######## block 1 ########
### Placement by cell class, block 1

Scale bar: 20 µm.
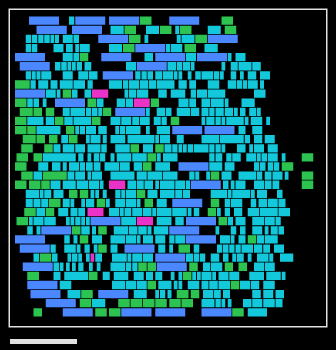
### Gate-type map, block 1

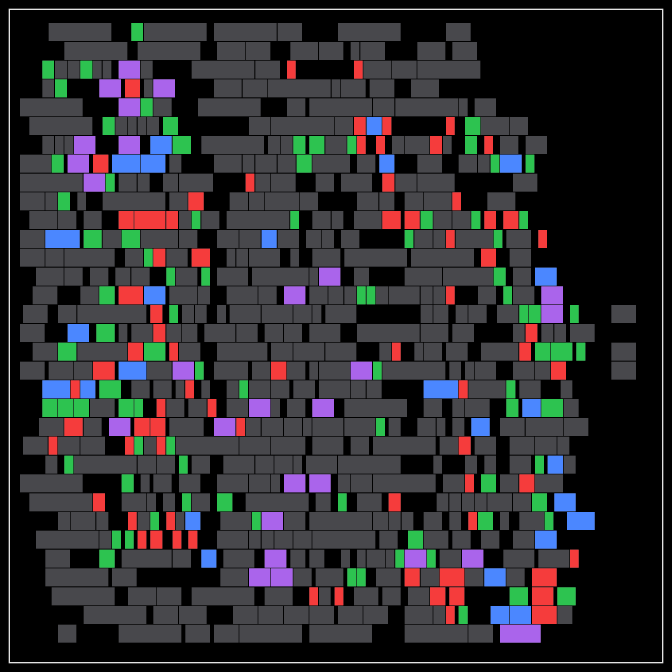
## src/rtl/ps2_digit_entry_pkg.sv

```systemverilog
// Shared constants for the PS/2 keypad digit-entry block: set-2 scancodes,
// decoderBCD display codes, decoder states and decoded key actions.
package ps2_digit_entry_pkg;

  localparam logic [7:0] SC_BRK   = 8'hF0;
  localparam logic [7:0] SC_EXT   = 8'hE0;
  localparam logic [7:0] SC_ENTER = 8'h5A;
  localparam logic [7:0] SC_BKSP  = 8'h66;
  localparam logic [7:0] SC_ESC   = 8'h76;

  localparam logic [7:0] SC_MAIN_0 = 8'h45;
  localparam logic [7:0] SC_MAIN_1 = 8'h16;
  localparam logic [7:0] SC_MAIN_2 = 8'h1E;
  localparam logic [7:0] SC_MAIN_3 = 8'h26;
  localparam logic [7:0] SC_MAIN_4 = 8'h25;
  localparam logic [7:0] SC_MAIN_5 = 8'h2E;
  localparam logic [7:0] SC_MAIN_6 = 8'h36;
  localparam logic [7:0] SC_MAIN_7 = 8'h3D;
  localparam logic [7:0] SC_MAIN_8 = 8'h3E;
  localparam logic [7:0] SC_MAIN_9 = 8'h46;

  localparam logic [7:0] SC_KP_0 = 8'h70;
  localparam logic [7:0] SC_KP_1 = 8'h69;
  localparam logic [7:0] SC_KP_2 = 8'h72;
  localparam logic [7:0] SC_KP_3 = 8'h7A;
  localparam logic [7:0] SC_KP_4 = 8'h6B;
  localparam logic [7:0] SC_KP_5 = 8'h73;
  localparam logic [7:0] SC_KP_6 = 8'h74;
  localparam logic [7:0] SC_KP_7 = 8'h6C;
  localparam logic [7:0] SC_KP_8 = 8'h75;
  localparam logic [7:0] SC_KP_9 = 8'h7D;

  localparam logic [13:0] CODE_EMPTY = 14'd10001;
  localparam logic [13:0] CODE_ERROR = 14'd10002;

  typedef enum logic [1:0] {
    S_MAKE,
    S_BRK,
    S_EXT,
    S_EXT_BRK
  } state_t;

  typedef enum logic [2:0] {
    ACT_NONE,
    ACT_DIGIT,
    ACT_BKSP,
    ACT_ESC,
    ACT_ENTER
  } action_t;

  // Shift-and-add form of acc*10 + d; at most 4 digits, so 14 bits never overflow.
  function automatic logic [13:0] times_ten_plus(input logic [13:0] a, input logic [3:0] d);
    return (a << 3) + (a << 1) + {10'd0, d};
  endfunction

endpackage

```

## src/rtl/ps2_digit_entry_if.sv

```systemverilog
// Byte-in / value-out bundle between the PS/2 receiver, the digit-entry block
// and decoderBCD.
interface ps2_digit_entry_if;

  logic [7:0]  scan_code;
  logic        scan_valid;
  logic [13:0] display_value;
  logic [2:0]  digit_count;
  logic [13:0] commit_value;
  logic        commit_valid;
  logic        error;

  modport master (
    output scan_code,
    output scan_valid,
    input  display_value,
    input  digit_count,
    input  commit_value,
    input  commit_valid,
    input  error
  );

  modport slave (
    input  scan_code,
    input  scan_valid,
    output display_value,
    output digit_count,
    output commit_value,
    output commit_valid,
    output error
  );

endinterface

```

## src/rtl/ps2_digit_entry_scan_to_digit.sv

```systemverilog
// Combinational scancode-to-digit lookup covering both the main number row and
// the numeric keypad.
module ps2_scan_to_digit
  import ps2_digit_entry_pkg::*;
(
  input  logic [7:0] code,
  output logic       is_digit,
  output logic [3:0] digit
);

  always_comb begin
    is_digit = 1'b1;
    digit    = 4'd0;
    case (code)
      SC_MAIN_0, SC_KP_0: digit = 4'd0;
      SC_MAIN_1, SC_KP_1: digit = 4'd1;
      SC_MAIN_2, SC_KP_2: digit = 4'd2;
      SC_MAIN_3, SC_KP_3: digit = 4'd3;
      SC_MAIN_4, SC_KP_4: digit = 4'd4;
      SC_MAIN_5, SC_KP_5: digit = 4'd5;
      SC_MAIN_6, SC_KP_6: digit = 4'd6;
      SC_MAIN_7, SC_KP_7: digit = 4'd7;
      SC_MAIN_8, SC_KP_8: digit = 4'd8;
      SC_MAIN_9, SC_KP_9: digit = 4'd9;
      default:            is_digit = 1'b0;
    endcase
  end

endmodule

```

## src/rtl/ps2_digit_entry.sv

```systemverilog
// PS/2 set-2 keypad number entry: decodes make/break/extended byte sequences and
// builds a up-to-MAX_DIGITS decimal value for decoderBCD, committed with ENTER.
module ps2_digit_entry #(
  parameter int          MAX_DIGITS = 4,
  parameter logic [13:0] CODE_EMPTY = ps2_digit_entry_pkg::CODE_EMPTY,
  parameter logic [13:0] CODE_ERROR = ps2_digit_entry_pkg::CODE_ERROR
) (
  input logic               clock,
  input logic               reset_n,
  ps2_digit_entry_if.slave  bus
);

  import ps2_digit_entry_pkg::*;

  localparam logic [2:0] MAX_CNT = 3'(MAX_DIGITS);

  state_t      state, state_nxt;
  action_t     action;
  logic [7:0]  last_make, last_make_nxt;
  logic [13:0] acc, acc_nxt;
  logic [2:0]  count, count_nxt;
  logic        error, error_nxt;
  logic [13:0] commit_value, commit_value_nxt;
  logic        commit_valid, commit_valid_nxt;
  logic        is_digit;
  logic [3:0]  digit;

  ps2_scan_to_digit u_scan_to_digit (
    .code     (bus.scan_code),
    .is_digit (is_digit),
    .digit    (digit)
  );

  always_ff @(posedge clock or negedge reset_n) begin
    if (!reset_n) begin
      state        <= S_MAKE;
      last_make    <= 8'h00;
      acc          <= 14'd0;
      count        <= 3'd0;
      error        <= 1'b0;
      commit_value <= 14'd0;
      commit_valid <= 1'b0;
    end else begin
      state        <= state_nxt;
      last_make    <= last_make_nxt;
      acc          <= acc_nxt;
      count        <= count_nxt;
      error        <= error_nxt;
      commit_value <= commit_value_nxt;
      commit_valid <= commit_valid_nxt;
    end
  end

  // Sequence decoder: turns the raw byte stream into at most one key action per byte.
  always_comb begin
    state_nxt     = state;
    last_make_nxt = last_make;
    action        = ACT_NONE;
    if (bus.scan_valid) begin
      case (state)
        S_MAKE: begin
          if (bus.scan_code == SC_BRK) begin
            state_nxt = S_BRK;
          end else if (bus.scan_code == SC_EXT) begin
            state_nxt = S_EXT;
          end else if (bus.scan_code != last_make) begin
            last_make_nxt = bus.scan_code;
            if (is_digit) begin
              action = ACT_DIGIT;
            end else begin
              case (bus.scan_code)
                SC_ENTER: action = ACT_ENTER;
                SC_BKSP:  action = ACT_BKSP;
                SC_ESC:   action = ACT_ESC;
                default:  action = ACT_NONE;
              endcase
            end
          end
        end
        S_BRK: begin
          if (bus.scan_code == last_make) begin
            last_make_nxt = 8'h00;
          end
          state_nxt = S_MAKE;
        end
        S_EXT: begin
          if (bus.scan_code == SC_BRK) begin
            state_nxt = S_EXT_BRK;
          end else begin
            state_nxt = S_MAKE;
            if (bus.scan_code == SC_ENTER) begin
              action = ACT_ENTER;
            end
          end
        end
        default: state_nxt = S_MAKE;
      endcase
    end
  end

  // Entry datapath. A BACKSPACE in the error state only clears the error: the
  // rejected overflow digit was never added, so the entered digits stay intact.
  always_comb begin
    acc_nxt          = acc;
    count_nxt        = count;
    error_nxt        = error;
    commit_value_nxt = commit_value;
    commit_valid_nxt = 1'b0;
    case (action)
      ACT_DIGIT: begin
        if (!error) begin
          if (count < MAX_CNT) begin
            acc_nxt   = times_ten_plus(acc, digit);
            count_nxt = count + 3'd1;
          end else begin
            error_nxt = 1'b1;
          end
        end
      end
      ACT_BKSP: begin
        if (error) begin
          error_nxt = 1'b0;
        end else if (count != 3'd0) begin
          acc_nxt   = acc / 14'd10;
          count_nxt = count - 3'd1;
        end
      end
      ACT_ESC: begin
        acc_nxt   = 14'd0;
        count_nxt = 3'd0;
        error_nxt = 1'b0;
      end
      ACT_ENTER: begin
        if (count != 3'd0 && !error) begin
          commit_value_nxt = acc;
          commit_valid_nxt = 1'b1;
          acc_nxt          = 14'd0;
          count_nxt        = 3'd0;
        end
      end
      default: ;
    endcase
  end

  assign bus.display_value = error ? CODE_ERROR : ((count == 3'd0) ? CODE_EMPTY : acc);
  assign bus.digit_count   = count;
  assign bus.commit_value  = commit_value;
  assign bus.commit_valid  = commit_valid;
  assign bus.error         = error;

endmodule
```

## src/flat_wrapper.sv

```systemverilog
// flat-port wrapper written by rule: the top's interface ports become plain ports
module ps2_digit_entry_flat import ps2_digit_entry_pkg::*;
#(
  parameter int          MAX_DIGITS = 4,
  parameter logic [13:0] CODE_EMPTY = ps2_digit_entry_pkg::CODE_EMPTY,
  parameter logic [13:0] CODE_ERROR = ps2_digit_entry_pkg::CODE_ERROR
)
  (clock, reset_n, bus_scan_code, bus_scan_valid, bus_display_value, bus_digit_count, bus_commit_value, bus_commit_valid, bus_error);
  ps2_digit_entry_if bus_i ();
  input logic clock;
  input logic reset_n;
  input wire logic [$bits(bus_i.scan_code)-1:0] bus_scan_code;
  input wire logic [$bits(bus_i.scan_valid)-1:0] bus_scan_valid;
  output wire logic [$bits(bus_i.display_value)-1:0] bus_display_value;
  output wire logic [$bits(bus_i.digit_count)-1:0] bus_digit_count;
  output wire logic [$bits(bus_i.commit_value)-1:0] bus_commit_value;
  output wire logic [$bits(bus_i.commit_valid)-1:0] bus_commit_valid;
  output wire logic [$bits(bus_i.error)-1:0] bus_error;
  assign bus_i.scan_code = bus_scan_code;
  assign bus_i.scan_valid = bus_scan_valid;
  assign bus_display_value = bus_i.display_value;
  assign bus_digit_count = bus_i.digit_count;
  assign bus_commit_value = bus_i.commit_value;
  assign bus_commit_valid = bus_i.commit_valid;
  assign bus_error = bus_i.error;
  ps2_digit_entry #(.MAX_DIGITS(MAX_DIGITS), .CODE_EMPTY(CODE_EMPTY), .CODE_ERROR(CODE_ERROR)) u_core (.clock(clock), .reset_n(reset_n), .bus(bus_i));
endmodule
```

## config.mk

```make
export PLATFORM = sky130hd
export DESIGN_NAME = ps2_digit_entry_flat
export DESIGN_NICKNAME = d
export VERILOG_FILES = /design/src/rtl/ps2_digit_entry_pkg.sv /design/src/rtl/ps2_digit_entry_if.sv /design/src/rtl/ps2_digit_entry_scan_to_digit.sv /design/src/rtl/ps2_digit_entry.sv /design/src/flat_wrapper.sv
export SDC_FILE = /design/constraint.sdc
export NUM_CORES = 1
export LEC_CHECK = 0
export CORE_UTILIZATION = 55
export CTS_CLUSTER_DIAMETER = 100
export DETAILED_ROUTE_END_ITERATION = 10
export MAX_ROUTING_LAYER = met4
export PLACE_DENSITY = 0.84
export SLEW_MARGIN = 30
export SYNTH_ARGS = -nofsm -noshare
export SYNTH_HDL_FRONTEND = slang
export SYNTH_SLANG_ARGS = --single-unit
```

## constraint.sdc

```tcl
create_clock -name clock -period 4.6 [get_ports clock]
set_input_delay 0.92 -clock clock [delete_from_list [all_inputs] [get_ports clock]]
set_output_delay 0.92 -clock clock [all_outputs]
set_load 0.005 [all_outputs]
```

==> flow_summary_export.csv <==
group,metric,value,unit
outcome,status,"finished, violations left",
outcome,violations,"negative setup slack",
grt,grt.overflow.total,0,
final_timing,layout_setup_ws,-0.007855,ns
final_timing,setup_violations,1,
synthesis,topCellsByArea,"dfrtp_1, ha_1, o21ai_0",
worst_hold_path,min_to,"u_core.bus.commit_value[1]$_DFFE_PN0P_",
finish,clk_share,1.310,%
synthesis,yosysCellCount,566,
finish,nNonClkBuffers,93,
final_timing,holdWs,0.5129,ns
synthesis,adder_share,7.635,%
Notes on 'Placement by cell class' of block 1 above:
[clock drivers and dummy loads] magenta | cells: 6
[combinational and other logic] cyan | cells: 480
[flops] blue | cells: 43
[other buffers and delay cells] green | cells: 93
final instance area: 5542 µm²
sequential cell area share: 19.42%

Notes on 'Gate-type map' of block 1 above:
[XOR/XNOR gates] purple | cells: 27
[NOR gates] red | cells: 74 | where: all over the die
[NAND gates] green | cells: 85 | where: all over the die
[AND and OR gates] blue | cells: 26 | where: all over the die
combinational share of cell area: 59.63%
number of standard cells in the final layout excluding fillers: 727
Top cell excl fill/tap: buf_4

critical path, cell delays in order:
cell and delay [ns]:
clkdlybuf4s50_1 0.43, buf_4 0.18, buf_4 0.17, nor2b_1 0.16, a31oi_1 0.24, a2bb2oi_2 0.19, inv_1 0.08, fa_1 0.54
ha_1 0.33, a21o_1 0.18, a21oi_2 0.18, o21bai_1 0.12, a21oi_2 0.16, o21bai_1 0.09, a21oi_2 0.17, o21bai_1 0.10
a21oi_2 0.16, o21ai_0 0.13, xnor2_1 0.16, o22ai_1 0.09

######## block 2 ########
### Register map, names as in the netlist, block 2

Scale bar: 20 µm. Other sequential cells in the stronger gray, the rest of the logic in the fainter gray.
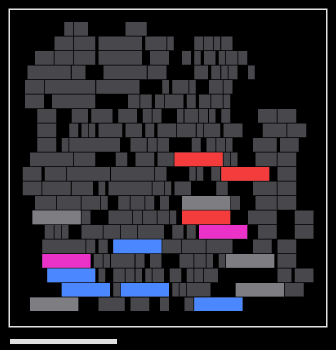
### Gate-type map, block 2

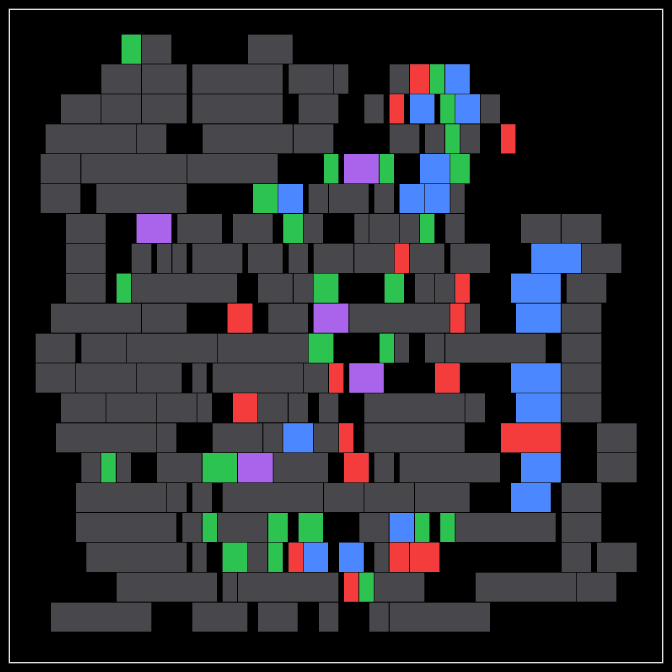
## config.mk

```make
export PLATFORM = sky130hd
export DESIGN_NAME = rr_decoder_arbiter
export DESIGN_NICKNAME = d
export VERILOG_FILES = /design/src/rtl/rr_decoder_arbiter_pkg.sv /design/src/rtl/rr_decoder_arbiter_decoder_3x8.sv /design/src/rtl/rr_decoder_arbiter.sv
export SDC_FILE = /design/constraint.sdc
export NUM_CORES = 1
export LEC_CHECK = 0
export ABC_CLOCK_PERIOD_IN_PS = 7870
export CAP_MARGIN = 30
export CORE_MARGIN = 2
export CORE_UTILIZATION = 55
export CTS_BUF_LIST = sky130_fd_sc_hd__clkbuf_8
export DETAILED_ROUTE_END_ITERATION = 8
export GPL_TIMING_DRIVEN = 0
export PLACE_DENSITY = 0.85
export SLEW_MARGIN = 5
export SYNTH_ARGS = -nofsm -noshare
export SYNTH_HDL_FRONTEND = slang
export SYNTH_HIERARCHICAL = 1
export SYNTH_SLANG_ARGS = --single-unit
export TNS_END_PERCENT = 50
```

## constraint.sdc

```tcl
create_clock -name clk -period 7.87 [get_ports clk]
set_input_delay 0.787 -clock clk [delete_from_list [all_inputs] [get_ports clk]]
set_output_delay 0.787 -clock clk [all_outputs]
set_load 0.03 [all_outputs]
```

## src/rtl/rr_decoder_arbiter_pkg.sv

```systemverilog
// Shared definitions for the round-robin decoder arbiter.
//   state_e  : arbiter FSM states (IDLE, GRANT, GAP)
//   N_REQ    : number of requesters
//   IDX_W    : width of a requester index
//   rr_pick  : round-robin search helper, returns {found, index}
package rr_decoder_arbiter_pkg;

  localparam int N_REQ = 8;
  localparam int IDX_W = 3;

  typedef enum logic [1:0] {
    ST_IDLE  = 2'd0,
    ST_GRANT = 2'd1,
    ST_GAP   = 2'd2
  } state_e;

  // First set request bit when scanning ptr, ptr+1, ... with wrap.
  // The loop runs from the farthest candidate down to ptr so the final
  // assignment is the nearest one, which avoids an early exit.
  function automatic logic [IDX_W:0] rr_pick(input logic [N_REQ-1:0] req,
                                             input logic [IDX_W-1:0] ptr);
    logic [IDX_W-1:0] cand;
    logic [IDX_W:0]   res;
    res = {(IDX_W+1){1'b0}};
    for (int k = N_REQ - 1; k >= 0; k--) begin
      cand = ptr + IDX_W'(k);
      if (req[cand]) begin
        res = {1'b1, cand};
      end
    end
    return res;
  endfunction

endpackage

```

## src/rtl/rr_decoder_arbiter_decoder_3x8.sv

```systemverilog
// decoder_3x8: 3-to-8 one-hot decoder with enable.
//   a, b, c : select, a = MSB, c = LSB
//   en      : enable; all outputs low when en = 0
//   d0..d7  : one-hot outputs, d<n> high when {a,b,c} == n and en = 1
module decoder_3x8 (
  input  logic a,
  input  logic b,
  input  logic c,
  input  logic en,
  output logic d0,
  output logic d1,
  output logic d2,
  output logic d3,
  output logic d4,
  output logic d5,
  output logic d6,
  output logic d7
);

  logic [7:0] dec;

  // One-hot decode of the select, gated by enable.
  always_comb begin
    dec = 8'h00;
    if (en) begin
      case ({a, b, c})
        3'd0:    dec = 8'h01;
        3'd1:    dec = 8'h02;
        3'd2:    dec = 8'h04;
        3'd3:    dec = 8'h08;
        3'd4:    dec = 8'h10;
        3'd5:    dec = 8'h20;
        3'd6:    dec = 8'h40;
        3'd7:    dec = 8'h80;
        default: dec = 8'h00;
      endcase
    end else begin
      dec = 8'h00;
    end
  end

  assign {d7, d6, d5, d4, d3, d2, d1, d0} = dec;

endmodule

```

## src/rtl/rr_decoder_arbiter.sv

```systemverilog
// rr_decoder_arbiter: 8-requester round-robin arbiter driving a 3-to-8
// decoded grant. Ownership is held while the owner keeps its request high,
// bounded by MAX_HOLD cycles (0 = unbounded), with one dead cycle between
// owners.
//   clk     : system clock, rising edge
//   rst_n   : asynchronous active-low reset
//   req     : request vector, bit i = requester i
//   sel_a/b/c : registered winner index (a = MSB)
//   sel_en  : registered, high while a grant is active
//   gnt     : one-hot grant decoded from sel_* and sel_en
//   busy    : high in GRANT (same as sel_en)
//   timeout : one-cycle pulse during the gap that follows a forced revoke
module rr_decoder_arbiter
  import rr_decoder_arbiter_pkg::*;
#(
  parameter int MAX_HOLD = 16
) (
  input  logic             clk,
  input  logic             rst_n,
  input  logic [N_REQ-1:0] req,
  output logic             sel_a,
  output logic             sel_b,
  output logic             sel_c,
  output logic             sel_en,
  output logic [N_REQ-1:0] gnt,
  output logic             busy,
  output logic             timeout
);

  localparam int HOLD_W = $clog2(MAX_HOLD) + 1;
  localparam logic [HOLD_W-1:0] HOLD_LAST =
    (MAX_HOLD == 0) ? {HOLD_W{1'b0}} : HOLD_W'(MAX_HOLD - 1);

  state_e            state_q;
  logic [IDX_W-1:0]  ptr_q;
  logic [IDX_W-1:0]  idx_q;
  logic [HOLD_W-1:0] hold_q;
  logic              en_q;
  logic              to_q;

  logic [IDX_W:0]    pick;
  logic              hold_expired;

  // Candidate winner from the current pointer; used in IDLE and GAP.
  always_comb begin
    pick = rr_pick(req, ptr_q);
  end

  // Ownership reaches its limit on the last allowed grant cycle.
  always_comb begin
    if (MAX_HOLD != 0) begin
      hold_expired = (hold_q == HOLD_LAST);
    end else begin
      hold_expired = 1'b0;
    end
  end

  // Arbiter FSM, rotating pointer, hold counter and registered outputs.
  always_ff @(posedge clk or negedge rst_n) begin
    if (!rst_n) begin
      state_q <= ST_IDLE;
      ptr_q   <= {IDX_W{1'b0}};
      idx_q   <= {IDX_W{1'b0}};
      hold_q  <= {HOLD_W{1'b0}};
      en_q    <= 1'b0;
      to_q    <= 1'b0;
    end else begin
      to_q <= 1'b0;
      case (state_q)
        ST_IDLE, ST_GAP: begin
          if (pick[IDX_W]) begin
            state_q <= ST_GRANT;
            idx_q   <= pick[IDX_W-1:0];
            hold_q  <= {HOLD_W{1'b0}};
            en_q    <= 1'b1;
          end else begin
            state_q <= ST_IDLE;
            en_q    <= 1'b0;
          end
        end
        ST_GRANT: begin
          // Release wins over timeout when both happen on the same edge.
          if (!req[idx_q]) begin
            state_q <= ST_GAP;
            en_q    <= 1'b0;
            ptr_q   <= idx_q + IDX_W'(1);
          end else if (hold_expired) begin
            state_q <= ST_GAP;
            en_q    <= 1'b0;
            to_q    <= 1'b1;
            ptr_q   <= idx_q + IDX_W'(1);
          end else begin
            // Saturate rather than wrap when the timeout is disabled.
            if (hold_q != {HOLD_W{1'b1}}) begin
              hold_q <= hold_q + HOLD_W'(1);
            end else begin
              hold_q <= hold_q;
            end
          end
        end
        default: begin
          state_q <= ST_IDLE;
          en_q    <= 1'b0;
        end
      endcase
    end
  end

  assign sel_a   = idx_q[2];
  assign sel_b   = idx_q[1];
  assign sel_c   = idx_q[0];
  assign sel_en  = en_q;
  assign busy    = en_q;
  assign timeout = to_q;

  decoder_3x8 u_dec (
    .a  (idx_q[2]),
    .b  (idx_q[1]),
    .c  (idx_q[0]),
    .en (en_q),
    .d0 (gnt[0]),
    .d1 (gnt[1]),
    .d2 (gnt[2]),
    .d3 (gnt[3]),
    .d4 (gnt[4]),
    .d5 (gnt[5]),
    .d6 (gnt[6]),
    .d7 (gnt[7])
  );

endmodule
```

==> flow_summary_export.csv <==
group,metric,value,unit
die,core,2978,µm²
final_timing,rsz0062_at_grt,"no",
placed_design,dp_hpwl,3.170,mm
synthesis,xor_share,2.602,%
clock_tree,cts_max_level,1,
outcome,status,"finished, final reports clean",
placed_design,place_inst,231,
synthesis,synth_flop_count,15,
grt,met2_usage,44.11,%
critical_path,critPathBufInv,4,
synthesis,topCombFamilyByArea,"multiplexers",
final_timing,holdWs,0.5248,ns
critical_path,crit_required,8.01,ns
die,die_w,59.32,µm
route,drt_iter0_drc,122,
critical_path,reg2reg_to,"idx_q[2]$_DFFE_PN0P_",
clock_tree,cts.sinks,15,
clock_tree,cts_hold_buf,0,
synthesis,enable_flop_cells,0,
About 'Register map, names as in the netlist' of block 2:
[`hold_q`] blue | flops: 5
[`idx_q`] red | flops: 3
[`state_q`] magenta | flops: 2

About 'Gate-type map' of block 2:
[NOR gates] red | cells: 17
[AND and OR gates] blue | cells: 18
[NAND gates] green | cells: 25
[XOR/XNOR gates] purple | cells: 5 | where: center

==> cell type report <==
class                           instances  share of cell area [%]
Inverter                                8                   1.501
Buffer                                 10                   2.752
Multi-Input combinational cell        142                   61.10
Clock inverter                          1                  0.2502
Timing Repair Buffer                   23                   11.51
Tap cell                               33                   2.064
Clock buffer                            3                   2.064
Sequential cell                        15                   18.76
==> registers in the layout (all words and copies together), names as in the netlist <==
| name | cells |
|---|---|
| hold_q | 5 |
| idx_q | 3 |
| ptr_q | 3 |
| state_q | 2 |
| busy | 1 |
| timeout | 1 |

######## block 3 ########
### Routed clock nets over the placement, block 3

Scale bar: 20 µm.
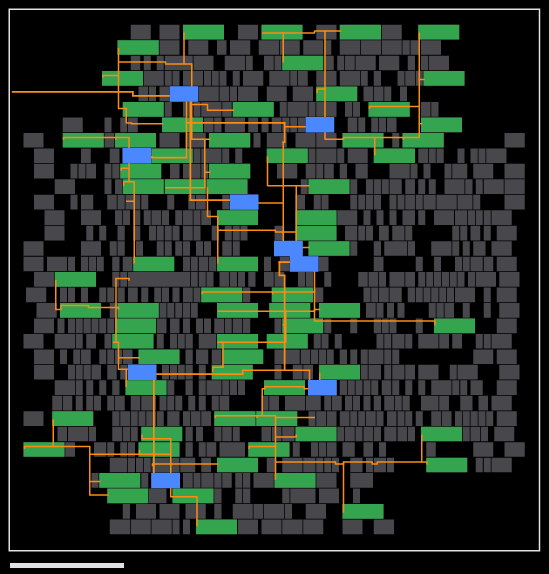
### Placement by cell class, block 3

Scale bar: 20 µm.
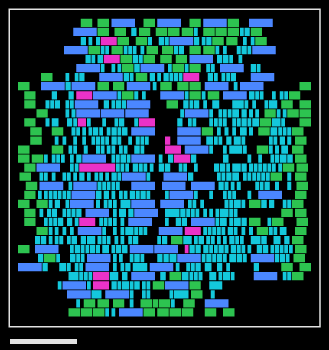
`src/rtl/klp32_pkg.sv`:
```
// Shared types and constants for the KLP32 multi-cycle control path.
// Holds the FSM state encoding, the control-field enums that appear on the
// datapath control ports, the decoded instruction classes, the RV32I base
// opcodes and a helper that maps funct3 (+ alternate bit) to an ALU operation.
package klp32_pkg;

  typedef enum logic [2:0] {
    ST_FETCH,
    ST_DECODE,
    ST_EXECUTE,
    ST_MEM,
    ST_WB,
    ST_TRAP
  } state_t;

  typedef enum logic [3:0] {
    ALU_ADD  = 4'd0,
    ALU_SUB  = 4'd1,
    ALU_SLL  = 4'd2,
    ALU_SLT  = 4'd3,
    ALU_SLTU = 4'd4,
    ALU_XOR  = 4'd5,
    ALU_SRL  = 4'd6,
    ALU_SRA  = 4'd7,
    ALU_OR   = 4'd8,
    ALU_AND  = 4'd9
  } alu_op_t;

  typedef enum logic [2:0] {
    IMM_I = 3'd0,
    IMM_S = 3'd1,
    IMM_B = 3'd2,
    IMM_U = 3'd3,
    IMM_J = 3'd4
  } imm_sel_t;

  typedef enum logic [1:0] {
    A_RS1  = 2'd0,
    A_PC   = 2'd1,
    A_ZERO = 2'd2
  } a_sel_t;

  typedef enum logic [1:0] {
    WB_ALU = 2'd0,
    WB_MEM = 2'd1,
    WB_PC4 = 2'd2
  } wb_sel_t;

  typedef enum logic [3:0] {
    CL_LUI,
    CL_AUIPC,
    CL_JAL,
    CL_JALR,
    CL_BRANCH,
    CL_LOAD,
    CL_STORE,
    CL_OPIMM,
    CL_OP,
    CL_ILLEGAL
  } inst_class_t;

  localparam logic [6:0] OPC_LUI    = 7'b0110111;
  localparam logic [6:0] OPC_AUIPC  = 7'b0010111;
  localparam logic [6:0] OPC_JAL    = 7'b1101111;
  localparam logic [6:0] OPC_JALR   = 7'b1100111;
  localparam logic [6:0] OPC_BRANCH = 7'b1100011;
  localparam logic [6:0] OPC_LOAD   = 7'b0000011;
  localparam logic [6:0] OPC_STORE  = 7'b0100011;
  localparam logic [6:0] OPC_OPIMM  = 7'b0010011;
  localparam logic [6:0] OPC_OP     = 7'b0110011;

  // ADDI x0,x0,0 -- the instruction register holds this after reset
  localparam logic [31:0] NOP_INST = 32'h0000_0013;

  // alt selects SUB for funct3=000 and SRA for funct3=101; ignored elsewhere
  function automatic alu_op_t alu_from_funct3(input logic [2:0] f3, input logic alt);
    alu_op_t op;
    case (f3)
      3'b000:  op = alt ? ALU_SUB : ALU_ADD;
      3'b001:  op = ALU_SLL;
      3'b010:  op = ALU_SLT;
      3'b011:  op = ALU_SLTU;
      3'b100:  op = ALU_XOR;
      3'b101:  op = alt ? ALU_SRA : ALU_SRL;
      3'b110:  op = ALU_OR;
      default: op = ALU_AND;
    endcase
    return op;
  endfunction

endpackage

```
`src/rtl/klp32_if.sv`:
```
// Memory handshake bundle between the KLP32 control FSM and the instruction /
// data memories.
//   imem_inst  [31:0]  instruction word from instruction memory
//   imem_valid         imem_inst valid this cycle
//   imem_req           fetch request
//   dmem_ready         data memory completes the access this cycle
//   dmem_re / dmem_we  load / store strobes
//   mem_funct3 [2:0]   access width and sign (ir[14:12])
// master = control FSM side, slave = memory side.
interface klp32_if;
  logic [31:0] imem_inst;
  logic        imem_valid;
  logic        imem_req;
  logic        dmem_ready;
  logic        dmem_re;
  logic        dmem_we;
  logic [2:0]  mem_funct3;

  modport master (
    input  imem_inst, imem_valid, dmem_ready,
    output imem_req, dmem_re, dmem_we, mem_funct3
  );

  modport slave (
    output imem_inst, imem_valid, dmem_ready,
    input  imem_req, dmem_re, dmem_we, mem_funct3
  );
endinterface

```
`src/rtl/klp32_decode.sv`:
```
// Combinational instruction decoder for the KLP32 control FSM.
// Inputs : opcode, funct3, funct7 fields of the instruction register.
// Outputs: instruction class, legality, and the class-specific ALU op,
//          immediate format, ALU A/B operand selects and writeback source.
module klp32_decode
  import klp32_pkg::*;
(
  input  logic [6:0]  opcode,
  input  logic [2:0]  funct3,
  input  logic [6:0]  funct7,
  output inst_class_t cls,
  output logic        legal,
  output alu_op_t     alu_sel,
  output imm_sel_t    imm_sel,
  output a_sel_t      a_sel,
  output logic        b_sel,
  output wb_sel_t     wb_sel
);

  always_comb begin
    cls     = CL_ILLEGAL;
    alu_sel = ALU_ADD;
    imm_sel = IMM_I;
    a_sel   = A_RS1;
    b_sel   = 1'b1;
    wb_sel  = WB_ALU;
    case (opcode)
      OPC_LUI: begin
        cls     = CL_LUI;
        imm_sel = IMM_U;
        a_sel   = A_ZERO;
      end
      OPC_AUIPC: begin
        cls     = CL_AUIPC;
        imm_sel = IMM_U;
        a_sel   = A_PC;
      end
      OPC_JAL: begin
        cls     = CL_JAL;
        imm_sel = IMM_J;
        a_sel   = A_PC;
        wb_sel  = WB_PC4;
      end
      OPC_JALR: begin
        cls    = CL_JALR;
        wb_sel = WB_PC4;
      end
      OPC_BRANCH: begin
        // funct3 010/011 are unassigned branch encodings
        if (funct3[2:1] != 2'b01) cls = CL_BRANCH;
        imm_sel = IMM_B;
        a_sel   = A_PC;
      end
      OPC_LOAD: begin
        cls    = CL_LOAD;
        wb_sel = WB_MEM;
      end
      OPC_STORE: begin
        cls     = CL_STORE;
        imm_sel = IMM_S;
      end
      OPC_OPIMM: begin
        cls = CL_OPIMM;
        // ADDI has no SUB form; only the right shift looks at funct7[5]
        alu_sel = alu_from_funct3(funct3, (funct3 == 3'b101) && funct7[5]);
      end
      OPC_OP: begin
        if (funct7 == 7'h00 || funct7 == 7'h20) cls = CL_OP;
        alu_sel = alu_from_funct3(funct3, funct7[5]);
        b_sel   = 1'b0;
      end
      default: ;
    endcase
    legal = (cls != CL_ILLEGAL);
  end

endmodule

```
`src/rtl/klp32_multicycle_ctrl.sv`:
```
// Multi-cycle control FSM for the KLP32 RV32I core.
// Sequences FETCH -> DECODE -> EXECUTE -> [MEM] -> [WB], holds the
// instruction register, drives every datapath control point and counts
// retired instructions. Waits on either memory are bounded by TIMEOUT_CYCLES;
// a timeout or an illegal instruction parks the FSM in a sticky TRAP state.
// Ports:
//   clk, reset          clock, synchronous active-high reset
//   mem (master)        instruction/data memory handshake bundle
//   ir                  latched instruction
//   br_eq/br_lt/br_ltu  branch comparator results
//   pc_write, pc_sel    PC load enable, 0=PC+4 / 1=ALU result
//   reg_we              register-file write enable
//   imm_sel, a_sel, b_sel, alu_sel, wb_sel   datapath mux/ALU controls
//   retired, instret    retire pulse and retired-instruction count
//   trap                high while in TRAP
module klp32_multicycle_ctrl
  import klp32_pkg::*;
#(
  parameter int TIMEOUT_CYCLES = 16,
  parameter int INSTRET_W      = 32
) (
  input  logic                 clk,
  input  logic                 reset,
  klp32_if.master              mem,
  output logic [31:0]          ir,
  input  logic                 br_eq,
  input  logic                 br_lt,
  input  logic                 br_ltu,
  output logic                 pc_write,
  output logic                 pc_sel,
  output logic                 reg_we,
  output logic [2:0]           imm_sel,
  output logic [1:0]           a_sel,
  output logic                 b_sel,
  output logic [3:0]           alu_sel,
  output logic [1:0]           wb_sel,
  output logic                 retired,
  output logic [INSTRET_W-1:0] instret,
  output logic                 trap
);

  localparam int CNT_W = (TIMEOUT_CYCLES > 1) ? $clog2(TIMEOUT_CYCLES) : 1;

  state_t               state_q, state_d;
  logic [31:0]          ir_q, ir_d;
  logic [CNT_W-1:0]     tmo_q, tmo_d;
  logic [INSTRET_W-1:0] instret_q, instret_d;

  inst_class_t dec_cls;
  logic        dec_legal;
  alu_op_t     dec_alu;
  imm_sel_t    dec_imm;
  a_sel_t      dec_a;
  logic        dec_b;
  wb_sel_t     dec_wb;

  logic waiting;
  logic timeout;
  logic br_taken;

  klp32_decode u_decode (
    .opcode  (ir_q[6:0]),
    .funct3  (ir_q[14:12]),
    .funct7  (ir_q[31:25]),
    .cls     (dec_cls),
    .legal   (dec_legal),
    .alu_sel (dec_alu),
    .imm_sel (dec_imm),
    .a_sel   (dec_a),
    .b_sel   (dec_b),
    .wb_sel  (dec_wb)
  );

  // A handshake in the same cycle as the last allowed wait cycle wins,
  // because waiting is already false when the memory responds.
  assign waiting = ((state_q == ST_FETCH) && !mem.imem_valid) ||
                   ((state_q == ST_MEM)   && !mem.dmem_ready);
  assign timeout = (TIMEOUT_CYCLES != 0) && waiting &&
                   (int'(tmo_q) == TIMEOUT_CYCLES - 1);

  // funct3[2:1] picks the comparison, funct3[0] inverts it
  always_comb begin
    case (ir_q[14:12])
      3'b000:  br_taken = br_eq;
      3'b001:  br_taken = !br_eq;
      3'b100:  br_taken = br_lt;
      3'b101:  br_taken = !br_lt;
      3'b110:  br_taken = br_ltu;
      3'b111:  br_taken = !br_ltu;
      default: br_taken = 1'b0;
    endcase
  end

  // State register
  always_ff @(posedge clk) begin
    if (reset) begin
      state_q   <= ST_FETCH;
      ir_q      <= NOP_INST;
      tmo_q     <= '0;
      instret_q <= '0;
    end else begin
      state_q   <= state_d;
      ir_q      <= ir_d;
      tmo_q     <= tmo_d;
      instret_q <= instret_d;
    end
  end

  // Next-state logic
  always_comb begin
    state_d   = state_q;
    ir_d      = ir_q;
    tmo_d     = '0;
    instret_d = instret_q + INSTRET_W'(retired);
    case (state_q)
      ST_FETCH: begin
        if (mem.imem_valid) begin
          ir_d    = mem.imem_inst;
          state_d = ST_DECODE;
        end else if (timeout) begin
          state_d = ST_TRAP;
        end else begin
          tmo_d = tmo_q + 1'b1;
        end
      end
      ST_DECODE: state_d = dec_legal ? ST_EXECUTE : ST_TRAP;
      ST_EXECUTE: begin
        if (dec_cls == CL_BRANCH)                           state_d = ST_FETCH;
        else if (dec_cls == CL_LOAD || dec_cls == CL_STORE) state_d = ST_MEM;
        else                                                state_d = ST_WB;
      end
      ST_MEM: begin
        if (mem.dmem_ready) begin
          state_d = (dec_cls == CL_STORE) ? ST_FETCH : ST_WB;
        end else if (timeout) begin
          state_d = ST_TRAP;
        end else begin
          tmo_d = tmo_q + 1'b1;
        end
      end
      ST_WB:   state_d = ST_FETCH;
      ST_TRAP: state_d = ST_TRAP;
      default: state_d = ST_FETCH;
    endcase
  end

  // Output decode; reset forces every strobe low regardless of state
  always_comb begin
    mem.imem_req   = 1'b0;
    mem.dmem_re    = 1'b0;
    mem.dmem_we    = 1'b0;
    mem.mem_funct3 = 3'b000;
    pc_write       = 1'b0;
    pc_sel         = 1'b0;
    reg_we         = 1'b0;
    imm_sel        = IMM_I;
    a_sel          = A_RS1;
    b_sel          = 1'b0;
    alu_sel        = ALU_ADD;
    wb_sel         = WB_ALU;
    retired        = 1'b0;
    trap           = 1'b0;
    if (reset) begin
      mem.imem_req = (state_q == ST_FETCH);
    end else begin
      case (state_q)
        ST_FETCH: mem.imem_req = 1'b1;
        ST_EXECUTE: begin
          imm_sel = dec_imm;
          a_sel   = dec_a;
          b_sel   = dec_b;
          alu_sel = dec_alu;
          if (dec_cls == CL_BRANCH) begin
            pc_write = 1'b1;
            pc_sel   = br_taken;
            retired  = 1'b1;
          end
        end
        ST_MEM: begin
          mem.dmem_re    = (dec_cls == CL_LOAD);
          mem.dmem_we    = (dec_cls == CL_STORE);
          mem.mem_funct3 = ir_q[14:12];
          imm_sel        = dec_imm;
          a_sel          = A_RS1;
          b_sel          = 1'b1;
          alu_sel        = ALU_ADD;
          // a store's final cycle is the one its memory accepts it
          if (mem.dmem_ready && dec_cls == CL_STORE) begin
            pc_write = 1'b1;
            retired  = 1'b1;
          end
        end
        ST_WB: begin
          // ALU selects stay live so JAL/JALR targets reach the PC mux
          imm_sel  = dec_imm;
          a_sel    = dec_a;
          b_sel    = dec_b;
          alu_sel  = dec_alu;
          wb_sel   = dec_wb;
          reg_we   = (ir_q[11:7] != 5'd0);
          pc_write = 1'b1;
          pc_sel   = (dec_cls == CL_JAL) || (dec_cls == CL_JALR);
          retired  = 1'b1;
        end
        ST_TRAP: trap = 1'b1;
        default: ;
      endcase
    end
  end

  assign ir      = ir_q;
  assign instret = instret_q;

endmodule

```
`src/flat_wrapper.sv`:
```
// flat-port wrapper written by rule: the top's interface ports become plain ports
module klp32_multicycle_ctrl_flat import klp32_pkg::*;
#(
  parameter int TIMEOUT_CYCLES = 16,
  parameter int INSTRET_W      = 32
)
  (clk, reset, ir, br_eq, br_lt, br_ltu, pc_write, pc_sel, reg_we, imm_sel, a_sel, b_sel, alu_sel, wb_sel, retired, instret, trap, mem_imem_inst, mem_imem_valid, mem_dmem_ready, mem_imem_req, mem_dmem_re, mem_dmem_we, mem_mem_funct3);
  klp32_if mem_i ();
  input  logic clk;
  input  logic reset;
  output logic [31:0] ir;
  input  logic br_eq;
  input  logic br_lt;
  input  logic br_ltu;
  output logic pc_write;
  output logic pc_sel;
  output logic reg_we;
  output logic [2:0] imm_sel;
  output logic [1:0] a_sel;
  output logic b_sel;
  output logic [3:0] alu_sel;
  output logic [1:0] wb_sel;
  output logic retired;
  output logic [INSTRET_W-1:0] instret;
  output logic trap;
  input wire logic [$bits(mem_i.imem_inst)-1:0] mem_imem_inst;
  input wire logic [$bits(mem_i.imem_valid)-1:0] mem_imem_valid;
  input wire logic [$bits(mem_i.dmem_ready)-1:0] mem_dmem_ready;
  output wire logic [$bits(mem_i.imem_req)-1:0] mem_imem_req;
  output wire logic [$bits(mem_i.dmem_re)-1:0] mem_dmem_re;
  output wire logic [$bits(mem_i.dmem_we)-1:0] mem_dmem_we;
  output wire logic [$bits(mem_i.mem_funct3)-1:0] mem_mem_funct3;
  assign mem_i.imem_inst = mem_imem_inst;
  assign mem_i.imem_valid = mem_imem_valid;
  assign mem_i.dmem_ready = mem_dmem_ready;
  assign mem_imem_req = mem_i.imem_req;
  assign mem_dmem_re = mem_i.dmem_re;
  assign mem_dmem_we = mem_i.dmem_we;
  assign mem_mem_funct3 = mem_i.mem_funct3;
  klp32_multicycle_ctrl #(.TIMEOUT_CYCLES(TIMEOUT_CYCLES), .INSTRET_W(INSTRET_W)) u_core (.clk(clk), .reset(reset), .mem(mem_i), .ir(ir), .br_eq(br_eq), .br_lt(br_lt), .br_ltu(br_ltu), .pc_write(pc_write), .pc_sel(pc_sel), .reg_we(reg_we), .imm_sel(imm_sel), .a_sel(a_sel), .b_sel(b_sel), .alu_sel(alu_sel), .wb_sel(wb_sel), .retired(retired), .instret(instret), .trap(trap));
endmodule
```
`config.mk`:
```
export PLATFORM = sky130hd
export DESIGN_NAME = klp32_multicycle_ctrl_flat
export DESIGN_NICKNAME = d
export VERILOG_FILES = /design/src/rtl/klp32_pkg.sv /design/src/rtl/klp32_if.sv /design/src/rtl/klp32_decode.sv /design/src/rtl/klp32_multicycle_ctrl.sv /design/src/flat_wrapper.sv
export SDC_FILE = /design/constraint.sdc
export NUM_CORES = 1
export LEC_CHECK = 0
export ABC_AREA = 1
export CORE_AREA = 2 2 91 93
export DETAILED_ROUTE_END_ITERATION = 8
export DIE_AREA = 0 0 93 95
export PLACE_DENSITY = 0.93
export SLEW_MARGIN = 10
export SYNTH_ARGS = -nofsm -noshare
export SYNTH_HDL_FRONTEND = slang
export SYNTH_HIERARCHICAL = 1
export SYNTH_SLANG_ARGS = --single-unit
```
`constraint.sdc`:
```
create_clock -name clk -period 7.45 [get_ports clk]
set_input_delay 0.745 -clock clk [delete_from_list [all_inputs] [get_ports clk]]
set_output_delay 0.745 -clock clk [all_outputs]
set_load 0.05 [all_outputs]
```
==> flow_summary_export.csv <==
group,metric,value,unit
outcome,status,"finished, final reports clean",
grt,grt_usage,24.92,%
finish,layout-drive-gt1-share,5.142,%
synthesis,xor_share,0.6912,%
synthesis,common_cells,"nand2_1, nor2_1, dfxtp_1",
route,wl_met3,910,µm
critical_path,endpoint_kind,"primary output",
critical_path,r2r_start,"u_core/ir[5]$_SDFFE_PP0P_",
grt,grt.busiest_layer,"met2",
finish,seq_cells,71,
die,core,7928,µm²
placed_design,dp_hpwl,8.437,mm
synthesis,yosys_most_used_dff,"dfxtp_1",
synthesis,synthAoiAreaFrac,11.92,%
finish,largestClassByArea,"combinational gates",
finish,final_area,5286,µm²
finish,final_cell_mix,"nand2_1, clkdlybuf4s50_1, nor2_1",
Notes on 'Routed clock nets over the placement' of block 3 above:
[flip-flops] green | count: 71
[clock drivers] blue | count: 9
[clock wires] orange | length: 815 µm
routed clock nets: 10
Clock Latency Late Sink: 0.34 ns
clock share of power: 19.8%
Power Clock: 0.308 mW

Notes on 'Placement by cell class' of block 3 above:
[clock drivers and dummy loads] magenta | cells: 15
[flops] blue | cells: 71
[other buffers and delay cells] green | cells: 125
[combinational and other logic] cyan | cells: 528

-- how the worst max path moves through the flow --
stage,startpoint,end,slack (ns),depth (start not counted)
after detailed placement,reset,pc_write,2.92,5
after CTS,reset,pc_write,2.91,5
after global placement,reset,pc_write,2.96,5
after floorplan,u_core/ir[0]$_SDFFE_PP1P_,u_core/instret[20]$_SDFF_PP0_,3.37,23
final,reset,pc_write,2.87,5
after global routing,reset,pc_write,2.63,5
-- state kept, by name, summed over array words and instances, names as in the netlist --
signal / count
u_core/tmo_q: 4
u_core/state_q: 3
u_core/ir: 32
u_core/instret: 32

######## block 4 ########
==> config.mk <==
export PLATFORM = sky130hd
export DESIGN_NAME = div_exe_unit
export DESIGN_NICKNAME = d
export VERILOG_FILES = /design/src/rtl/div_exe_unit.sv
export SDC_FILE = /design/constraint.sdc
export NUM_CORES = 1
export LEC_CHECK = 0
export ABC_CLOCK_PERIOD_IN_PS = 4600
export CAP_MARGIN = 0
export CELL_PAD_IN_SITES_DETAIL_PLACEMENT = 1
export CELL_PAD_IN_SITES_GLOBAL_PLACEMENT = 1
export CORE_ASPECT_RATIO = 0.6
export CORE_MARGIN = 3
export CORE_UTILIZATION = 40
export CTS_CLUSTER_SIZE = 28
export DETAILED_ROUTE_END_ITERATION = 12
export PLACE_DENSITY_LB_ADDON = 0.1
export SYNTH_ARGS = -nofsm -noshare
export SYNTH_HDL_FRONTEND = slang
export SYNTH_SLANG_ARGS = --single-unit
export TNS_END_PERCENT = 1
==> constraint.sdc <==
create_clock -name clk -period 4.6 [get_ports clk]
set_clock_uncertainty 0.2 [all_clocks]
set_input_delay 1.15 -clock clk [delete_from_list [all_inputs] [get_ports clk]]
set_output_delay 1.15 -clock clk [all_outputs]
set_load 0.03 [all_outputs]
==> src/rtl/div_exe_unit.sv <==
// Non-pipelined unsigned restoring divider execution unit with ROB-tag flush
// support and a CDB request/grant handshake.
module div_exe_unit #(
    parameter int DATA_WIDTH    = 32,
    parameter int ROB_TAG_WIDTH = 5,
    parameter int PID_WIDTH     = 6
) (
    input  logic                     clk,
    input  logic                     reset,
    input  logic                     iu_div_issue,
    output logic                     div_ready,
    input  logic [DATA_WIDTH-1:0]    iss_rs_data,
    input  logic [DATA_WIDTH-1:0]    iss_rt_data,
    input  logic                     iss_rem_sel,
    input  logic [ROB_TAG_WIDTH-1:0] iss_rob_tag,
    input  logic [PID_WIDTH-1:0]     iss_rd_pid,
    input  logic                     iss_reg_wr,
    input  logic                     cdb_flush,
    input  logic [ROB_TAG_WIDTH-1:0] cdb_rob_tag,
    input  logic [ROB_TAG_WIDTH-1:0] rob_r_ptr,
    output logic                     div_cdb_req,
    input  logic                     cdb_div_grant,
    output logic [DATA_WIDTH-1:0]    div_cdb_data,
    output logic [ROB_TAG_WIDTH-1:0] div_cdb_rob_tag,
    output logic [PID_WIDTH-1:0]     div_cdb_rd_pid,
    output logic                     div_cdb_reg_wr
);
    localparam int CNT_W = $clog2(DATA_WIDTH) + 1;

    typedef enum logic [1:0] {IDLE, BUSY, DONE} state_t;

    state_t                   state;
    logic [CNT_W-1:0]         cnt;
    logic [DATA_WIDTH-1:0]    divisor;
    logic [DATA_WIDTH-1:0]    quo;
    logic [DATA_WIDTH-1:0]    rem;
    logic                     rem_sel;
    logic [ROB_TAG_WIDTH-1:0] tag;
    logic [PID_WIDTH-1:0]     pid;
    logic                     reg_wr;

    logic [DATA_WIDTH:0]      shifted;
    logic                     ge;
    logic [DATA_WIDTH-1:0]    rem_next;
    logic [DATA_WIDTH-1:0]    quo_next;
    logic                     flush_held;
    logic                     accept;

    // Age is measured as distance from the ROB head so wrap-around compares correctly.
    function automatic logic is_junior(input logic [ROB_TAG_WIDTH-1:0] t,
                                       input logic [ROB_TAG_WIDTH-1:0] ftag,
                                       input logic [ROB_TAG_WIDTH-1:0] head);
        logic [ROB_TAG_WIDTH-1:0] d_t;
        logic [ROB_TAG_WIDTH-1:0] d_f;
        d_t = t - head;
        d_f = ftag - head;
        return d_t >= d_f;
    endfunction

    // Partial remainder stays below the divisor, so the subtraction fits in DATA_WIDTH bits.
    always_comb begin
        shifted  = {rem, quo[DATA_WIDTH-1]};
        ge       = shifted >= {1'b0, divisor};
        rem_next = ge ? (shifted[DATA_WIDTH-1:0] - divisor) : shifted[DATA_WIDTH-1:0];
        quo_next = {quo[DATA_WIDTH-2:0], ge};
    end

    assign flush_held = cdb_flush && is_junior(tag, cdb_rob_tag, rob_r_ptr);
    assign accept     = iu_div_issue && div_ready &&
                        !(cdb_flush && is_junior(iss_rob_tag, cdb_rob_tag, rob_r_ptr));

    always_ff @(posedge clk or negedge reset) begin
        if (!reset) begin
            state           <= IDLE;
            cnt             <= '0;
            divisor         <= '0;
            quo             <= '0;
            rem             <= '0;
            rem_sel         <= 1'b0;
            tag             <= '0;
            pid             <= '0;
            reg_wr          <= 1'b0;
            div_ready       <= 1'b1;
            div_cdb_req     <= 1'b0;
            div_cdb_data    <= '0;
            div_cdb_rob_tag <= '0;
            div_cdb_rd_pid  <= '0;
            div_cdb_reg_wr  <= 1'b0;
        end else begin
            case (state)
                IDLE: begin
                    if (accept) begin
                        state     <= BUSY;
                        div_ready <= 1'b0;
                        cnt       <= '0;
                        rem       <= '0;
                        quo       <= iss_rs_data;
                        divisor   <= iss_rt_data;
                        rem_sel   <= iss_rem_sel;
                        tag       <= iss_rob_tag;
                        pid       <= iss_rd_pid;
                        reg_wr    <= iss_reg_wr;
                    end
                end
                BUSY: begin
                    if (flush_held) begin
                        state     <= IDLE;
                        div_ready <= 1'b1;
                    end else if (cnt == CNT_W'(DATA_WIDTH)) begin
                        // Final cycle only loads the result registers.
                        state           <= DONE;
                        div_cdb_req     <= 1'b1;
                        div_cdb_data    <= rem_sel ? rem : quo;
                        div_cdb_rob_tag <= tag;
                        div_cdb_rd_pid  <= pid;
                        div_cdb_reg_wr  <= reg_wr;
                    end else begin
                        rem <= rem_next;
                        quo <= quo_next;
                        cnt <= cnt + CNT_W'(1);
                    end
                end
                DONE: begin
                    if (flush_held || cdb_div_grant) begin
                        state           <= IDLE;
                        div_ready       <= 1'b1;
                        div_cdb_req     <= 1'b0;
                        div_cdb_data    <= '0;
                        div_cdb_rob_tag <= '0;
                        div_cdb_rd_pid  <= '0;
                        div_cdb_reg_wr  <= 1'b0;
                    end
                end
                default: begin
                    state       <= IDLE;
                    div_ready   <= 1'b1;
                    div_cdb_req <= 1'b0;
                end
            endcase
        end
    end
endmodule

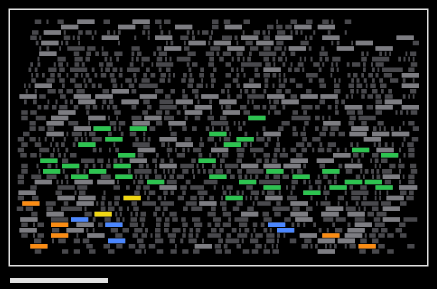
*Register map, names as in the netlist, block 4*
Scale bar: 50 µm. Other sequential cells in the stronger gray, the rest of the logic in the fainter gray.
[`quo`] green | flops: 32
[`tag`] blue | flops: 5
[`pid`] orange | flops: 6
[`state`] yellow | flops: 2
not colored: 118

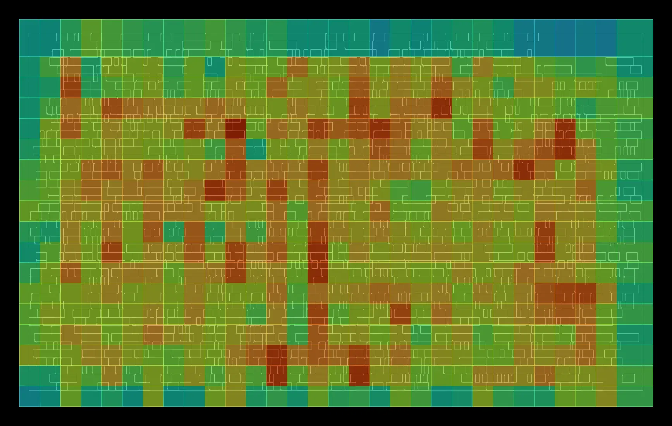
*Congestion heat map, block 4*
gr busiest metal: met1
Total GRT Usage: 24.03%
M3 GR Usage: 4.325%

worst max-delay path, stage by stage:
cell,delay [ns]
clkdlybuf4s50_1,0.52
ha_1,0.22
inv_1,0.07
fa_1,0.48
inv_1,0.05
ha_1,0.27
a21o_1,0.17
a21oi_1,0.24
a22oi_1,0.11
o221a_1,0.28
buf_4,0.17
o21ai_4,0.21
buf_12,0.23
mux2_2,0.35
metal layers:
layer | wire, µm | vias up
li1 | - | 4063
met1 | 16650 | 4317
met2 | 13790 | 168
met3 | 1370 | 20
met4 | 280 | 0
met5 | 0 | -
==> flow_summary_export.csv <==
group,metric,value,unit
die,chipArea,27530,µm²
finish,lay_top_count,"dfrtp_1",
grt,grt_start_max_net_pins,79,
finish,bufAreaShareNonClock,14.23,%
power,pwr.group.sequential,2.62,mW
synthesis,syn_nets,1214,
job,warning_count,27,
finish,final_cell_mix,"dfrtp_1, nand2_1, clkdlybuf4s50_1",
synthesis,synth_flop_count,163,
outcome,status,"finished, final reports clean",
clock_tree,cts_resized,0,
placed_design,portBuffers,137,
placed_design,place_inst,1504,
clock_tree,cts_max_level,4,
critical_path,r2r_cells,10,
clock_tree,tritoncts,"built",
power,power_switching,4.832,mW

######## block 5 ########
### Placement by cell class, block 5

Scale bar: 50 µm.
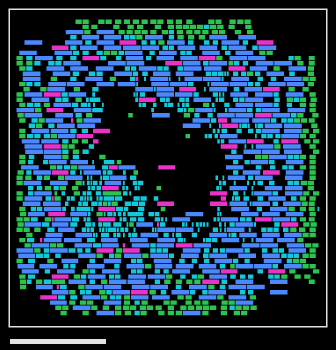
### Congestion heat map, block 5

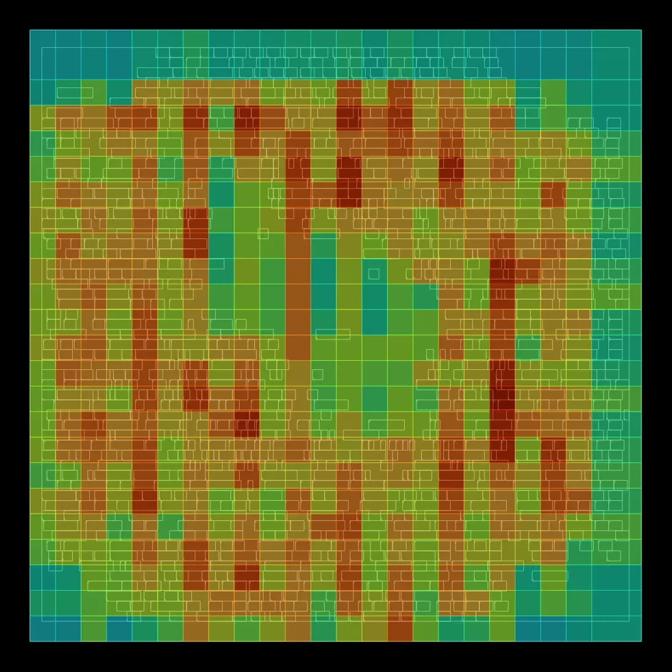
File: src/rtl/path_loader.sv
// Path bus transmitter: packs a valid/ready stream of node IDs into a padded flat bus and
// presents it with a valid/ack handshake. Optional ID checking is enabled by PATH_CHECK_EN.
module path_loader #(
   parameter int                NODE_W    = 7,
   parameter int                MAX_NODES = 36,
   parameter logic [NODE_W-1:0] PAD_ID    = 7'h7F,
   parameter int                NUM_NODES = 40
) (
   input  logic                          clk,
   input  logic                          rst,
   input  logic [NODE_W-1:0]             node_in,
   input  logic                          node_valid,
   input  logic                          node_last,
   output logic                          node_ready,
   input  logic                          path_abort,
   output logic [NODE_W*MAX_NODES-1:0]   path,
   output logic [NODE_W-1:0]             s,
   output logic [NODE_W-1:0]             e,
   output logic [$clog2(MAX_NODES+1)-1:0] node_count,
   output logic                          path_valid,
   input  logic                          path_ack,
   output logic                          path_err
);

   localparam int CNT_W = $clog2(MAX_NODES + 1);
   localparam logic [NODE_W*MAX_NODES-1:0] PAD_PATH = {MAX_NODES{PAD_ID}};
   localparam logic [CNT_W-1:0] LAST_SLOT = CNT_W'(MAX_NODES - 1);

   localparam logic [1:0] IDLE = 2'd0;
   localparam logic [1:0] LOAD = 2'd1;
   localparam logic [1:0] DONE = 2'd2;

   // Handshakes: a node transfers on a rising edge where node_valid and node_ready are both 1;
   // a path transfers on a rising edge where path_valid and path_ack are both 1.
   logic [1:0]                  state;
   logic                        ready_en;
   logic [NODE_W*MAX_NODES-1:0] path_q;
   logic [NODE_W-1:0]           s_q;
   logic [NODE_W-1:0]           e_q;
   logic [NODE_W-1:0]           prev_node;
   logic [CNT_W-1:0]            count_q;

   logic accept;
   logic node_ok;
   logic store;
   logic finish;
   logic drop_last;

`ifdef PATH_CHECK_EN
   localparam logic [NODE_W-1:0] NUM_ID = NODE_W'(NUM_NODES);
   logic err_q;
   assign node_ok  = (node_in < NUM_ID) && (node_in != PAD_ID);
   assign path_err = err_q;
`else
   assign node_ok  = 1'b1;
   assign path_err = 1'b0;
`endif

   assign node_ready = ready_en && (state != DONE);
   assign accept     = node_valid && node_ready;
   assign store      = accept && node_ok && !path_abort;
   assign finish     = store && (node_last || (count_q == LAST_SLOT));
   // A rejected final node still closes the path if at least one good node is held.
   assign drop_last  = accept && !node_ok && node_last && !path_abort;

   always_ff @(posedge clk or posedge rst) begin
      if (rst) begin
         ready_en <= 1'b0;
      end else begin
         ready_en <= 1'b1;
      end
   end

   always_ff @(posedge clk or posedge rst) begin
      if (rst) begin
         state     <= IDLE;
         path_q    <= PAD_PATH;
         s_q       <= '0;
         e_q       <= '0;
         prev_node <= '0;
         count_q   <= '0;
      end else if (state != DONE) begin
         if (path_abort) begin
            state   <= IDLE;
            path_q  <= PAD_PATH;
            count_q <= '0;
         end else if (store) begin
            for (int k = 0; k < MAX_NODES; k++) begin
               if (count_q == CNT_W'(k)) begin
                  path_q[k*NODE_W +: NODE_W] <= node_in;
               end
            end
            count_q   <= count_q + 1'b1;
            prev_node <= node_in;
            if (state == IDLE) begin
               s_q <= node_in;
            end
            if (finish) begin
               e_q   <= node_in;
               state <= DONE;
            end else begin
               state <= LOAD;
            end
         end else if (drop_last && (state == LOAD)) begin
            e_q   <= prev_node;
            state <= DONE;
         end
      end else if (path_ack) begin
         state   <= IDLE;
         path_q  <= PAD_PATH;
         count_q <= '0;
      end
   end

`ifdef PATH_CHECK_EN
   always_ff @(posedge clk or posedge rst) begin
      if (rst) begin
         err_q <= 1'b0;
      end else if ((state == DONE) && path_ack) begin
         err_q <= 1'b0;
      end else if (accept && !node_ok) begin
         err_q <= 1'b1;
      end
   end
`endif

   assign path       = path_q;
   assign s          = s_q;
   assign e          = e_q;
   assign node_count = count_q;
   assign path_valid = (state == DONE);

endmodule

File: config.mk
export PLATFORM = sky130hd
export DESIGN_NAME = path_loader
export DESIGN_NICKNAME = d
export VERILOG_FILES = /design/src/rtl/path_loader.sv
export SDC_FILE = /design/constraint.sdc
export NUM_CORES = 1
export LEC_CHECK = 0
export CORE_MARGIN = 3
export CORE_UTILIZATION = 44
export CTS_CLUSTER_DIAMETER = 60
export CTS_CLUSTER_SIZE = 8
export DETAILED_ROUTE_END_ITERATION = 7
export HOLD_SLACK_MARGIN = 0.15
export PLACE_DENSITY = 0.76
export SLEW_MARGIN = 30
export SYNTH_ARGS = -nofsm -noshare
export SYNTH_HDL_FRONTEND = slang
export SYNTH_SLANG_ARGS = --single-unit
File: constraint.sdc
create_clock -name clk -period 8.2 [get_ports clk]
set_input_delay 1.64 -clock clk [delete_from_list [all_inputs] [get_ports clk]]
set_output_delay 1.64 -clock clk [all_outputs]
set_load 0.01 [all_outputs]
==> flow_summary_export.csv <==
group,metric,value,unit
worst_hold_path,min_from,"s[1]$_DFFE_PP0P_",
route,vias_per_cell,5.924,
critical_path,crit_required,8.63,ns
route,vias,8400,
finish,nFillCells,1875,
route,highest_layer,"met4",
critical_path,path_depth,6,
critical_path,critPathTopFamily,"buffers and inverters",
synthesis,ys_types,50,
job,drv_cap,0,
synthesis,yosysCellCount,806,
synthesis,yosys_most_used_dff,"dfstp_2",
placed_design,gp_congestion,0.8436,
route,drc,0,
critical_path,critPathLaunch,"node_valid",
grt,met3_usage,6.535,%
final_timing,hold_viol,0,
outcome,status,"finished, final reports clean",
route,drt-met1-wl,13.97,mm
route,dr.pass1.iters,5,
## Picture notes: 'Placement by cell class' of block 5
[other buffers and delay cells] green | cells: 298
[flops] blue | cells: 275
[clock drivers and dummy loads] magenta | cells: 53
[combinational and other logic] cyan | cells: 468
final instance area: 15300 µm²
core area: 24600 µm²
sequential cell area share: 47.02%
Final Util: 62.20%

## Picture notes: 'Congestion heat map' of block 5
met2 usage: 41.78%
gr busiest metal: met2
met1 Usage GRT: 32.06%
WL/cell: 23.96 µm

-- where the power goes --
| group | internal [mW] | switching (mW) | total, mW |
|---|---|---|---|
| combinational | 0.139 | 0.256 | 0.396 |
| clock | 0.909 | 0.550 | 1.46 |
| sequential | 1.41 | 0.0247 | 1.44 |
| total | 2.46 | 0.831 | 3.29 |
-- cell type report --
type                            count  area [µm²]  share of cell area [%]
Multi-Input combinational cell    462        3595                   23.49
Inverter                            6       26.28                  0.1717
Sequential cell                   275        7197                   47.02
Tap cell                          324       405.4                   2.649
Timing Repair Buffer              298        2980                   19.47
Clock inverter                      2       17.52                  0.1145
Clock buffer                       51        1084                   7.080

######## block 6 ########
## config.mk

```make
export PLATFORM = sky130hd
export DESIGN_NAME = encode81_rr_flat
export DESIGN_NICKNAME = d
export VERILOG_FILES = /design/src/rtl/encode81_rr_pkg.sv /design/src/rtl/encode81_rr_if.sv /design/src/rtl/encode81_rr_pick.sv /design/src/rtl/encode81_rr.sv /design/src/flat_wrapper.sv
export SDC_FILE = /design/constraint.sdc
export NUM_CORES = 1
export LEC_CHECK = 0
export CAP_MARGIN = 25
export CORE_MARGIN = 1.5
export CORE_UTILIZATION = 57
export CTS_CLUSTER_SIZE = 40
export DETAILED_ROUTE_END_ITERATION = 10
export PLACE_DENSITY_LB_ADDON = 0.2
export SYNTH_ARGS = -nofsm -noshare
export SYNTH_HDL_FRONTEND = slang
export SYNTH_SLANG_ARGS = --single-unit
```

## constraint.sdc

```tcl
create_clock -name clk -period 6.2 [get_ports clk]
set_input_delay 0.93 -clock clk [delete_from_list [all_inputs] [get_ports clk]]
set_output_delay 0.93 -clock clk [all_outputs]
set_load 0.05 [all_outputs]
```

## src/rtl/encode81_rr_pkg.sv

```systemverilog
// -----------------------------------------------------------------------------
// enc_pkg
// Shared constants and types for the 8-request round-robin encoder.
//   NREQ        number of request lines
//   IDXW        width of a granted index (log2 NREQ)
//   OW          width of the packed output word {idx, valid}
//   state_t     two-state grant FSM encoding
//   O_VALID_BIT bit position of the valid flag in the packed word
//   O_IDX_LSB   LSB position of the index field in the packed word
// -----------------------------------------------------------------------------
package enc_pkg;

    localparam int NREQ        = 8;
    localparam int IDXW        = 3;
    localparam int OW          = IDXW + 1;
    localparam int O_VALID_BIT = 0;
    localparam int O_IDX_LSB   = 1;

    typedef enum logic {
        ST_IDLE  = 1'b0,
        ST_GRANT = 1'b1
    } state_t;

    // Build the packed select word that the downstream 1-to-8 demux decodes.
    function automatic logic [OW-1:0] pack_grant(input logic [IDXW-1:0] idx);
        logic [OW-1:0] w;
        w                         = '0;
        w[O_IDX_LSB +: IDXW]      = idx;
        w[O_VALID_BIT]            = 1'b1;
        return w;
    endfunction

endpackage : enc_pkg

```

## src/rtl/encode81_rr_if.sv

```systemverilog
// -----------------------------------------------------------------------------
// encode81_rr_if
// Request/grant bundle between a requesting agent and the round-robin encoder.
//   en     agent -> encoder  new grants may start
//   req    agent -> encoder  level-sensitive request lines
//   ack    agent -> encoder  consumer accepts the current grant
//   o      encoder -> agent  packed {idx, valid}
//   multi  encoder -> agent  more than one request seen at the producing arbitration
// master modport: the side driving requests; slave modport: the encoder.
// -----------------------------------------------------------------------------
interface encode81_rr_if;
    import enc_pkg::*;

    logic              en;
    logic [NREQ-1:0]   req;
    logic              ack;
    logic [OW-1:0]     o;
    logic              multi;

    modport master (
        output en,
        output req,
        output ack,
        input  o,
        input  multi
    );

    modport slave (
        input  en,
        input  req,
        input  ack,
        output o,
        output multi
    );

endinterface : encode81_rr_if

```

## src/rtl/encode81_rr_pick.sv

```systemverilog
// -----------------------------------------------------------------------------
// rr_pick
// Combinational round-robin selector.
//   req_i    request lines
//   ptr_i    highest-priority position for this arbitration
//   any_o    at least one request is set
//   idx_o    first set request scanning ptr, ptr+1, ... ptr+7 (mod NREQ)
//   multi_o  more than one request is set
// The requests are rotated so that position ptr lands on bit 0, a fixed
// LSB-first priority search finds the offset, and ptr is added back.
// -----------------------------------------------------------------------------
module rr_pick
    import enc_pkg::*;
(
    input  logic [NREQ-1:0] req_i,
    input  logic [IDXW-1:0] ptr_i,
    output logic            any_o,
    output logic [IDXW-1:0] idx_o,
    output logic            multi_o
);

    logic [NREQ-1:0] rot;
    logic [IDXW-1:0] offset;

    // rot[j] = req[(j + ptr) mod 8]; the 3-bit add wraps naturally.
    genvar gi;
    generate
        for (gi = 0; gi < NREQ; gi++) begin : g_rot
            logic [IDXW-1:0] src_idx;
            assign src_idx = IDXW'(gi) + ptr_i;
            assign rot[gi] = req_i[src_idx];
        end
    endgenerate

    // Descending scan so the lowest set bit is the last one written.
    always_comb begin
        offset = '0;
        for (int i = NREQ - 1; i >= 0; i--) begin
            if (rot[i]) begin
                offset = IDXW'(i);
            end
        end
    end

    assign idx_o   = offset + ptr_i;
    assign any_o   = |req_i;
    // Clearing the lowest set bit leaves something only if two or more were set.
    assign multi_o = |(req_i & (req_i - NREQ'(1)));

endmodule : rr_pick

```

## src/rtl/encode81_rr.sv

```systemverilog
// -----------------------------------------------------------------------------
// encode81_rr
// 8-request round-robin encoder. Grants one requester at a time and presents
// it as the packed select word {idx[2:0], valid}; the grant is held bit-stable
// until acknowledged, after which the priority pointer moves past the winner.
//   clk   rising-edge clock
//   rst   synchronous active-high reset
//   bus   encode81_rr_if.slave: en, req, ack in; o, multi out
// An acknowledge with requests still pending reloads a new grant in the same
// cycle (back-to-back), arbitrated from the already-advanced pointer.
// -----------------------------------------------------------------------------
module encode81_rr
    import enc_pkg::*;
(
    input  logic           clk,
    input  logic           rst,
    encode81_rr_if.slave   bus
);

    state_t          state_q;
    logic [IDXW-1:0] ptr_q;
    logic [OW-1:0]   o_q;
    logic            multi_q;

    logic [IDXW-1:0] cur_idx;
    logic [IDXW-1:0] ptr_d;
    logic            ack_fire;
    logic [IDXW-1:0] pick_ptr;
    logic            pick_any;
    logic [IDXW-1:0] pick_idx;
    logic            pick_multi;
    logic            start;

    // The granted index lives only in the output register.
    assign cur_idx  = o_q[O_IDX_LSB +: IDXW];
    assign ptr_d    = cur_idx + IDXW'(1);
    assign ack_fire = (state_q == ST_GRANT) && bus.ack;

    // On an accepted grant the next arbitration must already see the moved
    // pointer, otherwise back-to-back service would favour the old winner.
    assign pick_ptr = ack_fire ? ptr_d : ptr_q;

    rr_pick u_pick (
        .req_i   (bus.req),
        .ptr_i   (pick_ptr),
        .any_o   (pick_any),
        .idx_o   (pick_idx),
        .multi_o (pick_multi)
    );

    assign start = bus.en && pick_any;

    always_ff @(posedge clk) begin
        if (rst) begin
            state_q <= ST_IDLE;
            ptr_q   <= '0;
            o_q     <= '0;
            multi_q <= 1'b0;
        end else begin
            // multi is a one-cycle marker on the first cycle of a grant.
            multi_q <= 1'b0;
            case (state_q)
                ST_IDLE: begin
                    if (start) begin
                        o_q     <= pack_grant(pick_idx);
                        multi_q <= pick_multi;
                        state_q <= ST_GRANT;
                    end else begin
                        o_q     <= '0;
                    end
                end
                ST_GRANT: begin
                    if (bus.ack) begin
                        ptr_q <= ptr_d;
                        if (start) begin
                            o_q     <= pack_grant(pick_idx);
                            multi_q <= pick_multi;
                        end else begin
                            o_q     <= '0;
                            state_q <= ST_IDLE;
                        end
                    end
                end
                default: begin
                    o_q     <= '0;
                    state_q <= ST_IDLE;
                end
            endcase
        end
    end

    assign bus.o     = o_q;
    assign bus.multi = multi_q;

endmodule : encode81_rr

```

## src/flat_wrapper.sv

```systemverilog
// flat-port wrapper written by rule: the top's interface ports become plain ports
module encode81_rr_flat import enc_pkg::*;
  (clk, rst, bus_en, bus_req, bus_ack, bus_o, bus_multi);
  encode81_rr_if bus_i ();
  input  logic clk;
  input  logic rst;
  input wire logic [$bits(bus_i.en)-1:0] bus_en;
  input wire logic [$bits(bus_i.req)-1:0] bus_req;
  input wire logic [$bits(bus_i.ack)-1:0] bus_ack;
  output wire logic [$bits(bus_i.o)-1:0] bus_o;
  output wire logic [$bits(bus_i.multi)-1:0] bus_multi;
  assign bus_i.en = bus_en;
  assign bus_i.req = bus_req;
  assign bus_i.ack = bus_ack;
  assign bus_o = bus_i.o;
  assign bus_multi = bus_i.multi;
  encode81_rr u_core (.clk(clk), .rst(rst), .bus(bus_i));
endmodule
```

==> flow_summary_export.csv <==
group,metric,value,unit
outcome,status,"finished, final reports clean",
final_timing,setup_violations,0,
die,chipArea,2155,µm²
die,taps,25,
clock_tree,clockBufferDepth,2,
job,warning_count,26,
synthesis,syn_avg_cell_area,8.397,µm²
critical_path,endpoint_kind,"flop",
synthesis,yosysCellCount,128,
critical_path,arrival,4.99,ns
worst_hold_path,hold_path_depth,1,
critical_path,critical_path.slowest_cell,"clkdlybuf4s50_1",
final_timing,slew_headroom,60.37,%
finish,logic_area,838.3,µm²
finish,nFillCells,140,
job,drv_cap,0,
grt,grt.overflow.total,0,
final_timing,rsz0062_at_grt,"no",
synthesis,top_area_cell,"dfxtp_1",
finish,diodes,0,
Yosys cell counts (3+ instances only):
master    number
a21oi_1       10
and3_2         3
buf_6          4
dfxtp_1        9
ha_1           3
nand2_1        5
nand2b_1       3
nand3_1       21
nor2_1        10
nor3_1         3
o21ai_0        4
xnor2_1        5
report_power, final:
part	total, mW	switching (mW)	internal, mW	leakage, nW
combinational	0.142	0.0791	0.0632	0.407
clock	0.0447	0.0199	0.0248	0.0150
sequential	0.0680	0.00554	0.0624	0.0739
total	0.255	0.105	0.150	0.496
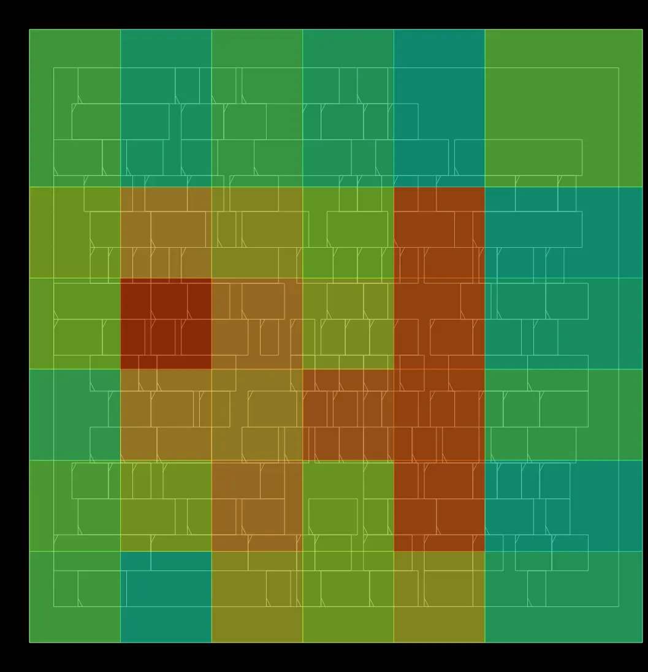
*Congestion heat map, block 6*
WL/cell: 14.59 µm
Total GRT Usage: 24.74%
Final Util: 71.47%
met1 Usage GRT: 30.66%
met2 usage: 44.72%


######## block 7 ########
File: config.mk
export PLATFORM = sky130hd
export DESIGN_NAME = uart_tx_fifo_flat
export DESIGN_NICKNAME = d
export VERILOG_FILES = /design/src/rtl/uart_tx_if.sv /design/src/rtl/uart_tx_fifo.sv /design/src/flat_wrapper.sv
export SDC_FILE = /design/constraint.sdc
export NUM_CORES = 1
export LEC_CHECK = 0
export CAP_MARGIN = 10
export CORE_ASPECT_RATIO = 1.25
export CORE_MARGIN = 5
export CORE_UTILIZATION = 44
export CTS_CLUSTER_SIZE = 20
export DETAILED_ROUTE_END_ITERATION = 8
export GPL_TIMING_DRIVEN = 0
export SLEW_MARGIN = 20
export SYNTH_ARGS = -nofsm -noshare
export SYNTH_HDL_FRONTEND = slang
export SYNTH_SLANG_ARGS = --single-unit
File: constraint.sdc
create_clock -name clk -period 4.7 [get_ports clk]
set_input_delay 0.705 -clock clk [delete_from_list [all_inputs] [get_ports clk]]
set_output_delay 0.705 -clock clk [all_outputs]
set_load 0.01 [all_outputs]
File: src/rtl/uart_tx_if.sv
// Byte-producer handshake and serial-line bundle for uart_tx_fifo.
interface uart_tx_if #(
    parameter int unsigned DEPTH = 16
);
    localparam int unsigned CW = $clog2(DEPTH) + 1;

    logic [7:0]    data_in;
    logic          valid_in;
    logic          ready_out;
    logic          uart_out;
    logic          busy;
    logic [CW-1:0] count;

    modport master (
        output data_in, valid_in,
        input  ready_out, uart_out, busy, count
    );

    modport slave (
        input  data_in, valid_in,
        output ready_out, uart_out, busy, count
    );
endinterface

File: src/rtl/uart_tx_fifo.sv
// Byte FIFO feeding a UART transmitter (8N1; 8E1 when UART_TX_PARITY_EN is defined).
// Synchronous active-low reset; uart_out, busy and count are registered.
module uart_tx_fifo #(
    parameter int unsigned CLKS_PER_BIT = 434,
    parameter int unsigned DEPTH        = 16
) (
    input  logic     clk,
    input  logic     rst_n,
    uart_tx_if.slave bus
);
    localparam int unsigned AW = $clog2(DEPTH);
    localparam int unsigned CW = AW + 1;
    localparam int unsigned BW = $clog2(CLKS_PER_BIT);

    typedef enum logic [2:0] {
        IDLE,
        START,
        DATA,
        STOP
`ifdef UART_TX_PARITY_EN
        , PARITY
`endif
    } state_t;

    // FIFO storage and bookkeeping
    logic [7:0]    mem [DEPTH];
    logic [AW-1:0] wr_ptr;
    logic [AW-1:0] rd_ptr;
    logic [CW-1:0] cnt;
    logic [CW-1:0] cnt_d;

    logic full_c;
    logic empty_c;
    logic push_c;
    logic pop_c;

    // Transmitter state
    state_t        state;
    state_t        state_d;
    logic [BW-1:0] baud_cnt;
    logic [BW-1:0] baud_d;
    logic [2:0]    bit_idx;
    logic [2:0]    idx_d;
    logic [7:0]    shift;
    logic [7:0]    shift_d;
    logic          tx_q;
    logic          tx_d;
    logic          busy_q;
    logic          baud_end_c;

    assign full_c        = (cnt == CW'(DEPTH));
    assign empty_c       = (cnt == '0);
    assign bus.ready_out = rst_n && !full_c;
    assign push_c        = bus.valid_in && bus.ready_out;
    assign baud_end_c    = (baud_cnt == BW'(CLKS_PER_BIT - 1));

    assign bus.uart_out  = tx_q;
    assign bus.busy      = busy_q;
    assign bus.count     = cnt;

    // Occupancy update; a full FIFO never pushes, so push+pop keeps count
    always_comb begin
        cnt_d = cnt;
        unique case ({push_c, pop_c})
            2'b10:   cnt_d = cnt + CW'(1);
            2'b01:   cnt_d = cnt - CW'(1);
            default: cnt_d = cnt;
        endcase
    end

    always_ff @(posedge clk) begin
        if (push_c) begin
            mem[wr_ptr] <= bus.data_in;
        end
    end

    always_ff @(posedge clk) begin
        if (!rst_n) begin
            wr_ptr <= '0;
            rd_ptr <= '0;
            cnt    <= '0;
        end else begin
            if (push_c) begin
                wr_ptr <= wr_ptr + AW'(1);
            end
            if (pop_c) begin
                rd_ptr <= rd_ptr + AW'(1);
            end
            cnt <= cnt_d;
        end
    end

    // Transmitter register bank
    always_ff @(posedge clk) begin
        if (!rst_n) begin
            state    <= IDLE;
            baud_cnt <= '0;
            bit_idx  <= '0;
            shift    <= '0;
            tx_q     <= 1'b1;
            busy_q   <= 1'b0;
        end else begin
            state    <= state_d;
            baud_cnt <= baud_d;
            bit_idx  <= idx_d;
            shift    <= shift_d;
            tx_q     <= tx_d;
            busy_q   <= (state_d != IDLE) || (cnt_d != '0);
        end
    end

    // Next-state logic; tx_d is the line level for the cycle after this edge
    always_comb begin
        state_d = state;
        baud_d  = baud_end_c ? '0 : baud_cnt + BW'(1);
        idx_d   = bit_idx;
        shift_d = shift;
        tx_d    = tx_q;
        pop_c   = 1'b0;

        unique case (state)
            IDLE: begin
                baud_d = '0;
                tx_d   = 1'b1;
                if (!empty_c) begin
                    pop_c   = 1'b1;
                    shift_d = mem[rd_ptr];
                    state_d = START;
                    tx_d    = 1'b0;
                end
            end
            START: begin
                tx_d = 1'b0;
                if (baud_end_c) begin
                    state_d = DATA;
                    idx_d   = 3'd0;
                    tx_d    = shift[0];
                end
            end
            DATA: begin
                tx_d = shift[bit_idx];
                if (baud_end_c) begin
                    if (bit_idx == 3'd7) begin
`ifdef UART_TX_PARITY_EN
                        state_d = PARITY;
                        tx_d    = ^shift;
`else
                        state_d = STOP;
                        tx_d    = 1'b1;
`endif
                    end else begin
                        idx_d = bit_idx + 3'd1;
                        tx_d  = shift[bit_idx + 3'd1];
                    end
                end
            end
`ifdef UART_TX_PARITY_EN
            PARITY: begin
                tx_d = ^shift;
                if (baud_end_c) begin
                    state_d = STOP;
                    tx_d    = 1'b1;
                end
            end
`endif
            STOP: begin
                tx_d = 1'b1;
                if (baud_end_c) begin
                    if (!empty_c) begin
                        pop_c   = 1'b1;
                        shift_d = mem[rd_ptr];
                        state_d = START;
                        tx_d    = 1'b0;
                    end else begin
                        state_d = IDLE;
                    end
                end
            end
            default: begin
                state_d = IDLE;
                baud_d  = '0;
                tx_d    = 1'b1;
            end
        endcase
    end
endmodule
File: src/flat_wrapper.sv
// flat-port wrapper written by rule: the top's interface ports become plain ports
module uart_tx_fifo_flat 
#(
    parameter int unsigned CLKS_PER_BIT = 434,
    parameter int unsigned DEPTH        = 16
)
  (clk, rst_n, bus_data_in, bus_valid_in, bus_ready_out, bus_uart_out, bus_busy, bus_count);
  uart_tx_if #(.DEPTH(DEPTH)) bus_i ();
  input  logic clk;
  input  logic rst_n;
  input wire logic [$bits(bus_i.data_in)-1:0] bus_data_in;
  input wire logic [$bits(bus_i.valid_in)-1:0] bus_valid_in;
  output wire logic [$bits(bus_i.ready_out)-1:0] bus_ready_out;
  output wire logic [$bits(bus_i.uart_out)-1:0] bus_uart_out;
  output wire logic [$bits(bus_i.busy)-1:0] bus_busy;
  output wire logic [$bits(bus_i.count)-1:0] bus_count;
  assign bus_i.data_in = bus_data_in;
  assign bus_i.valid_in = bus_valid_in;
  assign bus_ready_out = bus_i.ready_out;
  assign bus_uart_out = bus_i.uart_out;
  assign bus_busy = bus_i.busy;
  assign bus_count = bus_i.count;
  uart_tx_fifo #(.CLKS_PER_BIT(CLKS_PER_BIT), .DEPTH(DEPTH)) u_core (.clk(clk), .rst_n(rst_n), .bus(bus_i));
endmodule
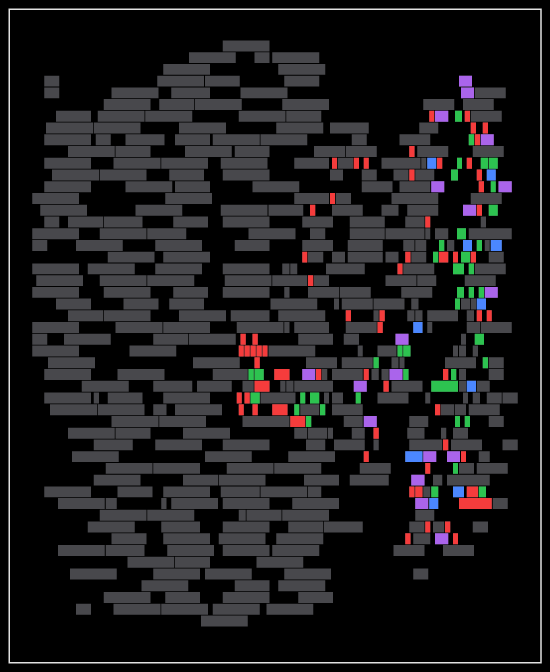
*Gate-type map, block 7*
[AND and OR gates] blue | cells: 10
[XOR/XNOR gates] purple | cells: 18
[NOR gates] red | cells: 64
[NAND gates] green | cells: 41 | where: middle right
combinational share of cell area: 27.33%
number of standard cells in the final layout excluding fillers: 690
Top cell excl fill/tap: edfxtp_1

==> flow_summary_export.csv <==
group,metric,value,unit
outcome,status,"finished, final reports clean",
placed_design,place_inst,659,
power,top_power_group,"sequential cells",
placed_design,dp_hpwl,9.237,mm
power,p_clk_share,34.9,%
synthesis,async_flop_share,0,%
final_timing,holdWs,0.4656,ns
placed_design,placed_cell_area,7483,µm²
finish,largest_reg_flops,128,
critical_path,ff2ff_setup_slack,1.57,ns
placed_design,portBuffers,18,
synthesis,netlist.area_leader.share,54.83,%
synthesis,yosysCellCount,428,
synthesis,xor_share,2.249,%
critical_path,arrival,3.48,ns
synthesis,syn_nets,450,
finish,layout-drive-gt1-share,20.50,%
worst_hold_path,min_from,"u_core.baud_cnt[0]$_SDFF_PP0_",
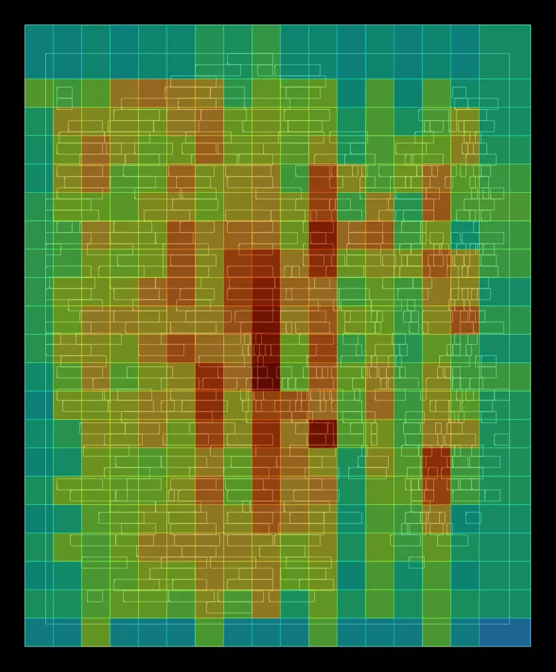
*Congestion heat map, block 7*
met1 Usage GRT: 18.92%
met2 usage: 29.36%

cell type report:
| class | instances | area [µm²] | area share (%) |
|---|---|---|---|
| buffer | 21 | 103.9 | 1.285 |
| timing repair buffer | 19 | 187.7 | 2.323 |
| tap | 212 | 265.3 | 3.283 |
| inverter | 9 | 33.78 | 0.4181 |
| multi-input combinational | 228 | 2208 | 27.33 |
| clock inverter | 13 | 167.7 | 2.075 |
| clock buffer | 18 | 429.2 | 5.311 |
| sequential | 170 | 4684 | 57.97 |

######## block 8 ########
### Congestion heat map, block 8

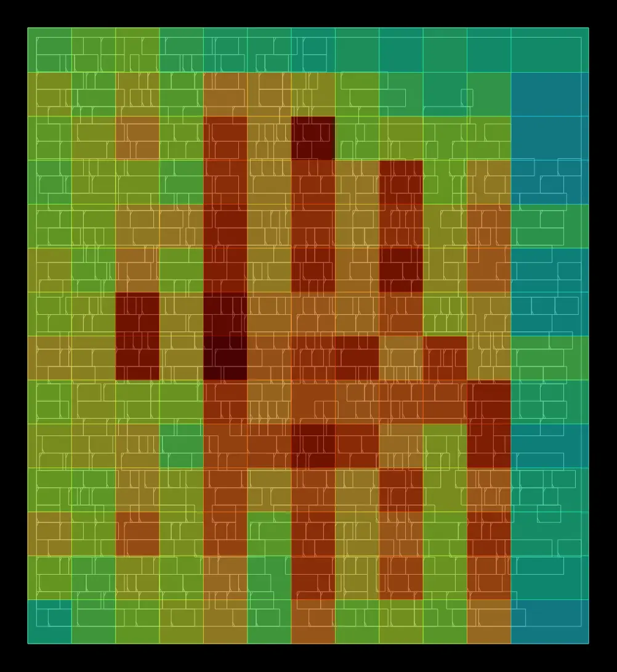
### Placement by cell class, block 8

Scale bar: 20 µm.
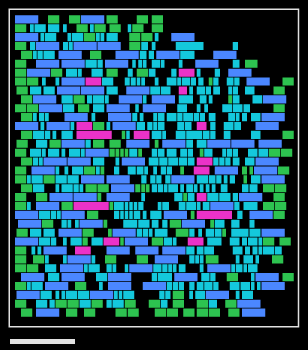
### config.mk
export PLATFORM = sky130hd
export DESIGN_NAME = cmp_max_ctrl
export DESIGN_NICKNAME = d
export VERILOG_FILES = /design/src/rtl/cmp_max_ctrl.sv
export SDC_FILE = /design/constraint.sdc
export NUM_CORES = 1
export LEC_CHECK = 0
export CAP_MARGIN = 10
export CORE_ASPECT_RATIO = 1.1
export CORE_UTILIZATION = 53
export CTS_CLUSTER_SIZE = 12
export DETAILED_ROUTE_END_ITERATION = 7
export GPL_TIMING_DRIVEN = 0
export PLACE_DENSITY = 0.85
export SLEW_MARGIN = 25
export SYNTH_ARGS = -nofsm -noshare
export SYNTH_HDL_FRONTEND = slang
export SYNTH_SLANG_ARGS = --single-unit
### constraint.sdc
create_clock -name clk -period 7.9 [get_ports clk]
set_input_delay 1.185 -clock clk [delete_from_list [all_inputs] [get_ports clk]]
set_output_delay 1.185 -clock clk [all_outputs]
set_load 0.1 [all_outputs]
### src/rtl/cmp_max_ctrl.sv
// Sequencer that streams words through a shared slow signed comparator and
// tracks the running maximum, its first index, exact ties and sign-opposite ties.
module cmp_max_ctrl #(
    parameter int CMP_WAIT = 4,
    parameter int CNT_W    = 8
) (
    input  logic             clk,
    input  logic             rst,
    input  logic             start,
    input  logic [CNT_W-1:0] len,
    input  logic             in_valid,
    input  logic [15:0]      in_data,
    output logic             in_ready,
    output logic [15:0]      cmp_a,
    output logic [15:0]      cmp_b,
    input  logic             cmp_eq,
    input  logic             cmp_ae,
    input  logic             cmp_gt,
    output logic             busy,
    output logic             done,
    output logic             err,
    output logic [15:0]      max_val,
    output logic [CNT_W-1:0] max_idx,
    output logic [CNT_W-1:0] tie_cnt,
    output logic [CNT_W-1:0] neg_cnt
);

    localparam int WAIT_W = (CMP_WAIT > 1) ? $clog2(CMP_WAIT) : 1;
    localparam logic [WAIT_W-1:0] WAIT_LOAD = WAIT_W'(CMP_WAIT - 1);

    typedef enum logic [2:0] {
        S_IDLE,
        S_FETCH,
        S_WAIT,
        S_DECIDE,
        S_DONE
    } state_t;

    state_t            r_state;
    logic [CNT_W-1:0]  r_len;
    logic [CNT_W-1:0]  r_idx;
    logic [WAIT_W-1:0] r_wait;
    logic              r_in_ready;
    logic              r_busy;
    logic              r_done;
    logic              r_err;
    logic [15:0]       r_cmp_a;
    logic [15:0]       r_cmp_b;
    logic [15:0]       r_max_val;
    logic [CNT_W-1:0]  r_max_idx;
    logic [CNT_W-1:0]  r_tie_cnt;
    logic [CNT_W-1:0]  r_neg_cnt;

    logic              w_xfer;
    logic [CNT_W-1:0]  w_idx_next;
    logic              w_last;
    logic [CNT_W-1:0]  w_tie_inc;
    logic [CNT_W-1:0]  w_neg_inc;

    assign w_xfer     = in_valid && r_in_ready;
    assign w_idx_next = r_idx + CNT_W'(1);
    assign w_last     = (w_idx_next == r_len);
    assign w_tie_inc  = (&r_tie_cnt) ? r_tie_cnt : r_tie_cnt + CNT_W'(1);
    assign w_neg_inc  = (&r_neg_cnt) ? r_neg_cnt : r_neg_cnt + CNT_W'(1);

    // Operands stay frozen from the FETCH that loads them until DECIDE samples the flags.
    always_ff @(posedge clk) begin
        if (rst) begin
            r_state    <= S_IDLE;
            r_len      <= '0;
            r_idx      <= '0;
            r_wait     <= '0;
            r_in_ready <= 1'b0;
            r_busy     <= 1'b0;
            r_done     <= 1'b0;
            r_err      <= 1'b0;
            r_cmp_a    <= '0;
            r_cmp_b    <= '0;
            r_max_val  <= '0;
            r_max_idx  <= '0;
            r_tie_cnt  <= '0;
            r_neg_cnt  <= '0;
        end else begin
            r_done <= 1'b0;
            case (r_state)
                S_IDLE: begin
                    if (start) begin
                        r_idx     <= '0;
                        r_max_val <= '0;
                        r_max_idx <= '0;
                        r_tie_cnt <= '0;
                        r_neg_cnt <= '0;
                        r_busy    <= 1'b1;
                        if (len != '0) begin
                            r_len      <= len;
                            r_in_ready <= 1'b1;
                            r_err      <= 1'b0;
                            r_state    <= S_FETCH;
                        end else begin
                            r_done  <= 1'b1;
                            r_err   <= 1'b1;
                            r_state <= S_DONE;
                        end
                    end
                end
                S_FETCH: begin
                    if (w_xfer) begin
                        if (r_idx == '0) begin
                            r_max_val <= in_data;
                            r_max_idx <= '0;
                            r_tie_cnt <= CNT_W'(1);
                            r_neg_cnt <= '0;
                            r_idx     <= CNT_W'(1);
                            if (r_len == CNT_W'(1)) begin
                                r_in_ready <= 1'b0;
                                r_done     <= 1'b1;
                                r_state    <= S_DONE;
                            end
                        end else begin
                            r_cmp_a    <= in_data;
                            r_cmp_b    <= r_max_val;
                            r_wait     <= WAIT_LOAD;
                            r_in_ready <= 1'b0;
                            r_state    <= S_WAIT;
                        end
                    end
                end
                S_WAIT: begin
                    if (r_wait == '0) begin
                        r_state <= S_DECIDE;
                    end else begin
                        r_wait <= r_wait - WAIT_W'(1);
                    end
                end
                S_DECIDE: begin
                    // gt takes priority so an illegal gt+eq pair still yields a consistent max.
                    if (cmp_gt) begin
                        r_max_val <= r_cmp_a;
                        r_max_idx <= r_idx;
                        r_tie_cnt <= CNT_W'(1);
                        r_neg_cnt <= '0;
                    end else if (cmp_eq) begin
                        r_tie_cnt <= w_tie_inc;
                    end else if (cmp_ae) begin
                        r_neg_cnt <= w_neg_inc;
                    end
                    r_idx <= w_idx_next;
                    if (w_last) begin
                        r_done  <= 1'b1;
                        r_state <= S_DONE;
                    end else begin
                        r_in_ready <= 1'b1;
                        r_state    <= S_FETCH;
                    end
                end
                S_DONE: begin
                    r_busy  <= 1'b0;
                    r_err   <= 1'b0;
                    r_state <= S_IDLE;
                end
                default: begin
                    r_in_ready <= 1'b0;
                    r_busy     <= 1'b0;
                    r_err      <= 1'b0;
                    r_state    <= S_IDLE;
                end
            endcase
        end
    end

    assign in_ready = r_in_ready;
    assign busy     = r_busy;
    assign done     = r_done;
    assign err      = r_err;
    assign cmp_a    = r_cmp_a;
    assign cmp_b    = r_cmp_b;
    assign max_val  = r_max_val;
    assign max_idx  = r_max_idx;
    assign tie_cnt  = r_tie_cnt;
    assign neg_cnt  = r_neg_cnt;

endmodule

==> flow_summary_export.csv <==
group,metric,value,unit
grt,grt_usage,28.21,%
synthesis,topCombFamilyByArea,"simple AND/OR/NAND/NOR gates",
route,drc,0,
critical_path,reg2reg_to,"max_idx[6]$_SDFFE_PP0P_",
power,p_int,0.8798,mW
synthesis,topCellsByArea,"dfxtp_1, mux2i_1, nor2_1",
die,ios,107,
synthesis,synthMuxAreaShare,12.04,%
critical_path,r2r_cells,10,
die,chipArea,8519,µm²
placed_design,dp_hpwl,8.214,mm
final_timing,hold_viol,0,
die,dieHeight,96.71,µm
grt,grt.busiest_layer,"met2",
placed_design,placed_cell_area,5508,µm²
critical_path,r2r_start,"r_idx[0]$_SDFFE_PP0P_",
power,p_comb_share,34.0,%
die,core,7913,µm²
power,powerComb,0.488,mW
worst_hold_path,min_from,"max_idx[4]$_SDFFE_PP0P_",
final_timing,slew_headroom,30.40,%
final_timing,holdWs,0.4858,ns
route,final_antenna_net_count,0,
outcome,status,"finished, final reports clean",
About 'Congestion heat map' of block 8:
met2 usage: 47.82%
WL/cell: 16.31 µm
M3 GR Usage: 8.362%

About 'Placement by cell class' of block 8:
[combinational and other logic] cyan | cells: 356
[other buffers and delay cells] green | cells: 136
[flops] blue | cells: 97
[clock drivers and dummy loads] magenta | cells: 15

-- final cells by class --
cell class,count,share of cell area [%]
Multi-Input combinational cell,346,38.31
Sequential cell,97,33.76
Timing Repair Buffer,105,18.27
Buffer,31,2.502
Tap cell,108,2.349
Clock buffer,9,2.154
Clock inverter,6,2.001
Inverter,10,0.6526
-- per-layer routing --
metal | share of wire [%] | vias to the layer above
met1 | 41 | 1931
met5 | 0 | -
met4 | 2.0 | 0
met2 | 50 | 145
li1 | - | 1958
met3 | 7.4 | 20

######## block 9 ########
### Gate-type map, block 9

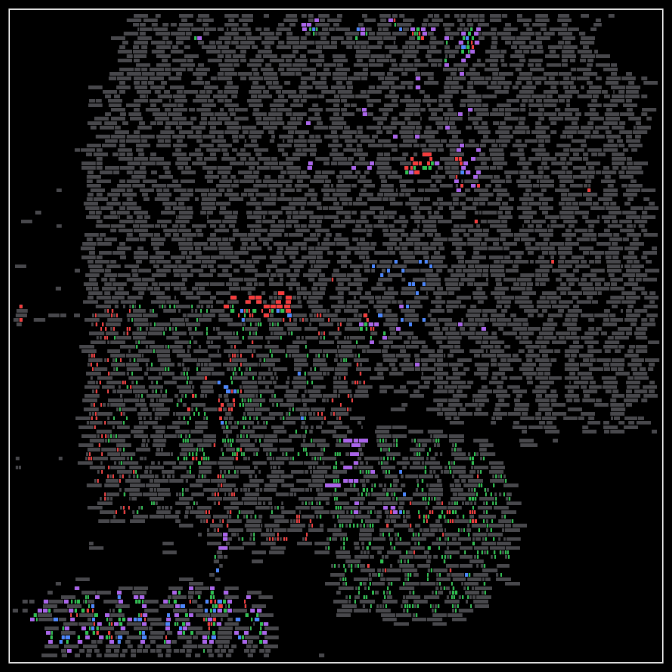
**config.mk**
```make
export PLATFORM = sky130hd
export DESIGN_NAME = branch_pred_unit_flat
export DESIGN_NICKNAME = d
export VERILOG_FILES = /design/src/rtl/branch_pred_unit_pkg.sv /design/src/rtl/branch_pred_unit_if.sv /design/src/rtl/branch_pred_unit_bp_ctr_table.sv /design/src/rtl/branch_pred_unit.sv /design/src/flat_wrapper.sv
export SDC_FILE = /design/constraint.sdc
export NUM_CORES = 2
export LEC_CHECK = 0
export CAP_MARGIN = 20
export CORE_UTILIZATION = 42
export DETAILED_ROUTE_END_ITERATION = 8
export GPL_ROUTABILITY_DRIVEN = 0
export PLACE_DENSITY_LB_ADDON = 0.3
export REMOVE_ABC_BUFFERS = 1
export SKIP_CTS_REPAIR_TIMING = 1
export SLEW_MARGIN = 5
export SYNTH_ARGS = -nofsm -noshare
export SYNTH_HDL_FRONTEND = slang
export SYNTH_SLANG_ARGS = --single-unit
```
**constraint.sdc**
```tcl
create_clock -name i_clk -period 8.4 [get_ports i_clk]
set_input_delay 1.68 -clock i_clk [delete_from_list [all_inputs] [get_ports i_clk]]
set_output_delay 1.68 -clock i_clk [all_outputs]
set_load 0.1 [all_outputs]
```
**src/rtl/branch_pred_unit_pkg.sv**
```systemverilog
// branch_pred_unit_pkg: shared types and helpers for the tournament branch predictor
package branch_pred_unit_pkg;

    typedef enum logic [1:0] {
        PRED_NONE = 2'b00,
        PRED_LOC  = 2'b01,
        PRED_GLB  = 2'b10,
        PRED_BOTH = 2'b11
    } PreStrategy_e;

    typedef enum logic [1:0] {
        SNT = 2'b00,
        WNT = 2'b01,
        WT  = 2'b10,
        ST  = 2'b11
    } BpCtr_e;

    // Tag field is sized for the smallest legal BTB index so any BTB_IDX_W fits
    localparam int TAG_W = 30;

    typedef struct packed {
        logic             valid;
        logic [TAG_W-1:0] tag;
        logic [29:0]      target;
        logic             is_jp;
    } BTB_ENTRY_s;

    // Saturating step of a 2-bit direction counter
    function automatic BpCtr_e ctr_next(BpCtr_e c, logic inc);
        return inc ? (c == ST  ? ST  : BpCtr_e'(c + 2'd1))
                   : (c == SNT ? SNT : BpCtr_e'(c - 2'd1));
    endfunction

endpackage

```
**src/rtl/branch_pred_unit_if.sv**
```systemverilog
// branch_pred_unit_if: fetch lookup and EX training bundle between pipeline and predictor
interface branch_pred_unit_if;

    logic [31:0] i_if_pc;
    logic        o_pred_hit;
    logic        o_pred_taken;
    logic        o_glb_taken;
    logic        o_loc_taken;
    logic [31:0] o_pred_target;
    logic        i_ex_upd_vld;
    logic [31:0] i_ex_pc;
    logic        i_ex_is_br;
    logic        i_ex_is_jp;
    logic        i_ex_taken;
    logic [31:0] i_ex_target;
    logic        i_ex_glb_taken;
    logic        i_ex_loc_taken;
    logic        i_ex_mispred;
    logic [31:0] o_br_cnt;
    logic [31:0] o_mispred_cnt;

    modport master (
        output i_if_pc, i_ex_upd_vld, i_ex_pc, i_ex_is_br, i_ex_is_jp, i_ex_taken,
               i_ex_target, i_ex_glb_taken, i_ex_loc_taken, i_ex_mispred,
        input  o_pred_hit, o_pred_taken, o_glb_taken, o_loc_taken, o_pred_target,
               o_br_cnt, o_mispred_cnt
    );

    modport slave (
        input  i_if_pc, i_ex_upd_vld, i_ex_pc, i_ex_is_br, i_ex_is_jp, i_ex_taken,
               i_ex_target, i_ex_glb_taken, i_ex_loc_taken, i_ex_mispred,
        output o_pred_hit, o_pred_taken, o_glb_taken, o_loc_taken, o_pred_target,
               o_br_cnt, o_mispred_cnt
    );

endinterface

```
**src/rtl/branch_pred_unit_bp_ctr_table.sv**
```systemverilog
// bp_ctr_table: table of saturating 2-bit counters, async read, inc/dec write
module bp_ctr_table
    import branch_pred_unit_pkg::*;
#(
    parameter int IDX_W = 6
) (
    input  logic             clk,
    input  logic             rst_n,
    input  logic [IDX_W-1:0] rd_idx,
    output BpCtr_e           rd_ctr,
    input  logic             wr_en,
    input  logic [IDX_W-1:0] wr_idx,
    input  logic             wr_inc
);

    BpCtr_e ctr [2**IDX_W];

    assign rd_ctr = ctr[rd_idx];

    // Counters start weakly not-taken and step toward the resolved outcome
    always_ff @(posedge clk or negedge rst_n) begin
        if (!rst_n) begin
            for (int i = 0; i < 2**IDX_W; i++) ctr[i] <= WNT;
        end else if (wr_en) begin
            ctr[wr_idx] <= ctr_next(ctr[wr_idx], wr_inc);
        end
    end

endmodule

```
**src/rtl/branch_pred_unit.sv**
```systemverilog
// branch_pred_unit: tournament (local/gshare) direction predictor with BTB and perf counters
module branch_pred_unit
    import branch_pred_unit_pkg::*;
#(
    parameter int           BTB_IDX_W = 4,
    parameter int           BHT_IDX_W = 6,
    parameter int           GHR_W     = 6,
    parameter PreStrategy_e STRATEGY  = PRED_BOTH
) (
    input logic               i_clk,
    input logic               i_rst_n,
    branch_pred_unit_if.slave bp
);

    BTB_ENTRY_s           btb [2**BTB_IDX_W];
    BTB_ENTRY_s           entry;
    logic [BTB_IDX_W-1:0] btb_rd_idx;
    logic [BTB_IDX_W-1:0] btb_wr_idx;
    logic [BHT_IDX_W-1:0] loc_rd_idx;
    logic [BHT_IDX_W-1:0] loc_wr_idx;
    logic [GHR_W-1:0]     ghr;
    logic [GHR_W-1:0]     glb_rd_idx;
    logic [GHR_W-1:0]     glb_wr_idx;
    BpCtr_e               loc_ctr;
    BpCtr_e               glb_ctr;
    BpCtr_e               cho_ctr;
    logic                 hit;
    logic                 dir;
    logic                 br_upd;
    logic                 btb_wr;
    logic [31:0]          br_cnt;
    logic [31:0]          mispred_cnt;
    logic                 unused_target_lsb;

    assign btb_rd_idx = bp.i_if_pc[BTB_IDX_W+1:2];
    assign btb_wr_idx = bp.i_ex_pc[BTB_IDX_W+1:2];
    assign loc_rd_idx = bp.i_if_pc[BHT_IDX_W+1:2];
    assign loc_wr_idx = bp.i_ex_pc[BHT_IDX_W+1:2];
    assign glb_rd_idx = bp.i_if_pc[GHR_W+1:2] ^ ghr;
    assign glb_wr_idx = bp.i_ex_pc[GHR_W+1:2] ^ ghr;
    assign br_upd     = bp.i_ex_upd_vld & bp.i_ex_is_br;
    assign btb_wr     = bp.i_ex_upd_vld & bp.i_ex_taken & (bp.i_ex_is_br | bp.i_ex_is_jp);
    assign entry      = btb[btb_rd_idx];
    assign hit        = entry.valid && entry.tag == TAG_W'(bp.i_if_pc >> (BTB_IDX_W + 2));

    // Targets are word aligned, so the low bits of the resolved target are dropped
    assign unused_target_lsb = ^bp.i_ex_target[1:0];

    bp_ctr_table #(.IDX_W(BHT_IDX_W)) u_loc (
        .clk    (i_clk),
        .rst_n  (i_rst_n),
        .rd_idx (loc_rd_idx),
        .rd_ctr (loc_ctr),
        .wr_en  (br_upd),
        .wr_idx (loc_wr_idx),
        .wr_inc (bp.i_ex_taken)
    );

    bp_ctr_table #(.IDX_W(GHR_W)) u_glb (
        .clk    (i_clk),
        .rst_n  (i_rst_n),
        .rd_idx (glb_rd_idx),
        .rd_ctr (glb_ctr),
        .wr_en  (br_upd),
        .wr_idx (glb_wr_idx),
        .wr_inc (bp.i_ex_taken)
    );

    // Chooser moves toward gshare when it alone was right, toward local when it alone was right
    bp_ctr_table #(.IDX_W(BHT_IDX_W)) u_cho (
        .clk    (i_clk),
        .rst_n  (i_rst_n),
        .rd_idx (loc_rd_idx),
        .rd_ctr (cho_ctr),
        .wr_en  (br_upd & (bp.i_ex_glb_taken != bp.i_ex_loc_taken)),
        .wr_idx (loc_wr_idx),
        .wr_inc (bp.i_ex_glb_taken == bp.i_ex_taken)
    );

    // Direction source for conditional branches that hit in the BTB
    always_comb begin
        dir = STRATEGY == PRED_NONE ? 1'b1 :
              STRATEGY == PRED_LOC  ? loc_ctr[1] :
              STRATEGY == PRED_GLB  ? glb_ctr[1] :
              cho_ctr[1] ? glb_ctr[1] : loc_ctr[1];
    end

    assign bp.o_pred_hit    = hit;
    assign bp.o_pred_taken  = hit && (entry.is_jp || dir);
    assign bp.o_glb_taken   = glb_ctr[1];
    assign bp.o_loc_taken   = loc_ctr[1];
    assign bp.o_pred_target = hit ? {entry.target, 2'b00} : bp.i_if_pc + 32'd4;
    assign bp.o_br_cnt      = br_cnt;
    assign bp.o_mispred_cnt = mispred_cnt;

    // BTB allocates on every taken branch/jump, overwriting whatever aliases into the slot
    always_ff @(posedge i_clk or negedge i_rst_n) begin
        if (!i_rst_n) begin
            for (int i = 0; i < 2**BTB_IDX_W; i++) btb[i] <= '0;
        end else if (btb_wr) begin
            btb[btb_wr_idx] <= '{valid:  1'b1,
                                 tag:    TAG_W'(bp.i_ex_pc >> (BTB_IDX_W + 2)),
                                 target: bp.i_ex_target[31:2],
                                 is_jp:  bp.i_ex_is_jp};
        end
    end

    // Non-speculative global history: shifted only by resolved conditional branches
    always_ff @(posedge i_clk or negedge i_rst_n) begin
        if (!i_rst_n) ghr <= '0;
        else if (br_upd) ghr <= {ghr[GHR_W-2:0], bp.i_ex_taken};
    end

    // Evaluation counters hold at all-ones rather than wrapping
    always_ff @(posedge i_clk or negedge i_rst_n) begin
        if (!i_rst_n) begin
            br_cnt      <= '0;
            mispred_cnt <= '0;
        end else begin
            if (br_upd && br_cnt != '1) br_cnt <= br_cnt + 32'd1;
            if (bp.i_ex_upd_vld && bp.i_ex_mispred && mispred_cnt != '1) mispred_cnt <= mispred_cnt + 32'd1;
        end
    end

endmodule

```
**src/flat_wrapper.sv**
```systemverilog
// flat-port wrapper written by rule: the top's interface ports become plain ports
module branch_pred_unit_flat import branch_pred_unit_pkg::*;
#(
    parameter int           BTB_IDX_W = 4,
    parameter int           BHT_IDX_W = 6,
    parameter int           GHR_W     = 6,
    parameter PreStrategy_e STRATEGY  = PRED_BOTH
)
  (i_clk, i_rst_n, bp_i_if_pc, bp_i_ex_upd_vld, bp_i_ex_pc, bp_i_ex_is_br, bp_i_ex_is_jp, bp_i_ex_taken, bp_i_ex_target, bp_i_ex_glb_taken, bp_i_ex_loc_taken, bp_i_ex_mispred, bp_o_pred_hit, bp_o_pred_taken, bp_o_glb_taken, bp_o_loc_taken, bp_o_pred_target, bp_o_br_cnt, bp_o_mispred_cnt);
  branch_pred_unit_if bp_i ();
  input logic i_clk;
  input logic i_rst_n;
  input wire logic [$bits(bp_i.i_if_pc)-1:0] bp_i_if_pc;
  input wire logic [$bits(bp_i.i_ex_upd_vld)-1:0] bp_i_ex_upd_vld;
  input wire logic [$bits(bp_i.i_ex_pc)-1:0] bp_i_ex_pc;
  input wire logic [$bits(bp_i.i_ex_is_br)-1:0] bp_i_ex_is_br;
  input wire logic [$bits(bp_i.i_ex_is_jp)-1:0] bp_i_ex_is_jp;
  input wire logic [$bits(bp_i.i_ex_taken)-1:0] bp_i_ex_taken;
  input wire logic [$bits(bp_i.i_ex_target)-1:0] bp_i_ex_target;
  input wire logic [$bits(bp_i.i_ex_glb_taken)-1:0] bp_i_ex_glb_taken;
  input wire logic [$bits(bp_i.i_ex_loc_taken)-1:0] bp_i_ex_loc_taken;
  input wire logic [$bits(bp_i.i_ex_mispred)-1:0] bp_i_ex_mispred;
  output wire logic [$bits(bp_i.o_pred_hit)-1:0] bp_o_pred_hit;
  output wire logic [$bits(bp_i.o_pred_taken)-1:0] bp_o_pred_taken;
  output wire logic [$bits(bp_i.o_glb_taken)-1:0] bp_o_glb_taken;
  output wire logic [$bits(bp_i.o_loc_taken)-1:0] bp_o_loc_taken;
  output wire logic [$bits(bp_i.o_pred_target)-1:0] bp_o_pred_target;
  output wire logic [$bits(bp_i.o_br_cnt)-1:0] bp_o_br_cnt;
  output wire logic [$bits(bp_i.o_mispred_cnt)-1:0] bp_o_mispred_cnt;
  assign bp_i.i_if_pc = bp_i_if_pc;
  assign bp_i.i_ex_upd_vld = bp_i_ex_upd_vld;
  assign bp_i.i_ex_pc = bp_i_ex_pc;
  assign bp_i.i_ex_is_br = bp_i_ex_is_br;
  assign bp_i.i_ex_is_jp = bp_i_ex_is_jp;
  assign bp_i.i_ex_taken = bp_i_ex_taken;
  assign bp_i.i_ex_target = bp_i_ex_target;
  assign bp_i.i_ex_glb_taken = bp_i_ex_glb_taken;
  assign bp_i.i_ex_loc_taken = bp_i_ex_loc_taken;
  assign bp_i.i_ex_mispred = bp_i_ex_mispred;
  assign bp_o_pred_hit = bp_i.o_pred_hit;
  assign bp_o_pred_taken = bp_i.o_pred_taken;
  assign bp_o_glb_taken = bp_i.o_glb_taken;
  assign bp_o_loc_taken = bp_i.o_loc_taken;
  assign bp_o_pred_target = bp_i.o_pred_target;
  assign bp_o_br_cnt = bp_i.o_br_cnt;
  assign bp_o_mispred_cnt = bp_i.o_mispred_cnt;
  branch_pred_unit #(.BTB_IDX_W(BTB_IDX_W), .BHT_IDX_W(BHT_IDX_W), .GHR_W(GHR_W), .STRATEGY(STRATEGY)) u_core (.i_clk(i_clk), .i_rst_n(i_rst_n), .bp(bp_i));
endmodule
```
==> flow_summary_export.csv <==
group,metric,value,unit
synthesis,synth-warning-count,0,
route,dr.pass1.iters,9,
finish,inv_count,17,
clock_tree,clkSlewWorstSetupHoldPaths,0.05,ns
final_timing,worst_slew_pin_slew,1.070,ns
critical_path,arrival,5.67,ns
final_timing,period_needed,7.346,ns
outcome,violations,"design-rule violations",
critical_path,criticalPathCategory,"in2out",
outcome,status,"finished, violations left",
synthesis,yosysCellCount,4759,
critical_path,path_cells,"buf_8, buf_4, mux4_2, mux2i_1, xor2_1, mux2i_1, nor4bb_1, nand4_1, nor3_4, buf_4, mux2_2, buf_12",
die,initial_core_util,42.40,%
finish,largestClassByArea,"flip-flops and latches",
job,warning_count,53,
clock_tree,clockBufferDepth,3,
synthesis,async_flop_share,100.0,%
critical_path,critPathTopFamily,"buffers and inverters",
route,drc,20,
final_timing,max_clock_freq,136.1,MHz
Notes on 'Gate-type map' of block 9 above:
[NAND gates] green | cells: 550
[XOR/XNOR gates] purple | cells: 144
[NOR gates] red | cells: 246
[AND and OR gates] blue | cells: 65
Top cell excl fill/tap: dfrtp_1
combinational share of cell area: 38.85%
number of standard cells in the final layout excluding fillers: 7037

where the power goes:
| group | total [mW] | internal, mW | switching [mW] |
|---|---|---|---|
| clock | 6.83 | 4.00 | 2.82 |
| combinational | 3.27 | 1.58 | 1.70 |
| sequential | 8.39 | 7.81 | 0.575 |
routing by layer:
metal	part of all wire, %	vias to the layer above	wire length [µm]	track usage (%)
met3	5.2	271	9045	3.920
met2	48	1003	82780	35.21
li1	-	17696	-	-
met5	0.035	-	60	0
met4	2.2	12	3841	6.419
met1	45	21614	77310	31.54

######## block 10 ########
### Gate-type map, block 10

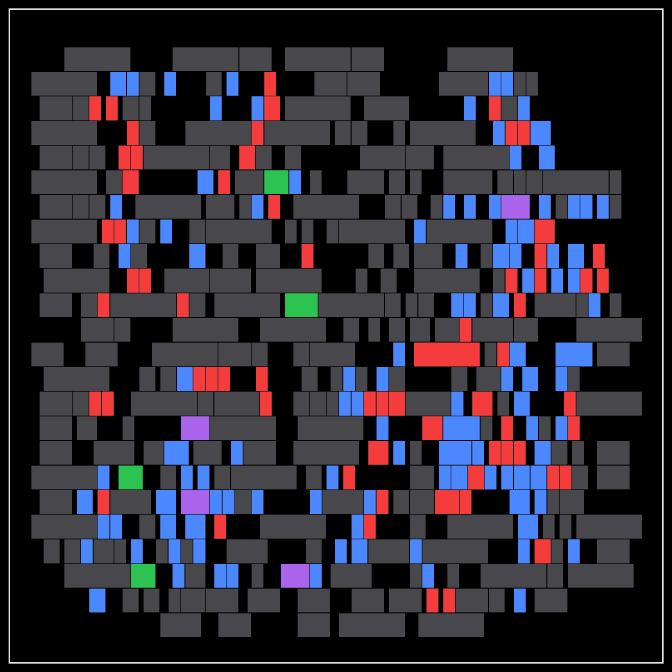
### Placement by cell class, block 10

Scale bar: 20 µm.
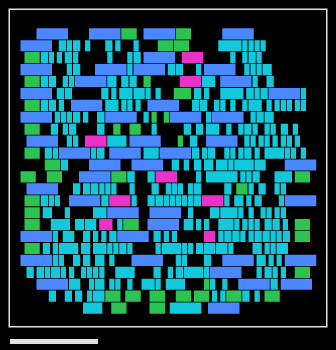
### Routed clock nets over the placement, block 10

Scale bar: 20 µm.
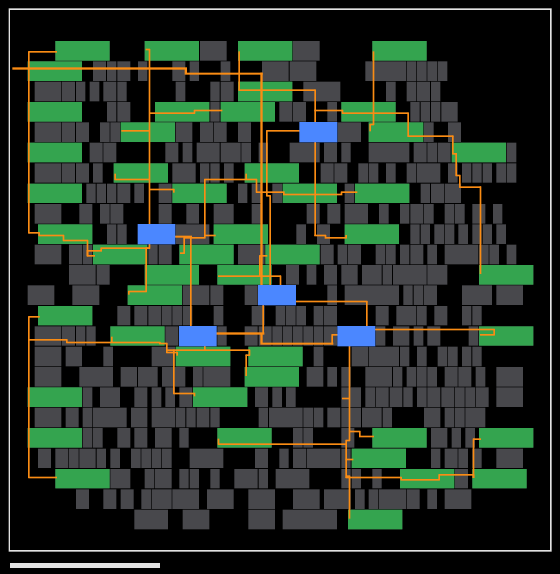
--- src/rtl/program_loader_if.sv ---
// Byte-stream ingress and instruction-memory write port of the boot loader.
// Also carries the CPU hold/status signals.
interface program_loader_if;
  logic [7:0] in_data;
  logic       in_valid;
  logic       in_ready;
  logic       imem_we;
  logic [7:0] imem_addr;
  logic [7:0] imem_wdata;
  logic       cpu_hold;
  logic       load_done;
  logic       load_error;

  modport master (
    output in_data, in_valid,
    input  in_ready, imem_we, imem_addr, imem_wdata, cpu_hold, load_done, load_error
  );

  modport slave (
    input  in_data, in_valid,
    output in_ready, imem_we, imem_addr, imem_wdata, cpu_hold, load_done, load_error
  );
endinterface

--- src/rtl/program_loader.sv ---
// Framed boot loader: writes each data byte to imem one cycle after acceptance; cpu_hold drops
// two cycles after a good checksum byte. in_ready is a pure state decode (low in VERIFY/ERROR).
module program_loader #(
  parameter logic [7:0] LOAD_BASE = 8'h00
) (
  input  logic            clk,
  input  logic            reset,
  program_loader_if.slave ldr
);
  localparam logic [7:0] SYNC_BYTE = 8'hA5;

  typedef enum logic [2:0] {
    S_IDLE, S_LEN, S_DATA, S_CHECK, S_VERIFY, S_DONE, S_ERROR
  } state_t;

  state_t     state_q;
  logic [7:0] remaining_q;
  logic [7:0] sum_q;
  logic [7:0] wr_ptr_q;
  logic       imem_we_q;
  logic [7:0] imem_addr_q;
  logic [7:0] imem_wdata_q;
  logic       cpu_hold_q;
  logic       load_done_q;
  logic       load_error_q;

  logic       in_ready;
  logic       accept;
  logic [7:0] sum_d;
  logic [7:0] wr_ptr_d;
  logic [7:0] remaining_d;

  assign in_ready    = (state_q != S_VERIFY) && (state_q != S_ERROR);
  assign accept      = ldr.in_valid && in_ready;
  assign sum_d       = sum_q + ldr.in_data;
  assign wr_ptr_d    = wr_ptr_q + 8'd1;
  assign remaining_d = remaining_q - 8'd1;

  always_ff @(posedge clk) begin
    if (reset) begin
      state_q      <= S_IDLE;
      remaining_q  <= 8'h00;
      sum_q        <= 8'h00;
      wr_ptr_q     <= 8'h00;
      imem_we_q    <= 1'b0;
      imem_addr_q  <= 8'h00;
      imem_wdata_q <= 8'h00;
      cpu_hold_q   <= 1'b1;
      load_done_q  <= 1'b0;
      load_error_q <= 1'b0;
    end else begin
      imem_we_q <= 1'b0;
      case (state_q)
        S_IDLE: begin
          if (accept && ldr.in_data == SYNC_BYTE) state_q <= S_LEN;
        end
        S_LEN: begin
          if (accept) begin
            remaining_q <= ldr.in_data;
            sum_q       <= 8'h00;
            wr_ptr_q    <= LOAD_BASE;
            state_q     <= (ldr.in_data != 8'h00) ? S_DATA : S_CHECK;
          end
        end
        S_DATA: begin
          if (accept) begin
            imem_we_q    <= 1'b1;
            imem_addr_q  <= wr_ptr_q;
            imem_wdata_q <= ldr.in_data;
            wr_ptr_q     <= wr_ptr_d;
            sum_q        <= sum_d;
            remaining_q  <= remaining_d;
            if (remaining_d == 8'h00) state_q <= S_CHECK;
          end
        end
        S_CHECK: begin
          if (accept) begin
            sum_q   <= sum_d;
            state_q <= S_VERIFY;
          end
        end
        S_VERIFY: begin
          if (sum_q == 8'h00) begin
            state_q     <= S_DONE;
            load_done_q <= 1'b1;
            cpu_hold_q  <= 1'b0;
          end else begin
            state_q      <= S_ERROR;
            load_error_q <= 1'b1;
          end
        end
        S_DONE: begin
          // A sync byte here restarts loading and re-asserts the core hold immediately.
          if (accept && ldr.in_data == SYNC_BYTE) begin
            state_q     <= S_LEN;
            cpu_hold_q  <= 1'b1;
            load_done_q <= 1'b0;
          end
        end
        S_ERROR: begin
          state_q <= S_ERROR;
        end
        default: state_q <= S_IDLE;
      endcase
    end
  end

  assign ldr.in_ready   = in_ready;
  assign ldr.imem_we    = imem_we_q;
  assign ldr.imem_addr  = imem_addr_q;
  assign ldr.imem_wdata = imem_wdata_q;
  assign ldr.cpu_hold   = cpu_hold_q;
  assign ldr.load_done  = load_done_q;
  assign ldr.load_error = load_error_q;
endmodule

--- src/flat_wrapper.sv ---
// flat-port wrapper written by rule: the top's interface ports become plain ports
module program_loader_flat 
#(
  parameter logic [7:0] LOAD_BASE = 8'h00
)
  (clk, reset, ldr_in_data, ldr_in_valid, ldr_in_ready, ldr_imem_we, ldr_imem_addr, ldr_imem_wdata, ldr_cpu_hold, ldr_load_done, ldr_load_error);
  program_loader_if ldr_i ();
  input  logic clk;
  input  logic reset;
  input wire logic [$bits(ldr_i.in_data)-1:0] ldr_in_data;
  input wire logic [$bits(ldr_i.in_valid)-1:0] ldr_in_valid;
  output wire logic [$bits(ldr_i.in_ready)-1:0] ldr_in_ready;
  output wire logic [$bits(ldr_i.imem_we)-1:0] ldr_imem_we;
  output wire logic [$bits(ldr_i.imem_addr)-1:0] ldr_imem_addr;
  output wire logic [$bits(ldr_i.imem_wdata)-1:0] ldr_imem_wdata;
  output wire logic [$bits(ldr_i.cpu_hold)-1:0] ldr_cpu_hold;
  output wire logic [$bits(ldr_i.load_done)-1:0] ldr_load_done;
  output wire logic [$bits(ldr_i.load_error)-1:0] ldr_load_error;
  assign ldr_i.in_data = ldr_in_data;
  assign ldr_i.in_valid = ldr_in_valid;
  assign ldr_in_ready = ldr_i.in_ready;
  assign ldr_imem_we = ldr_i.imem_we;
  assign ldr_imem_addr = ldr_i.imem_addr;
  assign ldr_imem_wdata = ldr_i.imem_wdata;
  assign ldr_cpu_hold = ldr_i.cpu_hold;
  assign ldr_load_done = ldr_i.load_done;
  assign ldr_load_error = ldr_i.load_error;
  program_loader #(.LOAD_BASE(LOAD_BASE)) u_core (.clk(clk), .reset(reset), .ldr(ldr_i));
endmodule
--- config.mk ---
export PLATFORM = sky130hd
export DESIGN_NAME = program_loader_flat
export DESIGN_NICKNAME = d
export VERILOG_FILES = /design/src/rtl/program_loader_if.sv /design/src/rtl/program_loader.sv /design/src/flat_wrapper.sv
export SDC_FILE = /design/constraint.sdc
export NUM_CORES = 1
export LEC_CHECK = 0
export ABC_AREA = 1
export CAP_MARGIN = 10
export CORE_MARGIN = 2
export CORE_UTILIZATION = 55
export CTS_CLUSTER_DIAMETER = 30
export DETAILED_ROUTE_END_ITERATION = 12
export GPL_TIMING_DRIVEN = 0
export PLACE_DENSITY_LB_ADDON = 0.1
export SLEW_MARGIN = 10
export SYNTH_ARGS = -nofsm -noshare
export SYNTH_HDL_FRONTEND = slang
export SYNTH_SLANG_ARGS = --single-unit
--- constraint.sdc ---
create_clock -name clk -period 2.4 [get_ports clk]
set_input_delay 0.36 -clock clk [delete_from_list [all_inputs] [get_ports clk]]
set_output_delay 0.36 -clock clk [all_outputs]
set_load 0.02 [all_outputs]
==> flow_summary_export.csv <==
group,metric,value,unit
outcome,status,"finished, final reports clean",
clock_tree,clkSlewWorstSetupHoldPaths,0.09,ns
power,p_int,1.630,mW
final_timing,holdWs,0.4623,ns
final_timing,tns,0,ns
die,dieHeight,72.08,µm
route,drt-met1-wl,2.888,mm
worst_hold_path,min_from,"u_core.ldr.imem_addr[6]$_SDFFE_PP0P_",
die,ios,32,
route,vias,2521,
final_timing,layout_setup_ws,0.3379,ns
final_timing,hold_viol,0,
critical_path,critical_path.slowest_cell,"clkdlybuf4s50_1",
synthesis,yosys_most_used_dff,"dfxtp_1",
critical_path,reg2reg_to,"u_core.state_q[2]$_SDFFE_PP0P_",
synthesis,netlist_instances,366,
synthesis,yosys_area,2549,µm²
synthesis,syn_avg_cell_area,6.964,µm²
About 'Gate-type map' of block 10:
[NAND gates] blue | cells: 108 | where: all over the die
[AND-OR and OR-AND gates] green | cells: 4
[XOR/XNOR gates] purple | cells: 4
[NOR gates] red | cells: 65

About 'Placement by cell class' of block 10:
[flops] blue | cells: 47
[clock drivers and dummy loads] magenta | cells: 8
[other buffers and delay cells] green | cells: 40
[combinational and other logic] cyan | cells: 310

About 'Routed clock nets over the placement' of block 10:
[clock wires] orange | length: 588 µm
[clock drivers] blue | count: 5
[flip-flops] green | count: 47
flops lie: all over the die
routed clock nets: 6
Worst Skew: 0.01544 ns
clock share of power: 18.1%
Power Clock: 0.519 mW
Clock Latency Late Sink: 0.30 ns

kinds of logic after synthesis:
kind of cell    share of synthesized area, %
buf+inv                                8.050
flops                                  36.92
compound gates                         18.07
fa+ha+maj                              5.695
simple gates                           29.90
xor+xnor                               1.374
final cells by class:
cell class | instances | area share (%)
buffer | 9 | 1.697
tap | 52 | 2.152
inverter | 41 | 5.091
clock inverter | 2 | 0.5381
multi-input combinational | 269 | 46.40
timing repair buffer | 31 | 10.26
clock buffer | 6 | 2.732
sequential | 47 | 31.13
worst min-delay path, stage by stage (launching register included):
cell and delay [ns]:
dfxtp_1 0.32, nand2_1 0.06, a21oi_1 0.05

######## block 11 ########
### Placement by cell class, block 11

Scale bar: 20 µm.
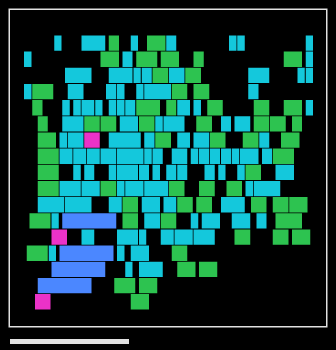
### Routed clock nets over the placement, block 11

Scale bar: 20 µm.
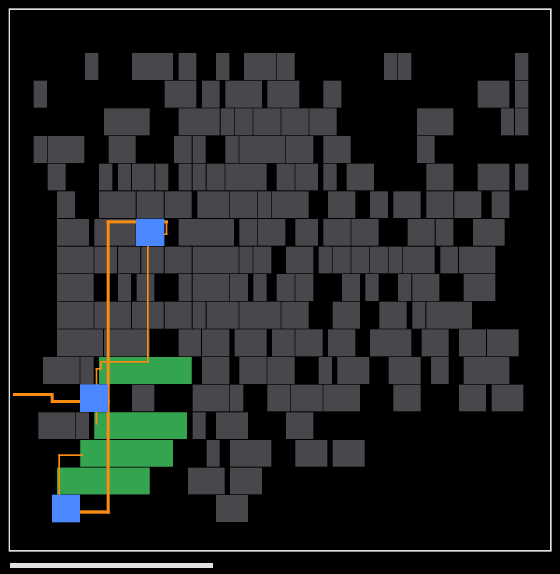
### Congestion heat map, block 11

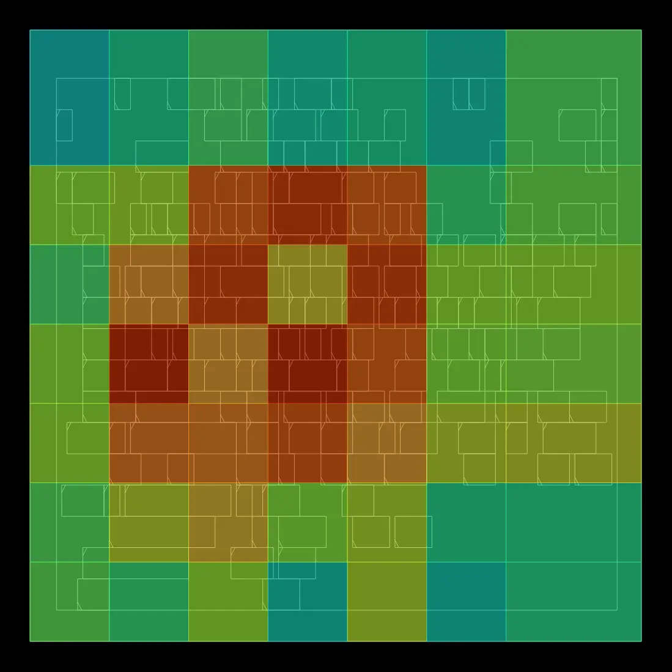
`src/rtl/cpu_defs.sv`:
```
// Shared opcode constants, FSM state encoding and control-word layout for the CPU.
// Used by the control unit, the datapath and the benches.
package cpu_defs;

    localparam logic [4:0] OP_LD   = 5'b00000;
    localparam logic [4:0] OP_LDI  = 5'b00001;
    localparam logic [4:0] OP_ST   = 5'b00010;
    localparam logic [4:0] OP_ADD  = 5'b00011;
    localparam logic [4:0] OP_SUB  = 5'b00100;
    localparam logic [4:0] OP_ADDI = 5'b01100;
    localparam logic [4:0] OP_BR   = 5'b10010;
    localparam logic [4:0] OP_JR   = 5'b10100;
    localparam logic [4:0] OP_NOP  = 5'b11010;
    localparam logic [4:0] OP_HALT = 5'b11011;

    typedef enum logic [3:0] {
        S_RST, S_T0, S_T1, S_T2, S_T3, S_T4, S_T5, S_T6, S_T7, S_HALT
    } state_t;

    // One-hot instruction class bit positions; NOP also covers undefined opcodes.
    localparam int CLS_W    = 10;
    localparam int CLS_LD   = 0;
    localparam int CLS_LDI  = 1;
    localparam int CLS_ST   = 2;
    localparam int CLS_ADD  = 3;
    localparam int CLS_SUB  = 4;
    localparam int CLS_ADDI = 5;
    localparam int CLS_BR   = 6;
    localparam int CLS_JR   = 7;
    localparam int CLS_HALT = 8;
    localparam int CLS_NOP  = 9;

    typedef struct packed {
        logic pc_out, zlow_out, zhigh_out, mdr_out, c_out, in_port_out, lo_out, hi_out, r_out, ba_out;
        logic mar_in, pc_in, mdr_in, ir_in, y_in, z_in, hi_in, lo_in, c_in, in_in, out_in, con_in, r_in;
        logic inc_pc, read, write, gra, grb, grc, add, subtract, multiply, divide;
    } ctrl_t;

endpackage

```
`src/rtl/instr_decode.sv`:
```
// Maps the opcode field to a one-hot instruction class.
// Purely combinational; no storage, no flow control.
module instr_decode
    import cpu_defs::*;
#(
    parameter int OP_W = 5
) (
    input  logic [OP_W-1:0]  i_opcode,
    output logic [CLS_W-1:0] o_cls
);

    always_comb begin
        o_cls = '0;
        case (i_opcode)
            OP_LD:   o_cls[CLS_LD]   = 1'b1;
            OP_LDI:  o_cls[CLS_LDI]  = 1'b1;
            OP_ST:   o_cls[CLS_ST]   = 1'b1;
            OP_ADD:  o_cls[CLS_ADD]  = 1'b1;
            OP_SUB:  o_cls[CLS_SUB]  = 1'b1;
            OP_ADDI: o_cls[CLS_ADDI] = 1'b1;
            OP_BR:   o_cls[CLS_BR]   = 1'b1;
            OP_JR:   o_cls[CLS_JR]   = 1'b1;
            OP_HALT: o_cls[CLS_HALT] = 1'b1;
            default: o_cls[CLS_NOP]  = 1'b1;
        endcase
    end

endmodule

```
`src/rtl/control_unit.sv`:
```
// Multi-cycle CPU control FSM: fetch in T0-T2, execute in T3-T7, 3 to 8 cycles per instruction.
// Controls are a pure decode of state, opcode and con_ff; clr forces RST asynchronously.
module control_unit
    import cpu_defs::*;
#(
    parameter int IR_W = 32,
    parameter int OP_W = 5
) (
    input  logic            clk,
    input  logic            clr,
    input  logic            stop,
    input  logic [IR_W-1:0] ir,
    input  logic            con_ff,
    output logic            run,
    output logic            PCout, Zlowout, Zhighout, MDRout, Cout, IN_Portout, LOout, HIout, Rout, BAout,
    output logic            MARIn, PCIn, MDRIn, IRIn, YIn, ZIn, HiIn, LoIn, CIn, InIn, OutIn, CONIn, RIn,
    output logic            IncPC, read, write, Gra, Grb, Grc, add, subtract, multiply, divide
);

    state_t            r_state;
    state_t            w_next;
    ctrl_t             w_c;
    logic              w_run;
    logic              w_fin;
    logic [CLS_W-1:0]  w_cls;
    logic              w_mem_cls;

    instr_decode #(.OP_W(OP_W)) u_decode (
        .i_opcode (ir[IR_W-1 -: OP_W]),
        .o_cls    (w_cls)
    );

    // ld, ldi and st share the effective-address computation in T3/T4.
    assign w_mem_cls = w_cls[CLS_LD] | w_cls[CLS_LDI] | w_cls[CLS_ST];

    always_ff @(posedge clk or posedge clr) begin
        if (clr) r_state <= S_RST;
        else     r_state <= w_next;
    end

    always_comb begin
        w_c   = '0;
        w_run = 1'b1;
        w_fin = 1'b0;
        w_next = S_RST;
        case (r_state)
            S_RST: w_next = S_T0;
            S_T0: begin
                w_c.pc_out = 1'b1; w_c.mar_in = 1'b1; w_c.inc_pc = 1'b1; w_c.z_in = 1'b1;
                w_next = S_T1;
            end
            S_T1: begin
                w_c.zlow_out = 1'b1; w_c.pc_in = 1'b1; w_c.read = 1'b1; w_c.mdr_in = 1'b1;
                w_next = S_T2;
            end
            S_T2: begin
                w_c.mdr_out = 1'b1; w_c.ir_in = 1'b1;
                w_next = S_T3;
                if (w_cls[CLS_HALT])     w_next = S_HALT;
                else if (w_cls[CLS_NOP]) w_fin = 1'b1;
            end
            S_T3: begin
                w_next = S_T4;
                if (w_mem_cls) begin
                    w_c.grb = 1'b1; w_c.ba_out = 1'b1; w_c.y_in = 1'b1;
                end else if (w_cls[CLS_ADD] | w_cls[CLS_SUB] | w_cls[CLS_ADDI]) begin
                    w_c.grb = 1'b1; w_c.r_out = 1'b1; w_c.y_in = 1'b1;
                end else if (w_cls[CLS_BR]) begin
                    w_c.gra = 1'b1; w_c.r_out = 1'b1; w_c.con_in = 1'b1;
                end else if (w_cls[CLS_JR]) begin
                    w_c.gra = 1'b1; w_c.r_out = 1'b1; w_c.pc_in = 1'b1;
                    w_fin = 1'b1;
                end
            end
            S_T4: begin
                w_next = S_T5;
                if (w_mem_cls | w_cls[CLS_ADDI]) begin
                    w_c.c_out = 1'b1; w_c.add = 1'b1; w_c.z_in = 1'b1;
                end else if (w_cls[CLS_ADD] | w_cls[CLS_SUB]) begin
                    w_c.grc = 1'b1; w_c.r_out = 1'b1; w_c.z_in = 1'b1;
                    w_c.add = w_cls[CLS_ADD]; w_c.subtract = w_cls[CLS_SUB];
                end else if (w_cls[CLS_BR]) begin
                    w_c.pc_out = 1'b1; w_c.y_in = 1'b1;
                end
            end
            S_T5: begin
                w_next = S_T6;
                if (w_cls[CLS_LD] | w_cls[CLS_ST]) begin
                    w_c.zlow_out = 1'b1; w_c.mar_in = 1'b1;
                end else if (w_cls[CLS_BR]) begin
                    w_c.c_out = 1'b1; w_c.add = 1'b1; w_c.z_in = 1'b1;
                end else begin
                    w_c.zlow_out = 1'b1; w_c.gra = 1'b1; w_c.r_in = 1'b1;
                    w_fin = 1'b1;
                end
            end
            S_T6: begin
                w_next = S_T7;
                if (w_cls[CLS_LD]) begin
                    w_c.read = 1'b1; w_c.mdr_in = 1'b1;
                end else if (w_cls[CLS_ST]) begin
                    w_c.gra = 1'b1; w_c.r_out = 1'b1; w_c.mdr_in = 1'b1;
                end else begin
                    w_c.zlow_out = con_ff; w_c.pc_in = con_ff;
                    w_fin = 1'b1;
                end
            end
            S_T7: begin
                w_c.mdr_out = 1'b1;
                w_c.gra   = w_cls[CLS_LD]; w_c.r_in = w_cls[CLS_LD];
                w_c.write = w_cls[CLS_ST];
                w_fin = 1'b1;
            end
            S_HALT: begin
                w_run  = 1'b0;
                w_next = S_HALT;
            end
            default: w_next = S_RST;
        endcase
        // Instruction boundary: honour a pending stop request here and only here.
        if (w_fin) w_next = stop ? S_HALT : S_T0;
    end

    assign run        = w_run;
    assign PCout      = w_c.pc_out;
    assign Zlowout    = w_c.zlow_out;
    assign Zhighout   = w_c.zhigh_out;
    assign MDRout     = w_c.mdr_out;
    assign Cout       = w_c.c_out;
    assign IN_Portout = w_c.in_port_out;
    assign LOout      = w_c.lo_out;
    assign HIout      = w_c.hi_out;
    assign Rout       = w_c.r_out;
    assign BAout      = w_c.ba_out;
    assign MARIn      = w_c.mar_in;
    assign PCIn       = w_c.pc_in;
    assign MDRIn      = w_c.mdr_in;
    assign IRIn       = w_c.ir_in;
    assign YIn        = w_c.y_in;
    assign ZIn        = w_c.z_in;
    assign HiIn       = w_c.hi_in;
    assign LoIn       = w_c.lo_in;
    assign CIn        = w_c.c_in;
    assign InIn       = w_c.in_in;
    assign OutIn      = w_c.out_in;
    assign CONIn      = w_c.con_in;
    assign RIn        = w_c.r_in;
    assign IncPC      = w_c.inc_pc;
    assign read       = w_c.read;
    assign write      = w_c.write;
    assign Gra        = w_c.gra;
    assign Grb        = w_c.grb;
    assign Grc        = w_c.grc;
    assign add        = w_c.add;
    assign subtract   = w_c.subtract;
    assign multiply   = w_c.multiply;
    assign divide     = w_c.divide;

endmodule

```
`config.mk`:
```
export PLATFORM = sky130hd
export DESIGN_NAME = control_unit
export DESIGN_NICKNAME = d
export VERILOG_FILES = /design/src/rtl/cpu_defs.sv /design/src/rtl/instr_decode.sv /design/src/rtl/control_unit.sv
export SDC_FILE = /design/constraint.sdc
export NUM_CORES = 1
export LEC_CHECK = 0
export CORE_MARGIN = 2
export CORE_UTILIZATION = 34
export CTS_CLUSTER_SIZE = 30
export DETAILED_ROUTE_END_ITERATION = 16
export PLACE_DENSITY = 0.85
export SLEW_MARGIN = 20
export SYNTH_ARGS = -nofsm -noshare
export SYNTH_HDL_FRONTEND = slang
export SYNTH_SLANG_ARGS = --single-unit
export TNS_END_PERCENT = 10
```
`constraint.sdc`:
```
create_clock -name clk -period 2.76 [get_ports clk]
set_input_delay 0.552 -clock clk [delete_from_list [all_inputs] [get_ports clk]]
set_output_delay 0.552 -clock clk [all_outputs]
set_load 0.01 [all_outputs]
```
==> flow_summary_export.csv <==
group,metric,value,unit
route,highest_layer,"met4",
finish,fin_nets,210,
grt,antenna_found_initial,0,
critical_path,cpMostUsedCell,"buf_4",
power,seq_power_share,14.9,%
finish,area_growth,59.36,%
final_timing,min_period_over_period,98.97,%
clock_tree,cts_hold_buf,0,
outcome,status,"finished, final reports clean",
final_timing,period_needed,2.732,ns
placed_design,dp_hpwl,2.136,mm
synthesis,enable_flop_cells,0,
clock_tree,cts_max_level,1,
finish,flop_area,100.1,µm²
route,routed-wl-met2,1.495,mm
route,vias_per_cell,5.460,
route,drt_iter0_drc,26,
critical_path,worstSetupStartpointType,"primary input",
grt,grt_pass1_wl,4.540,mm
Notes on 'Placement by cell class' of block 11 above:
[other buffers and delay cells] green | cells: 60
[clock drivers] magenta | cells: 3
[combinational and other logic] cyan | cells: 105
[flops] blue | cells: 4

Notes on 'Routed clock nets over the placement' of block 11 above:
[flip-flops] green | count: 4
[clock drivers] blue | count: 3
[clock wires] orange | length: 81.4 µm
flops lie: lower left
routed clock nets: 4

Notes on 'Congestion heat map' of block 11 above:
met1 Usage GRT: 22.91%
met2 usage: 41.88%
M3 GR Usage: 2.825%

==> final cells by class <==
type | count | share of cell area (%)
Multi-Input combinational cell | 98 | 49.09
Timing Repair Buffer | 60 | 36.87
Sequential cell | 4 | 7.641
Tap cell | 28 | 2.674
Inverter | 7 | 2.006
Clock buffer | 3 | 1.719
==> through the flow <==
step	instance area, µm²	worst slack (ns)
after floorplan	859.6	0.3582
after global placement	1269	-0.4583
after detailed placement	1269	-0.4790
after CTS	1301	-0.08928
after global routing	1310	-0.02783
final	1310	0.02840

######## block 12 ########
### Gate-type map, block 12

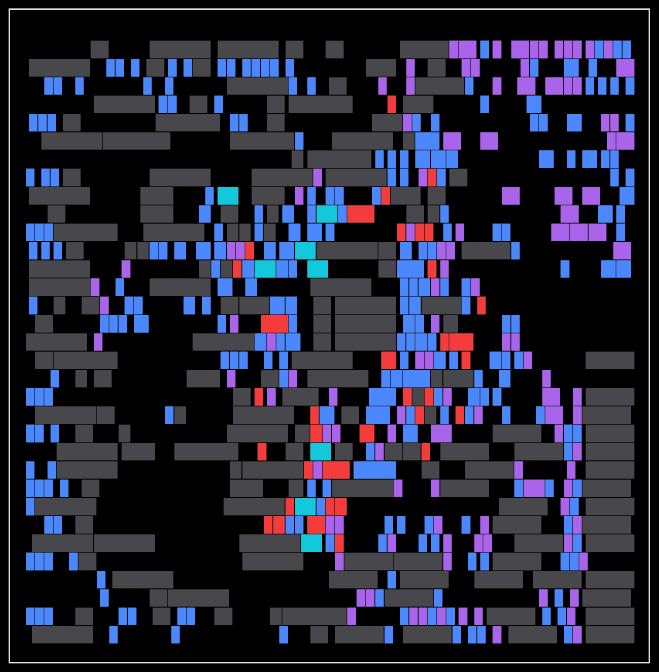
### Register map, names as in the netlist, block 12

Scale bar: 20 µm. Other sequential cells in the stronger gray, the rest of the logic in the fainter gray.
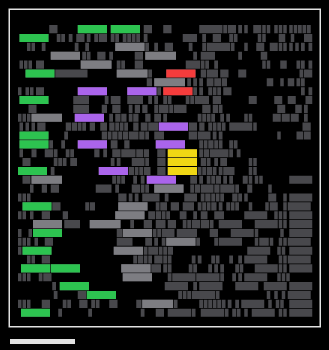
File: config.mk
export PLATFORM = sky130hd
export DESIGN_NAME = axi4_burst_master
export DESIGN_NICKNAME = d
export VERILOG_FILES = /design/src/rtl/axi4_burst_master.sv
export SDC_FILE = /design/constraint.sdc
export NUM_CORES = 1
export LEC_CHECK = 0
export ABC_AREA = 1
export CAP_MARGIN = 20
export CORE_AREA = 2 2 93 95
export DETAILED_ROUTE_END_ITERATION = 8
export DIE_AREA = 0 0 95 97
export DONT_BUFFER_PORTS = 1
export SLEW_MARGIN = 20
export SYNTH_ARGS = -nofsm -noshare
export SYNTH_HDL_FRONTEND = slang
export SYNTH_SLANG_ARGS = --single-unit
File: constraint.sdc
create_clock -name ACLK -period 2.4 [get_ports ACLK]
set_input_delay 0.48 -clock ACLK [delete_from_list [all_inputs] [get_ports ACLK]]
set_output_delay 0.48 -clock ACLK [all_outputs]
set_load 0.05 [all_outputs]
File: src/rtl/axi4_burst_master.sv
`default_nettype none
// ============================================================================
// Module      : axi4_burst_master
// Description : Single-outstanding AXI4 burst master that bridges a command
//               port and write/read beat streams onto the AXI channels.
// Revision    : 1.0 - initial release
// ============================================================================
module axi4_burst_master #(
    parameter int DATA_WIDTH = 32,
    parameter int ADDR_WIDTH = 16,
    parameter int TIMEOUT    = 256
) (
    input  logic                  ACLK,
    input  logic                  ARESETn,

    input  logic                  cmd_valid,
    output logic                  cmd_ready,
    input  logic                  cmd_write,
    input  logic [ADDR_WIDTH-1:0] cmd_addr,
    input  logic [7:0]            cmd_len,
    input  logic [2:0]            cmd_size,

    input  logic                  wr_valid,
    output logic                  wr_ready,
    input  logic [DATA_WIDTH-1:0] wr_data,

    output logic                  rd_valid,
    input  logic                  rd_ready,
    output logic [DATA_WIDTH-1:0] rd_data,
    output logic                  rd_last,

    output logic                  done,
    output logic [1:0]            done_resp,

    output logic [ADDR_WIDTH-1:0] AWADDR,
    output logic [7:0]            AWLEN,
    output logic [2:0]            AWSIZE,
    output logic                  AWVALID,
    input  logic                  AWREADY,

    output logic [DATA_WIDTH-1:0] WDATA,
    output logic                  WVALID,
    output logic                  WLAST,
    input  logic                  WREADY,

    input  logic [1:0]            BRESP,
    input  logic                  BVALID,
    output logic                  BREADY,

    output logic [ADDR_WIDTH-1:0] ARADDR,
    output logic [7:0]            ARLEN,
    output logic [2:0]            ARSIZE,
    output logic                  ARVALID,
    input  logic                  ARREADY,

    input  logic [DATA_WIDTH-1:0] RDATA,
    input  logic [1:0]            RRESP,
    input  logic                  RVALID,
    input  logic                  RLAST,
    output logic                  RREADY
);

    typedef enum logic [2:0] {
        ST_IDLE = 3'd0,
        ST_AW   = 3'd1,
        ST_W    = 3'd2,
        ST_B    = 3'd3,
        ST_AR   = 3'd4,
        ST_R    = 3'd5
    } state_t;

    localparam int                c_WD_W     = (TIMEOUT > 1) ? $clog2(TIMEOUT) : 1;
    localparam logic [c_WD_W-1:0] c_WD_LIMIT = c_WD_W'(TIMEOUT - 1);
    localparam logic [c_WD_W-1:0] c_WD_ONE   = c_WD_W'(1);

    state_t                r_state;
    state_t                w_next_state;
    logic [ADDR_WIDTH-1:0] r_addr;
    logic [7:0]            r_len;
    logic [2:0]            r_size;
    logic [7:0]            r_beat_cnt;
    logic [1:0]            r_acc_resp;
    logic [c_WD_W-1:0]     r_wdog;

    logic                  w_hs;
    logic                  w_timeout;
    logic                  w_beat_last;
    logic [1:0]            w_r_resp;

    function automatic logic [1:0] resp_max(input logic [1:0] a, input logic [1:0] b);
        return (a > b) ? a : b;
    endfunction

    assign w_beat_last = (r_beat_cnt == r_len);
    assign w_timeout   = (r_state != ST_IDLE) && (r_wdog == c_WD_LIMIT);
    assign w_r_resp    = resp_max(r_acc_resp, RRESP);

    // Address channel fields come straight from the captured command.
    assign AWADDR = r_addr;
    assign AWLEN  = r_len;
    assign AWSIZE = r_size;
    assign ARADDR = r_addr;
    assign ARLEN  = r_len;
    assign ARSIZE = r_size;

    always_ff @(posedge ACLK or negedge ARESETn) begin
        if (!ARESETn) begin
            r_state <= ST_IDLE;
        end else begin
            r_state <= w_next_state;
        end
    end

    always_comb begin
        w_next_state = r_state;
        w_hs         = 1'b0;
        cmd_ready    = 1'b0;
        wr_ready     = 1'b0;
        rd_valid     = 1'b0;
        rd_data      = '0;
        rd_last      = 1'b0;
        done         = 1'b0;
        done_resp    = 2'b00;
        AWVALID      = 1'b0;
        WDATA        = '0;
        WVALID       = 1'b0;
        WLAST        = 1'b0;
        BREADY       = 1'b0;
        ARVALID      = 1'b0;
        RREADY       = 1'b0;

        case (r_state)
            ST_IDLE: begin
                cmd_ready = 1'b1;
                if (cmd_valid) begin
                    w_next_state = cmd_write ? ST_AW : ST_AR;
                end
            end
            ST_AW: begin
                AWVALID = 1'b1;
                if (AWREADY) begin
                    w_hs         = 1'b1;
                    w_next_state = ST_W;
                end
            end
            ST_W: begin
                WVALID   = wr_valid;
                wr_ready = WREADY;
                WDATA    = wr_data;
                WLAST    = w_beat_last;
                if (wr_valid && WREADY) begin
                    w_hs = 1'b1;
                    if (w_beat_last) begin
                        w_next_state = ST_B;
                    end
                end
            end
            ST_B: begin
                BREADY = 1'b1;
                if (BVALID) begin
                    w_hs         = 1'b1;
                    done         = 1'b1;
                    done_resp    = BRESP;
                    w_next_state = ST_IDLE;
                end
            end
            ST_AR: begin
                ARVALID = 1'b1;
                if (ARREADY) begin
                    w_hs         = 1'b1;
                    w_next_state = ST_R;
                end
            end
            ST_R: begin
                rd_valid = RVALID;
                RREADY   = rd_ready;
                rd_data  = RDATA;
                rd_last  = RLAST || w_beat_last;
                if (RVALID && rd_ready) begin
                    w_hs = 1'b1;
                    if (RLAST || w_beat_last) begin
                        done         = 1'b1;
                        // An RLAST arriving before the expected count is a protocol error.
                        done_resp    = (RLAST && !w_beat_last) ? resp_max(w_r_resp, 2'b10) : w_r_resp;
                        w_next_state = ST_IDLE;
                    end
                end
            end
            default: begin
                w_next_state = ST_IDLE;
            end
        endcase

        // Watchdog expiry silences every channel so the slave sees no handshake.
        if (w_timeout) begin
            w_hs         = 1'b0;
            wr_ready     = 1'b0;
            rd_valid     = 1'b0;
            rd_data      = '0;
            rd_last      = 1'b0;
            AWVALID      = 1'b0;
            WDATA        = '0;
            WVALID       = 1'b0;
            WLAST        = 1'b0;
            BREADY       = 1'b0;
            ARVALID      = 1'b0;
            RREADY       = 1'b0;
            done         = 1'b1;
            done_resp    = 2'b11;
            w_next_state = ST_IDLE;
        end
    end

    always_ff @(posedge ACLK or negedge ARESETn) begin
        if (!ARESETn) begin
            r_addr     <= '0;
            r_len      <= '0;
            r_size     <= '0;
            r_beat_cnt <= '0;
            r_acc_resp <= '0;
            r_wdog     <= '0;
        end else begin
            if ((r_state == ST_IDLE) && cmd_valid) begin
                r_addr     <= cmd_addr;
                r_len      <= cmd_len;
                r_size     <= cmd_size;
                r_beat_cnt <= '0;
                r_acc_resp <= '0;
            end else if (w_hs && ((r_state == ST_W) || (r_state == ST_R))) begin
                // The final beat leaves the count at len so it can never wrap.
                if (!w_beat_last) begin
                    r_beat_cnt <= r_beat_cnt + 8'd1;
                end
                if (r_state == ST_R) begin
                    r_acc_resp <= w_r_resp;
                end
            end

            if ((r_state == ST_IDLE) || w_hs || w_timeout) begin
                r_wdog <= '0;
            end else begin
                r_wdog <= r_wdog + c_WD_ONE;
            end
        end
    end

endmodule
`default_nettype wire
==> flow_summary_export.csv <==
group,metric,value,unit
final_timing,layout_setup_ws,-0.006013,ns
synthesis,syn_nets,646,
outcome,status,"finished, violations left",
outcome,violations,"negative setup slack",
critical_path,critical_path.slowest_cell,"dfrtp_1",
placed_design,placed_cell_area,4244,µm²
synthesis,netlist.area_leader.share,35.56,%
finish,layout-drive-gt1-share,26.24,%
final_timing,max_clock_freq,415.6,MHz
route,wl_met3,926,µm
clock_tree,post_cts_buffers,4,
synthesis,ys_types,32,
route,dr.pass1.iters,4,
critical_path,path_depth,9,
die,dieHeight,97,µm
final_timing,setup_violations,4,
placed_design,gp_congestion,0.9502,
grt,grt.overflow.total,0,
finish,flop_area,1211,µm²
final_timing,rsz0062_at_grt,"yes",
About 'Gate-type map' of block 12:
[NOR gates] red | cells: 35
[XOR/XNOR gates] cyan | cells: 8
[inverters] purple | cells: 115
[NAND gates] blue | cells: 256 | where: all over the die
combinational share of cell area: 33.89%
number of standard cells in the final layout excluding fillers: 689
Top cell excl fill/tap: nand2_1

About 'Register map, names as in the netlist' of block 12:
[`r_acc_resp`] red | flops: 2
[`r_state`] yellow | flops: 3
[`r_beat_cnt`] purple | flops: 8
[`ARADDR`] green | flops: 16
not colored: 19

state kept, by name (all words and copies together), names as in the netlist:
signal and flops:
ARADDR 16, ARLEN 8, ARSIZE 3, r_acc_resp 2
r_beat_cnt 8, r_state 3, r_wdog 8
where the power goes:
part           internal (mW)  switching [mW]
combinational           1.05            3.38
clock                  0.230           0.261
sequential              1.09           0.152
total                   2.37            3.80

######## block 13 ########
==> src/rtl/four_two_enc_pkg.sv <==
// Shared constants, state type and helpers for the 4-to-2 round-robin encoder.
package four_two_enc_pkg;

  localparam int N_REQ = 4;
  localparam int IDX_W = 2;

  localparam int PRIO_FIXED = 0;
  localparam int PRIO_RR    = 1;

  typedef enum logic {
    IDLE = 1'b0,
    HOLD = 1'b1
  } state_e;

  // Expand a request index into the matching one-hot grant vector.
  function automatic logic [N_REQ-1:0] idx_to_onehot(input logic [IDX_W-1:0] idx);
    logic [N_REQ-1:0] v;
    v = '0;
    v[idx] = 1'b1;
    return v;
  endfunction

endpackage

==> src/rtl/four_to_two_rr_enc_pick.sv <==
// Combinational request picker: fixed (lowest index wins) or round-robin
// scanning upward from the pointer with wrap. Also flags multi-hot requests.
module rr_prio_pick
  import four_two_enc_pkg::*;
(
  input  logic [N_REQ-1:0] i_req,
  input  logic [IDX_W-1:0] i_ptr,
  input  logic             i_mode,   // 1 = round-robin, 0 = fixed
  output logic [IDX_W-1:0] o_idx,
  output logic             o_found,
  output logic             o_multi
);

  logic [IDX_W-1:0] w_start;
  logic [IDX_W-1:0] w_pos;

  assign o_found = |i_req;
  // Clearing the lowest set bit leaves something only if two or more were set.
  assign o_multi = |(i_req & (i_req - N_REQ'(1)));

  // Scan from the farthest position back to the start so the nearest hit wins.
  always_comb begin
    w_start = i_mode ? i_ptr : '0;
    w_pos   = '0;
    o_idx   = '0;
    for (int k = N_REQ - 1; k >= 0; k--) begin
      w_pos = w_start + IDX_W'(k);
      if (i_req[w_pos]) o_idx = w_pos;
    end
  end

endmodule

==> src/rtl/four_to_two_rr_enc.sv <==
// Sequential 4-to-2 encoder with valid/ready handoff and one-cycle grant pulse.
//   state | meaning
//   IDLE  | no pending selection, capture on En with any request
//   HOLD  | Out/Multi frozen and Valid high until Ready handshake
module four_to_two_rr_enc
  import four_two_enc_pkg::*;
#(
  parameter int PRIO_MODE = PRIO_RR
) (
  input  logic             i_clk,
  input  logic             i_rst_n,
  input  logic             i_en,
  input  logic [N_REQ-1:0] i_req,
  input  logic             i_ready,
  output logic [IDX_W-1:0] o_out,
  output logic             o_valid,
  output logic             o_multi,
  output logic [N_REQ-1:0] o_grant
);

  localparam logic LP_RR = (PRIO_MODE == PRIO_RR);

  state_e           r_state;
  state_e           w_next_state;
  logic [IDX_W-1:0] r_ptr;
  logic [IDX_W-1:0] r_out;
  logic             r_multi;
  logic [N_REQ-1:0] r_grant;

  logic [IDX_W-1:0] w_idx;
  logic             w_found;
  logic             w_multi;
  logic             w_capture;
  logic             w_handshake;

  rr_prio_pick u_pick (
    .i_req   (i_req),
    .i_ptr   (r_ptr),
    .i_mode  (LP_RR),
    .o_idx   (w_idx),
    .o_found (w_found),
    .o_multi (w_multi)
  );

  // State register; reset drops any pending selection immediately.
  always_ff @(posedge i_clk or negedge i_rst_n) begin
    if (!i_rst_n) r_state <= IDLE;
    else          r_state <= w_next_state;
  end

  // Next-state: capture on enabled non-zero request, release on Ready.
  always_comb begin
    w_next_state = r_state;
    case (r_state)
      IDLE:    if (i_en && w_found) w_next_state = HOLD;
      HOLD:    if (i_ready)         w_next_state = IDLE;
      default: w_next_state = IDLE;
    endcase
  end

  // Output/strobe decode from the current state.
  always_comb begin
    w_capture   = 1'b0;
    w_handshake = 1'b0;
    case (r_state)
      IDLE:    w_capture   = i_en && w_found;
      HOLD:    w_handshake = i_ready;
      default: ;
    endcase
  end

  // Datapath registers: index/multi on capture, grant pulse and pointer on handshake.
  always_ff @(posedge i_clk or negedge i_rst_n) begin
    if (!i_rst_n) begin
      r_out   <= '0;
      r_multi <= 1'b0;
      r_grant <= '0;
      r_ptr   <= '0;
    end else begin
      if (w_capture) begin
        r_out   <= w_idx;
        r_multi <= w_multi;
      end
      r_grant <= w_handshake ? idx_to_onehot(r_out) : '0;
      // Fixed mode never moves the pointer so the scan always starts at 0.
      if (w_handshake && LP_RR) r_ptr <= r_out + IDX_W'(1);
    end
  end

  assign o_out   = r_out;
  assign o_valid = (r_state == HOLD);
  assign o_multi = r_multi;
  assign o_grant = r_grant;

endmodule
==> config.mk <==
export PLATFORM = sky130hd
export DESIGN_NAME = four_to_two_rr_enc
export DESIGN_NICKNAME = d
export VERILOG_FILES = /design/src/rtl/four_two_enc_pkg.sv /design/src/rtl/four_to_two_rr_enc_pick.sv /design/src/rtl/four_to_two_rr_enc.sv
export SDC_FILE = /design/constraint.sdc
export NUM_CORES = 1
export LEC_CHECK = 0
export CAP_MARGIN = 20
export CORE_MARGIN = 2
export CORE_UTILIZATION = 39
export DETAILED_ROUTE_END_ITERATION = 6
export PLACE_DENSITY_LB_ADDON = 0.2
export SETUP_SLACK_MARGIN = 0.15
export SYNTH_ARGS = -nofsm -noshare
export SYNTH_HDL_FRONTEND = slang
export SYNTH_SLANG_ARGS = --single-unit
==> constraint.sdc <==
create_clock -name i_clk -period 1.09 [get_ports i_clk]
set_input_delay 0.327 -clock i_clk [delete_from_list [all_inputs] [get_ports i_clk]]
set_output_delay 0.327 -clock i_clk [all_outputs]
set_load 0.005 [all_outputs]
==> flow_summary_export.csv <==
group,metric,value,unit
synthesis,yosysCellCount,48,
critical_path,max_stage_delay,0.38,ns
finish,diodes,0,
critical_path,criticalPathCategory,"reg2reg",
final_timing,setup_violations,8,
critical_path,critPathBufInv,1,
placed_design,placed_cell_area,819.5,µm²
power,powerComb,0.921,mW
critical_path,r2r_start,"o_valid$_DFF_PN0_",
power,p_clk_share,14.6,%
route,routed-wl-met2,684,µm
finish,largestClassByArea,"combinational gates",
finish,nFillCells,97,
grt,antenna_found_initial,0,
outcome,violations,"negative setup slack",
placed_design,dp_hpwl,917.6,µm
final_timing,slew_headroom,81.74,%
clock_tree,cts.sinks,10,
die,taps,15,
critical_path,ff2ff_setup_slack,-0.14,ns
outcome,status,"finished, violations left",
placed_design,place_inst,91,
route,drc,0,
route,drt_iter0_drc,4,
finish,finalNonFillerCells,100,
synthesis,yosys_most_used_dff,"dfrtp_1",
final_timing,layout_setup_ws,-0.1429,ns
## cell usage in the layout (no fill, tap or decap), drive strengths merged, types with 2 or more instances in the layout
cell / instances
a21oi: 2
buf: 25
inv: 4
clkdlybuf4s50: 2
and3: 4
clkdlybuf4s15: 2
ha: 4
clkbuf: 4
nand2: 3
dfrtp: 10
dlygate4sd2: 3
o21ai: 7
## cell families after synthesis
| group | synth area share, % |
|---|---|
| adder cells (fa/ha/maj) | 11.29 |
| flip-flops | 47.06 |
| multiplexers | 4.000 |
| AND-OR/OR-AND | 14.59 |
| AND/OR/NAND/NOR | 20.24 |
| buffers and inverters | 2.823 |
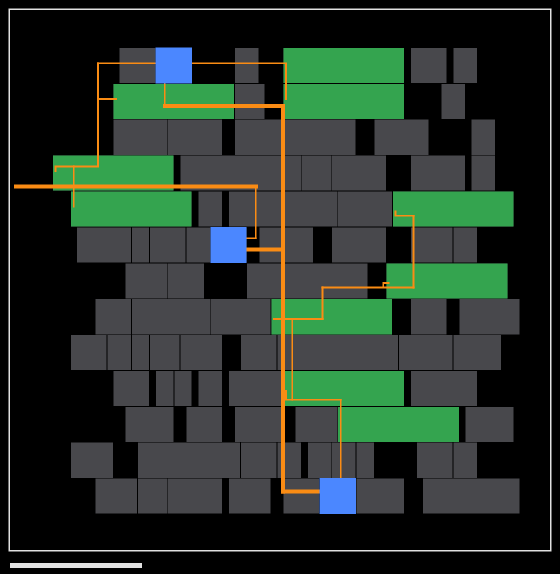
*Routed clock nets over the placement, block 13*
Scale bar: 10 µm.
[flip-flops] green | count: 10
[clock wires] orange | length: 145 µm
[clock drivers] blue | count: 3
routed clock nets: 4
Worst Skew: 0.006622 ns
Clock Latency Late Sink: 0.27 ns
Power Clock: 0.250 mW

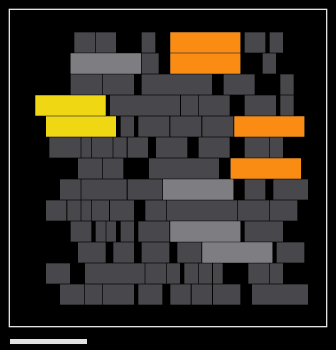
*Register map, names as in the netlist, block 13*
Scale bar: 10 µm. Other sequential cells in the stronger gray, the rest of the logic in the fainter gray.
[`o_grant`] orange | flops: 4
[`r_ptr`] yellow | flops: 2
not colored: 4
Final Util: 75.37%
Flop+latch power: 0.538 mW
Seq. cell area: 250.2 µm²


######## block 14 ########
### Routed clock nets over the placement, block 14

Scale bar: 50 µm.
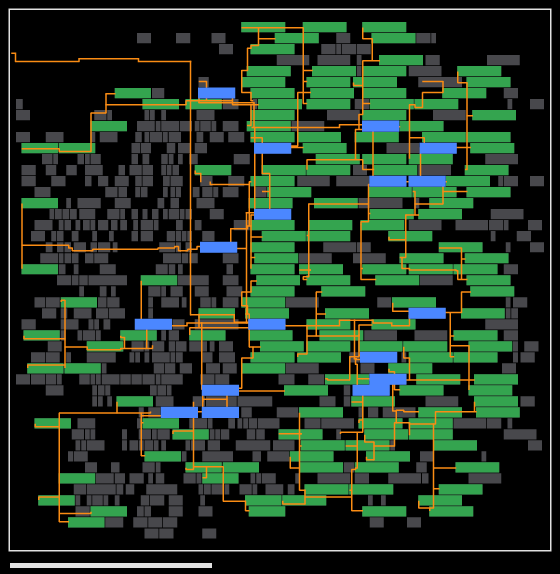
### Gate-type map, block 14

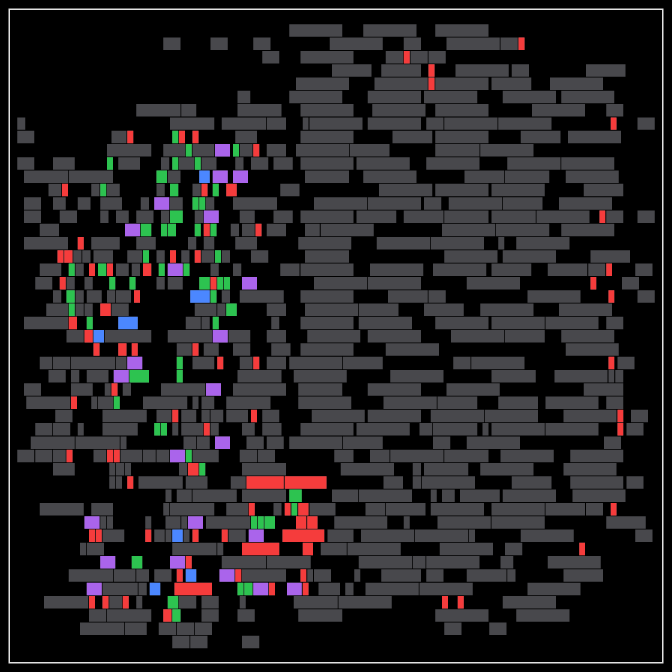
### Placement by cell class, block 14

Scale bar: 50 µm.
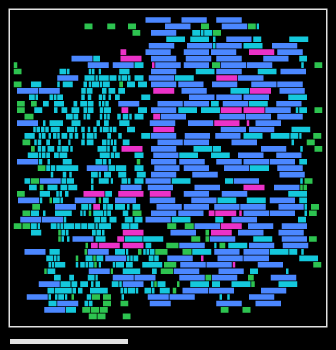
File: config.mk
export PLATFORM = sky130hd
export DESIGN_NAME = fir_decimator
export DESIGN_NICKNAME = d
export VERILOG_FILES = /design/src/rtl/fir_decimator.sv
export SDC_FILE = /design/constraint.sdc
export NUM_CORES = 1
export LEC_CHECK = 0
export CAP_MARGIN = 20
export CORE_UTILIZATION = 45
export CTS_CLUSTER_DIAMETER = 30
export DETAILED_ROUTE_END_ITERATION = 8
export GPL_ROUTABILITY_DRIVEN = 0
export GPL_TIMING_DRIVEN = 0
export PLACE_DENSITY = 0.63
export SYNTH_ARGS = -nofsm -noshare
export SYNTH_HDL_FRONTEND = slang
export SYNTH_SLANG_ARGS = --single-unit
File: constraint.sdc
create_clock -name clk -period 3.4 [get_ports clk]
set_clock_uncertainty 0.15 [all_clocks]
set_input_delay 0.34 -clock clk [delete_from_list [all_inputs] [get_ports clk]]
set_output_delay 0.34 -clock clk [all_outputs]
set_load 0.02 [all_outputs]
File: src/rtl/fir_decimator.sv
// fir_decimator
//   Block-sum decimator behind a FIR filter. It sums DECIM consecutive valid
//   samples, shifts the sum right arithmetically by SHIFT and saturates it to
//   16 bits. The result goes into a first-word-fall-through output FIFO.
//   A result that arrives while the FIFO is full with no pop is dropped, and
//   the sticky ovf flag is set.
//
//   Optional macro FIR_DECIM_ROUND_EN: when defined, 2^(SHIFT-1) is added
//   before the shift, which rounds half up. When undefined, the result is
//   truncated toward negative infinity and no rounding adder is built.
//
//   Ports
//     clk      in   single clock, rising edge
//     rst      in   async active-low reset
//     x        in   16-bit signed sample
//     valid    in   x is valid this cycle
//     clr      in   synchronous flush of phase, accumulator, FIFO and ovf
//     m_data   out  16-bit signed sample at the FIFO head (0 when empty)
//     m_valid  out  FIFO non-empty
//     m_ready  in   downstream accepts m_data this cycle
//     level    out  FIFO occupancy
//     ovf      out  sticky drop flag
module fir_decimator #(
    parameter int DECIM = 4,
    parameter int SHIFT = 2,
    parameter int DEPTH = 8
) (
    input  logic                       clk,
    input  logic                       rst,
    input  logic signed [15:0]         x,
    input  logic                       valid,
    input  logic                       clr,
    output logic signed [15:0]         m_data,
    output logic                       m_valid,
    input  logic                       m_ready,
    output logic [$clog2(DEPTH):0]     level,
    output logic                       ovf
);

    localparam int PW   = $clog2(DECIM);
    localparam int AW   = 17 + PW;
    localparam int PTRW = $clog2(DEPTH);
    localparam int LW   = PTRW + 1;

    localparam logic [PW-1:0]        LAST = PW'(DECIM - 1);
    localparam logic signed [AW-1:0] MAXV = AW'(32767);
    localparam logic signed [AW-1:0] MINV = AW'(-32768);

    logic [PW-1:0]          phase;
    logic signed [AW-1:0]   acc;
    logic signed [AW-1:0]   x_ext;
    logic signed [AW-1:0]   sum;
    logic signed [AW-1:0]   rsum;
    logic signed [AW-1:0]   shifted;
    logic signed [15:0]     result;

    logic signed [15:0]     mem [DEPTH];
    logic [PTRW-1:0]        wr_ptr;
    logic [PTRW-1:0]        rd_ptr;
    logic                   full;
    logic                   push;
    logic                   pop;
    logic                   do_write;
    logic                   drop;

    assign x_ext = {{(AW-16){x[15]}}, x};
    assign sum   = acc + x_ext;

`ifdef FIR_DECIM_ROUND_EN
    localparam logic signed [AW-1:0] RND = (SHIFT > 0) ? AW'(1 << (SHIFT - 1)) : '0;
    assign rsum = sum + RND;
`else
    assign rsum = sum;
`endif

    assign shifted = rsum >>> SHIFT;

    always_comb begin
        result = shifted[15:0];
        if (shifted > MAXV)
            result = 16'sh7fff;
        else if (shifted < MINV)
            result = 16'sh8000;
    end

    // FIFO control. clr masks every push and pop on its edge.
    // A push into a full FIFO still succeeds when a pop frees the head
    // slot on the same edge.
    assign m_valid  = (level != '0);
    assign full     = (level == LW'(DEPTH));
    assign push     = valid && (phase == LAST) && !clr;
    assign pop      = m_valid && m_ready && !clr;
    assign do_write = push && (!full || pop);
    assign drop     = push && full && !pop;

    assign m_data = m_valid ? mem[rd_ptr] : 16'sd0;

    always_ff @(posedge clk or negedge rst) begin
        if (!rst) begin
            phase <= '0;
            acc   <= '0;
        end else if (clr) begin
            phase <= '0;
            acc   <= '0;
        end else if (valid) begin
            phase <= (phase == LAST) ? '0 : phase + PW'(1);
            // Phase 0 starts a new block, so x replaces the old sum.
            acc   <= (phase == '0) ? x_ext : sum;
        end
    end

    always_ff @(posedge clk) begin
        if (do_write)
            mem[wr_ptr] <= result;
    end

    always_ff @(posedge clk or negedge rst) begin
        if (!rst) begin
            wr_ptr <= '0;
            rd_ptr <= '0;
            level  <= '0;
            ovf    <= 1'b0;
        end else if (clr) begin
            wr_ptr <= '0;
            rd_ptr <= '0;
            level  <= '0;
            ovf    <= 1'b0;
        end else begin
            if (do_write)
                wr_ptr <= wr_ptr + PTRW'(1);
            if (pop)
                rd_ptr <= rd_ptr + PTRW'(1);
            if (do_write && !pop)
                level <= level + LW'(1);
            else if (pop && !do_write)
                level <= level - LW'(1);
            if (drop)
                ovf <= 1'b1;
        end
    end

endmodule

==> flow_summary_export.csv <==
group,metric,value,unit
outcome,status,"finished, final reports clean",
final_timing,period_needed,3.300,ns
job,warning_count,27,
finish,largest_reg_flops,128,
worst_hold_path,hold_path.class,"reg2reg",
synthesis,syn_avg_cell_area,14.10,µm²
final_timing,maxSlewViolCount,0,
die,die_w,133.4,µm
synthesis,ys_types,59,
critical_path,criticalPathCategory,"in2reg",
critical_path,critPathBufInv,3,
critical_path,worstSetupStartpointType,"primary input",
final_timing,holdWs,0.3657,ns
synthesis,synth-warning-count,0,
power,p_comb_share,34.4,%
critical_path,critPathTopFamily,"buffers and inverters",
route,dr.pass1.iters,4,
finish,lay_top_count,"edfxtp_1",
About 'Routed clock nets over the placement' of block 14:
[clock drivers] blue | count: 17
[clock wires] orange | length: 1750 µm
[flip-flops] green | count: 160
routed clock nets: 18
flops lie: all over the die
clock share of power: 28.8%
Clock Latency Late Sink: 0.41 ns
Power Clock: 1.90 mW

About 'Gate-type map' of block 14:
[AND and OR gates] blue | cells: 7
[NAND gates] green | cells: 53
[NOR gates] red | cells: 81 | where: all over the die
[XOR/XNOR gates] purple | cells: 23

About 'Placement by cell class' of block 14:
[other buffers and delay cells] green | cells: 83
[clock drivers and dummy loads] magenta | cells: 32
[combinational and other logic] cyan | cells: 359
[flops] blue | cells: 160

==> Yosys cell counts (6+ instances only) <==
library cell  number  area (µm²)
buf_2              8       40.04
mux4_2            32       720.7
mux2i_1           28       280.3
a21oi_1           22       110.1
a311oi_1           6       52.55
ha_1              24       300.3
o21ai_0           11       55.05
dfrtp_1           32       800.8
clkbuf_1          16       60.06
inv_1              8       30.03
a211oi_1          10       75.07
maj3_1             6       60.06
nand2_1           37       138.9
nor2_1            67       251.5
xnor2_1           15       131.4
nand3_1            6       30.03
maj3_2             9       101.4
xor2_1             8       70.07
nor3_1             6       30.03
edfxtp_1         128        3844

######## block 15 ########
## src/rtl/fprint_sched_pkg.sv

```systemverilog
// Shared types and defaults for the fingerprint comparator scheduler.
package fprint_sched_pkg;

  localparam int unsigned KEYS_DEFAULT  = 16;
  localparam int unsigned KEY_W_DEFAULT = 4;
  localparam int unsigned CRC_W_DEFAULT = 32;

  localparam logic [1:0] CORE_NONE = 2'b11;

  typedef enum logic [2:0] {
    IDLE,
    FETCH,
    COMPARE,
    REPORT,
    ADVANCE
  } sched_state_t;

endpackage

```

## src/rtl/fprint_rr_arbiter.sv

```systemverilog
// Combinational round-robin pick: first set request strictly after last_grant,
// wrapping modulo KEYS.
module fprint_rr_arbiter
  import fprint_sched_pkg::*;
#(
  parameter int unsigned KEYS  = KEYS_DEFAULT,
  parameter int unsigned KEY_W = KEY_W_DEFAULT
) (
  input  logic [KEYS-1:0]  req,
  input  logic [KEY_W-1:0] last_grant,
  output logic [KEY_W-1:0] grant,
  output logic             any
);

  int unsigned      sum;
  logic [KEY_W-1:0] idx;

  always_comb begin
    grant = '0;
    any   = 1'b0;
    sum   = 0;
    idx   = '0;
    // Offset KEYS lands back on last_grant itself, so it has lowest priority.
    for (int unsigned i = 1; i <= KEYS; i++) begin
      sum = 32'(last_grant) + i;
      idx = KEY_W'(sum % KEYS);
      if (!any && req[idx]) begin
        grant = idx;
        any   = 1'b1;
      end
    end
  end

endmodule

```

## src/rtl/fprint_compare_scheduler.sv

```systemverilog
// Grants one checked-in task at a time, fetches and votes on its fingerprints,
// reports the verdict and advances tail pointers. FPRINT_TMR_VOTE_EN selects TMR vote.
module fprint_compare_scheduler
  import fprint_sched_pkg::*;
#(
  parameter int unsigned KEYS  = KEYS_DEFAULT,
  parameter int unsigned KEY_W = KEY_W_DEFAULT,
  parameter int unsigned CRC_W = CRC_W_DEFAULT
) (
  input  logic             clk,
  input  logic             reset,
  input  logic [KEYS-1:0]  fprint_checkin,
  output logic             fetch_req,
  output logic [KEY_W-1:0] fetch_task,
  input  logic             fetch_valid,
  input  logic [CRC_W-1:0] fprint0,
  input  logic [CRC_W-1:0] fprint1,
  input  logic [CRC_W-1:0] fprint2,
  output logic             comparator_task_verified,
  output logic [KEY_W-1:0] comparator_task,
  output logic             comparator_mismatch,
  output logic [1:0]       comparator_mismatch_core,
  input  logic             fprint_task_verified_ack,
  output logic             comp_inc_tail_pointer,
  output logic [KEY_W-1:0] comp_tail_task,
  output logic             busy
);

  sched_state_t     state, state_next;
  logic [KEY_W-1:0] task_q;
  logic [KEY_W-1:0] last_grant;
  logic [KEY_W-1:0] grant_id;
  logic             grant_any;
  logic [CRC_W-1:0] fp0_q, fp1_q;
  logic             mismatch_q;
  logic [1:0]       core_q;
  logic             vote_mismatch;
  logic [1:0]       vote_core;

  fprint_rr_arbiter #(
    .KEYS  (KEYS),
    .KEY_W (KEY_W)
  ) u_arb (
    .req        (fprint_checkin),
    .last_grant (last_grant),
    .grant      (grant_id),
    .any        (grant_any)
  );

`ifdef FPRINT_TMR_VOTE_EN
  logic [CRC_W-1:0] fp2_q;
  logic             eq01, eq02, eq12;

  assign eq01 = (fp0_q == fp1_q);
  assign eq02 = (fp0_q == fp2_q);
  assign eq12 = (fp1_q == fp2_q);

  always_comb begin
    vote_mismatch = 1'b1;
    vote_core     = CORE_NONE;
    if (eq01 && eq12) begin
      vote_mismatch = 1'b0;
    end else if (eq12) begin
      vote_core = 2'd0;
    end else if (eq02) begin
      vote_core = 2'd1;
    end else if (eq01) begin
      vote_core = 2'd2;
    end
  end

  always_ff @(posedge clk) begin
    if (reset) begin
      fp2_q <= '0;
    end else if (state == FETCH && fetch_valid) begin
      fp2_q <= fprint2;
    end
  end
`else
  logic unused_fprint2;

  assign unused_fprint2 = ^fprint2;
  assign vote_mismatch  = (fp0_q != fp1_q);
  assign vote_core      = CORE_NONE;
`endif

  always_comb begin
    state_next = state;
    case (state)
      IDLE:    if (grant_any) state_next = FETCH;
      FETCH:   if (fetch_valid) state_next = COMPARE;
      COMPARE: state_next = REPORT;
      REPORT:  if (fprint_task_verified_ack) state_next = ADVANCE;
      ADVANCE: state_next = IDLE;
      default: state_next = IDLE;
    endcase
  end

  always_ff @(posedge clk) begin
    if (reset) begin
      state      <= IDLE;
      task_q     <= '0;
      last_grant <= KEY_W'(KEYS - 1);
      fp0_q      <= '0;
      fp1_q      <= '0;
      mismatch_q <= 1'b0;
      core_q     <= CORE_NONE;
    end else begin
      state <= state_next;
      if (state == IDLE && grant_any) begin
        task_q     <= grant_id;
        last_grant <= grant_id;
      end
      if (state == FETCH && fetch_valid) begin
        fp0_q <= fprint0;
        fp1_q <= fprint1;
      end
      if (state == COMPARE) begin
        mismatch_q <= vote_mismatch;
        core_q     <= vote_core;
      end
    end
  end

  assign fetch_req                = (state == FETCH);
  assign fetch_task               = task_q;
  assign comparator_task_verified = (state == REPORT);
  assign comparator_task          = task_q;
  assign comparator_mismatch      = mismatch_q;
  assign comparator_mismatch_core = core_q;
  assign comp_inc_tail_pointer    = (state == ADVANCE);
  assign comp_tail_task           = task_q;
  assign busy                     = (state != IDLE);

endmodule
```

## config.mk

```make
export PLATFORM = sky130hd
export DESIGN_NAME = fprint_compare_scheduler
export DESIGN_NICKNAME = d
export VERILOG_FILES = /design/src/rtl/fprint_sched_pkg.sv /design/src/rtl/fprint_rr_arbiter.sv /design/src/rtl/fprint_compare_scheduler.sv
export SDC_FILE = /design/constraint.sdc
export NUM_CORES = 1
export LEC_CHECK = 0
export CAP_MARGIN = 15
export CORE_ASPECT_RATIO = 2
export CORE_MARGIN = 2
export CORE_UTILIZATION = 40
export CTS_BUF_LIST = sky130_fd_sc_hd__clkbuf_4 sky130_fd_sc_hd__clkbuf_8
export CTS_CLUSTER_SIZE = 28
export DETAILED_ROUTE_END_ITERATION = 16
export GPL_TIMING_DRIVEN = 0
export PLACE_DENSITY = 0.66
export SLEW_MARGIN = 30
export SYNTH_ARGS = -nofsm -noshare
export SYNTH_HDL_FRONTEND = slang
export SYNTH_HIERARCHICAL = 1
export SYNTH_SLANG_ARGS = --single-unit
```

## constraint.sdc

```tcl
create_clock -name clk -period 5.8 [get_ports clk]
set_clock_uncertainty 0.2 [all_clocks]
set_input_delay 1.16 -clock clk [delete_from_list [all_inputs] [get_ports clk]]
set_output_delay 1.16 -clock clk [all_outputs]
set_load 0.02 [all_outputs]
```

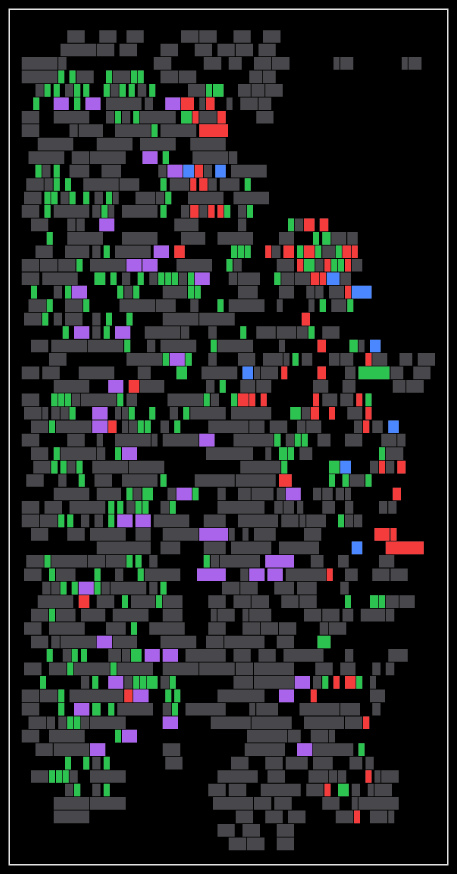
*Gate-type map, block 15*
[AND and OR gates] blue | cells: 9
[NAND gates] green | cells: 189 | where: all over the die
[XOR/XNOR gates] purple | cells: 41
[NOR gates] red | cells: 58

==> flow_summary_export.csv <==
group,metric,value,unit
placed_design,place_ws,0.6224,ns
grt,met2_usage,48.75,%
route,dr.pass1.iters,5,
power,p_int,1.995,mW
die,dieHeight,172.6,µm
synthesis,synth_flop_count,76,
synthesis,synthAoiAreaFrac,15.84,%
clock_tree,cts_buffers,9,
finish,clk_share,3.132,%
clock_tree,clkSlewWorstSetupHoldPaths,0.09,ns
outcome,status,"finished, final reports clean",
finish,comb_cells,544,
clock_tree,cts_max_level,3,
clock_tree,cts_resized,0,
final_timing,min_period_over_period,92.52,%
grt,grt.busiest_layer,"met2",
power,power_density,554.4,nW/µm²
route,drt-met1-wl,5.964,mm
worst_hold_path,min_to,"fp1_q[9]$_SDFFE_PP0P_",
finish,flop_area,1521,µm²
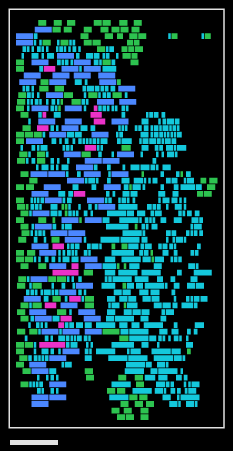
*Placement by cell class, block 15*
Scale bar: 20 µm.
[combinational and other logic] cyan | cells: 559
[flops] blue | cells: 76
[clock drivers and dummy loads] magenta | cells: 16
[other buffers and delay cells] green | cells: 148

==> through the flow <==
step	instance area, µm²	utilization [%]
floorplan	5692	-
global placement	6919	49.81
detailed placement	6919	49.81
CTS	7143	51.42
global route	7151	51.48
finish	7151	51.48
==> power groups by stage <==
stage / clock, mW / sequential, mW / combinational (mW)
final: 0.452 / 0.619 / 2.89
after global routing: 0.480 / 0.626 / 3.08
after CTS: 0.457 / 0.618 / 2.83
after detailed placement: 0 / 0.631 / 2.82
after global placement: 0 / 0.630 / 2.77
after floorplan: 0 / 0.626 / 2.05

######## block 16 ########
`config.mk`:
```
export PLATFORM = sky130hd
export DESIGN_NAME = restoring_div_32x32
export DESIGN_NICKNAME = d
export VERILOG_FILES = /design/src/rtl/restoring_div_32x32.sv
export SDC_FILE = /design/constraint.sdc
export NUM_CORES = 1
export LEC_CHECK = 0
export CAP_MARGIN = 15
export CORE_MARGIN = 2
export CORE_UTILIZATION = 50
export DETAILED_ROUTE_END_ITERATION = 10
export PLACE_DENSITY = 0.86
export SLEW_MARGIN = 30
export SYNTH_ARGS = -nofsm -noshare
export SYNTH_HDL_FRONTEND = slang
export SYNTH_SLANG_ARGS = --single-unit
```
`constraint.sdc`:
```
create_clock -name clk -period 10.34 [get_ports clk]
set_input_delay 2.068 -clock clk [delete_from_list [all_inputs] [get_ports clk]]
set_output_delay 2.068 -clock clk [all_outputs]
set_load 0.02 [all_outputs]
```
`src/rtl/restoring_div_32x32.sv`:
```
// Sequential unsigned restoring divider: one quotient bit per clock through a
// start/done handshake. Divide-by-zero completes immediately with a flag.
module restoring_div_32x32 #(
  parameter int WIDTH = 32
) (
  input  logic             clk,
  input  logic             rst,
  input  logic             start,
  input  logic [WIDTH-1:0] dividend,
  input  logic [WIDTH-1:0] divisor,
  output logic             busy,
  output logic             done,
  output logic [WIDTH-1:0] quotient,
  output logic [WIDTH-1:0] remainder,
  output logic             div_by_zero
);

  localparam int CNT_W = $clog2(WIDTH);
  localparam logic [CNT_W-1:0] LAST_ITER = CNT_W'(WIDTH - 1);
  localparam logic [CNT_W-1:0] CNT_ONE   = CNT_W'(1);

  typedef enum logic [1:0] {
    IDLE = 2'd0,
    RUN  = 2'd1,
    DONE = 2'd2
  } state_t;

  state_t           state_r;
  // Dividend bits leave at the MSB while quotient bits enter at the LSB, so
  // after WIDTH iterations this register holds the quotient.
  logic [WIDTH-1:0] dq_r;
  logic [WIDTH-1:0] dsr_r;
  logic [WIDTH-1:0] pr_r;
  logic [CNT_W-1:0] cnt_r;

  logic [WIDTH:0]   shifted_s;
  logic [WIDTH:0]   trial_s;
  logic [WIDTH-1:0] pr_next_s;
  logic [WIDTH-1:0] dq_next_s;

  // One restoring step: shift in the next dividend bit and try subtracting.
  assign shifted_s = {pr_r, dq_r[WIDTH-1]};
  assign trial_s   = shifted_s - {1'b0, dsr_r};
  assign pr_next_s = trial_s[WIDTH] ? shifted_s[WIDTH-1:0] : trial_s[WIDTH-1:0];
  assign dq_next_s = {dq_r[WIDTH-2:0], ~trial_s[WIDTH]};

  // Control FSM, datapath registers and registered result outputs.
  always_ff @(posedge clk or posedge rst) begin
    if (rst) begin
      state_r     <= IDLE;
      dq_r        <= {WIDTH{1'b0}};
      dsr_r       <= {WIDTH{1'b0}};
      pr_r        <= {WIDTH{1'b0}};
      cnt_r       <= {CNT_W{1'b0}};
      busy        <= 1'b0;
      done        <= 1'b0;
      quotient    <= {WIDTH{1'b0}};
      remainder   <= {WIDTH{1'b0}};
      div_by_zero <= 1'b0;
    end else begin
      case (state_r)
        IDLE: begin
          if (start) begin
            if (divisor == {WIDTH{1'b0}}) begin
              quotient    <= {WIDTH{1'b1}};
              remainder   <= dividend;
              div_by_zero <= 1'b1;
              done        <= 1'b1;
              state_r     <= DONE;
            end else begin
              dq_r    <= dividend;
              dsr_r   <= divisor;
              pr_r    <= {WIDTH{1'b0}};
              cnt_r   <= {CNT_W{1'b0}};
              busy    <= 1'b1;
              state_r <= RUN;
            end
          end else begin
            state_r <= IDLE;
          end
        end
        RUN: begin
          pr_r  <= pr_next_s;
          dq_r  <= dq_next_s;
          cnt_r <= cnt_r + CNT_ONE;
          if (cnt_r == LAST_ITER) begin
            quotient    <= dq_next_s;
            remainder   <= pr_next_s;
            div_by_zero <= 1'b0;
            busy        <= 1'b0;
            done        <= 1'b1;
            state_r     <= DONE;
          end else begin
            state_r <= RUN;
          end
        end
        DONE: begin
          done    <= 1'b0;
          state_r <= IDLE;
        end
        default: begin
          busy    <= 1'b0;
          done    <= 1'b0;
          state_r <= IDLE;
        end
      endcase
    end
  end

endmodule

```
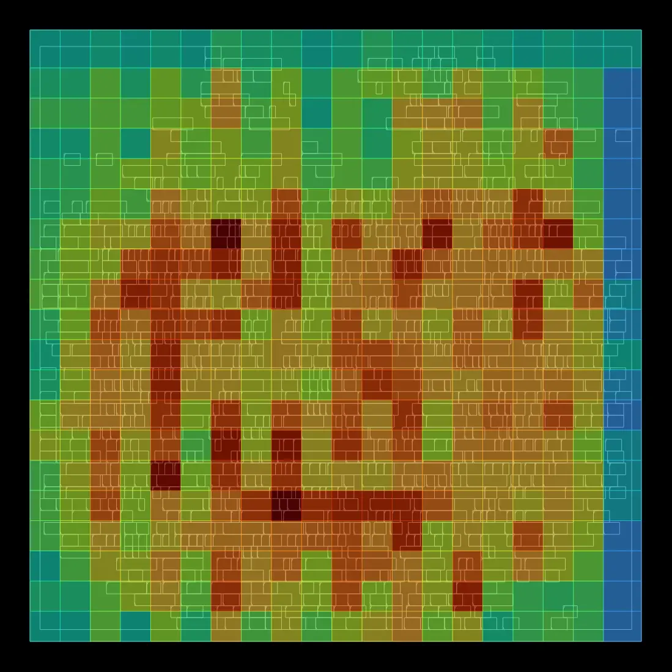
*Congestion heat map, block 16*
Total GRT Usage: 25.98%
gr busiest metal: met2

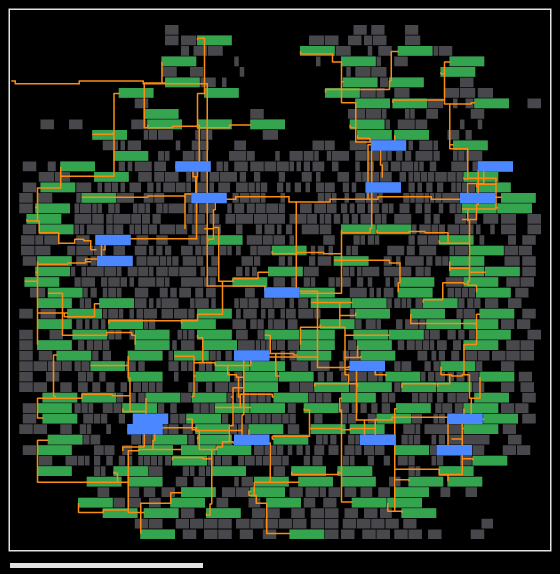
*Routed clock nets over the placement, block 16*
Scale bar: 50 µm.
[clock wires] orange | length: 2130 µm
[clock drivers] blue | count: 17
[flip-flops] green | count: 170
routed clock nets: 18

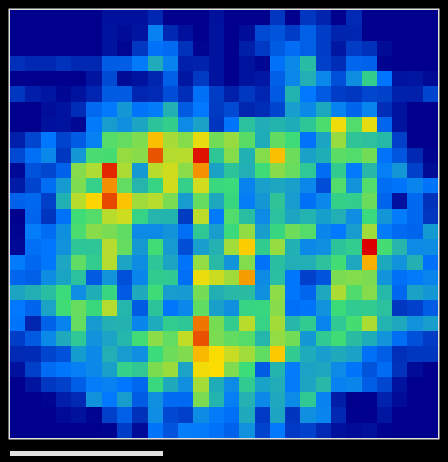
*Wiring heat map, block 16*
Scale bar: 50 µm. 28 x 28 tiles, from dark blue (low) to red (high), scaled to the fullest tile. Values are wire area over tile area, all layers added.
emptiest ninth of the die: upper left
fullest tile: 0.73
densest ninth of the die: center
mean over tiles: 0.21

==> flow_summary_export.csv <==
group,metric,value,unit
finish,clk_share,5.027,%
final_timing,period_needed,5.258,ns
finish,area_growth,21.79,%
synthesis,yosys_most_used_dff,"dfrtp_1",
final_timing,tns,0,ns
critical_path,critPathTopFamily,"buffers and inverters",
critical_path,critPathLaunch,"divisor[0]",
route,wl_met3,1.490,mm
route,routed-wl-met2,12.02,mm
placed_design,placed_cell_area,10660,µm²
placed_design,place_inst,1286,
outcome,status,"finished, final reports clean",
critical_path,crit_end,"remainder[29]$_DFFE_PP0P_",
synthesis,synth_area,9216,µm²
final_timing,maxSlewViolCount,0,
critical_path,path_cells,"clkdlybuf4s50_1, nor4_1, nand4_1, o41ai_1, nand2b_1, buf_4, clkinv_1, buf_4, o21ai_0, nand2_1, o31ai_1, nor2_1",
metal layers:
metal  global-route usage [%]  vias to the layer above
li1                         -                     3692
met5                        0                        -
met2                    42.70                      338
met3                    4.542                       69
met1                    33.80                     3821
met4                    11.68                        0
power breakdown:
part	internal, mW	total (mW)	switching, mW
Sequential	0.996	1.25	0.249
Combinational	1.13	2.71	1.58
Clock	0.341	0.620	0.280
registers in the layout (all words and copies together) (netlist names):
register and count:
dq_r 32, dsr_r 32, pr_r 32, quotient 32
remainder 32, cnt_r 5, state_r 2, busy 1
div_by_zero 1, done 1

######## block 17 ########
### Congestion heat map, block 17

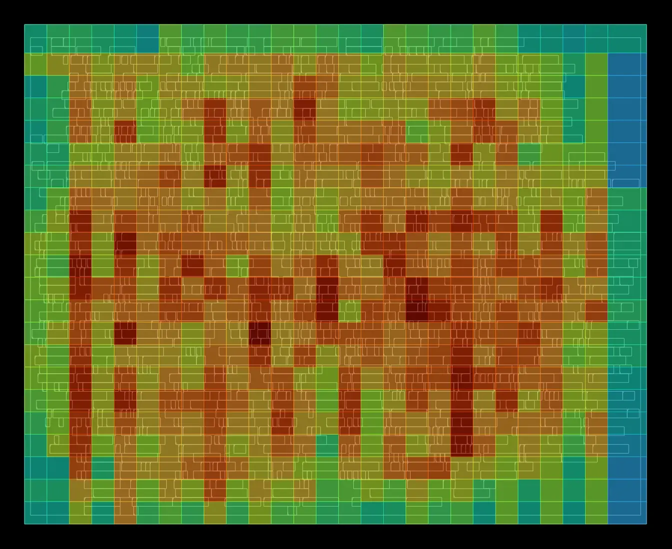
### Register map, names as in the netlist, block 17

Scale bar: 50 µm. Other sequential cells in the stronger gray, the rest of the logic in the fainter gray.
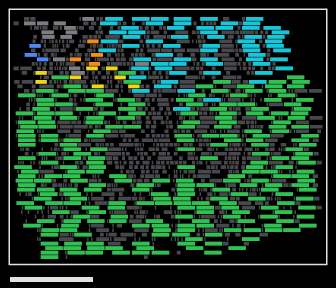
[src/rtl/mcs4_pkg.sv]
`default_nettype none
// ============================================================================
// Module      : mcs4 (package)
// Description : Shared types and constants for the MCS-4 family blocks:
//               4-bit character type, instruction-cycle phase enumeration,
//               the I/O-group OPR code and the I/O-group OPA sub-opcodes.
// Revision    : 1.0 - initial release
// ============================================================================
package mcs4;

    typedef logic [3:0] char_t;

    // One instruction cycle is eight steps: three address, two memory
    // (OPR, OPA), three execute.
    typedef enum logic [2:0] {
        PH_A1 = 3'd0,
        PH_A2 = 3'd1,
        PH_A3 = 3'd2,
        PH_M1 = 3'd3,
        PH_M2 = 3'd4,
        PH_X1 = 3'd5,
        PH_X2 = 3'd6,
        PH_X3 = 3'd7
    } phase_t;

    localparam char_t OPR_IO  = 4'hE;

    // I/O-group OPA sub-opcodes
    localparam char_t OPA_WRM = 4'h0;
    localparam char_t OPA_WMP = 4'h1;
    localparam char_t OPA_WRR = 4'h2;
    localparam char_t OPA_WPM = 4'h3;
    localparam char_t OPA_WR0 = 4'h4;
    localparam char_t OPA_WR1 = 4'h5;
    localparam char_t OPA_WR2 = 4'h6;
    localparam char_t OPA_WR3 = 4'h7;
    localparam char_t OPA_SBM = 4'h8;
    localparam char_t OPA_RDM = 4'h9;
    localparam char_t OPA_RDR = 4'hA;
    localparam char_t OPA_ADM = 4'hB;
    localparam char_t OPA_RD0 = 4'hC;
    localparam char_t OPA_RD1 = 4'hD;
    localparam char_t OPA_RD2 = 4'hE;
    localparam char_t OPA_RD3 = 4'hF;

endpackage
`default_nettype wire

[src/rtl/mcs4_timing.sv]
`default_nettype none
// ============================================================================
// Module      : mcs4_timing
// Description : Instruction-cycle phase sequencer shared by the 4001/4002
//               models. Advances A1..X3 once per enabled step, parks at X3
//               until sync is seen, and restarts at A1 whenever sync is
//               sampled on a step.
// Ports       : clk, rst     - clock, synchronous active-high reset
//               clken_2      - step enable
//               sync         - cycle start marker
//               phase        - current step phase
// Revision    : 1.0 - initial release
// ============================================================================
module mcs4_timing
    import mcs4::*;
(
    input  logic   clk,
    input  logic   rst,
    input  logic   clken_2,
    input  logic   sync,
    output phase_t phase
);

    phase_t r_phase;
    phase_t w_phase_nxt;

    always_ff @(posedge clk) begin
        if (rst) begin
            r_phase <= PH_X3;
        end else begin
            r_phase <= w_phase_nxt;
        end
    end

    always_comb begin
        w_phase_nxt = r_phase;
        if (clken_2) begin
            if (sync) begin
                w_phase_nxt = PH_A1;
            end else begin
                case (r_phase)
                    PH_A1:   w_phase_nxt = PH_A2;
                    PH_A2:   w_phase_nxt = PH_A3;
                    PH_A3:   w_phase_nxt = PH_M1;
                    PH_M1:   w_phase_nxt = PH_M2;
                    PH_M2:   w_phase_nxt = PH_X1;
                    PH_X1:   w_phase_nxt = PH_X2;
                    PH_X2:   w_phase_nxt = PH_X3;
                    default: w_phase_nxt = PH_X3;
                endcase
            end
        end
    end

    assign phase = r_phase;

endmodule
`default_nettype wire

[src/rtl/i4002_ram.sv]
`default_nettype none
// ============================================================================
// Module      : i4002_ram
// Description : One 4002 RAM chip: 4 registers x (16 main + 4 status)
//               4-bit characters plus a 4-bit output port. Decodes SRC and
//               the I/O instruction group from the bus sequence.
// Ports       : clk, rst           - clock, synchronous active-high reset
//               clken_1            - phase-1 enable (no effect)
//               clken_2            - step enable
//               sync               - cycle start marker
//               cm_ram             - bank command line
//               dbus_in            - resolved data bus
//               dbus_out, dbus_oe  - read data and its drive enable
//               io_out             - registered output port
// Revision    : 1.0 - initial release
// ============================================================================
module i4002_ram
    import mcs4::*;
#(
    parameter logic [1:0] CHIP_ID = 2'd0
) (
    input  logic  clk,
    input  logic  rst,
    input  logic  clken_1,
    input  logic  clken_2,
    input  logic  sync,
    input  logic  cm_ram,
    input  char_t dbus_in,
    output char_t dbus_out,
    output logic  dbus_oe,
    output char_t io_out
);

    phase_t     w_phase;
    char_t      r_opr;
    char_t      r_opa;
    logic       r_io_cmd;
    logic       r_sel;
    logic [7:0] r_addr;
    logic       r_src_pend;   // SRC high nibble taken, low nibble due at X3
    char_t      r_io_out;
    char_t      r_main [4][16];
    char_t      r_stat [4][4];

    logic       w_io_op;
    logic [1:0] w_reg;
    logic [3:0] w_chr;
    logic       w_rd_en;
    char_t      w_rd_data;
    logic       w_unused;

    assign w_unused = clken_1;

    mcs4_timing u_timing (
        .clk     (clk),
        .rst     (rst),
        .clken_2 (clken_2),
        .sync    (sync),
        .phase   (w_phase)
    );

    assign w_io_op = r_io_cmd && (r_opr == OPR_IO) && r_sel;
    assign w_reg   = r_addr[5:4];
    assign w_chr   = r_addr[3:0];

    always_ff @(posedge clk) begin
        if (rst) begin
            r_opr      <= '0;
            r_opa      <= '0;
            r_io_cmd   <= 1'b0;
            r_sel      <= 1'b0;
            r_addr     <= '0;
            r_src_pend <= 1'b0;
            r_io_out   <= '0;
            for (int r = 0; r < 4; r++) begin
                for (int c = 0; c < 16; c++) begin
                    r_main[r][c] <= '0;
                end
                for (int s = 0; s < 4; s++) begin
                    r_stat[r][s] <= '0;
                end
            end
        end else if (clken_2) begin
            case (w_phase)
                PH_A1: begin
                    // A cycle restarted before X3 must not complete a stale SRC
                    r_src_pend <= 1'b0;
                end
                PH_M1: begin
                    r_opr <= dbus_in;
                end
                PH_M2: begin
                    r_opa    <= dbus_in;
                    r_io_cmd <= cm_ram;
                end
                PH_X2: begin
                    if (cm_ram) begin
                        r_addr[7:4] <= dbus_in;
                        r_src_pend  <= 1'b1;
                    end
                    // Writes use the address as it stood before this step
                    if (w_io_op) begin
                        case (r_opa)
                            OPA_WRM: r_main[w_reg][w_chr] <= dbus_in;
                            OPA_WMP: r_io_out <= dbus_in;
                            OPA_WR0, OPA_WR1, OPA_WR2, OPA_WR3:
                                r_stat[w_reg][r_opa[1:0]] <= dbus_in;
                            default: ;
                        endcase
                    end
                end
                PH_X3: begin
                    if (r_src_pend) begin
                        r_addr[3:0] <= dbus_in;
                        r_sel       <= (r_addr[7:6] == CHIP_ID);
                        r_src_pend  <= 1'b0;
                    end
                end
                default: ;
            endcase
        end
    end

    always_comb begin
        w_rd_en   = 1'b0;
        w_rd_data = r_main[w_reg][w_chr];
        case (r_opa)
            OPA_SBM, OPA_RDM, OPA_ADM: w_rd_en = 1'b1;
            OPA_RD0, OPA_RD1, OPA_RD2, OPA_RD3: begin
                w_rd_en   = 1'b1;
                w_rd_data = r_stat[w_reg][r_opa[1:0]];
            end
            default: ;
        endcase
    end

    assign dbus_oe  = w_io_op && w_rd_en && (w_phase == PH_X2);
    assign dbus_out = dbus_oe ? w_rd_data : 4'h0;
    assign io_out   = r_io_out;

endmodule
`default_nettype wire

[config.mk]
export PLATFORM = sky130hd
export DESIGN_NAME = i4002_ram
export DESIGN_NICKNAME = d
export VERILOG_FILES = /design/src/rtl/mcs4_pkg.sv /design/src/rtl/mcs4_timing.sv /design/src/rtl/i4002_ram.sv
export SDC_FILE = /design/constraint.sdc
export NUM_CORES = 1
export LEC_CHECK = 0
export CAP_MARGIN = 30
export CORE_ASPECT_RATIO = 0.8
export CORE_MARGIN = 1.5
export CORE_UTILIZATION = 57
export CTS_CLUSTER_DIAMETER = 150
export CTS_CLUSTER_SIZE = 30
export DETAILED_ROUTE_END_ITERATION = 8
export PLACE_DENSITY_LB_ADDON = 0.25
export SETUP_SLACK_MARGIN = 0.02
export SLEW_MARGIN = 10
export SYNTH_ARGS = -nofsm -noshare
export SYNTH_HDL_FRONTEND = slang
export SYNTH_SLANG_ARGS = --single-unit
[constraint.sdc]
create_clock -name clk -period 2.3 [get_ports clk]
set_input_delay 0.46 -clock clk [delete_from_list [all_inputs] [get_ports clk]]
set_output_delay 0.46 -clock clk [all_outputs]
set_load 0.02 [all_outputs]
==> flow_summary_export.csv <==
group,metric,value,unit
outcome,status,"finished, violations left",
outcome,violations,"negative setup slack",
power,power_switching,2.422,mW
finish,largestClassByArea,"flip-flops and latches",
grt,grt_pass1_wl,63.08,mm
route,highest_layer,"met4",
synthesis,syn_avg_cell_area,12.79,µm²
synthesis,syn_nets,1275,
grt,grt.overflow.total,0,
final_timing,setup_violations,5,
placed_design,place_inst,1699,
final_timing,layout_setup_ws,-0.8658,ns
finish,comb_cells,818,
grt,grt.busiest_layer,"met1",
synthesis,yosysCellCount,1265,
Notes on 'Congestion heat map' of block 17 above:
Total GRT Usage: 29.15%
met2 usage: 42.08%

Notes on 'Register map, names as in the netlist' of block 17 above:
[`u_timing.phase`] blue | flops: 3
[`r_stat`] cyan | flops: 64
[`r_main`] green | flops: 256
[`r_opa`] orange | flops: 4 | where: upper left
[`r_addr`] yellow | flops: 8 | where: upper left
Seq. cell area: 10190 µm²
Final Util: 67.59%
sequential cell area share: 54.67%
Flop+latch power: 7.18 mW

## what timing repair did
action | CTS | global route
setup endpoints to repair | 13 | 36
pin swaps | 6 | 16
cloned | 1 | 3
gates resized | 60 | 42
hold buffers | 0 | 0
setup buffers | 5 | 9
## state kept, by name, summed over array words and instances, names as in the netlist, named ones only
| signal | cells |
|---|---|
| u_timing.phase | 3 |
| io_out | 4 |
| r_io_cmd | 1 |
| r_src_pend | 1 |
| r_sel | 1 |
| r_stat | 64 |
| r_opa | 4 |
| r_opr | 4 |
| r_main | 256 |
| r_addr | 8 |

######## block 18 ########
### Routed clock nets over the placement, block 18

Scale bar: 50 µm.
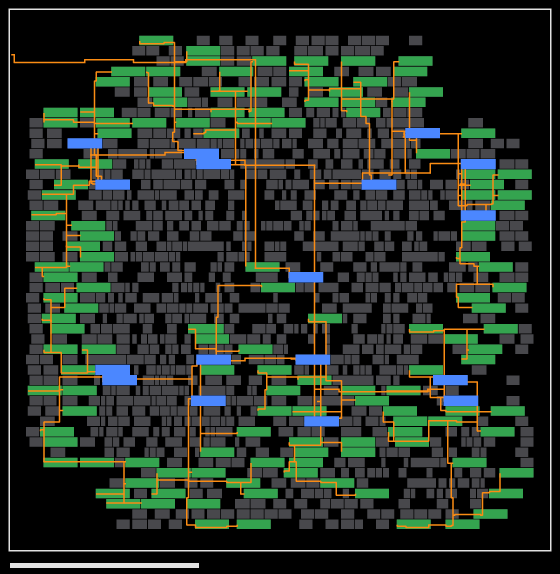
### Register map, names as in the netlist, block 18

Scale bar: 50 µm. Other sequential cells in the stronger gray, the rest of the logic in the fainter gray.
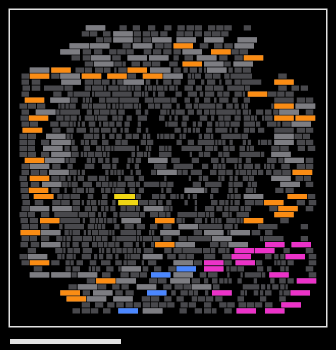
$ cat config.mk
export PLATFORM = sky130hd
export DESIGN_NAME = alu_sequencer
export DESIGN_NICKNAME = d
export VERILOG_FILES = /design/src/rtl/alu_pkg.sv /design/src/rtl/alu_sequencer_alu.sv /design/src/rtl/alu_sequencer.sv
export SDC_FILE = /design/constraint.sdc
export NUM_CORES = 1
export LEC_CHECK = 0
export CAP_MARGIN = 20
export CORE_MARGIN = 4
export CORE_UTILIZATION = 49
export DETAILED_ROUTE_END_ITERATION = 10
export PLACE_DENSITY = 0.77
export SLEW_MARGIN = 20
export SYNTH_ARGS = -nofsm -noshare
export SYNTH_HDL_FRONTEND = slang
export SYNTH_HIERARCHICAL = 1
export SYNTH_SLANG_ARGS = --single-unit
export TNS_END_PERCENT = 100
$ cat constraint.sdc
create_clock -name i_clk -period 4.79 [get_ports i_clk]
set_input_delay 0.958 -clock i_clk [delete_from_list [all_inputs] [get_ports i_clk]]
set_output_delay 0.958 -clock i_clk [all_outputs]
set_load 0.05 [all_outputs]
$ cat src/rtl/alu_pkg.sv
// Shared ALU definitions: datapath width and opcode encoding.
package alu_pkg;

  localparam int unsigned WIDTH = 36;

  typedef enum logic [1:0] {
    ALU_ADD = 2'b00,
    ALU_SUB = 2'b01,
    ALU_AND = 2'b10,
    ALU_OR  = 2'b11
  } alu_op_e;

endpackage

$ cat src/rtl/alu_sequencer_alu.sv
// Combinational ALU: add, subtract, and, or. Carry-out is discarded.
module ALU
  import alu_pkg::*;
(
  input  logic [WIDTH-1:0] i_a,
  input  logic [WIDTH-1:0] i_b,
  input  alu_op_e          i_ALUControlS,
  output logic [WIDTH-1:0] o_ALU_Result
);

  always_comb begin
    o_ALU_Result = '0;
    case (i_ALUControlS)
      ALU_ADD: o_ALU_Result = i_a + i_b;
      ALU_SUB: o_ALU_Result = i_a - i_b;
      ALU_AND: o_ALU_Result = i_a & i_b;
      ALU_OR:  o_ALU_Result = i_a | i_b;
      default: o_ALU_Result = '0;
    endcase
  end

endmodule

$ cat src/rtl/alu_sequencer.sv
// Two-stage registered request/response wrapper around ALU with result flags
// and a saturating overflow-event counter.
module alu_sequencer
  import alu_pkg::*;
#(
  parameter int unsigned WIDTH = 36,
  parameter int unsigned TAG_W = 4,
  parameter int unsigned CNT_W = 16
) (
  input  logic             i_clk,
  input  logic             i_rst,
  input  logic             i_cmd_valid,
  output logic             o_cmd_ready,
  input  logic [1:0]       i_cmd_op,
  input  logic [WIDTH-1:0] i_cmd_a,
  input  logic [WIDTH-1:0] i_cmd_b,
  input  logic [TAG_W-1:0] i_cmd_tag,
  output logic             o_rsp_valid,
  input  logic             i_rsp_ready,
  output logic [WIDTH-1:0] o_rsp_result,
  output logic [TAG_W-1:0] o_rsp_tag,
  output logic             o_rsp_zero,
  output logic             o_rsp_neg,
  output logic             o_rsp_ovf,
  output logic [CNT_W-1:0] o_ovf_count
);

  if (WIDTH != alu_pkg::WIDTH) begin : g_width_err
    $error("alu_sequencer: WIDTH must equal the ALU width");
  end

  // S1: operand register feeding the ALU
  logic             s1_v_q, s1_v_d;
  alu_op_e          op_q, op_d;
  logic [WIDTH-1:0] a_q, a_d, b_q, b_d;
  logic [TAG_W-1:0] tag1_q, tag1_d;

  // S2: response register
  logic             s2_v_q, s2_v_d;
  logic [WIDTH-1:0] res_q, res_d;
  logic [TAG_W-1:0] tag2_q, tag2_d;
  logic             zero_q, zero_d, neg_q, neg_d, ovf_q, ovf_d;
  logic [CNT_W-1:0] cnt_q, cnt_d;

  logic [WIDTH-1:0] alu_r;
  logic             cmd_fire, rsp_fire, adv, ovf_calc;

  ALU u_alu (
    .i_a          (a_q),
    .i_b          (b_q),
    .i_ALUControlS(op_q),
    .o_ALU_Result (alu_r)
  );

  assign o_cmd_ready = !s1_v_q || !s2_v_q || i_rsp_ready;
  assign cmd_fire    = i_cmd_valid && o_cmd_ready;
  assign rsp_fire    = s2_v_q && i_rsp_ready;
  assign adv         = s1_v_q && (!s2_v_q || i_rsp_ready);

  always_comb begin
    ovf_calc = 1'b0;
    case (op_q)
      ALU_ADD: ovf_calc = (a_q[WIDTH-1] == b_q[WIDTH-1]) && (alu_r[WIDTH-1] != a_q[WIDTH-1]);
      ALU_SUB: ovf_calc = (a_q[WIDTH-1] != b_q[WIDTH-1]) && (alu_r[WIDTH-1] != a_q[WIDTH-1]);
      default: ovf_calc = 1'b0;
    endcase
  end

  always_comb begin
    s1_v_d = s1_v_q;
    op_d   = op_q;
    a_d    = a_q;
    b_d    = b_q;
    tag1_d = tag1_q;
    s2_v_d = s2_v_q;
    res_d  = res_q;
    tag2_d = tag2_q;
    zero_d = zero_q;
    neg_d  = neg_q;
    ovf_d  = ovf_q;
    cnt_d  = cnt_q;

    // Drain, advance and accept may all fire together; later writes win.
    if (rsp_fire) s2_v_d = 1'b0;
    if (adv) begin
      s1_v_d = 1'b0;
      s2_v_d = 1'b1;
      res_d  = alu_r;
      tag2_d = tag1_q;
      zero_d = (alu_r == '0);
      neg_d  = alu_r[WIDTH-1];
      ovf_d  = ovf_calc;
    end
    if (cmd_fire) begin
      s1_v_d = 1'b1;
      op_d   = alu_op_e'(i_cmd_op);
      a_d    = i_cmd_a;
      b_d    = i_cmd_b;
      tag1_d = i_cmd_tag;
    end
    if (rsp_fire && ovf_q && (cnt_q != '1)) cnt_d = cnt_q + CNT_W'(1);
  end

  always_ff @(posedge i_clk or posedge i_rst) begin
    if (i_rst) begin
      s1_v_q <= 1'b0;
      op_q   <= ALU_ADD;
      a_q    <= '0;
      b_q    <= '0;
      tag1_q <= '0;
      s2_v_q <= 1'b0;
      res_q  <= '0;
      tag2_q <= '0;
      zero_q <= 1'b0;
      neg_q  <= 1'b0;
      ovf_q  <= 1'b0;
      cnt_q  <= '0;
    end else begin
      s1_v_q <= s1_v_d;
      op_q   <= op_d;
      a_q    <= a_d;
      b_q    <= b_d;
      tag1_q <= tag1_d;
      s2_v_q <= s2_v_d;
      res_q  <= res_d;
      tag2_q <= tag2_d;
      zero_q <= zero_d;
      neg_q  <= neg_d;
      ovf_q  <= ovf_d;
      cnt_q  <= cnt_d;
    end
  end

  assign o_rsp_valid  = s2_v_q;
  assign o_rsp_result = res_q;
  assign o_rsp_tag    = tag2_q;
  assign o_rsp_zero   = zero_q;
  assign o_rsp_neg    = neg_q;
  assign o_rsp_ovf    = ovf_q;
  assign o_ovf_count  = cnt_q;

endmodule

==> flow_summary_export.csv <==
group,metric,value,unit
placed_design,place_inst,1241,
route,dr.pass1.iters,5,
synthesis,top_cell,"dfrtp_1",
power,power_switching,2.773,mW
critical_path,worstSetupStartpointType,"flop",
die,taps,225,
synthesis,yosys_most_used_dff,"dfrtp_1",
outcome,status,"finished, final reports clean",
placed_design,portBuffers,142,
final_timing,hold_viol,0,
synthesis,yosys_area,8891,µm²
final_timing,rsz0062_at_grt,"yes",
critical_path,criticalPathCategory,"reg2reg",
die,core,17540,µm²
synthesis,topCombFamilyByArea,"multiplexers",
worst_hold_path,min_from,"o_ovf_count[15]$_DFFE_PP0P_",
critical_path,endpoint_kind,"flop",
clock_tree,clock_tree.root_cell,"clkbuf_16",
finish,final_util,67.02,%
route,routedWlPerCell,18.38,µm
grt,antenna_found_initial,1,
finish,final_area,11750,µm²
finish,logic_area,5514,µm²
route,wl_met3,1.183,mm
synthesis,synthAoiAreaFrac,13.55,%
die,ios,143,
synthesis,xor_share,7.487,%
die,row_count,48,
synthesis,adder_share,8.978,%
## Picture notes: 'Routed clock nets over the placement' of block 18
[clock drivers] blue | count: 17
[clock wires] orange | length: 1890 µm
[flip-flops] green | count: 138
flops lie: all over the die
routed clock nets: 18

## Picture notes: 'Register map, names as in the netlist' of block 18
[`a_q`] orange | flops: 36
[`o_rsp_tag`] blue | flops: 4 | where: bottom center
[`op_q`] yellow | flops: 2
[`o_ovf_count`] magenta | flops: 16 | where: lower right
not colored: 80

power by group through the flow:
stage,Sequential [mW],Clock (mW),Combinational [mW]
2_1_floorplan,2.26,0,1.68
3_3_place_gp,1.68,0,3.29
3_5_place_dp,1.69,0,3.30
4_1_cts,1.67,1.35,3.33
5_1_grt,1.72,1.41,3.76
6_report,1.68,1.33,3.50
registers in the layout (all words and copies together) (netlist names):
signal,flops
op_q,2
s1_v_q,1
o_ovf_count,16
tag1_q,4
b_q,36
o_rsp_tag,4
a_q,36
o_rsp_ovf,1
o_rsp_result,36
o_rsp_valid,1
o_rsp_zero,1

######## block 19 ########
### src/rtl/wb_arb_pkg.sv
`default_nettype none
// +----------------------------------------------------------------------+
// | wb_arb_pkg : shared types and constants for the flash WB arbiter     |
// | Rev 1.0    : initial release                                         |
// +----------------------------------------------------------------------+
package wb_arb_pkg;

    typedef enum logic [1:0] {
        IDLE  = 2'd0,
        OWNED = 2'd1,
        ABORT = 2'd2
    } arb_state_e;

    localparam logic M_SD  = 1'b0;
    localparam logic M_LDR = 1'b1;

    localparam int c_timeout_default = 4096;

endpackage
`default_nettype wire

### src/rtl/wb_rr_grant.sv
`default_nettype none
// +----------------------------------------------------------------------+
// | wb_rr_grant : two-requester round-robin owner selection              |
// | Rev 1.0     : initial release                                        |
// +----------------------------------------------------------------------+
module wb_rr_grant
    import wb_arb_pkg::*;
(
    input  logic [1:0] i_req,
    input  logic       i_last,
    output logic       o_valid,
    output logic       o_next_owner
);

    always_comb begin
        o_valid      = |i_req;
        o_next_owner = M_SD;
        case (i_req)
            2'b10:   o_next_owner = M_LDR;
            // On a tie the master that did not own the bus last time wins.
            2'b11:   o_next_owner = ~i_last;
            default: o_next_owner = M_SD;
        endcase
    end

endmodule
`default_nettype wire

### src/rtl/wb_flash_arbiter.sv
`default_nettype none
// +----------------------------------------------------------------------+
// | wb_flash_arbiter : two-master WB arbiter for the SPI flash slave,    |
// |                    cyc-locked round-robin grant with stall timeout   |
// | Rev 1.0          : initial release                                   |
// +----------------------------------------------------------------------+
module wb_flash_arbiter
    import wb_arb_pkg::*;
#(
    parameter int TIMEOUT_CYCLES = c_timeout_default,
    parameter int ADR_WIDTH      = 32,
    parameter int DAT_WIDTH      = 32
) (
    input  logic                 wb_clk_i,
    input  logic                 reset_n,

    input  logic                 m0_cyc_i,
    input  logic                 m0_stb_i,
    input  logic                 m0_we_i,
    input  logic [ADR_WIDTH-1:0] m0_adr_i,
    input  logic [DAT_WIDTH-1:0] m0_dat_i,
    output logic [DAT_WIDTH-1:0] m0_dat_o,
    output logic                 m0_ack_o,
    output logic                 m0_err_o,

    input  logic                 m1_cyc_i,
    input  logic                 m1_stb_i,
    input  logic                 m1_we_i,
    input  logic [ADR_WIDTH-1:0] m1_adr_i,
    input  logic [DAT_WIDTH-1:0] m1_dat_i,
    output logic [DAT_WIDTH-1:0] m1_dat_o,
    output logic                 m1_ack_o,
    output logic                 m1_err_o,

    output logic                 s_cyc_o,
    output logic                 s_stb_o,
    output logic                 s_we_o,
    output logic [ADR_WIDTH-1:0] s_adr_o,
    output logic [DAT_WIDTH-1:0] s_dat_o,
    input  logic [DAT_WIDTH-1:0] s_dat_i,
    input  logic                 s_ack_i,

    output logic [1:0]           o_grant,
    output logic                 o_timeout
);

    localparam int                 c_cnt_w   = (TIMEOUT_CYCLES > 2) ? $clog2(TIMEOUT_CYCLES) : 1;
    localparam logic [c_cnt_w-1:0] c_cnt_max = c_cnt_w'(TIMEOUT_CYCLES - 1);

    arb_state_e           r_state;
    arb_state_e           w_state_nxt;
    logic                 r_owner;
    logic                 w_owner_nxt;
    logic                 r_last;
    logic                 w_last_nxt;
    logic [c_cnt_w-1:0]   r_cnt;
    logic [c_cnt_w-1:0]   w_cnt_nxt;

    logic                 w_req_valid;
    logic                 w_req_owner;
    logic                 w_own_cyc;
    logic                 w_own_stb;
    logic                 w_own_we;
    logic [ADR_WIDTH-1:0] w_own_adr;
    logic [DAT_WIDTH-1:0] w_own_dat;
    logic                 w_timeout_hit;

    wb_rr_grant u_rr_grant (
        .i_req        ({m1_cyc_i, m0_cyc_i}),
        .i_last       (r_last),
        .o_valid      (w_req_valid),
        .o_next_owner (w_req_owner)
    );

    assign w_own_cyc = (r_owner == M_LDR) ? m1_cyc_i : m0_cyc_i;
    assign w_own_stb = (r_owner == M_LDR) ? m1_stb_i : m0_stb_i;
    assign w_own_we  = (r_owner == M_LDR) ? m1_we_i  : m0_we_i;
    assign w_own_adr = (r_owner == M_LDR) ? m1_adr_i : m0_adr_i;
    assign w_own_dat = (r_owner == M_LDR) ? m1_dat_i : m0_dat_i;

    // An ack arriving in the final stall cycle takes priority over the abort.
    assign w_timeout_hit = (r_state == OWNED) && w_own_cyc && w_own_stb &&
                           !s_ack_i && (r_cnt == c_cnt_max);

    always_ff @(posedge wb_clk_i or negedge reset_n) begin
        if (!reset_n) begin
            r_state <= IDLE;
            r_owner <= M_SD;
            r_last  <= M_LDR;
            r_cnt   <= '0;
        end else begin
            r_state <= w_state_nxt;
            r_owner <= w_owner_nxt;
            r_last  <= w_last_nxt;
            r_cnt   <= w_cnt_nxt;
        end
    end

    always_comb begin
        w_state_nxt = r_state;
        w_owner_nxt = r_owner;
        w_last_nxt  = r_last;
        w_cnt_nxt   = '0;
        case (r_state)
            IDLE: begin
                if (w_req_valid) begin
                    w_state_nxt = OWNED;
                    w_owner_nxt = w_req_owner;
                    w_last_nxt  = w_req_owner;
                end
            end
            OWNED: begin
                if (!w_own_cyc) begin
                    w_state_nxt = IDLE;
                end else if (w_timeout_hit) begin
                    w_state_nxt = ABORT;
                end else if (w_own_stb && !s_ack_i) begin
                    w_cnt_nxt = (r_cnt == c_cnt_max) ? r_cnt : r_cnt + c_cnt_w'(1);
                end
            end
            ABORT: begin
                if (!w_own_cyc) begin
                    w_state_nxt = IDLE;
                end
            end
            default: w_state_nxt = IDLE;
        endcase
    end

    always_comb begin
        s_cyc_o   = 1'b0;
        s_stb_o   = 1'b0;
        s_we_o    = 1'b0;
        s_adr_o   = '0;
        s_dat_o   = '0;
        m0_dat_o  = '0;
        m1_dat_o  = '0;
        m0_ack_o  = 1'b0;
        m1_ack_o  = 1'b0;
        m0_err_o  = 1'b0;
        m1_err_o  = 1'b0;
        o_grant   = 2'b00;
        o_timeout = 1'b0;
        case (r_state)
            OWNED: begin
                s_cyc_o   = w_own_cyc;
                s_stb_o   = w_own_stb;
                s_we_o    = w_own_we;
                s_adr_o   = w_own_adr;
                s_dat_o   = w_own_dat;
                m0_dat_o  = s_dat_i;
                m1_dat_o  = s_dat_i;
                m0_ack_o  = (r_owner == M_SD)  && s_ack_i;
                m1_ack_o  = (r_owner == M_LDR) && s_ack_i;
                m0_err_o  = (r_owner == M_SD)  && w_timeout_hit;
                m1_err_o  = (r_owner == M_LDR) && w_timeout_hit;
                o_timeout = w_timeout_hit;
                o_grant   = (r_owner == M_LDR) ? 2'b10 : 2'b01;
            end
            ABORT: begin
                o_grant   = (r_owner == M_LDR) ? 2'b10 : 2'b01;
            end
            default: begin
                o_grant   = 2'b00;
            end
        endcase
    end

endmodule
`default_nettype wire

### config.mk
export PLATFORM = sky130hd
export DESIGN_NAME = wb_flash_arbiter
export DESIGN_NICKNAME = d
export VERILOG_FILES = /design/src/rtl/wb_arb_pkg.sv /design/src/rtl/wb_rr_grant.sv /design/src/rtl/wb_flash_arbiter.sv
export SDC_FILE = /design/constraint.sdc
export NUM_CORES = 1
export LEC_CHECK = 0
export CORE_AREA = 2 2 118 120
export DETAILED_ROUTE_END_ITERATION = 8
export DIE_AREA = 0 0 120 122
export PLACE_DENSITY = 0.65
export SLEW_MARGIN = 5
export SYNTH_ARGS = -nofsm -noshare
export SYNTH_HDL_FRONTEND = slang
export SYNTH_SLANG_ARGS = --single-unit
### constraint.sdc
create_clock -name wb_clk_i -period 1.77 [get_ports wb_clk_i]
set_input_delay 0.4425 -clock wb_clk_i [delete_from_list [all_inputs] [get_ports wb_clk_i]]
set_output_delay 0.4425 -clock wb_clk_i [all_outputs]
set_load 0.05 [all_outputs]
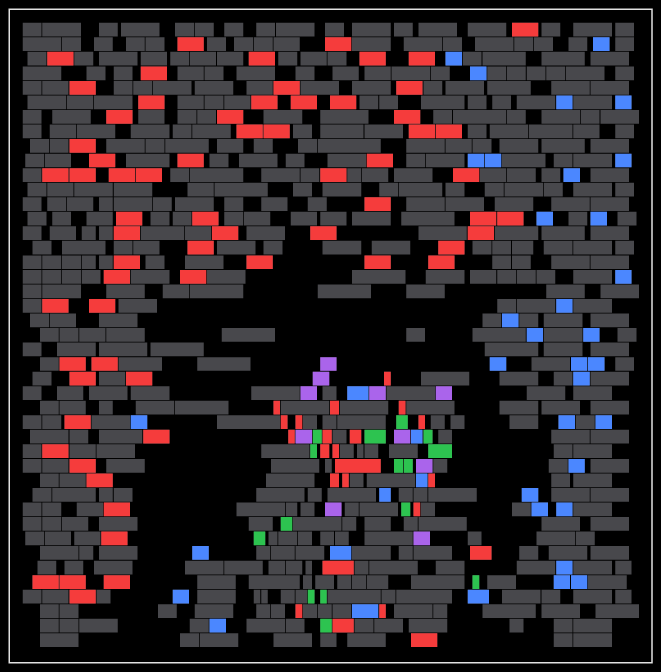
*Gate-type map, block 19*
[NAND gates] green | cells: 15
[NOR gates] red | cells: 89
[XOR/XNOR gates] purple | cells: 10
[AND and OR gates] blue | cells: 40
combinational share of cell area: 30.83%
number of standard cells in the final layout excluding fillers: 829

==> flow_summary_export.csv <==
group,metric,value,unit
outcome,status,"finished, violations left",
outcome,violations,"negative setup slack",
clock_tree,tritoncts,"built",
finish,bufAreaShareNonClock,61.12,%
power,p_int,9.649,mW
die,die_w,120,µm
clock_tree,clock_tree.root_cell,"clkbuf_16",
clock_tree,post_cts_buffers,26,
critical_path,critPathLaunch,"r_owner$_DFFE_PN0P_",
route,drc,0,
grt,grt_start_max_net_pins,17,
final_timing,setup_violations,140,
route,dr.pass1.iters,4,
finish,final_cell_mix,"clkdlybuf4s50_1, buf_12, nor2b_4",
final_timing,slew_headroom,79.91,%
placed_design,placed_cell_area,7745,µm²
synthesis,syn_avg_cell_area,8.155,µm²
critical_path,criticalPathCategory,"reg2out",
job,warning_count,31,
synthesis,synth_area,2504,µm²
finish,diodes,1,
power,top_power_group,"combinational cells",
finish,largestClassByArea,"non-clock buffers",
critical_path,endpoint_kind,"primary output",
final_timing,layout_setup_ws,-0.5665,ns
clock_tree,clkSlewWorstSetupHoldPaths,0.05,ns
metal layers:
metal  GRT usage (%)  up-vias  share of wire [%]
li1                -     1685                  -
met1           23.90     1738                 35
met2           42.83      210                 56
met3           4.682       26                7.2
met4           6.397        0                2.3
met5               0        -                  0
logic make-up after synthesis:
family,Yosys count
compound gates,8
xor+xnor,10
fa+ha+maj,4
buf+inv,56
flops,16
mux,69
simple gates,144
sequential cells by signal (all words and copies together) (netlist names):
name     flops
r_cnt       12
r_owner      1
r_state      2
r_last       1

######## block 20 ########
### Congestion heat map, block 20

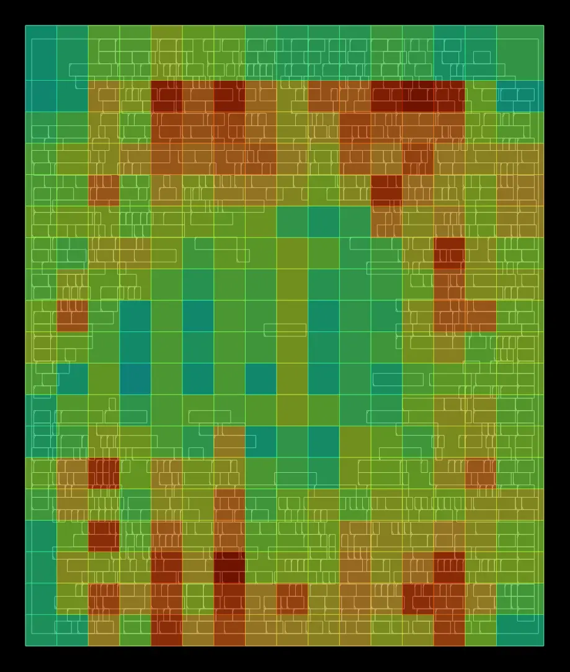
### Gate-type map, block 20

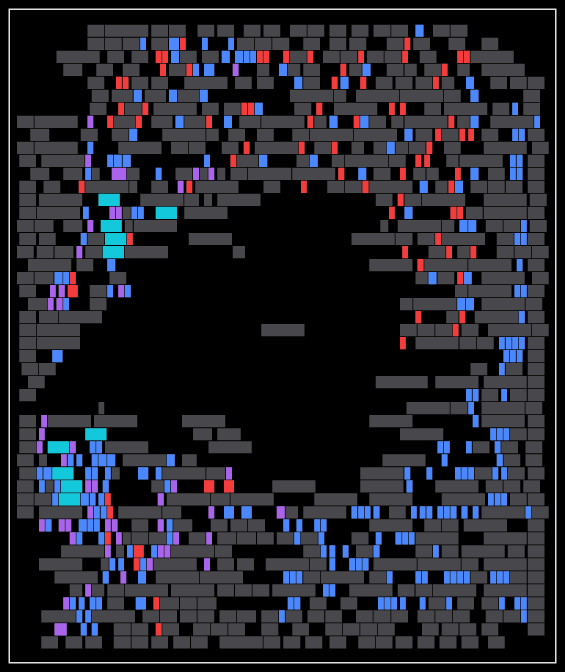
### Placement by cell class, block 20

Scale bar: 20 µm.
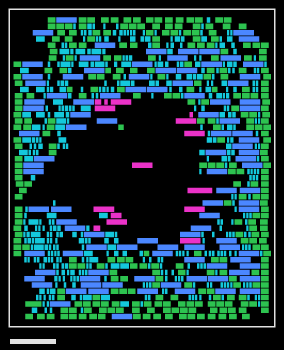
`src/rtl/axi_lite_pkg.sv`:
```
// AXI4-Lite demux shared definitions: response codes and FSM state encodings.
// Latency: n/a (declarations only).
// Backpressure: n/a.
package axi_lite_pkg;

    localparam logic [1:0] RESP_OKAY   = 2'b00;
    localparam logic [1:0] RESP_EXOKAY = 2'b01;
    localparam logic [1:0] RESP_SLVERR = 2'b10;
    localparam logic [1:0] RESP_DECERR = 2'b11;

    typedef enum logic [1:0] {
        W_IDLE  = 2'd0,
        W_ISSUE = 2'd1,
        W_WAITB = 2'd2,
        W_RESP  = 2'd3
    } w_state_t;

    typedef enum logic [1:0] {
        R_IDLE  = 2'd0,
        R_ISSUE = 2'd1,
        R_WAITR = 2'd2,
        R_RESP  = 2'd3
    } r_state_t;

endpackage

```
`src/rtl/axi_lite_addr_decoder.sv`:
```
// Address decoder: maps an address onto the base/mask table, lowest index wins.
// Latency: purely combinational.
// Backpressure: none; stateless.
//
// Ports:
//   addr_i  address to decode
//   hit_o   one-hot select of the winning slave (all zero on miss)
//   idx_o   encoded index of the winning slave (0 on miss)
//   miss_o  no slave matched
module axi_lite_addr_decoder #(
    parameter int ADDR_WIDTH = 8,
    parameter int NUM_SLAVES = 2,
    parameter int IDX_WIDTH  = 1,
    parameter logic [NUM_SLAVES*ADDR_WIDTH-1:0] BASE_ADDRS = {8'h10, 8'h00},
    parameter logic [NUM_SLAVES*ADDR_WIDTH-1:0] ADDR_MASKS = {8'hF0, 8'hF0}
) (
    input  logic [ADDR_WIDTH-1:0] addr_i,
    output logic [NUM_SLAVES-1:0] hit_o,
    output logic [IDX_WIDTH-1:0]  idx_o,
    output logic                  miss_o
);

    always_comb begin
        hit_o  = '0;
        idx_o  = '0;
        miss_o = 1'b1;
        // miss_o doubles as "nothing matched yet", giving lowest-index priority.
        for (int i = 0; i < NUM_SLAVES; i++) begin
            if (miss_o &&
                ((addr_i & ADDR_MASKS[i*ADDR_WIDTH +: ADDR_WIDTH]) ==
                 BASE_ADDRS[i*ADDR_WIDTH +: ADDR_WIDTH])) begin
                hit_o[i] = 1'b1;
                idx_o    = IDX_WIDTH'(i);
                miss_o   = 1'b0;
            end
        end
    end

endmodule

```
`src/rtl/axi_lite_demux.sv`:
```
// AXI4-Lite 1-to-N router; unmapped addresses answered locally with DECERR.
// Latency: request forwarded one edge after capture; response one edge after downstream handshake.
// Backpressure: one outstanding read and one outstanding write; upstream readies low while busy.
//
// Ports:
//   axi_aclk / axi_areset     clock, async active-high reset
//   s_axi_aw*/w*/b*/ar*/r*    upstream slave port
//   m_axi_aw*/w*/b*/ar*/r*    downstream master ports, slave i in slice i of each flattened bus
module axi_lite_demux
    import axi_lite_pkg::*;
#(
    parameter int DATA_WIDTH = 32,
    parameter int ADDR_WIDTH = 8,
    parameter int RESP_WIDTH = 2,
    parameter int NUM_SLAVES = 2,
    parameter logic [NUM_SLAVES*ADDR_WIDTH-1:0] BASE_ADDRS = {8'h10, 8'h00},
    parameter logic [NUM_SLAVES*ADDR_WIDTH-1:0] ADDR_MASKS = {8'hF0, 8'hF0}
) (
    input  logic                               axi_aclk,
    input  logic                               axi_areset,
    // upstream write
    input  logic [ADDR_WIDTH-1:0]              s_axi_awaddr,
    input  logic                               s_axi_awvalid,
    output logic                               s_axi_awready,
    input  logic [DATA_WIDTH-1:0]              s_axi_wdata,
    input  logic [DATA_WIDTH/8-1:0]            s_axi_wstrb,
    input  logic                               s_axi_wvalid,
    output logic                               s_axi_wready,
    output logic [RESP_WIDTH-1:0]              s_axi_bresp,
    output logic                               s_axi_bvalid,
    input  logic                               s_axi_bready,
    // upstream read
    input  logic [ADDR_WIDTH-1:0]              s_axi_araddr,
    input  logic                               s_axi_arvalid,
    output logic                               s_axi_arready,
    output logic [DATA_WIDTH-1:0]              s_axi_rdata,
    output logic [RESP_WIDTH-1:0]              s_axi_rresp,
    output logic                               s_axi_rvalid,
    input  logic                               s_axi_rready,
    // downstream write
    output logic [NUM_SLAVES*ADDR_WIDTH-1:0]   m_axi_awaddr,
    output logic [NUM_SLAVES-1:0]              m_axi_awvalid,
    input  logic [NUM_SLAVES-1:0]              m_axi_awready,
    output logic [NUM_SLAVES*DATA_WIDTH-1:0]   m_axi_wdata,
    output logic [NUM_SLAVES*DATA_WIDTH/8-1:0] m_axi_wstrb,
    output logic [NUM_SLAVES-1:0]              m_axi_wvalid,
    input  logic [NUM_SLAVES-1:0]              m_axi_wready,
    input  logic [NUM_SLAVES*RESP_WIDTH-1:0]   m_axi_bresp,
    input  logic [NUM_SLAVES-1:0]              m_axi_bvalid,
    output logic [NUM_SLAVES-1:0]              m_axi_bready,
    // downstream read
    output logic [NUM_SLAVES*ADDR_WIDTH-1:0]   m_axi_araddr,
    output logic [NUM_SLAVES-1:0]              m_axi_arvalid,
    input  logic [NUM_SLAVES-1:0]              m_axi_arready,
    input  logic [NUM_SLAVES*DATA_WIDTH-1:0]   m_axi_rdata,
    input  logic [NUM_SLAVES*RESP_WIDTH-1:0]   m_axi_rresp,
    input  logic [NUM_SLAVES-1:0]              m_axi_rvalid,
    output logic [NUM_SLAVES-1:0]              m_axi_rready
);

    localparam int IDX_W = (NUM_SLAVES > 1) ? $clog2(NUM_SLAVES) : 1;

    // Goes high on the first edge out of reset so no ready is raised while in reset.
    logic live_q;

    // ---------------- write path ----------------
    w_state_t                w_state_q, w_state_d;
    logic                    aw_got_q, w_got_q, awdone_q, wdone_q;
    logic [ADDR_WIDTH-1:0]   awaddr_q;
    logic [DATA_WIDTH-1:0]   wdata_q;
    logic [DATA_WIDTH/8-1:0] wstrb_q;
    logic [IDX_W-1:0]        widx_q;
    logic [NUM_SLAVES-1:0]   wsel_q;
    logic [RESP_WIDTH-1:0]   bresp_q;

    logic                    aw_hs, w_hs, aw_have, w_have, aw_dn_hs, w_dn_hs;
    logic [ADDR_WIDTH-1:0]   awaddr_nxt;
    logic [NUM_SLAVES-1:0]   w_hit;
    logic [IDX_W-1:0]        w_idx;
    logic                    w_miss;

    assign aw_hs   = s_axi_awvalid && s_axi_awready;
    assign w_hs    = s_axi_wvalid && s_axi_wready;
    assign aw_have = aw_got_q || aw_hs;
    assign w_have  = w_got_q || w_hs;
    // Decode the address that will be held after this edge, so a same-edge AW capture is routed.
    assign awaddr_nxt = aw_hs ? s_axi_awaddr : awaddr_q;
    assign aw_dn_hs = (w_state_q == W_ISSUE) && !awdone_q && m_axi_awready[widx_q];
    assign w_dn_hs  = (w_state_q == W_ISSUE) && !wdone_q && m_axi_wready[widx_q];

    axi_lite_addr_decoder #(
        .ADDR_WIDTH (ADDR_WIDTH),
        .NUM_SLAVES (NUM_SLAVES),
        .IDX_WIDTH  (IDX_W),
        .BASE_ADDRS (BASE_ADDRS),
        .ADDR_MASKS (ADDR_MASKS)
    ) u_wdec (
        .addr_i (awaddr_nxt),
        .hit_o  (w_hit),
        .idx_o  (w_idx),
        .miss_o (w_miss)
    );

    always_ff @(posedge axi_aclk or posedge axi_areset) begin
        if (axi_areset) begin
            live_q    <= 1'b0;
            w_state_q <= W_IDLE;
            aw_got_q  <= 1'b0;
            w_got_q   <= 1'b0;
            awdone_q  <= 1'b0;
            wdone_q   <= 1'b0;
            awaddr_q  <= '0;
            wdata_q   <= '0;
            wstrb_q   <= '0;
            widx_q    <= '0;
            wsel_q    <= '0;
            bresp_q   <= '0;
        end else begin
            live_q    <= 1'b1;
            w_state_q <= w_state_d;
            if (aw_hs) begin
                awaddr_q <= s_axi_awaddr;
                aw_got_q <= 1'b1;
            end
            if (w_hs) begin
                wdata_q <= s_axi_wdata;
                wstrb_q <= s_axi_wstrb;
                w_got_q <= 1'b1;
            end
            if (aw_dn_hs) awdone_q <= 1'b1;
            if (w_dn_hs)  wdone_q  <= 1'b1;
            if (w_state_q == W_WAITB && m_axi_bvalid[widx_q])
                bresp_q <= m_axi_bresp[widx_q*RESP_WIDTH +: RESP_WIDTH];
            // Leaving idle: latch the route and rearm the per-beat flags.
            if (w_state_q == W_IDLE && aw_have && w_have) begin
                aw_got_q <= 1'b0;
                w_got_q  <= 1'b0;
                awdone_q <= 1'b0;
                wdone_q  <= 1'b0;
                widx_q   <= w_idx;
                wsel_q   <= w_hit;
                if (w_miss) bresp_q <= RESP_WIDTH'(RESP_DECERR);
            end
        end
    end

    always_comb begin
        w_state_d = w_state_q;
        case (w_state_q)
            W_IDLE:  if (aw_have && w_have) w_state_d = w_miss ? W_RESP : W_ISSUE;
            W_ISSUE: if ((awdone_q || aw_dn_hs) && (wdone_q || w_dn_hs)) w_state_d = W_WAITB;
            W_WAITB: if (m_axi_bvalid[widx_q]) w_state_d = W_RESP;
            W_RESP:  if (s_axi_bready) w_state_d = W_IDLE;
            default: w_state_d = W_IDLE;
        endcase
    end

    always_comb begin
        s_axi_awready = live_q && (w_state_q == W_IDLE) && !aw_got_q;
        s_axi_wready  = live_q && (w_state_q == W_IDLE) && !w_got_q;
        s_axi_bvalid  = (w_state_q == W_RESP);
        s_axi_bresp   = bresp_q;
        m_axi_awvalid = wsel_q & {NUM_SLAVES{(w_state_q == W_ISSUE) && !awdone_q}};
        m_axi_wvalid  = wsel_q & {NUM_SLAVES{(w_state_q == W_ISSUE) && !wdone_q}};
        m_axi_bready  = wsel_q & {NUM_SLAVES{w_state_q == W_WAITB}};
        m_axi_awaddr  = {NUM_SLAVES{awaddr_q}};
        m_axi_wdata   = {NUM_SLAVES{wdata_q}};
        m_axi_wstrb   = {NUM_SLAVES{wstrb_q}};
    end

    // ---------------- read path ----------------
    r_state_t              r_state_q, r_state_d;
    logic [ADDR_WIDTH-1:0] araddr_q;
    logic [IDX_W-1:0]      ridx_q;
    logic [NUM_SLAVES-1:0] rsel_q;
    logic [DATA_WIDTH-1:0] rdata_q;
    logic [RESP_WIDTH-1:0] rresp_q;

    logic                  ar_hs;
    logic [NUM_SLAVES-1:0] r_hit;
    logic [IDX_W-1:0]      r_idx;
    logic                  r_miss;

    assign ar_hs = s_axi_arvalid && s_axi_arready;

    axi_lite_addr_decoder #(
        .ADDR_WIDTH (ADDR_WIDTH),
        .NUM_SLAVES (NUM_SLAVES),
        .IDX_WIDTH  (IDX_W),
        .BASE_ADDRS (BASE_ADDRS),
        .ADDR_MASKS (ADDR_MASKS)
    ) u_rdec (
        .addr_i (s_axi_araddr),
        .hit_o  (r_hit),
        .idx_o  (r_idx),
        .miss_o (r_miss)
    );

    always_ff @(posedge axi_aclk or posedge axi_areset) begin
        if (axi_areset) begin
            r_state_q <= R_IDLE;
            araddr_q  <= '0;
            ridx_q    <= '0;
            rsel_q    <= '0;
            rdata_q   <= '0;
            rresp_q   <= '0;
        end else begin
            r_state_q <= r_state_d;
            if (ar_hs) begin
                araddr_q <= s_axi_araddr;
                ridx_q   <= r_idx;
                rsel_q   <= r_hit;
                if (r_miss) begin
                    rdata_q <= '0;
                    rresp_q <= RESP_WIDTH'(RESP_DECERR);
                end
            end
            if (r_state_q == R_WAITR && m_axi_rvalid[ridx_q]) begin
                rdata_q <= m_axi_rdata[ridx_q*DATA_WIDTH +: DATA_WIDTH];
                rresp_q <= m_axi_rresp[ridx_q*RESP_WIDTH +: RESP_WIDTH];
            end
        end
    end

    always_comb begin
        r_state_d = r_state_q;
        case (r_state_q)
            R_IDLE:  if (ar_hs) r_state_d = r_miss ? R_RESP : R_ISSUE;
            R_ISSUE: if (m_axi_arready[ridx_q]) r_state_d = R_WAITR;
            R_WAITR: if (m_axi_rvalid[ridx_q]) r_state_d = R_RESP;
            R_RESP:  if (s_axi_rready) r_state_d = R_IDLE;
            default: r_state_d = R_IDLE;
        endcase
    end

    always_comb begin
        s_axi_arready = live_q && (r_state_q == R_IDLE);
        s_axi_rvalid  = (r_state_q == R_RESP);
        s_axi_rdata   = rdata_q;
        s_axi_rresp   = rresp_q;
        m_axi_arvalid = rsel_q & {NUM_SLAVES{r_state_q == R_ISSUE}};
        m_axi_rready  = rsel_q & {NUM_SLAVES{r_state_q == R_WAITR}};
        m_axi_araddr  = {NUM_SLAVES{araddr_q}};
    end

endmodule

```
`config.mk`:
```
export PLATFORM = sky130hd
export DESIGN_NAME = axi_lite_demux
export DESIGN_NICKNAME = d
export VERILOG_FILES = /design/src/rtl/axi_lite_pkg.sv /design/src/rtl/axi_lite_addr_decoder.sv /design/src/rtl/axi_lite_demux.sv
export SDC_FILE = /design/constraint.sdc
export NUM_CORES = 1
export LEC_CHECK = 0
export ABC_AREA = 1
export CAP_MARGIN = 10
export CORE_ASPECT_RATIO = 1.2
export CORE_UTILIZATION = 35
export DETAILED_ROUTE_END_ITERATION = 16
export PLACE_DENSITY = 0.87
export SYNTH_ARGS = -nofsm -noshare
export SYNTH_HDL_FRONTEND = slang
export SYNTH_HIERARCHICAL = 1
export SYNTH_SLANG_ARGS = --single-unit
export TNS_END_PERCENT = 10
```
`constraint.sdc`:
```
create_clock -name axi_aclk -period 3.75 [get_ports axi_aclk]
set_input_delay 1.125 -clock axi_aclk [delete_from_list [all_inputs] [get_ports axi_aclk]]
set_output_delay 1.125 -clock axi_aclk [all_outputs]
set_load 0.02 [all_outputs]
```
==> flow_summary_export.csv <==
group,metric,value,unit
power,pwr.group.sequential,2.01,mW
worst_hold_path,min_from,"wdata_q[1]$_DFFE_PP0P_",
synthesis,synth_seq_share,49.02,%
power,p_int,4.018,mW
finish,layout-drive-gt1-share,8.175,%
finish,diodes,0,
die,core,14530,µm²
worst_hold_path,hold_path_depth,2,
outcome,status,"finished, final reports clean",
route,wl_met3,881,µm
critical_path,critical_path.slowest_cell,"clkdlybuf4s50_1",
final_timing,tns,0,ns
final_timing,worst_slew_pin_slew,0.7018,ns
job,drv_cap,0,
route,vias_per_cell,4.613,
grt,grt_pass1_vias,4574,
clock_tree,cts.sinks,103,
critical_path,critPathLaunch,"w_state_q[1]$_DFFE_PP0P_",
power,power_density,843.5,nW/µm²
synthesis,async_flop_share,100.0,%
About 'Congestion heat map' of block 20:
gr busiest metal: met2
Total GRT Usage: 19.29%
met1 Usage GRT: 21.95%
met2 usage: 35.70%
M3 GR Usage: 3.700%

About 'Gate-type map' of block 20:
[adder and majority cells] cyan | cells: 10 | where: middle left
[NOR gates] red | cells: 78 | where: all over the die
[inverters] purple | cells: 48
[NAND gates] blue | cells: 220 | where: all over the die

About 'Placement by cell class' of block 20:
[flops] blue | cells: 103
[clock drivers and dummy loads] magenta | cells: 15
[combinational and other logic] cyan | cells: 425
[other buffers and delay cells] green | cells: 301

[final cells by class]
cell class              instances  share of cell area (%)
inverters                      48                   2.304
multi-input cells             377                   23.39
clock inverters                 5                  0.6972
clock buffers                  10                   2.895
flip-flops and latches        103                   31.22
well taps                     200                   3.031
repair buffers                301                   36.47
[logic make-up after synthesis]
kind of cell | count (synthesis) | synth area share [%]
and+or+nand+nor | 298 | 22.89
buffers and inverters | 126 | 14.25
DFF | 103 | 49.02
AOI/OAI and AO/OA | 49 | 7.330
muxes | 19 | 4.046
adders and majority gates | 10 | 2.380
other | 1 | 0.07133

######## block 21 ########
### Register map, names as in the netlist, block 21

Scale bar: 20 µm. Other sequential cells in the stronger gray, the rest of the logic in the fainter gray.
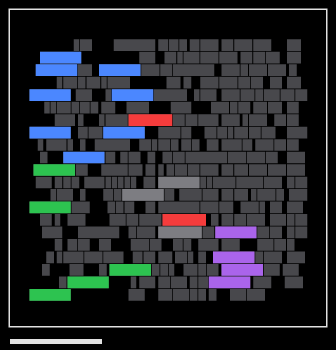
### Routed clock nets over the placement, block 21

Scale bar: 20 µm.
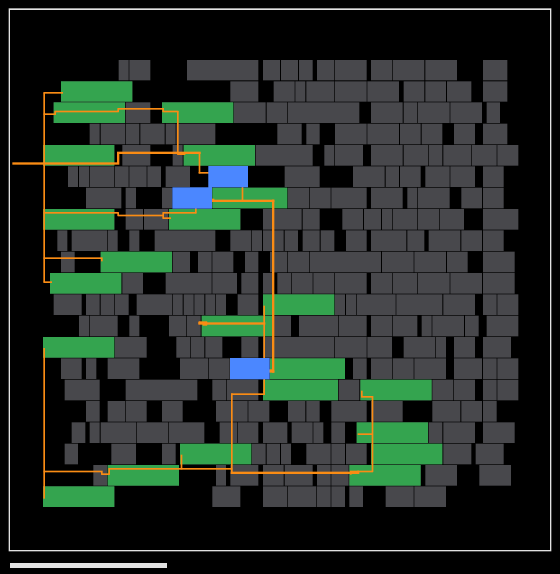
$ cat src/rtl/fft64_stage_sequencer.sv
// fft64_stage_sequencer
// Control sequencer for a 64-point radix-4 in-place FFT. It runs 3 stages of
// 16 butterflies. For each butterfly it issues 4 data addresses and 3 twiddle
// ROM indices. Before starting the next stage it waits for all 16 writebacks
// of the current stage, so in-place data is never read before it is written.
//
// Twiddle ROM layout: entry 0 = 1; entries 16+k, 32+k, 48+k = W64^k, W64^2k,
// W64^3k for k = 0..15.
//
// Ports
//   clk, rst              clock (rising edge), asynchronous active-high reset
//   start                 begin a transform; sampled only in IDLE
//   abort                 return to IDLE next cycle from any state, no done
//   bf_valid / bf_ready   butterfly command handshake
//   stage, bf_idx         current stage (0..2) and butterfly index (0..15)
//   addr0..addr3          data addresses of the 4 butterfly legs
//   tw1..tw3              twiddle ROM indices of legs 1..3 (leg 0 is unit)
//   wb_valid              one pulse per butterfly result written back
//   busy                  high in every state except IDLE
//   done                  one-cycle pulse when a transform completes
//   err                   sticky error: writeback overflow or drain timeout

module fft64_stage_sequencer #(
  parameter int unsigned DRAIN_TIMEOUT = 255,
  parameter int unsigned WB_CNT_W      = 5
) (
  input  logic       clk,
  input  logic       rst,
  input  logic       start,
  input  logic       abort,
  output logic       bf_valid,
  input  logic       bf_ready,
  output logic [1:0] stage,
  output logic [3:0] bf_idx,
  output logic [5:0] addr0,
  output logic [5:0] addr1,
  output logic [5:0] addr2,
  output logic [5:0] addr3,
  output logic [5:0] tw1,
  output logic [5:0] tw2,
  output logic [5:0] tw3,
  input  logic       wb_valid,
  output logic       busy,
  output logic       done,
  output logic       err
);

  localparam int unsigned TMO_W = $clog2(DRAIN_TIMEOUT + 1);

  localparam logic [WB_CNT_W-1:0] WB_FULL    = WB_CNT_W'(16);
  localparam logic [WB_CNT_W-1:0] WB_LAST    = WB_CNT_W'(15);
  localparam logic [TMO_W-1:0]    TMO_LAST   = TMO_W'(DRAIN_TIMEOUT - 1);
  localparam logic [1:0]          LAST_STAGE = 2'd2;
  localparam logic [3:0]          LAST_BF    = 4'd15;

  typedef enum logic [1:0] {
    S_IDLE  = 2'd0,
    S_ISSUE = 2'd1,
    S_DRAIN = 2'd2,
    S_DONE  = 2'd3
  } state_t;

  state_t              state;
  state_t              state_next;
  logic [WB_CNT_W-1:0] wb_count;
  logic [TMO_W-1:0]    tmo_cnt;

  logic accept_start;
  logic handshake;
  logic last_bf;
  logic wb_full;
  logic drain_done;
  logic wb_overflow;
  logic tmo_expire;

  // Cycle events shared by the FSM and the counters
  assign accept_start = (state == S_IDLE) && start;
  assign handshake    = (state == S_ISSUE) && bf_ready;
  assign last_bf      = handshake && (bf_idx == LAST_BF);
  assign wb_full      = (wb_count == WB_FULL);
  // Look ahead by one writeback so the next stage issues the cycle after the
  // 16th writeback arrives.
  assign drain_done   = (state == S_DRAIN) &&
                        (wb_full || (wb_valid && (wb_count == WB_LAST)));
  assign wb_overflow  = wb_valid && ((state == S_IDLE) || wb_full);
  assign tmo_expire   = (state == S_DRAIN) && !drain_done && !wb_valid &&
                        (tmo_cnt == TMO_LAST);

  // State register
  always_ff @(posedge clk or posedge rst) begin
    if (rst) begin
      state <= S_IDLE;
    end else begin
      state <= state_next;
    end
  end

  // Next-state logic; abort overrides every other event
  always_comb begin
    state_next = state;
    if (abort) begin
      state_next = S_IDLE;
    end else begin
      case (state)
        S_IDLE: begin
          if (start) state_next = S_ISSUE;
        end
        S_ISSUE: begin
          if (last_bf) state_next = S_DRAIN;
        end
        S_DRAIN: begin
          if (drain_done) begin
            state_next = (stage == LAST_STAGE) ? S_DONE : S_ISSUE;
          end else if (tmo_expire) begin
            state_next = S_IDLE;
          end
        end
        S_DONE: begin
          state_next = S_IDLE;
        end
        default: begin
          state_next = S_IDLE;
        end
      endcase
    end
  end

  // State-decoded outputs
  always_comb begin
    bf_valid = 1'b0;
    busy     = 1'b0;
    done     = 1'b0;
    case (state)
      S_IDLE:  ;
      S_ISSUE: begin
        bf_valid = 1'b1;
        busy     = 1'b1;
      end
      S_DRAIN: begin
        busy = 1'b1;
      end
      S_DONE: begin
        busy = 1'b1;
        done = 1'b1;
      end
      default: ;
    endcase
  end

  // Butterfly leg addresses and twiddle indices from the registered position.
  // g = b>>2 selects the group, j = b&3 the position inside it; each field is
  // placed by concatenation so no sum can overflow.
  always_comb begin
    addr0 = 6'd0;
    addr1 = 6'd0;
    addr2 = 6'd0;
    addr3 = 6'd0;
    tw1   = 6'd0;
    tw2   = 6'd0;
    tw3   = 6'd0;
    if (state == S_ISSUE) begin
      case (stage)
        2'd0: begin
          addr0 = {2'd0, bf_idx};
          addr1 = {2'd1, bf_idx};
          addr2 = {2'd2, bf_idx};
          addr3 = {2'd3, bf_idx};
          tw1   = {2'd1, bf_idx};
          tw2   = {2'd2, bf_idx};
          tw3   = {2'd3, bf_idx};
        end
        2'd1: begin
          addr0 = {bf_idx[3:2], 2'd0, bf_idx[1:0]};
          addr1 = {bf_idx[3:2], 2'd1, bf_idx[1:0]};
          addr2 = {bf_idx[3:2], 2'd2, bf_idx[1:0]};
          addr3 = {bf_idx[3:2], 2'd3, bf_idx[1:0]};
          tw1   = {2'd1, bf_idx[1:0], 2'd0};
          tw2   = {2'd2, bf_idx[1:0], 2'd0};
          tw3   = {2'd3, bf_idx[1:0], 2'd0};
        end
        2'd2: begin
          // Last stage: contiguous quads, all twiddles are unity (entry 0)
          addr0 = {bf_idx, 2'd0};
          addr1 = {bf_idx, 2'd1};
          addr2 = {bf_idx, 2'd2};
          addr3 = {bf_idx, 2'd3};
        end
        default: ;
      endcase
    end
  end

  // Position, writeback, timeout counters and sticky error
  always_ff @(posedge clk or posedge rst) begin
    if (rst) begin
      stage    <= 2'd0;
      bf_idx   <= 4'd0;
      wb_count <= '0;
      tmo_cnt  <= '0;
      err      <= 1'b0;
    end else if (abort) begin
      // err deliberately left untouched
      stage    <= 2'd0;
      bf_idx   <= 4'd0;
      wb_count <= '0;
      tmo_cnt  <= '0;
    end else begin
      if (accept_start) begin
        err <= 1'b0;
      end else if (wb_overflow || tmo_expire) begin
        err <= 1'b1;
      end

      if (accept_start) begin
        stage  <= 2'd0;
        bf_idx <= 4'd0;
      end else if (handshake) begin
        bf_idx <= bf_idx + 4'd1;
      end else if (drain_done) begin
        bf_idx <= 4'd0;
        if (stage != LAST_STAGE) stage <= stage + 2'd1;
      end else if (tmo_expire || (state == S_DONE)) begin
        stage  <= 2'd0;
        bf_idx <= 4'd0;
      end

      // Count held at 16 through DONE so a stray writeback there flags err
      if (state == S_IDLE) begin
        wb_count <= '0;
      end else if (drain_done) begin
        wb_count <= (stage == LAST_STAGE) ? WB_FULL : '0;
      end else if (tmo_expire || (state == S_DONE)) begin
        wb_count <= '0;
      end else if (wb_valid && !wb_full) begin
        wb_count <= wb_count + WB_CNT_W'(1);
      end

      if ((state != S_DRAIN) || wb_valid || drain_done || tmo_expire) begin
        tmo_cnt <= '0;
      end else begin
        tmo_cnt <= tmo_cnt + TMO_W'(1);
      end
    end
  end

endmodule

$ cat config.mk
export PLATFORM = sky130hd
export DESIGN_NAME = fft64_stage_sequencer
export DESIGN_NICKNAME = d
export VERILOG_FILES = /design/src/rtl/fft64_stage_sequencer.sv
export SDC_FILE = /design/constraint.sdc
export NUM_CORES = 1
export LEC_CHECK = 0
export CAP_MARGIN = 20
export CORE_MARGIN = 4
export CORE_UTILIZATION = 46
export DETAILED_ROUTE_END_ITERATION = 6
export GPL_TIMING_DRIVEN = 0
export PLACE_DENSITY = 0.81
export SLEW_MARGIN = 40
export SYNTH_ARGS = -nofsm -noshare
export SYNTH_HDL_FRONTEND = slang
export SYNTH_SLANG_ARGS = --single-unit
$ cat constraint.sdc
create_clock -name clk -period 2.2 [get_ports clk]
set_input_delay 0.55 -clock clk [delete_from_list [all_inputs] [get_ports clk]]
set_output_delay 0.55 -clock clk [all_outputs]
set_load 0.005 [all_outputs]
==> flow_summary_export.csv <==
group,metric,value,unit
outcome,status,"finished, violations left",
grt,grt_pass1_vias,1655,
route,routedWlPerCell,16.76,µm
synthesis,syn_avg_cell_area,8.650,µm²
finish,comb_cells,133,
clock_tree,cts_buffers,3,
power,power_density,324.7,nW/µm²
final_timing,layout_setup_ws,-0.2086,ns
synthesis,adder_share,7.342,%
die,core,3468,µm²
synthesis,synth_area,1704,µm²
finish,layout-drive-gt1-share,47.14,%
synthesis,synthAoiAreaFrac,13.14,%
critical_path,criticalPathCategory,"reg2out",
final_timing,setup_violations,20,
route,drt_iter0_drc,102,
final_timing,max_clock_freq,415.2,MHz
outcome,violations,"negative setup slack",
final_timing,min_period_over_period,109.5,%
critical_path,endpoint_kind,"primary output",
finish,seq_cells,22,
finish,lay_top_count,"buf_4",
synthesis,synthMuxAreaShare,1.175,%
synthesis,top_cell,"buf_4",
finish,diodes,0,
job,warning_count,33,
Notes on 'Register map, names as in the netlist' of block 21 above:
[`wb_count`] green | flops: 5 | where: lower left
[`bf_idx`] purple | flops: 4
[`stage`] red | flops: 2
[`tmo_cnt`] blue | flops: 8 | where: upper left
not colored: 3

Notes on 'Routed clock nets over the placement' of block 21 above:
[flip-flops] green | count: 22
[clock drivers] blue | count: 3
[clock wires] orange | length: 271 µm
routed clock nets: 4
Worst Skew: 0.009862 ns
Power Clock: 0.294 mW
clock share of power: 32.9%

==> state kept, by name (all words and copies together), names as in the netlist <==
register  flops
err           1
bf_idx        4
state         2
stage         2
wb_count      5
tmo_cnt       8
==> layer usage <==
metal / global-route usage [%] / wire length [µm] / vias up / share of wire [%]
met5: 0 / 0 / - / 0
met1: 25.15 / 2059 / 834 / 38
li1: - / - / 835 / -
met2: 39.64 / 2791 / 77 / 51
met3: 4.052 / 423 / 17 / 7.7
met4: 7.299 / 190 / 0 / 3.5


==> gallery <==
Congestion heat map.
picture 1
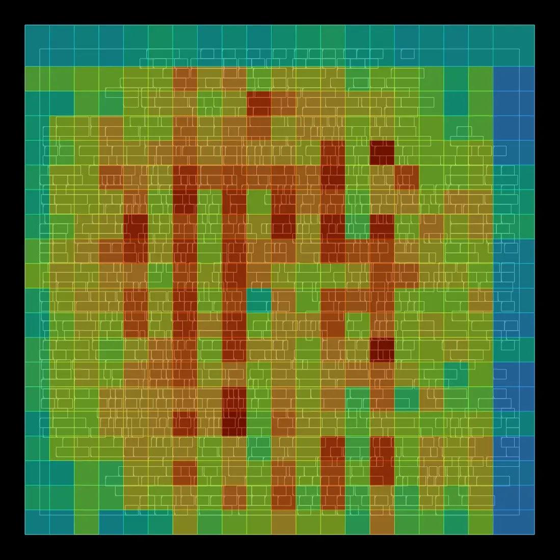
picture 2
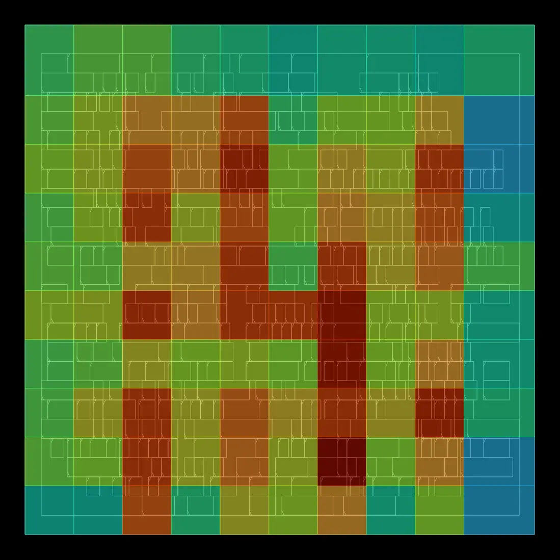
picture 3
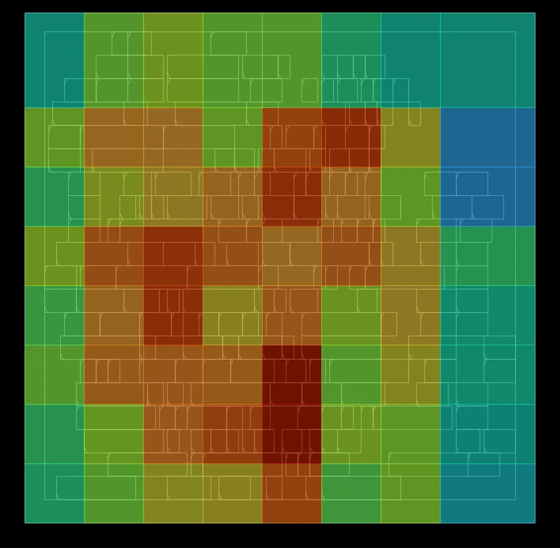
picture 4
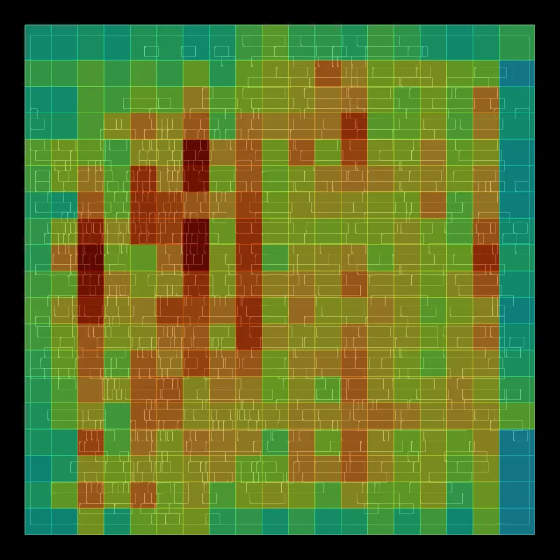
picture 5
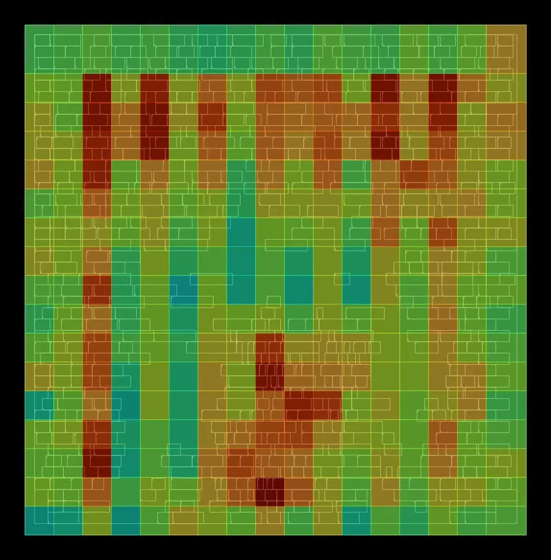
picture 6
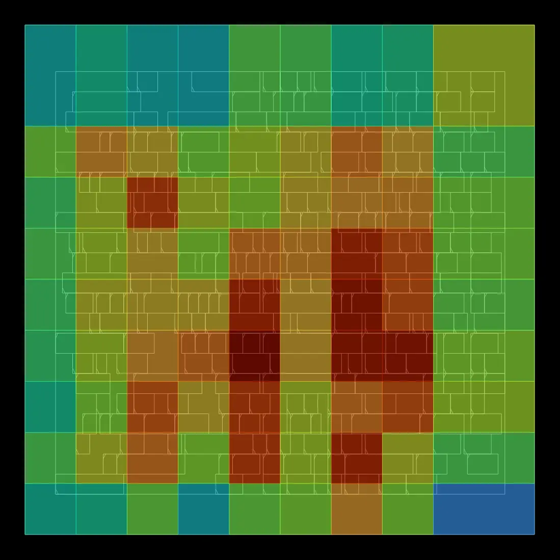
Of these, highest utilization: picture 6
Of these, least wire per cell: picture 2
picture 3 -> block 2
picture 1 -> block 18
picture 5 -> block 19
picture 6 -> block 21
picture 4 -> block 14
picture 2 -> block 10


==> notes/layouts.md <==
Pictures saved along the way, in no particular order.

Gate-type map.
(a)
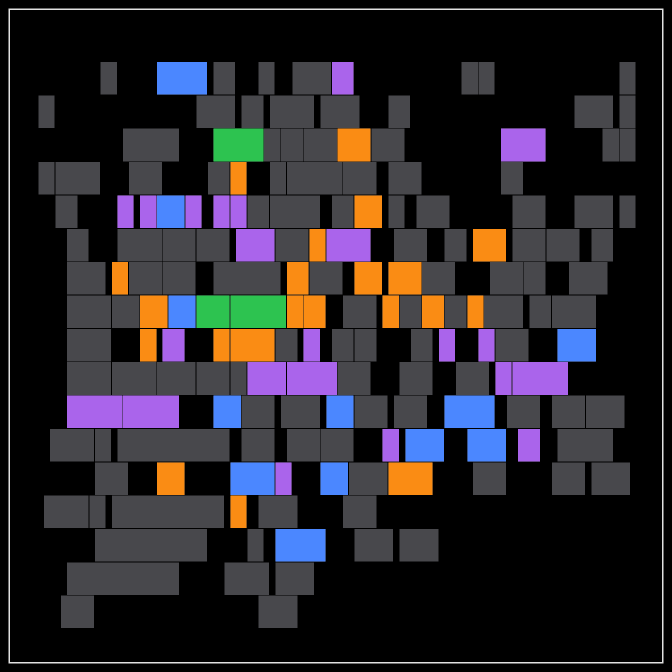
(b)
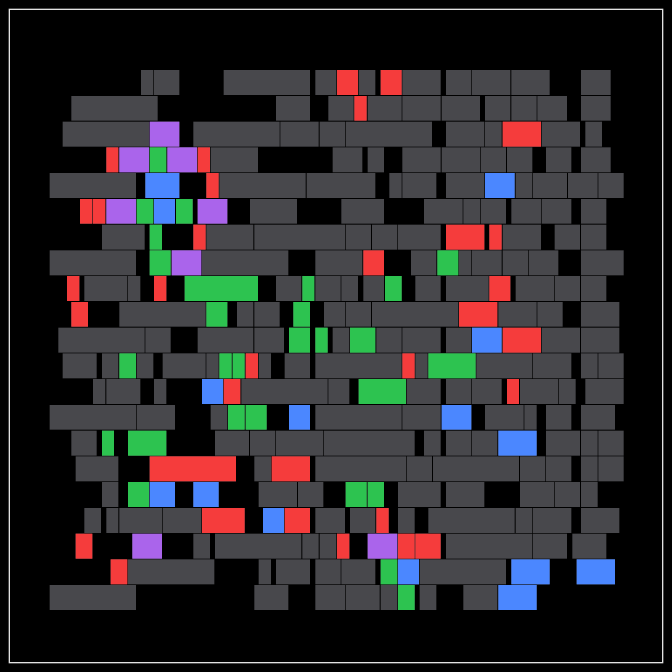
(c)
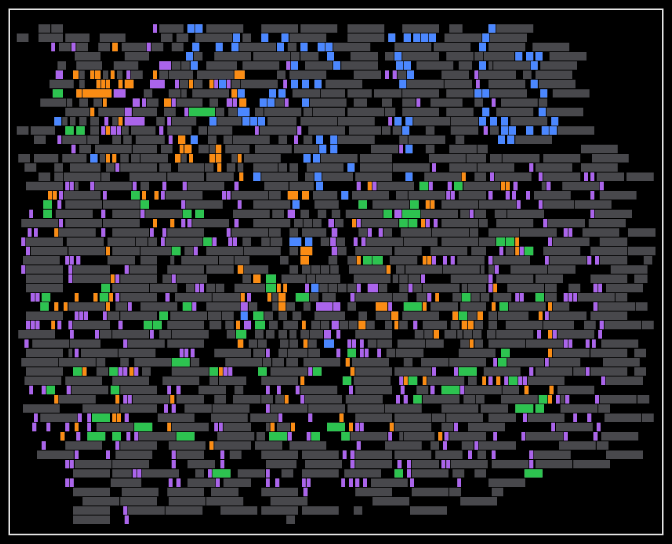
(d)
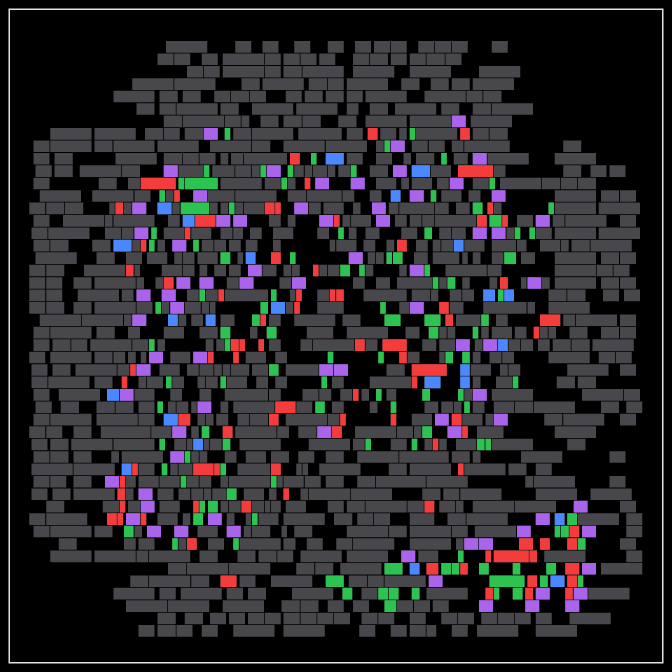
(e)
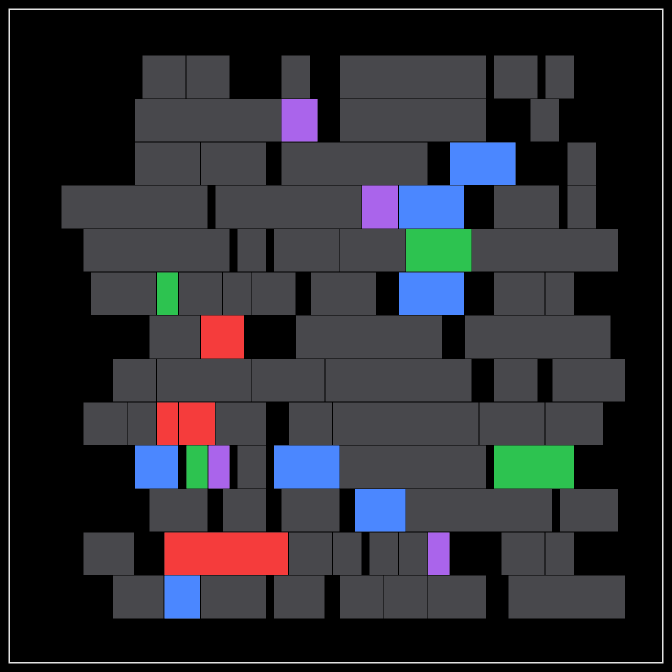
(f)
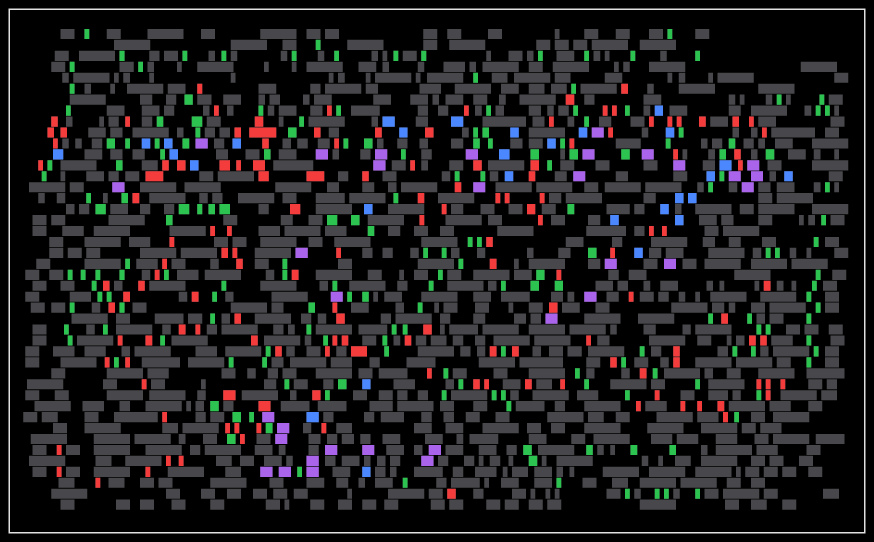
(d) comes from block 18.
(b) comes from block 21.
(c) comes from block 17.
(e) comes from block 13.
(f) comes from block 4.
(a) comes from block 11.
- fewest cells: (e)

No activity file was given, so power comes from the tool's default toggle rates.
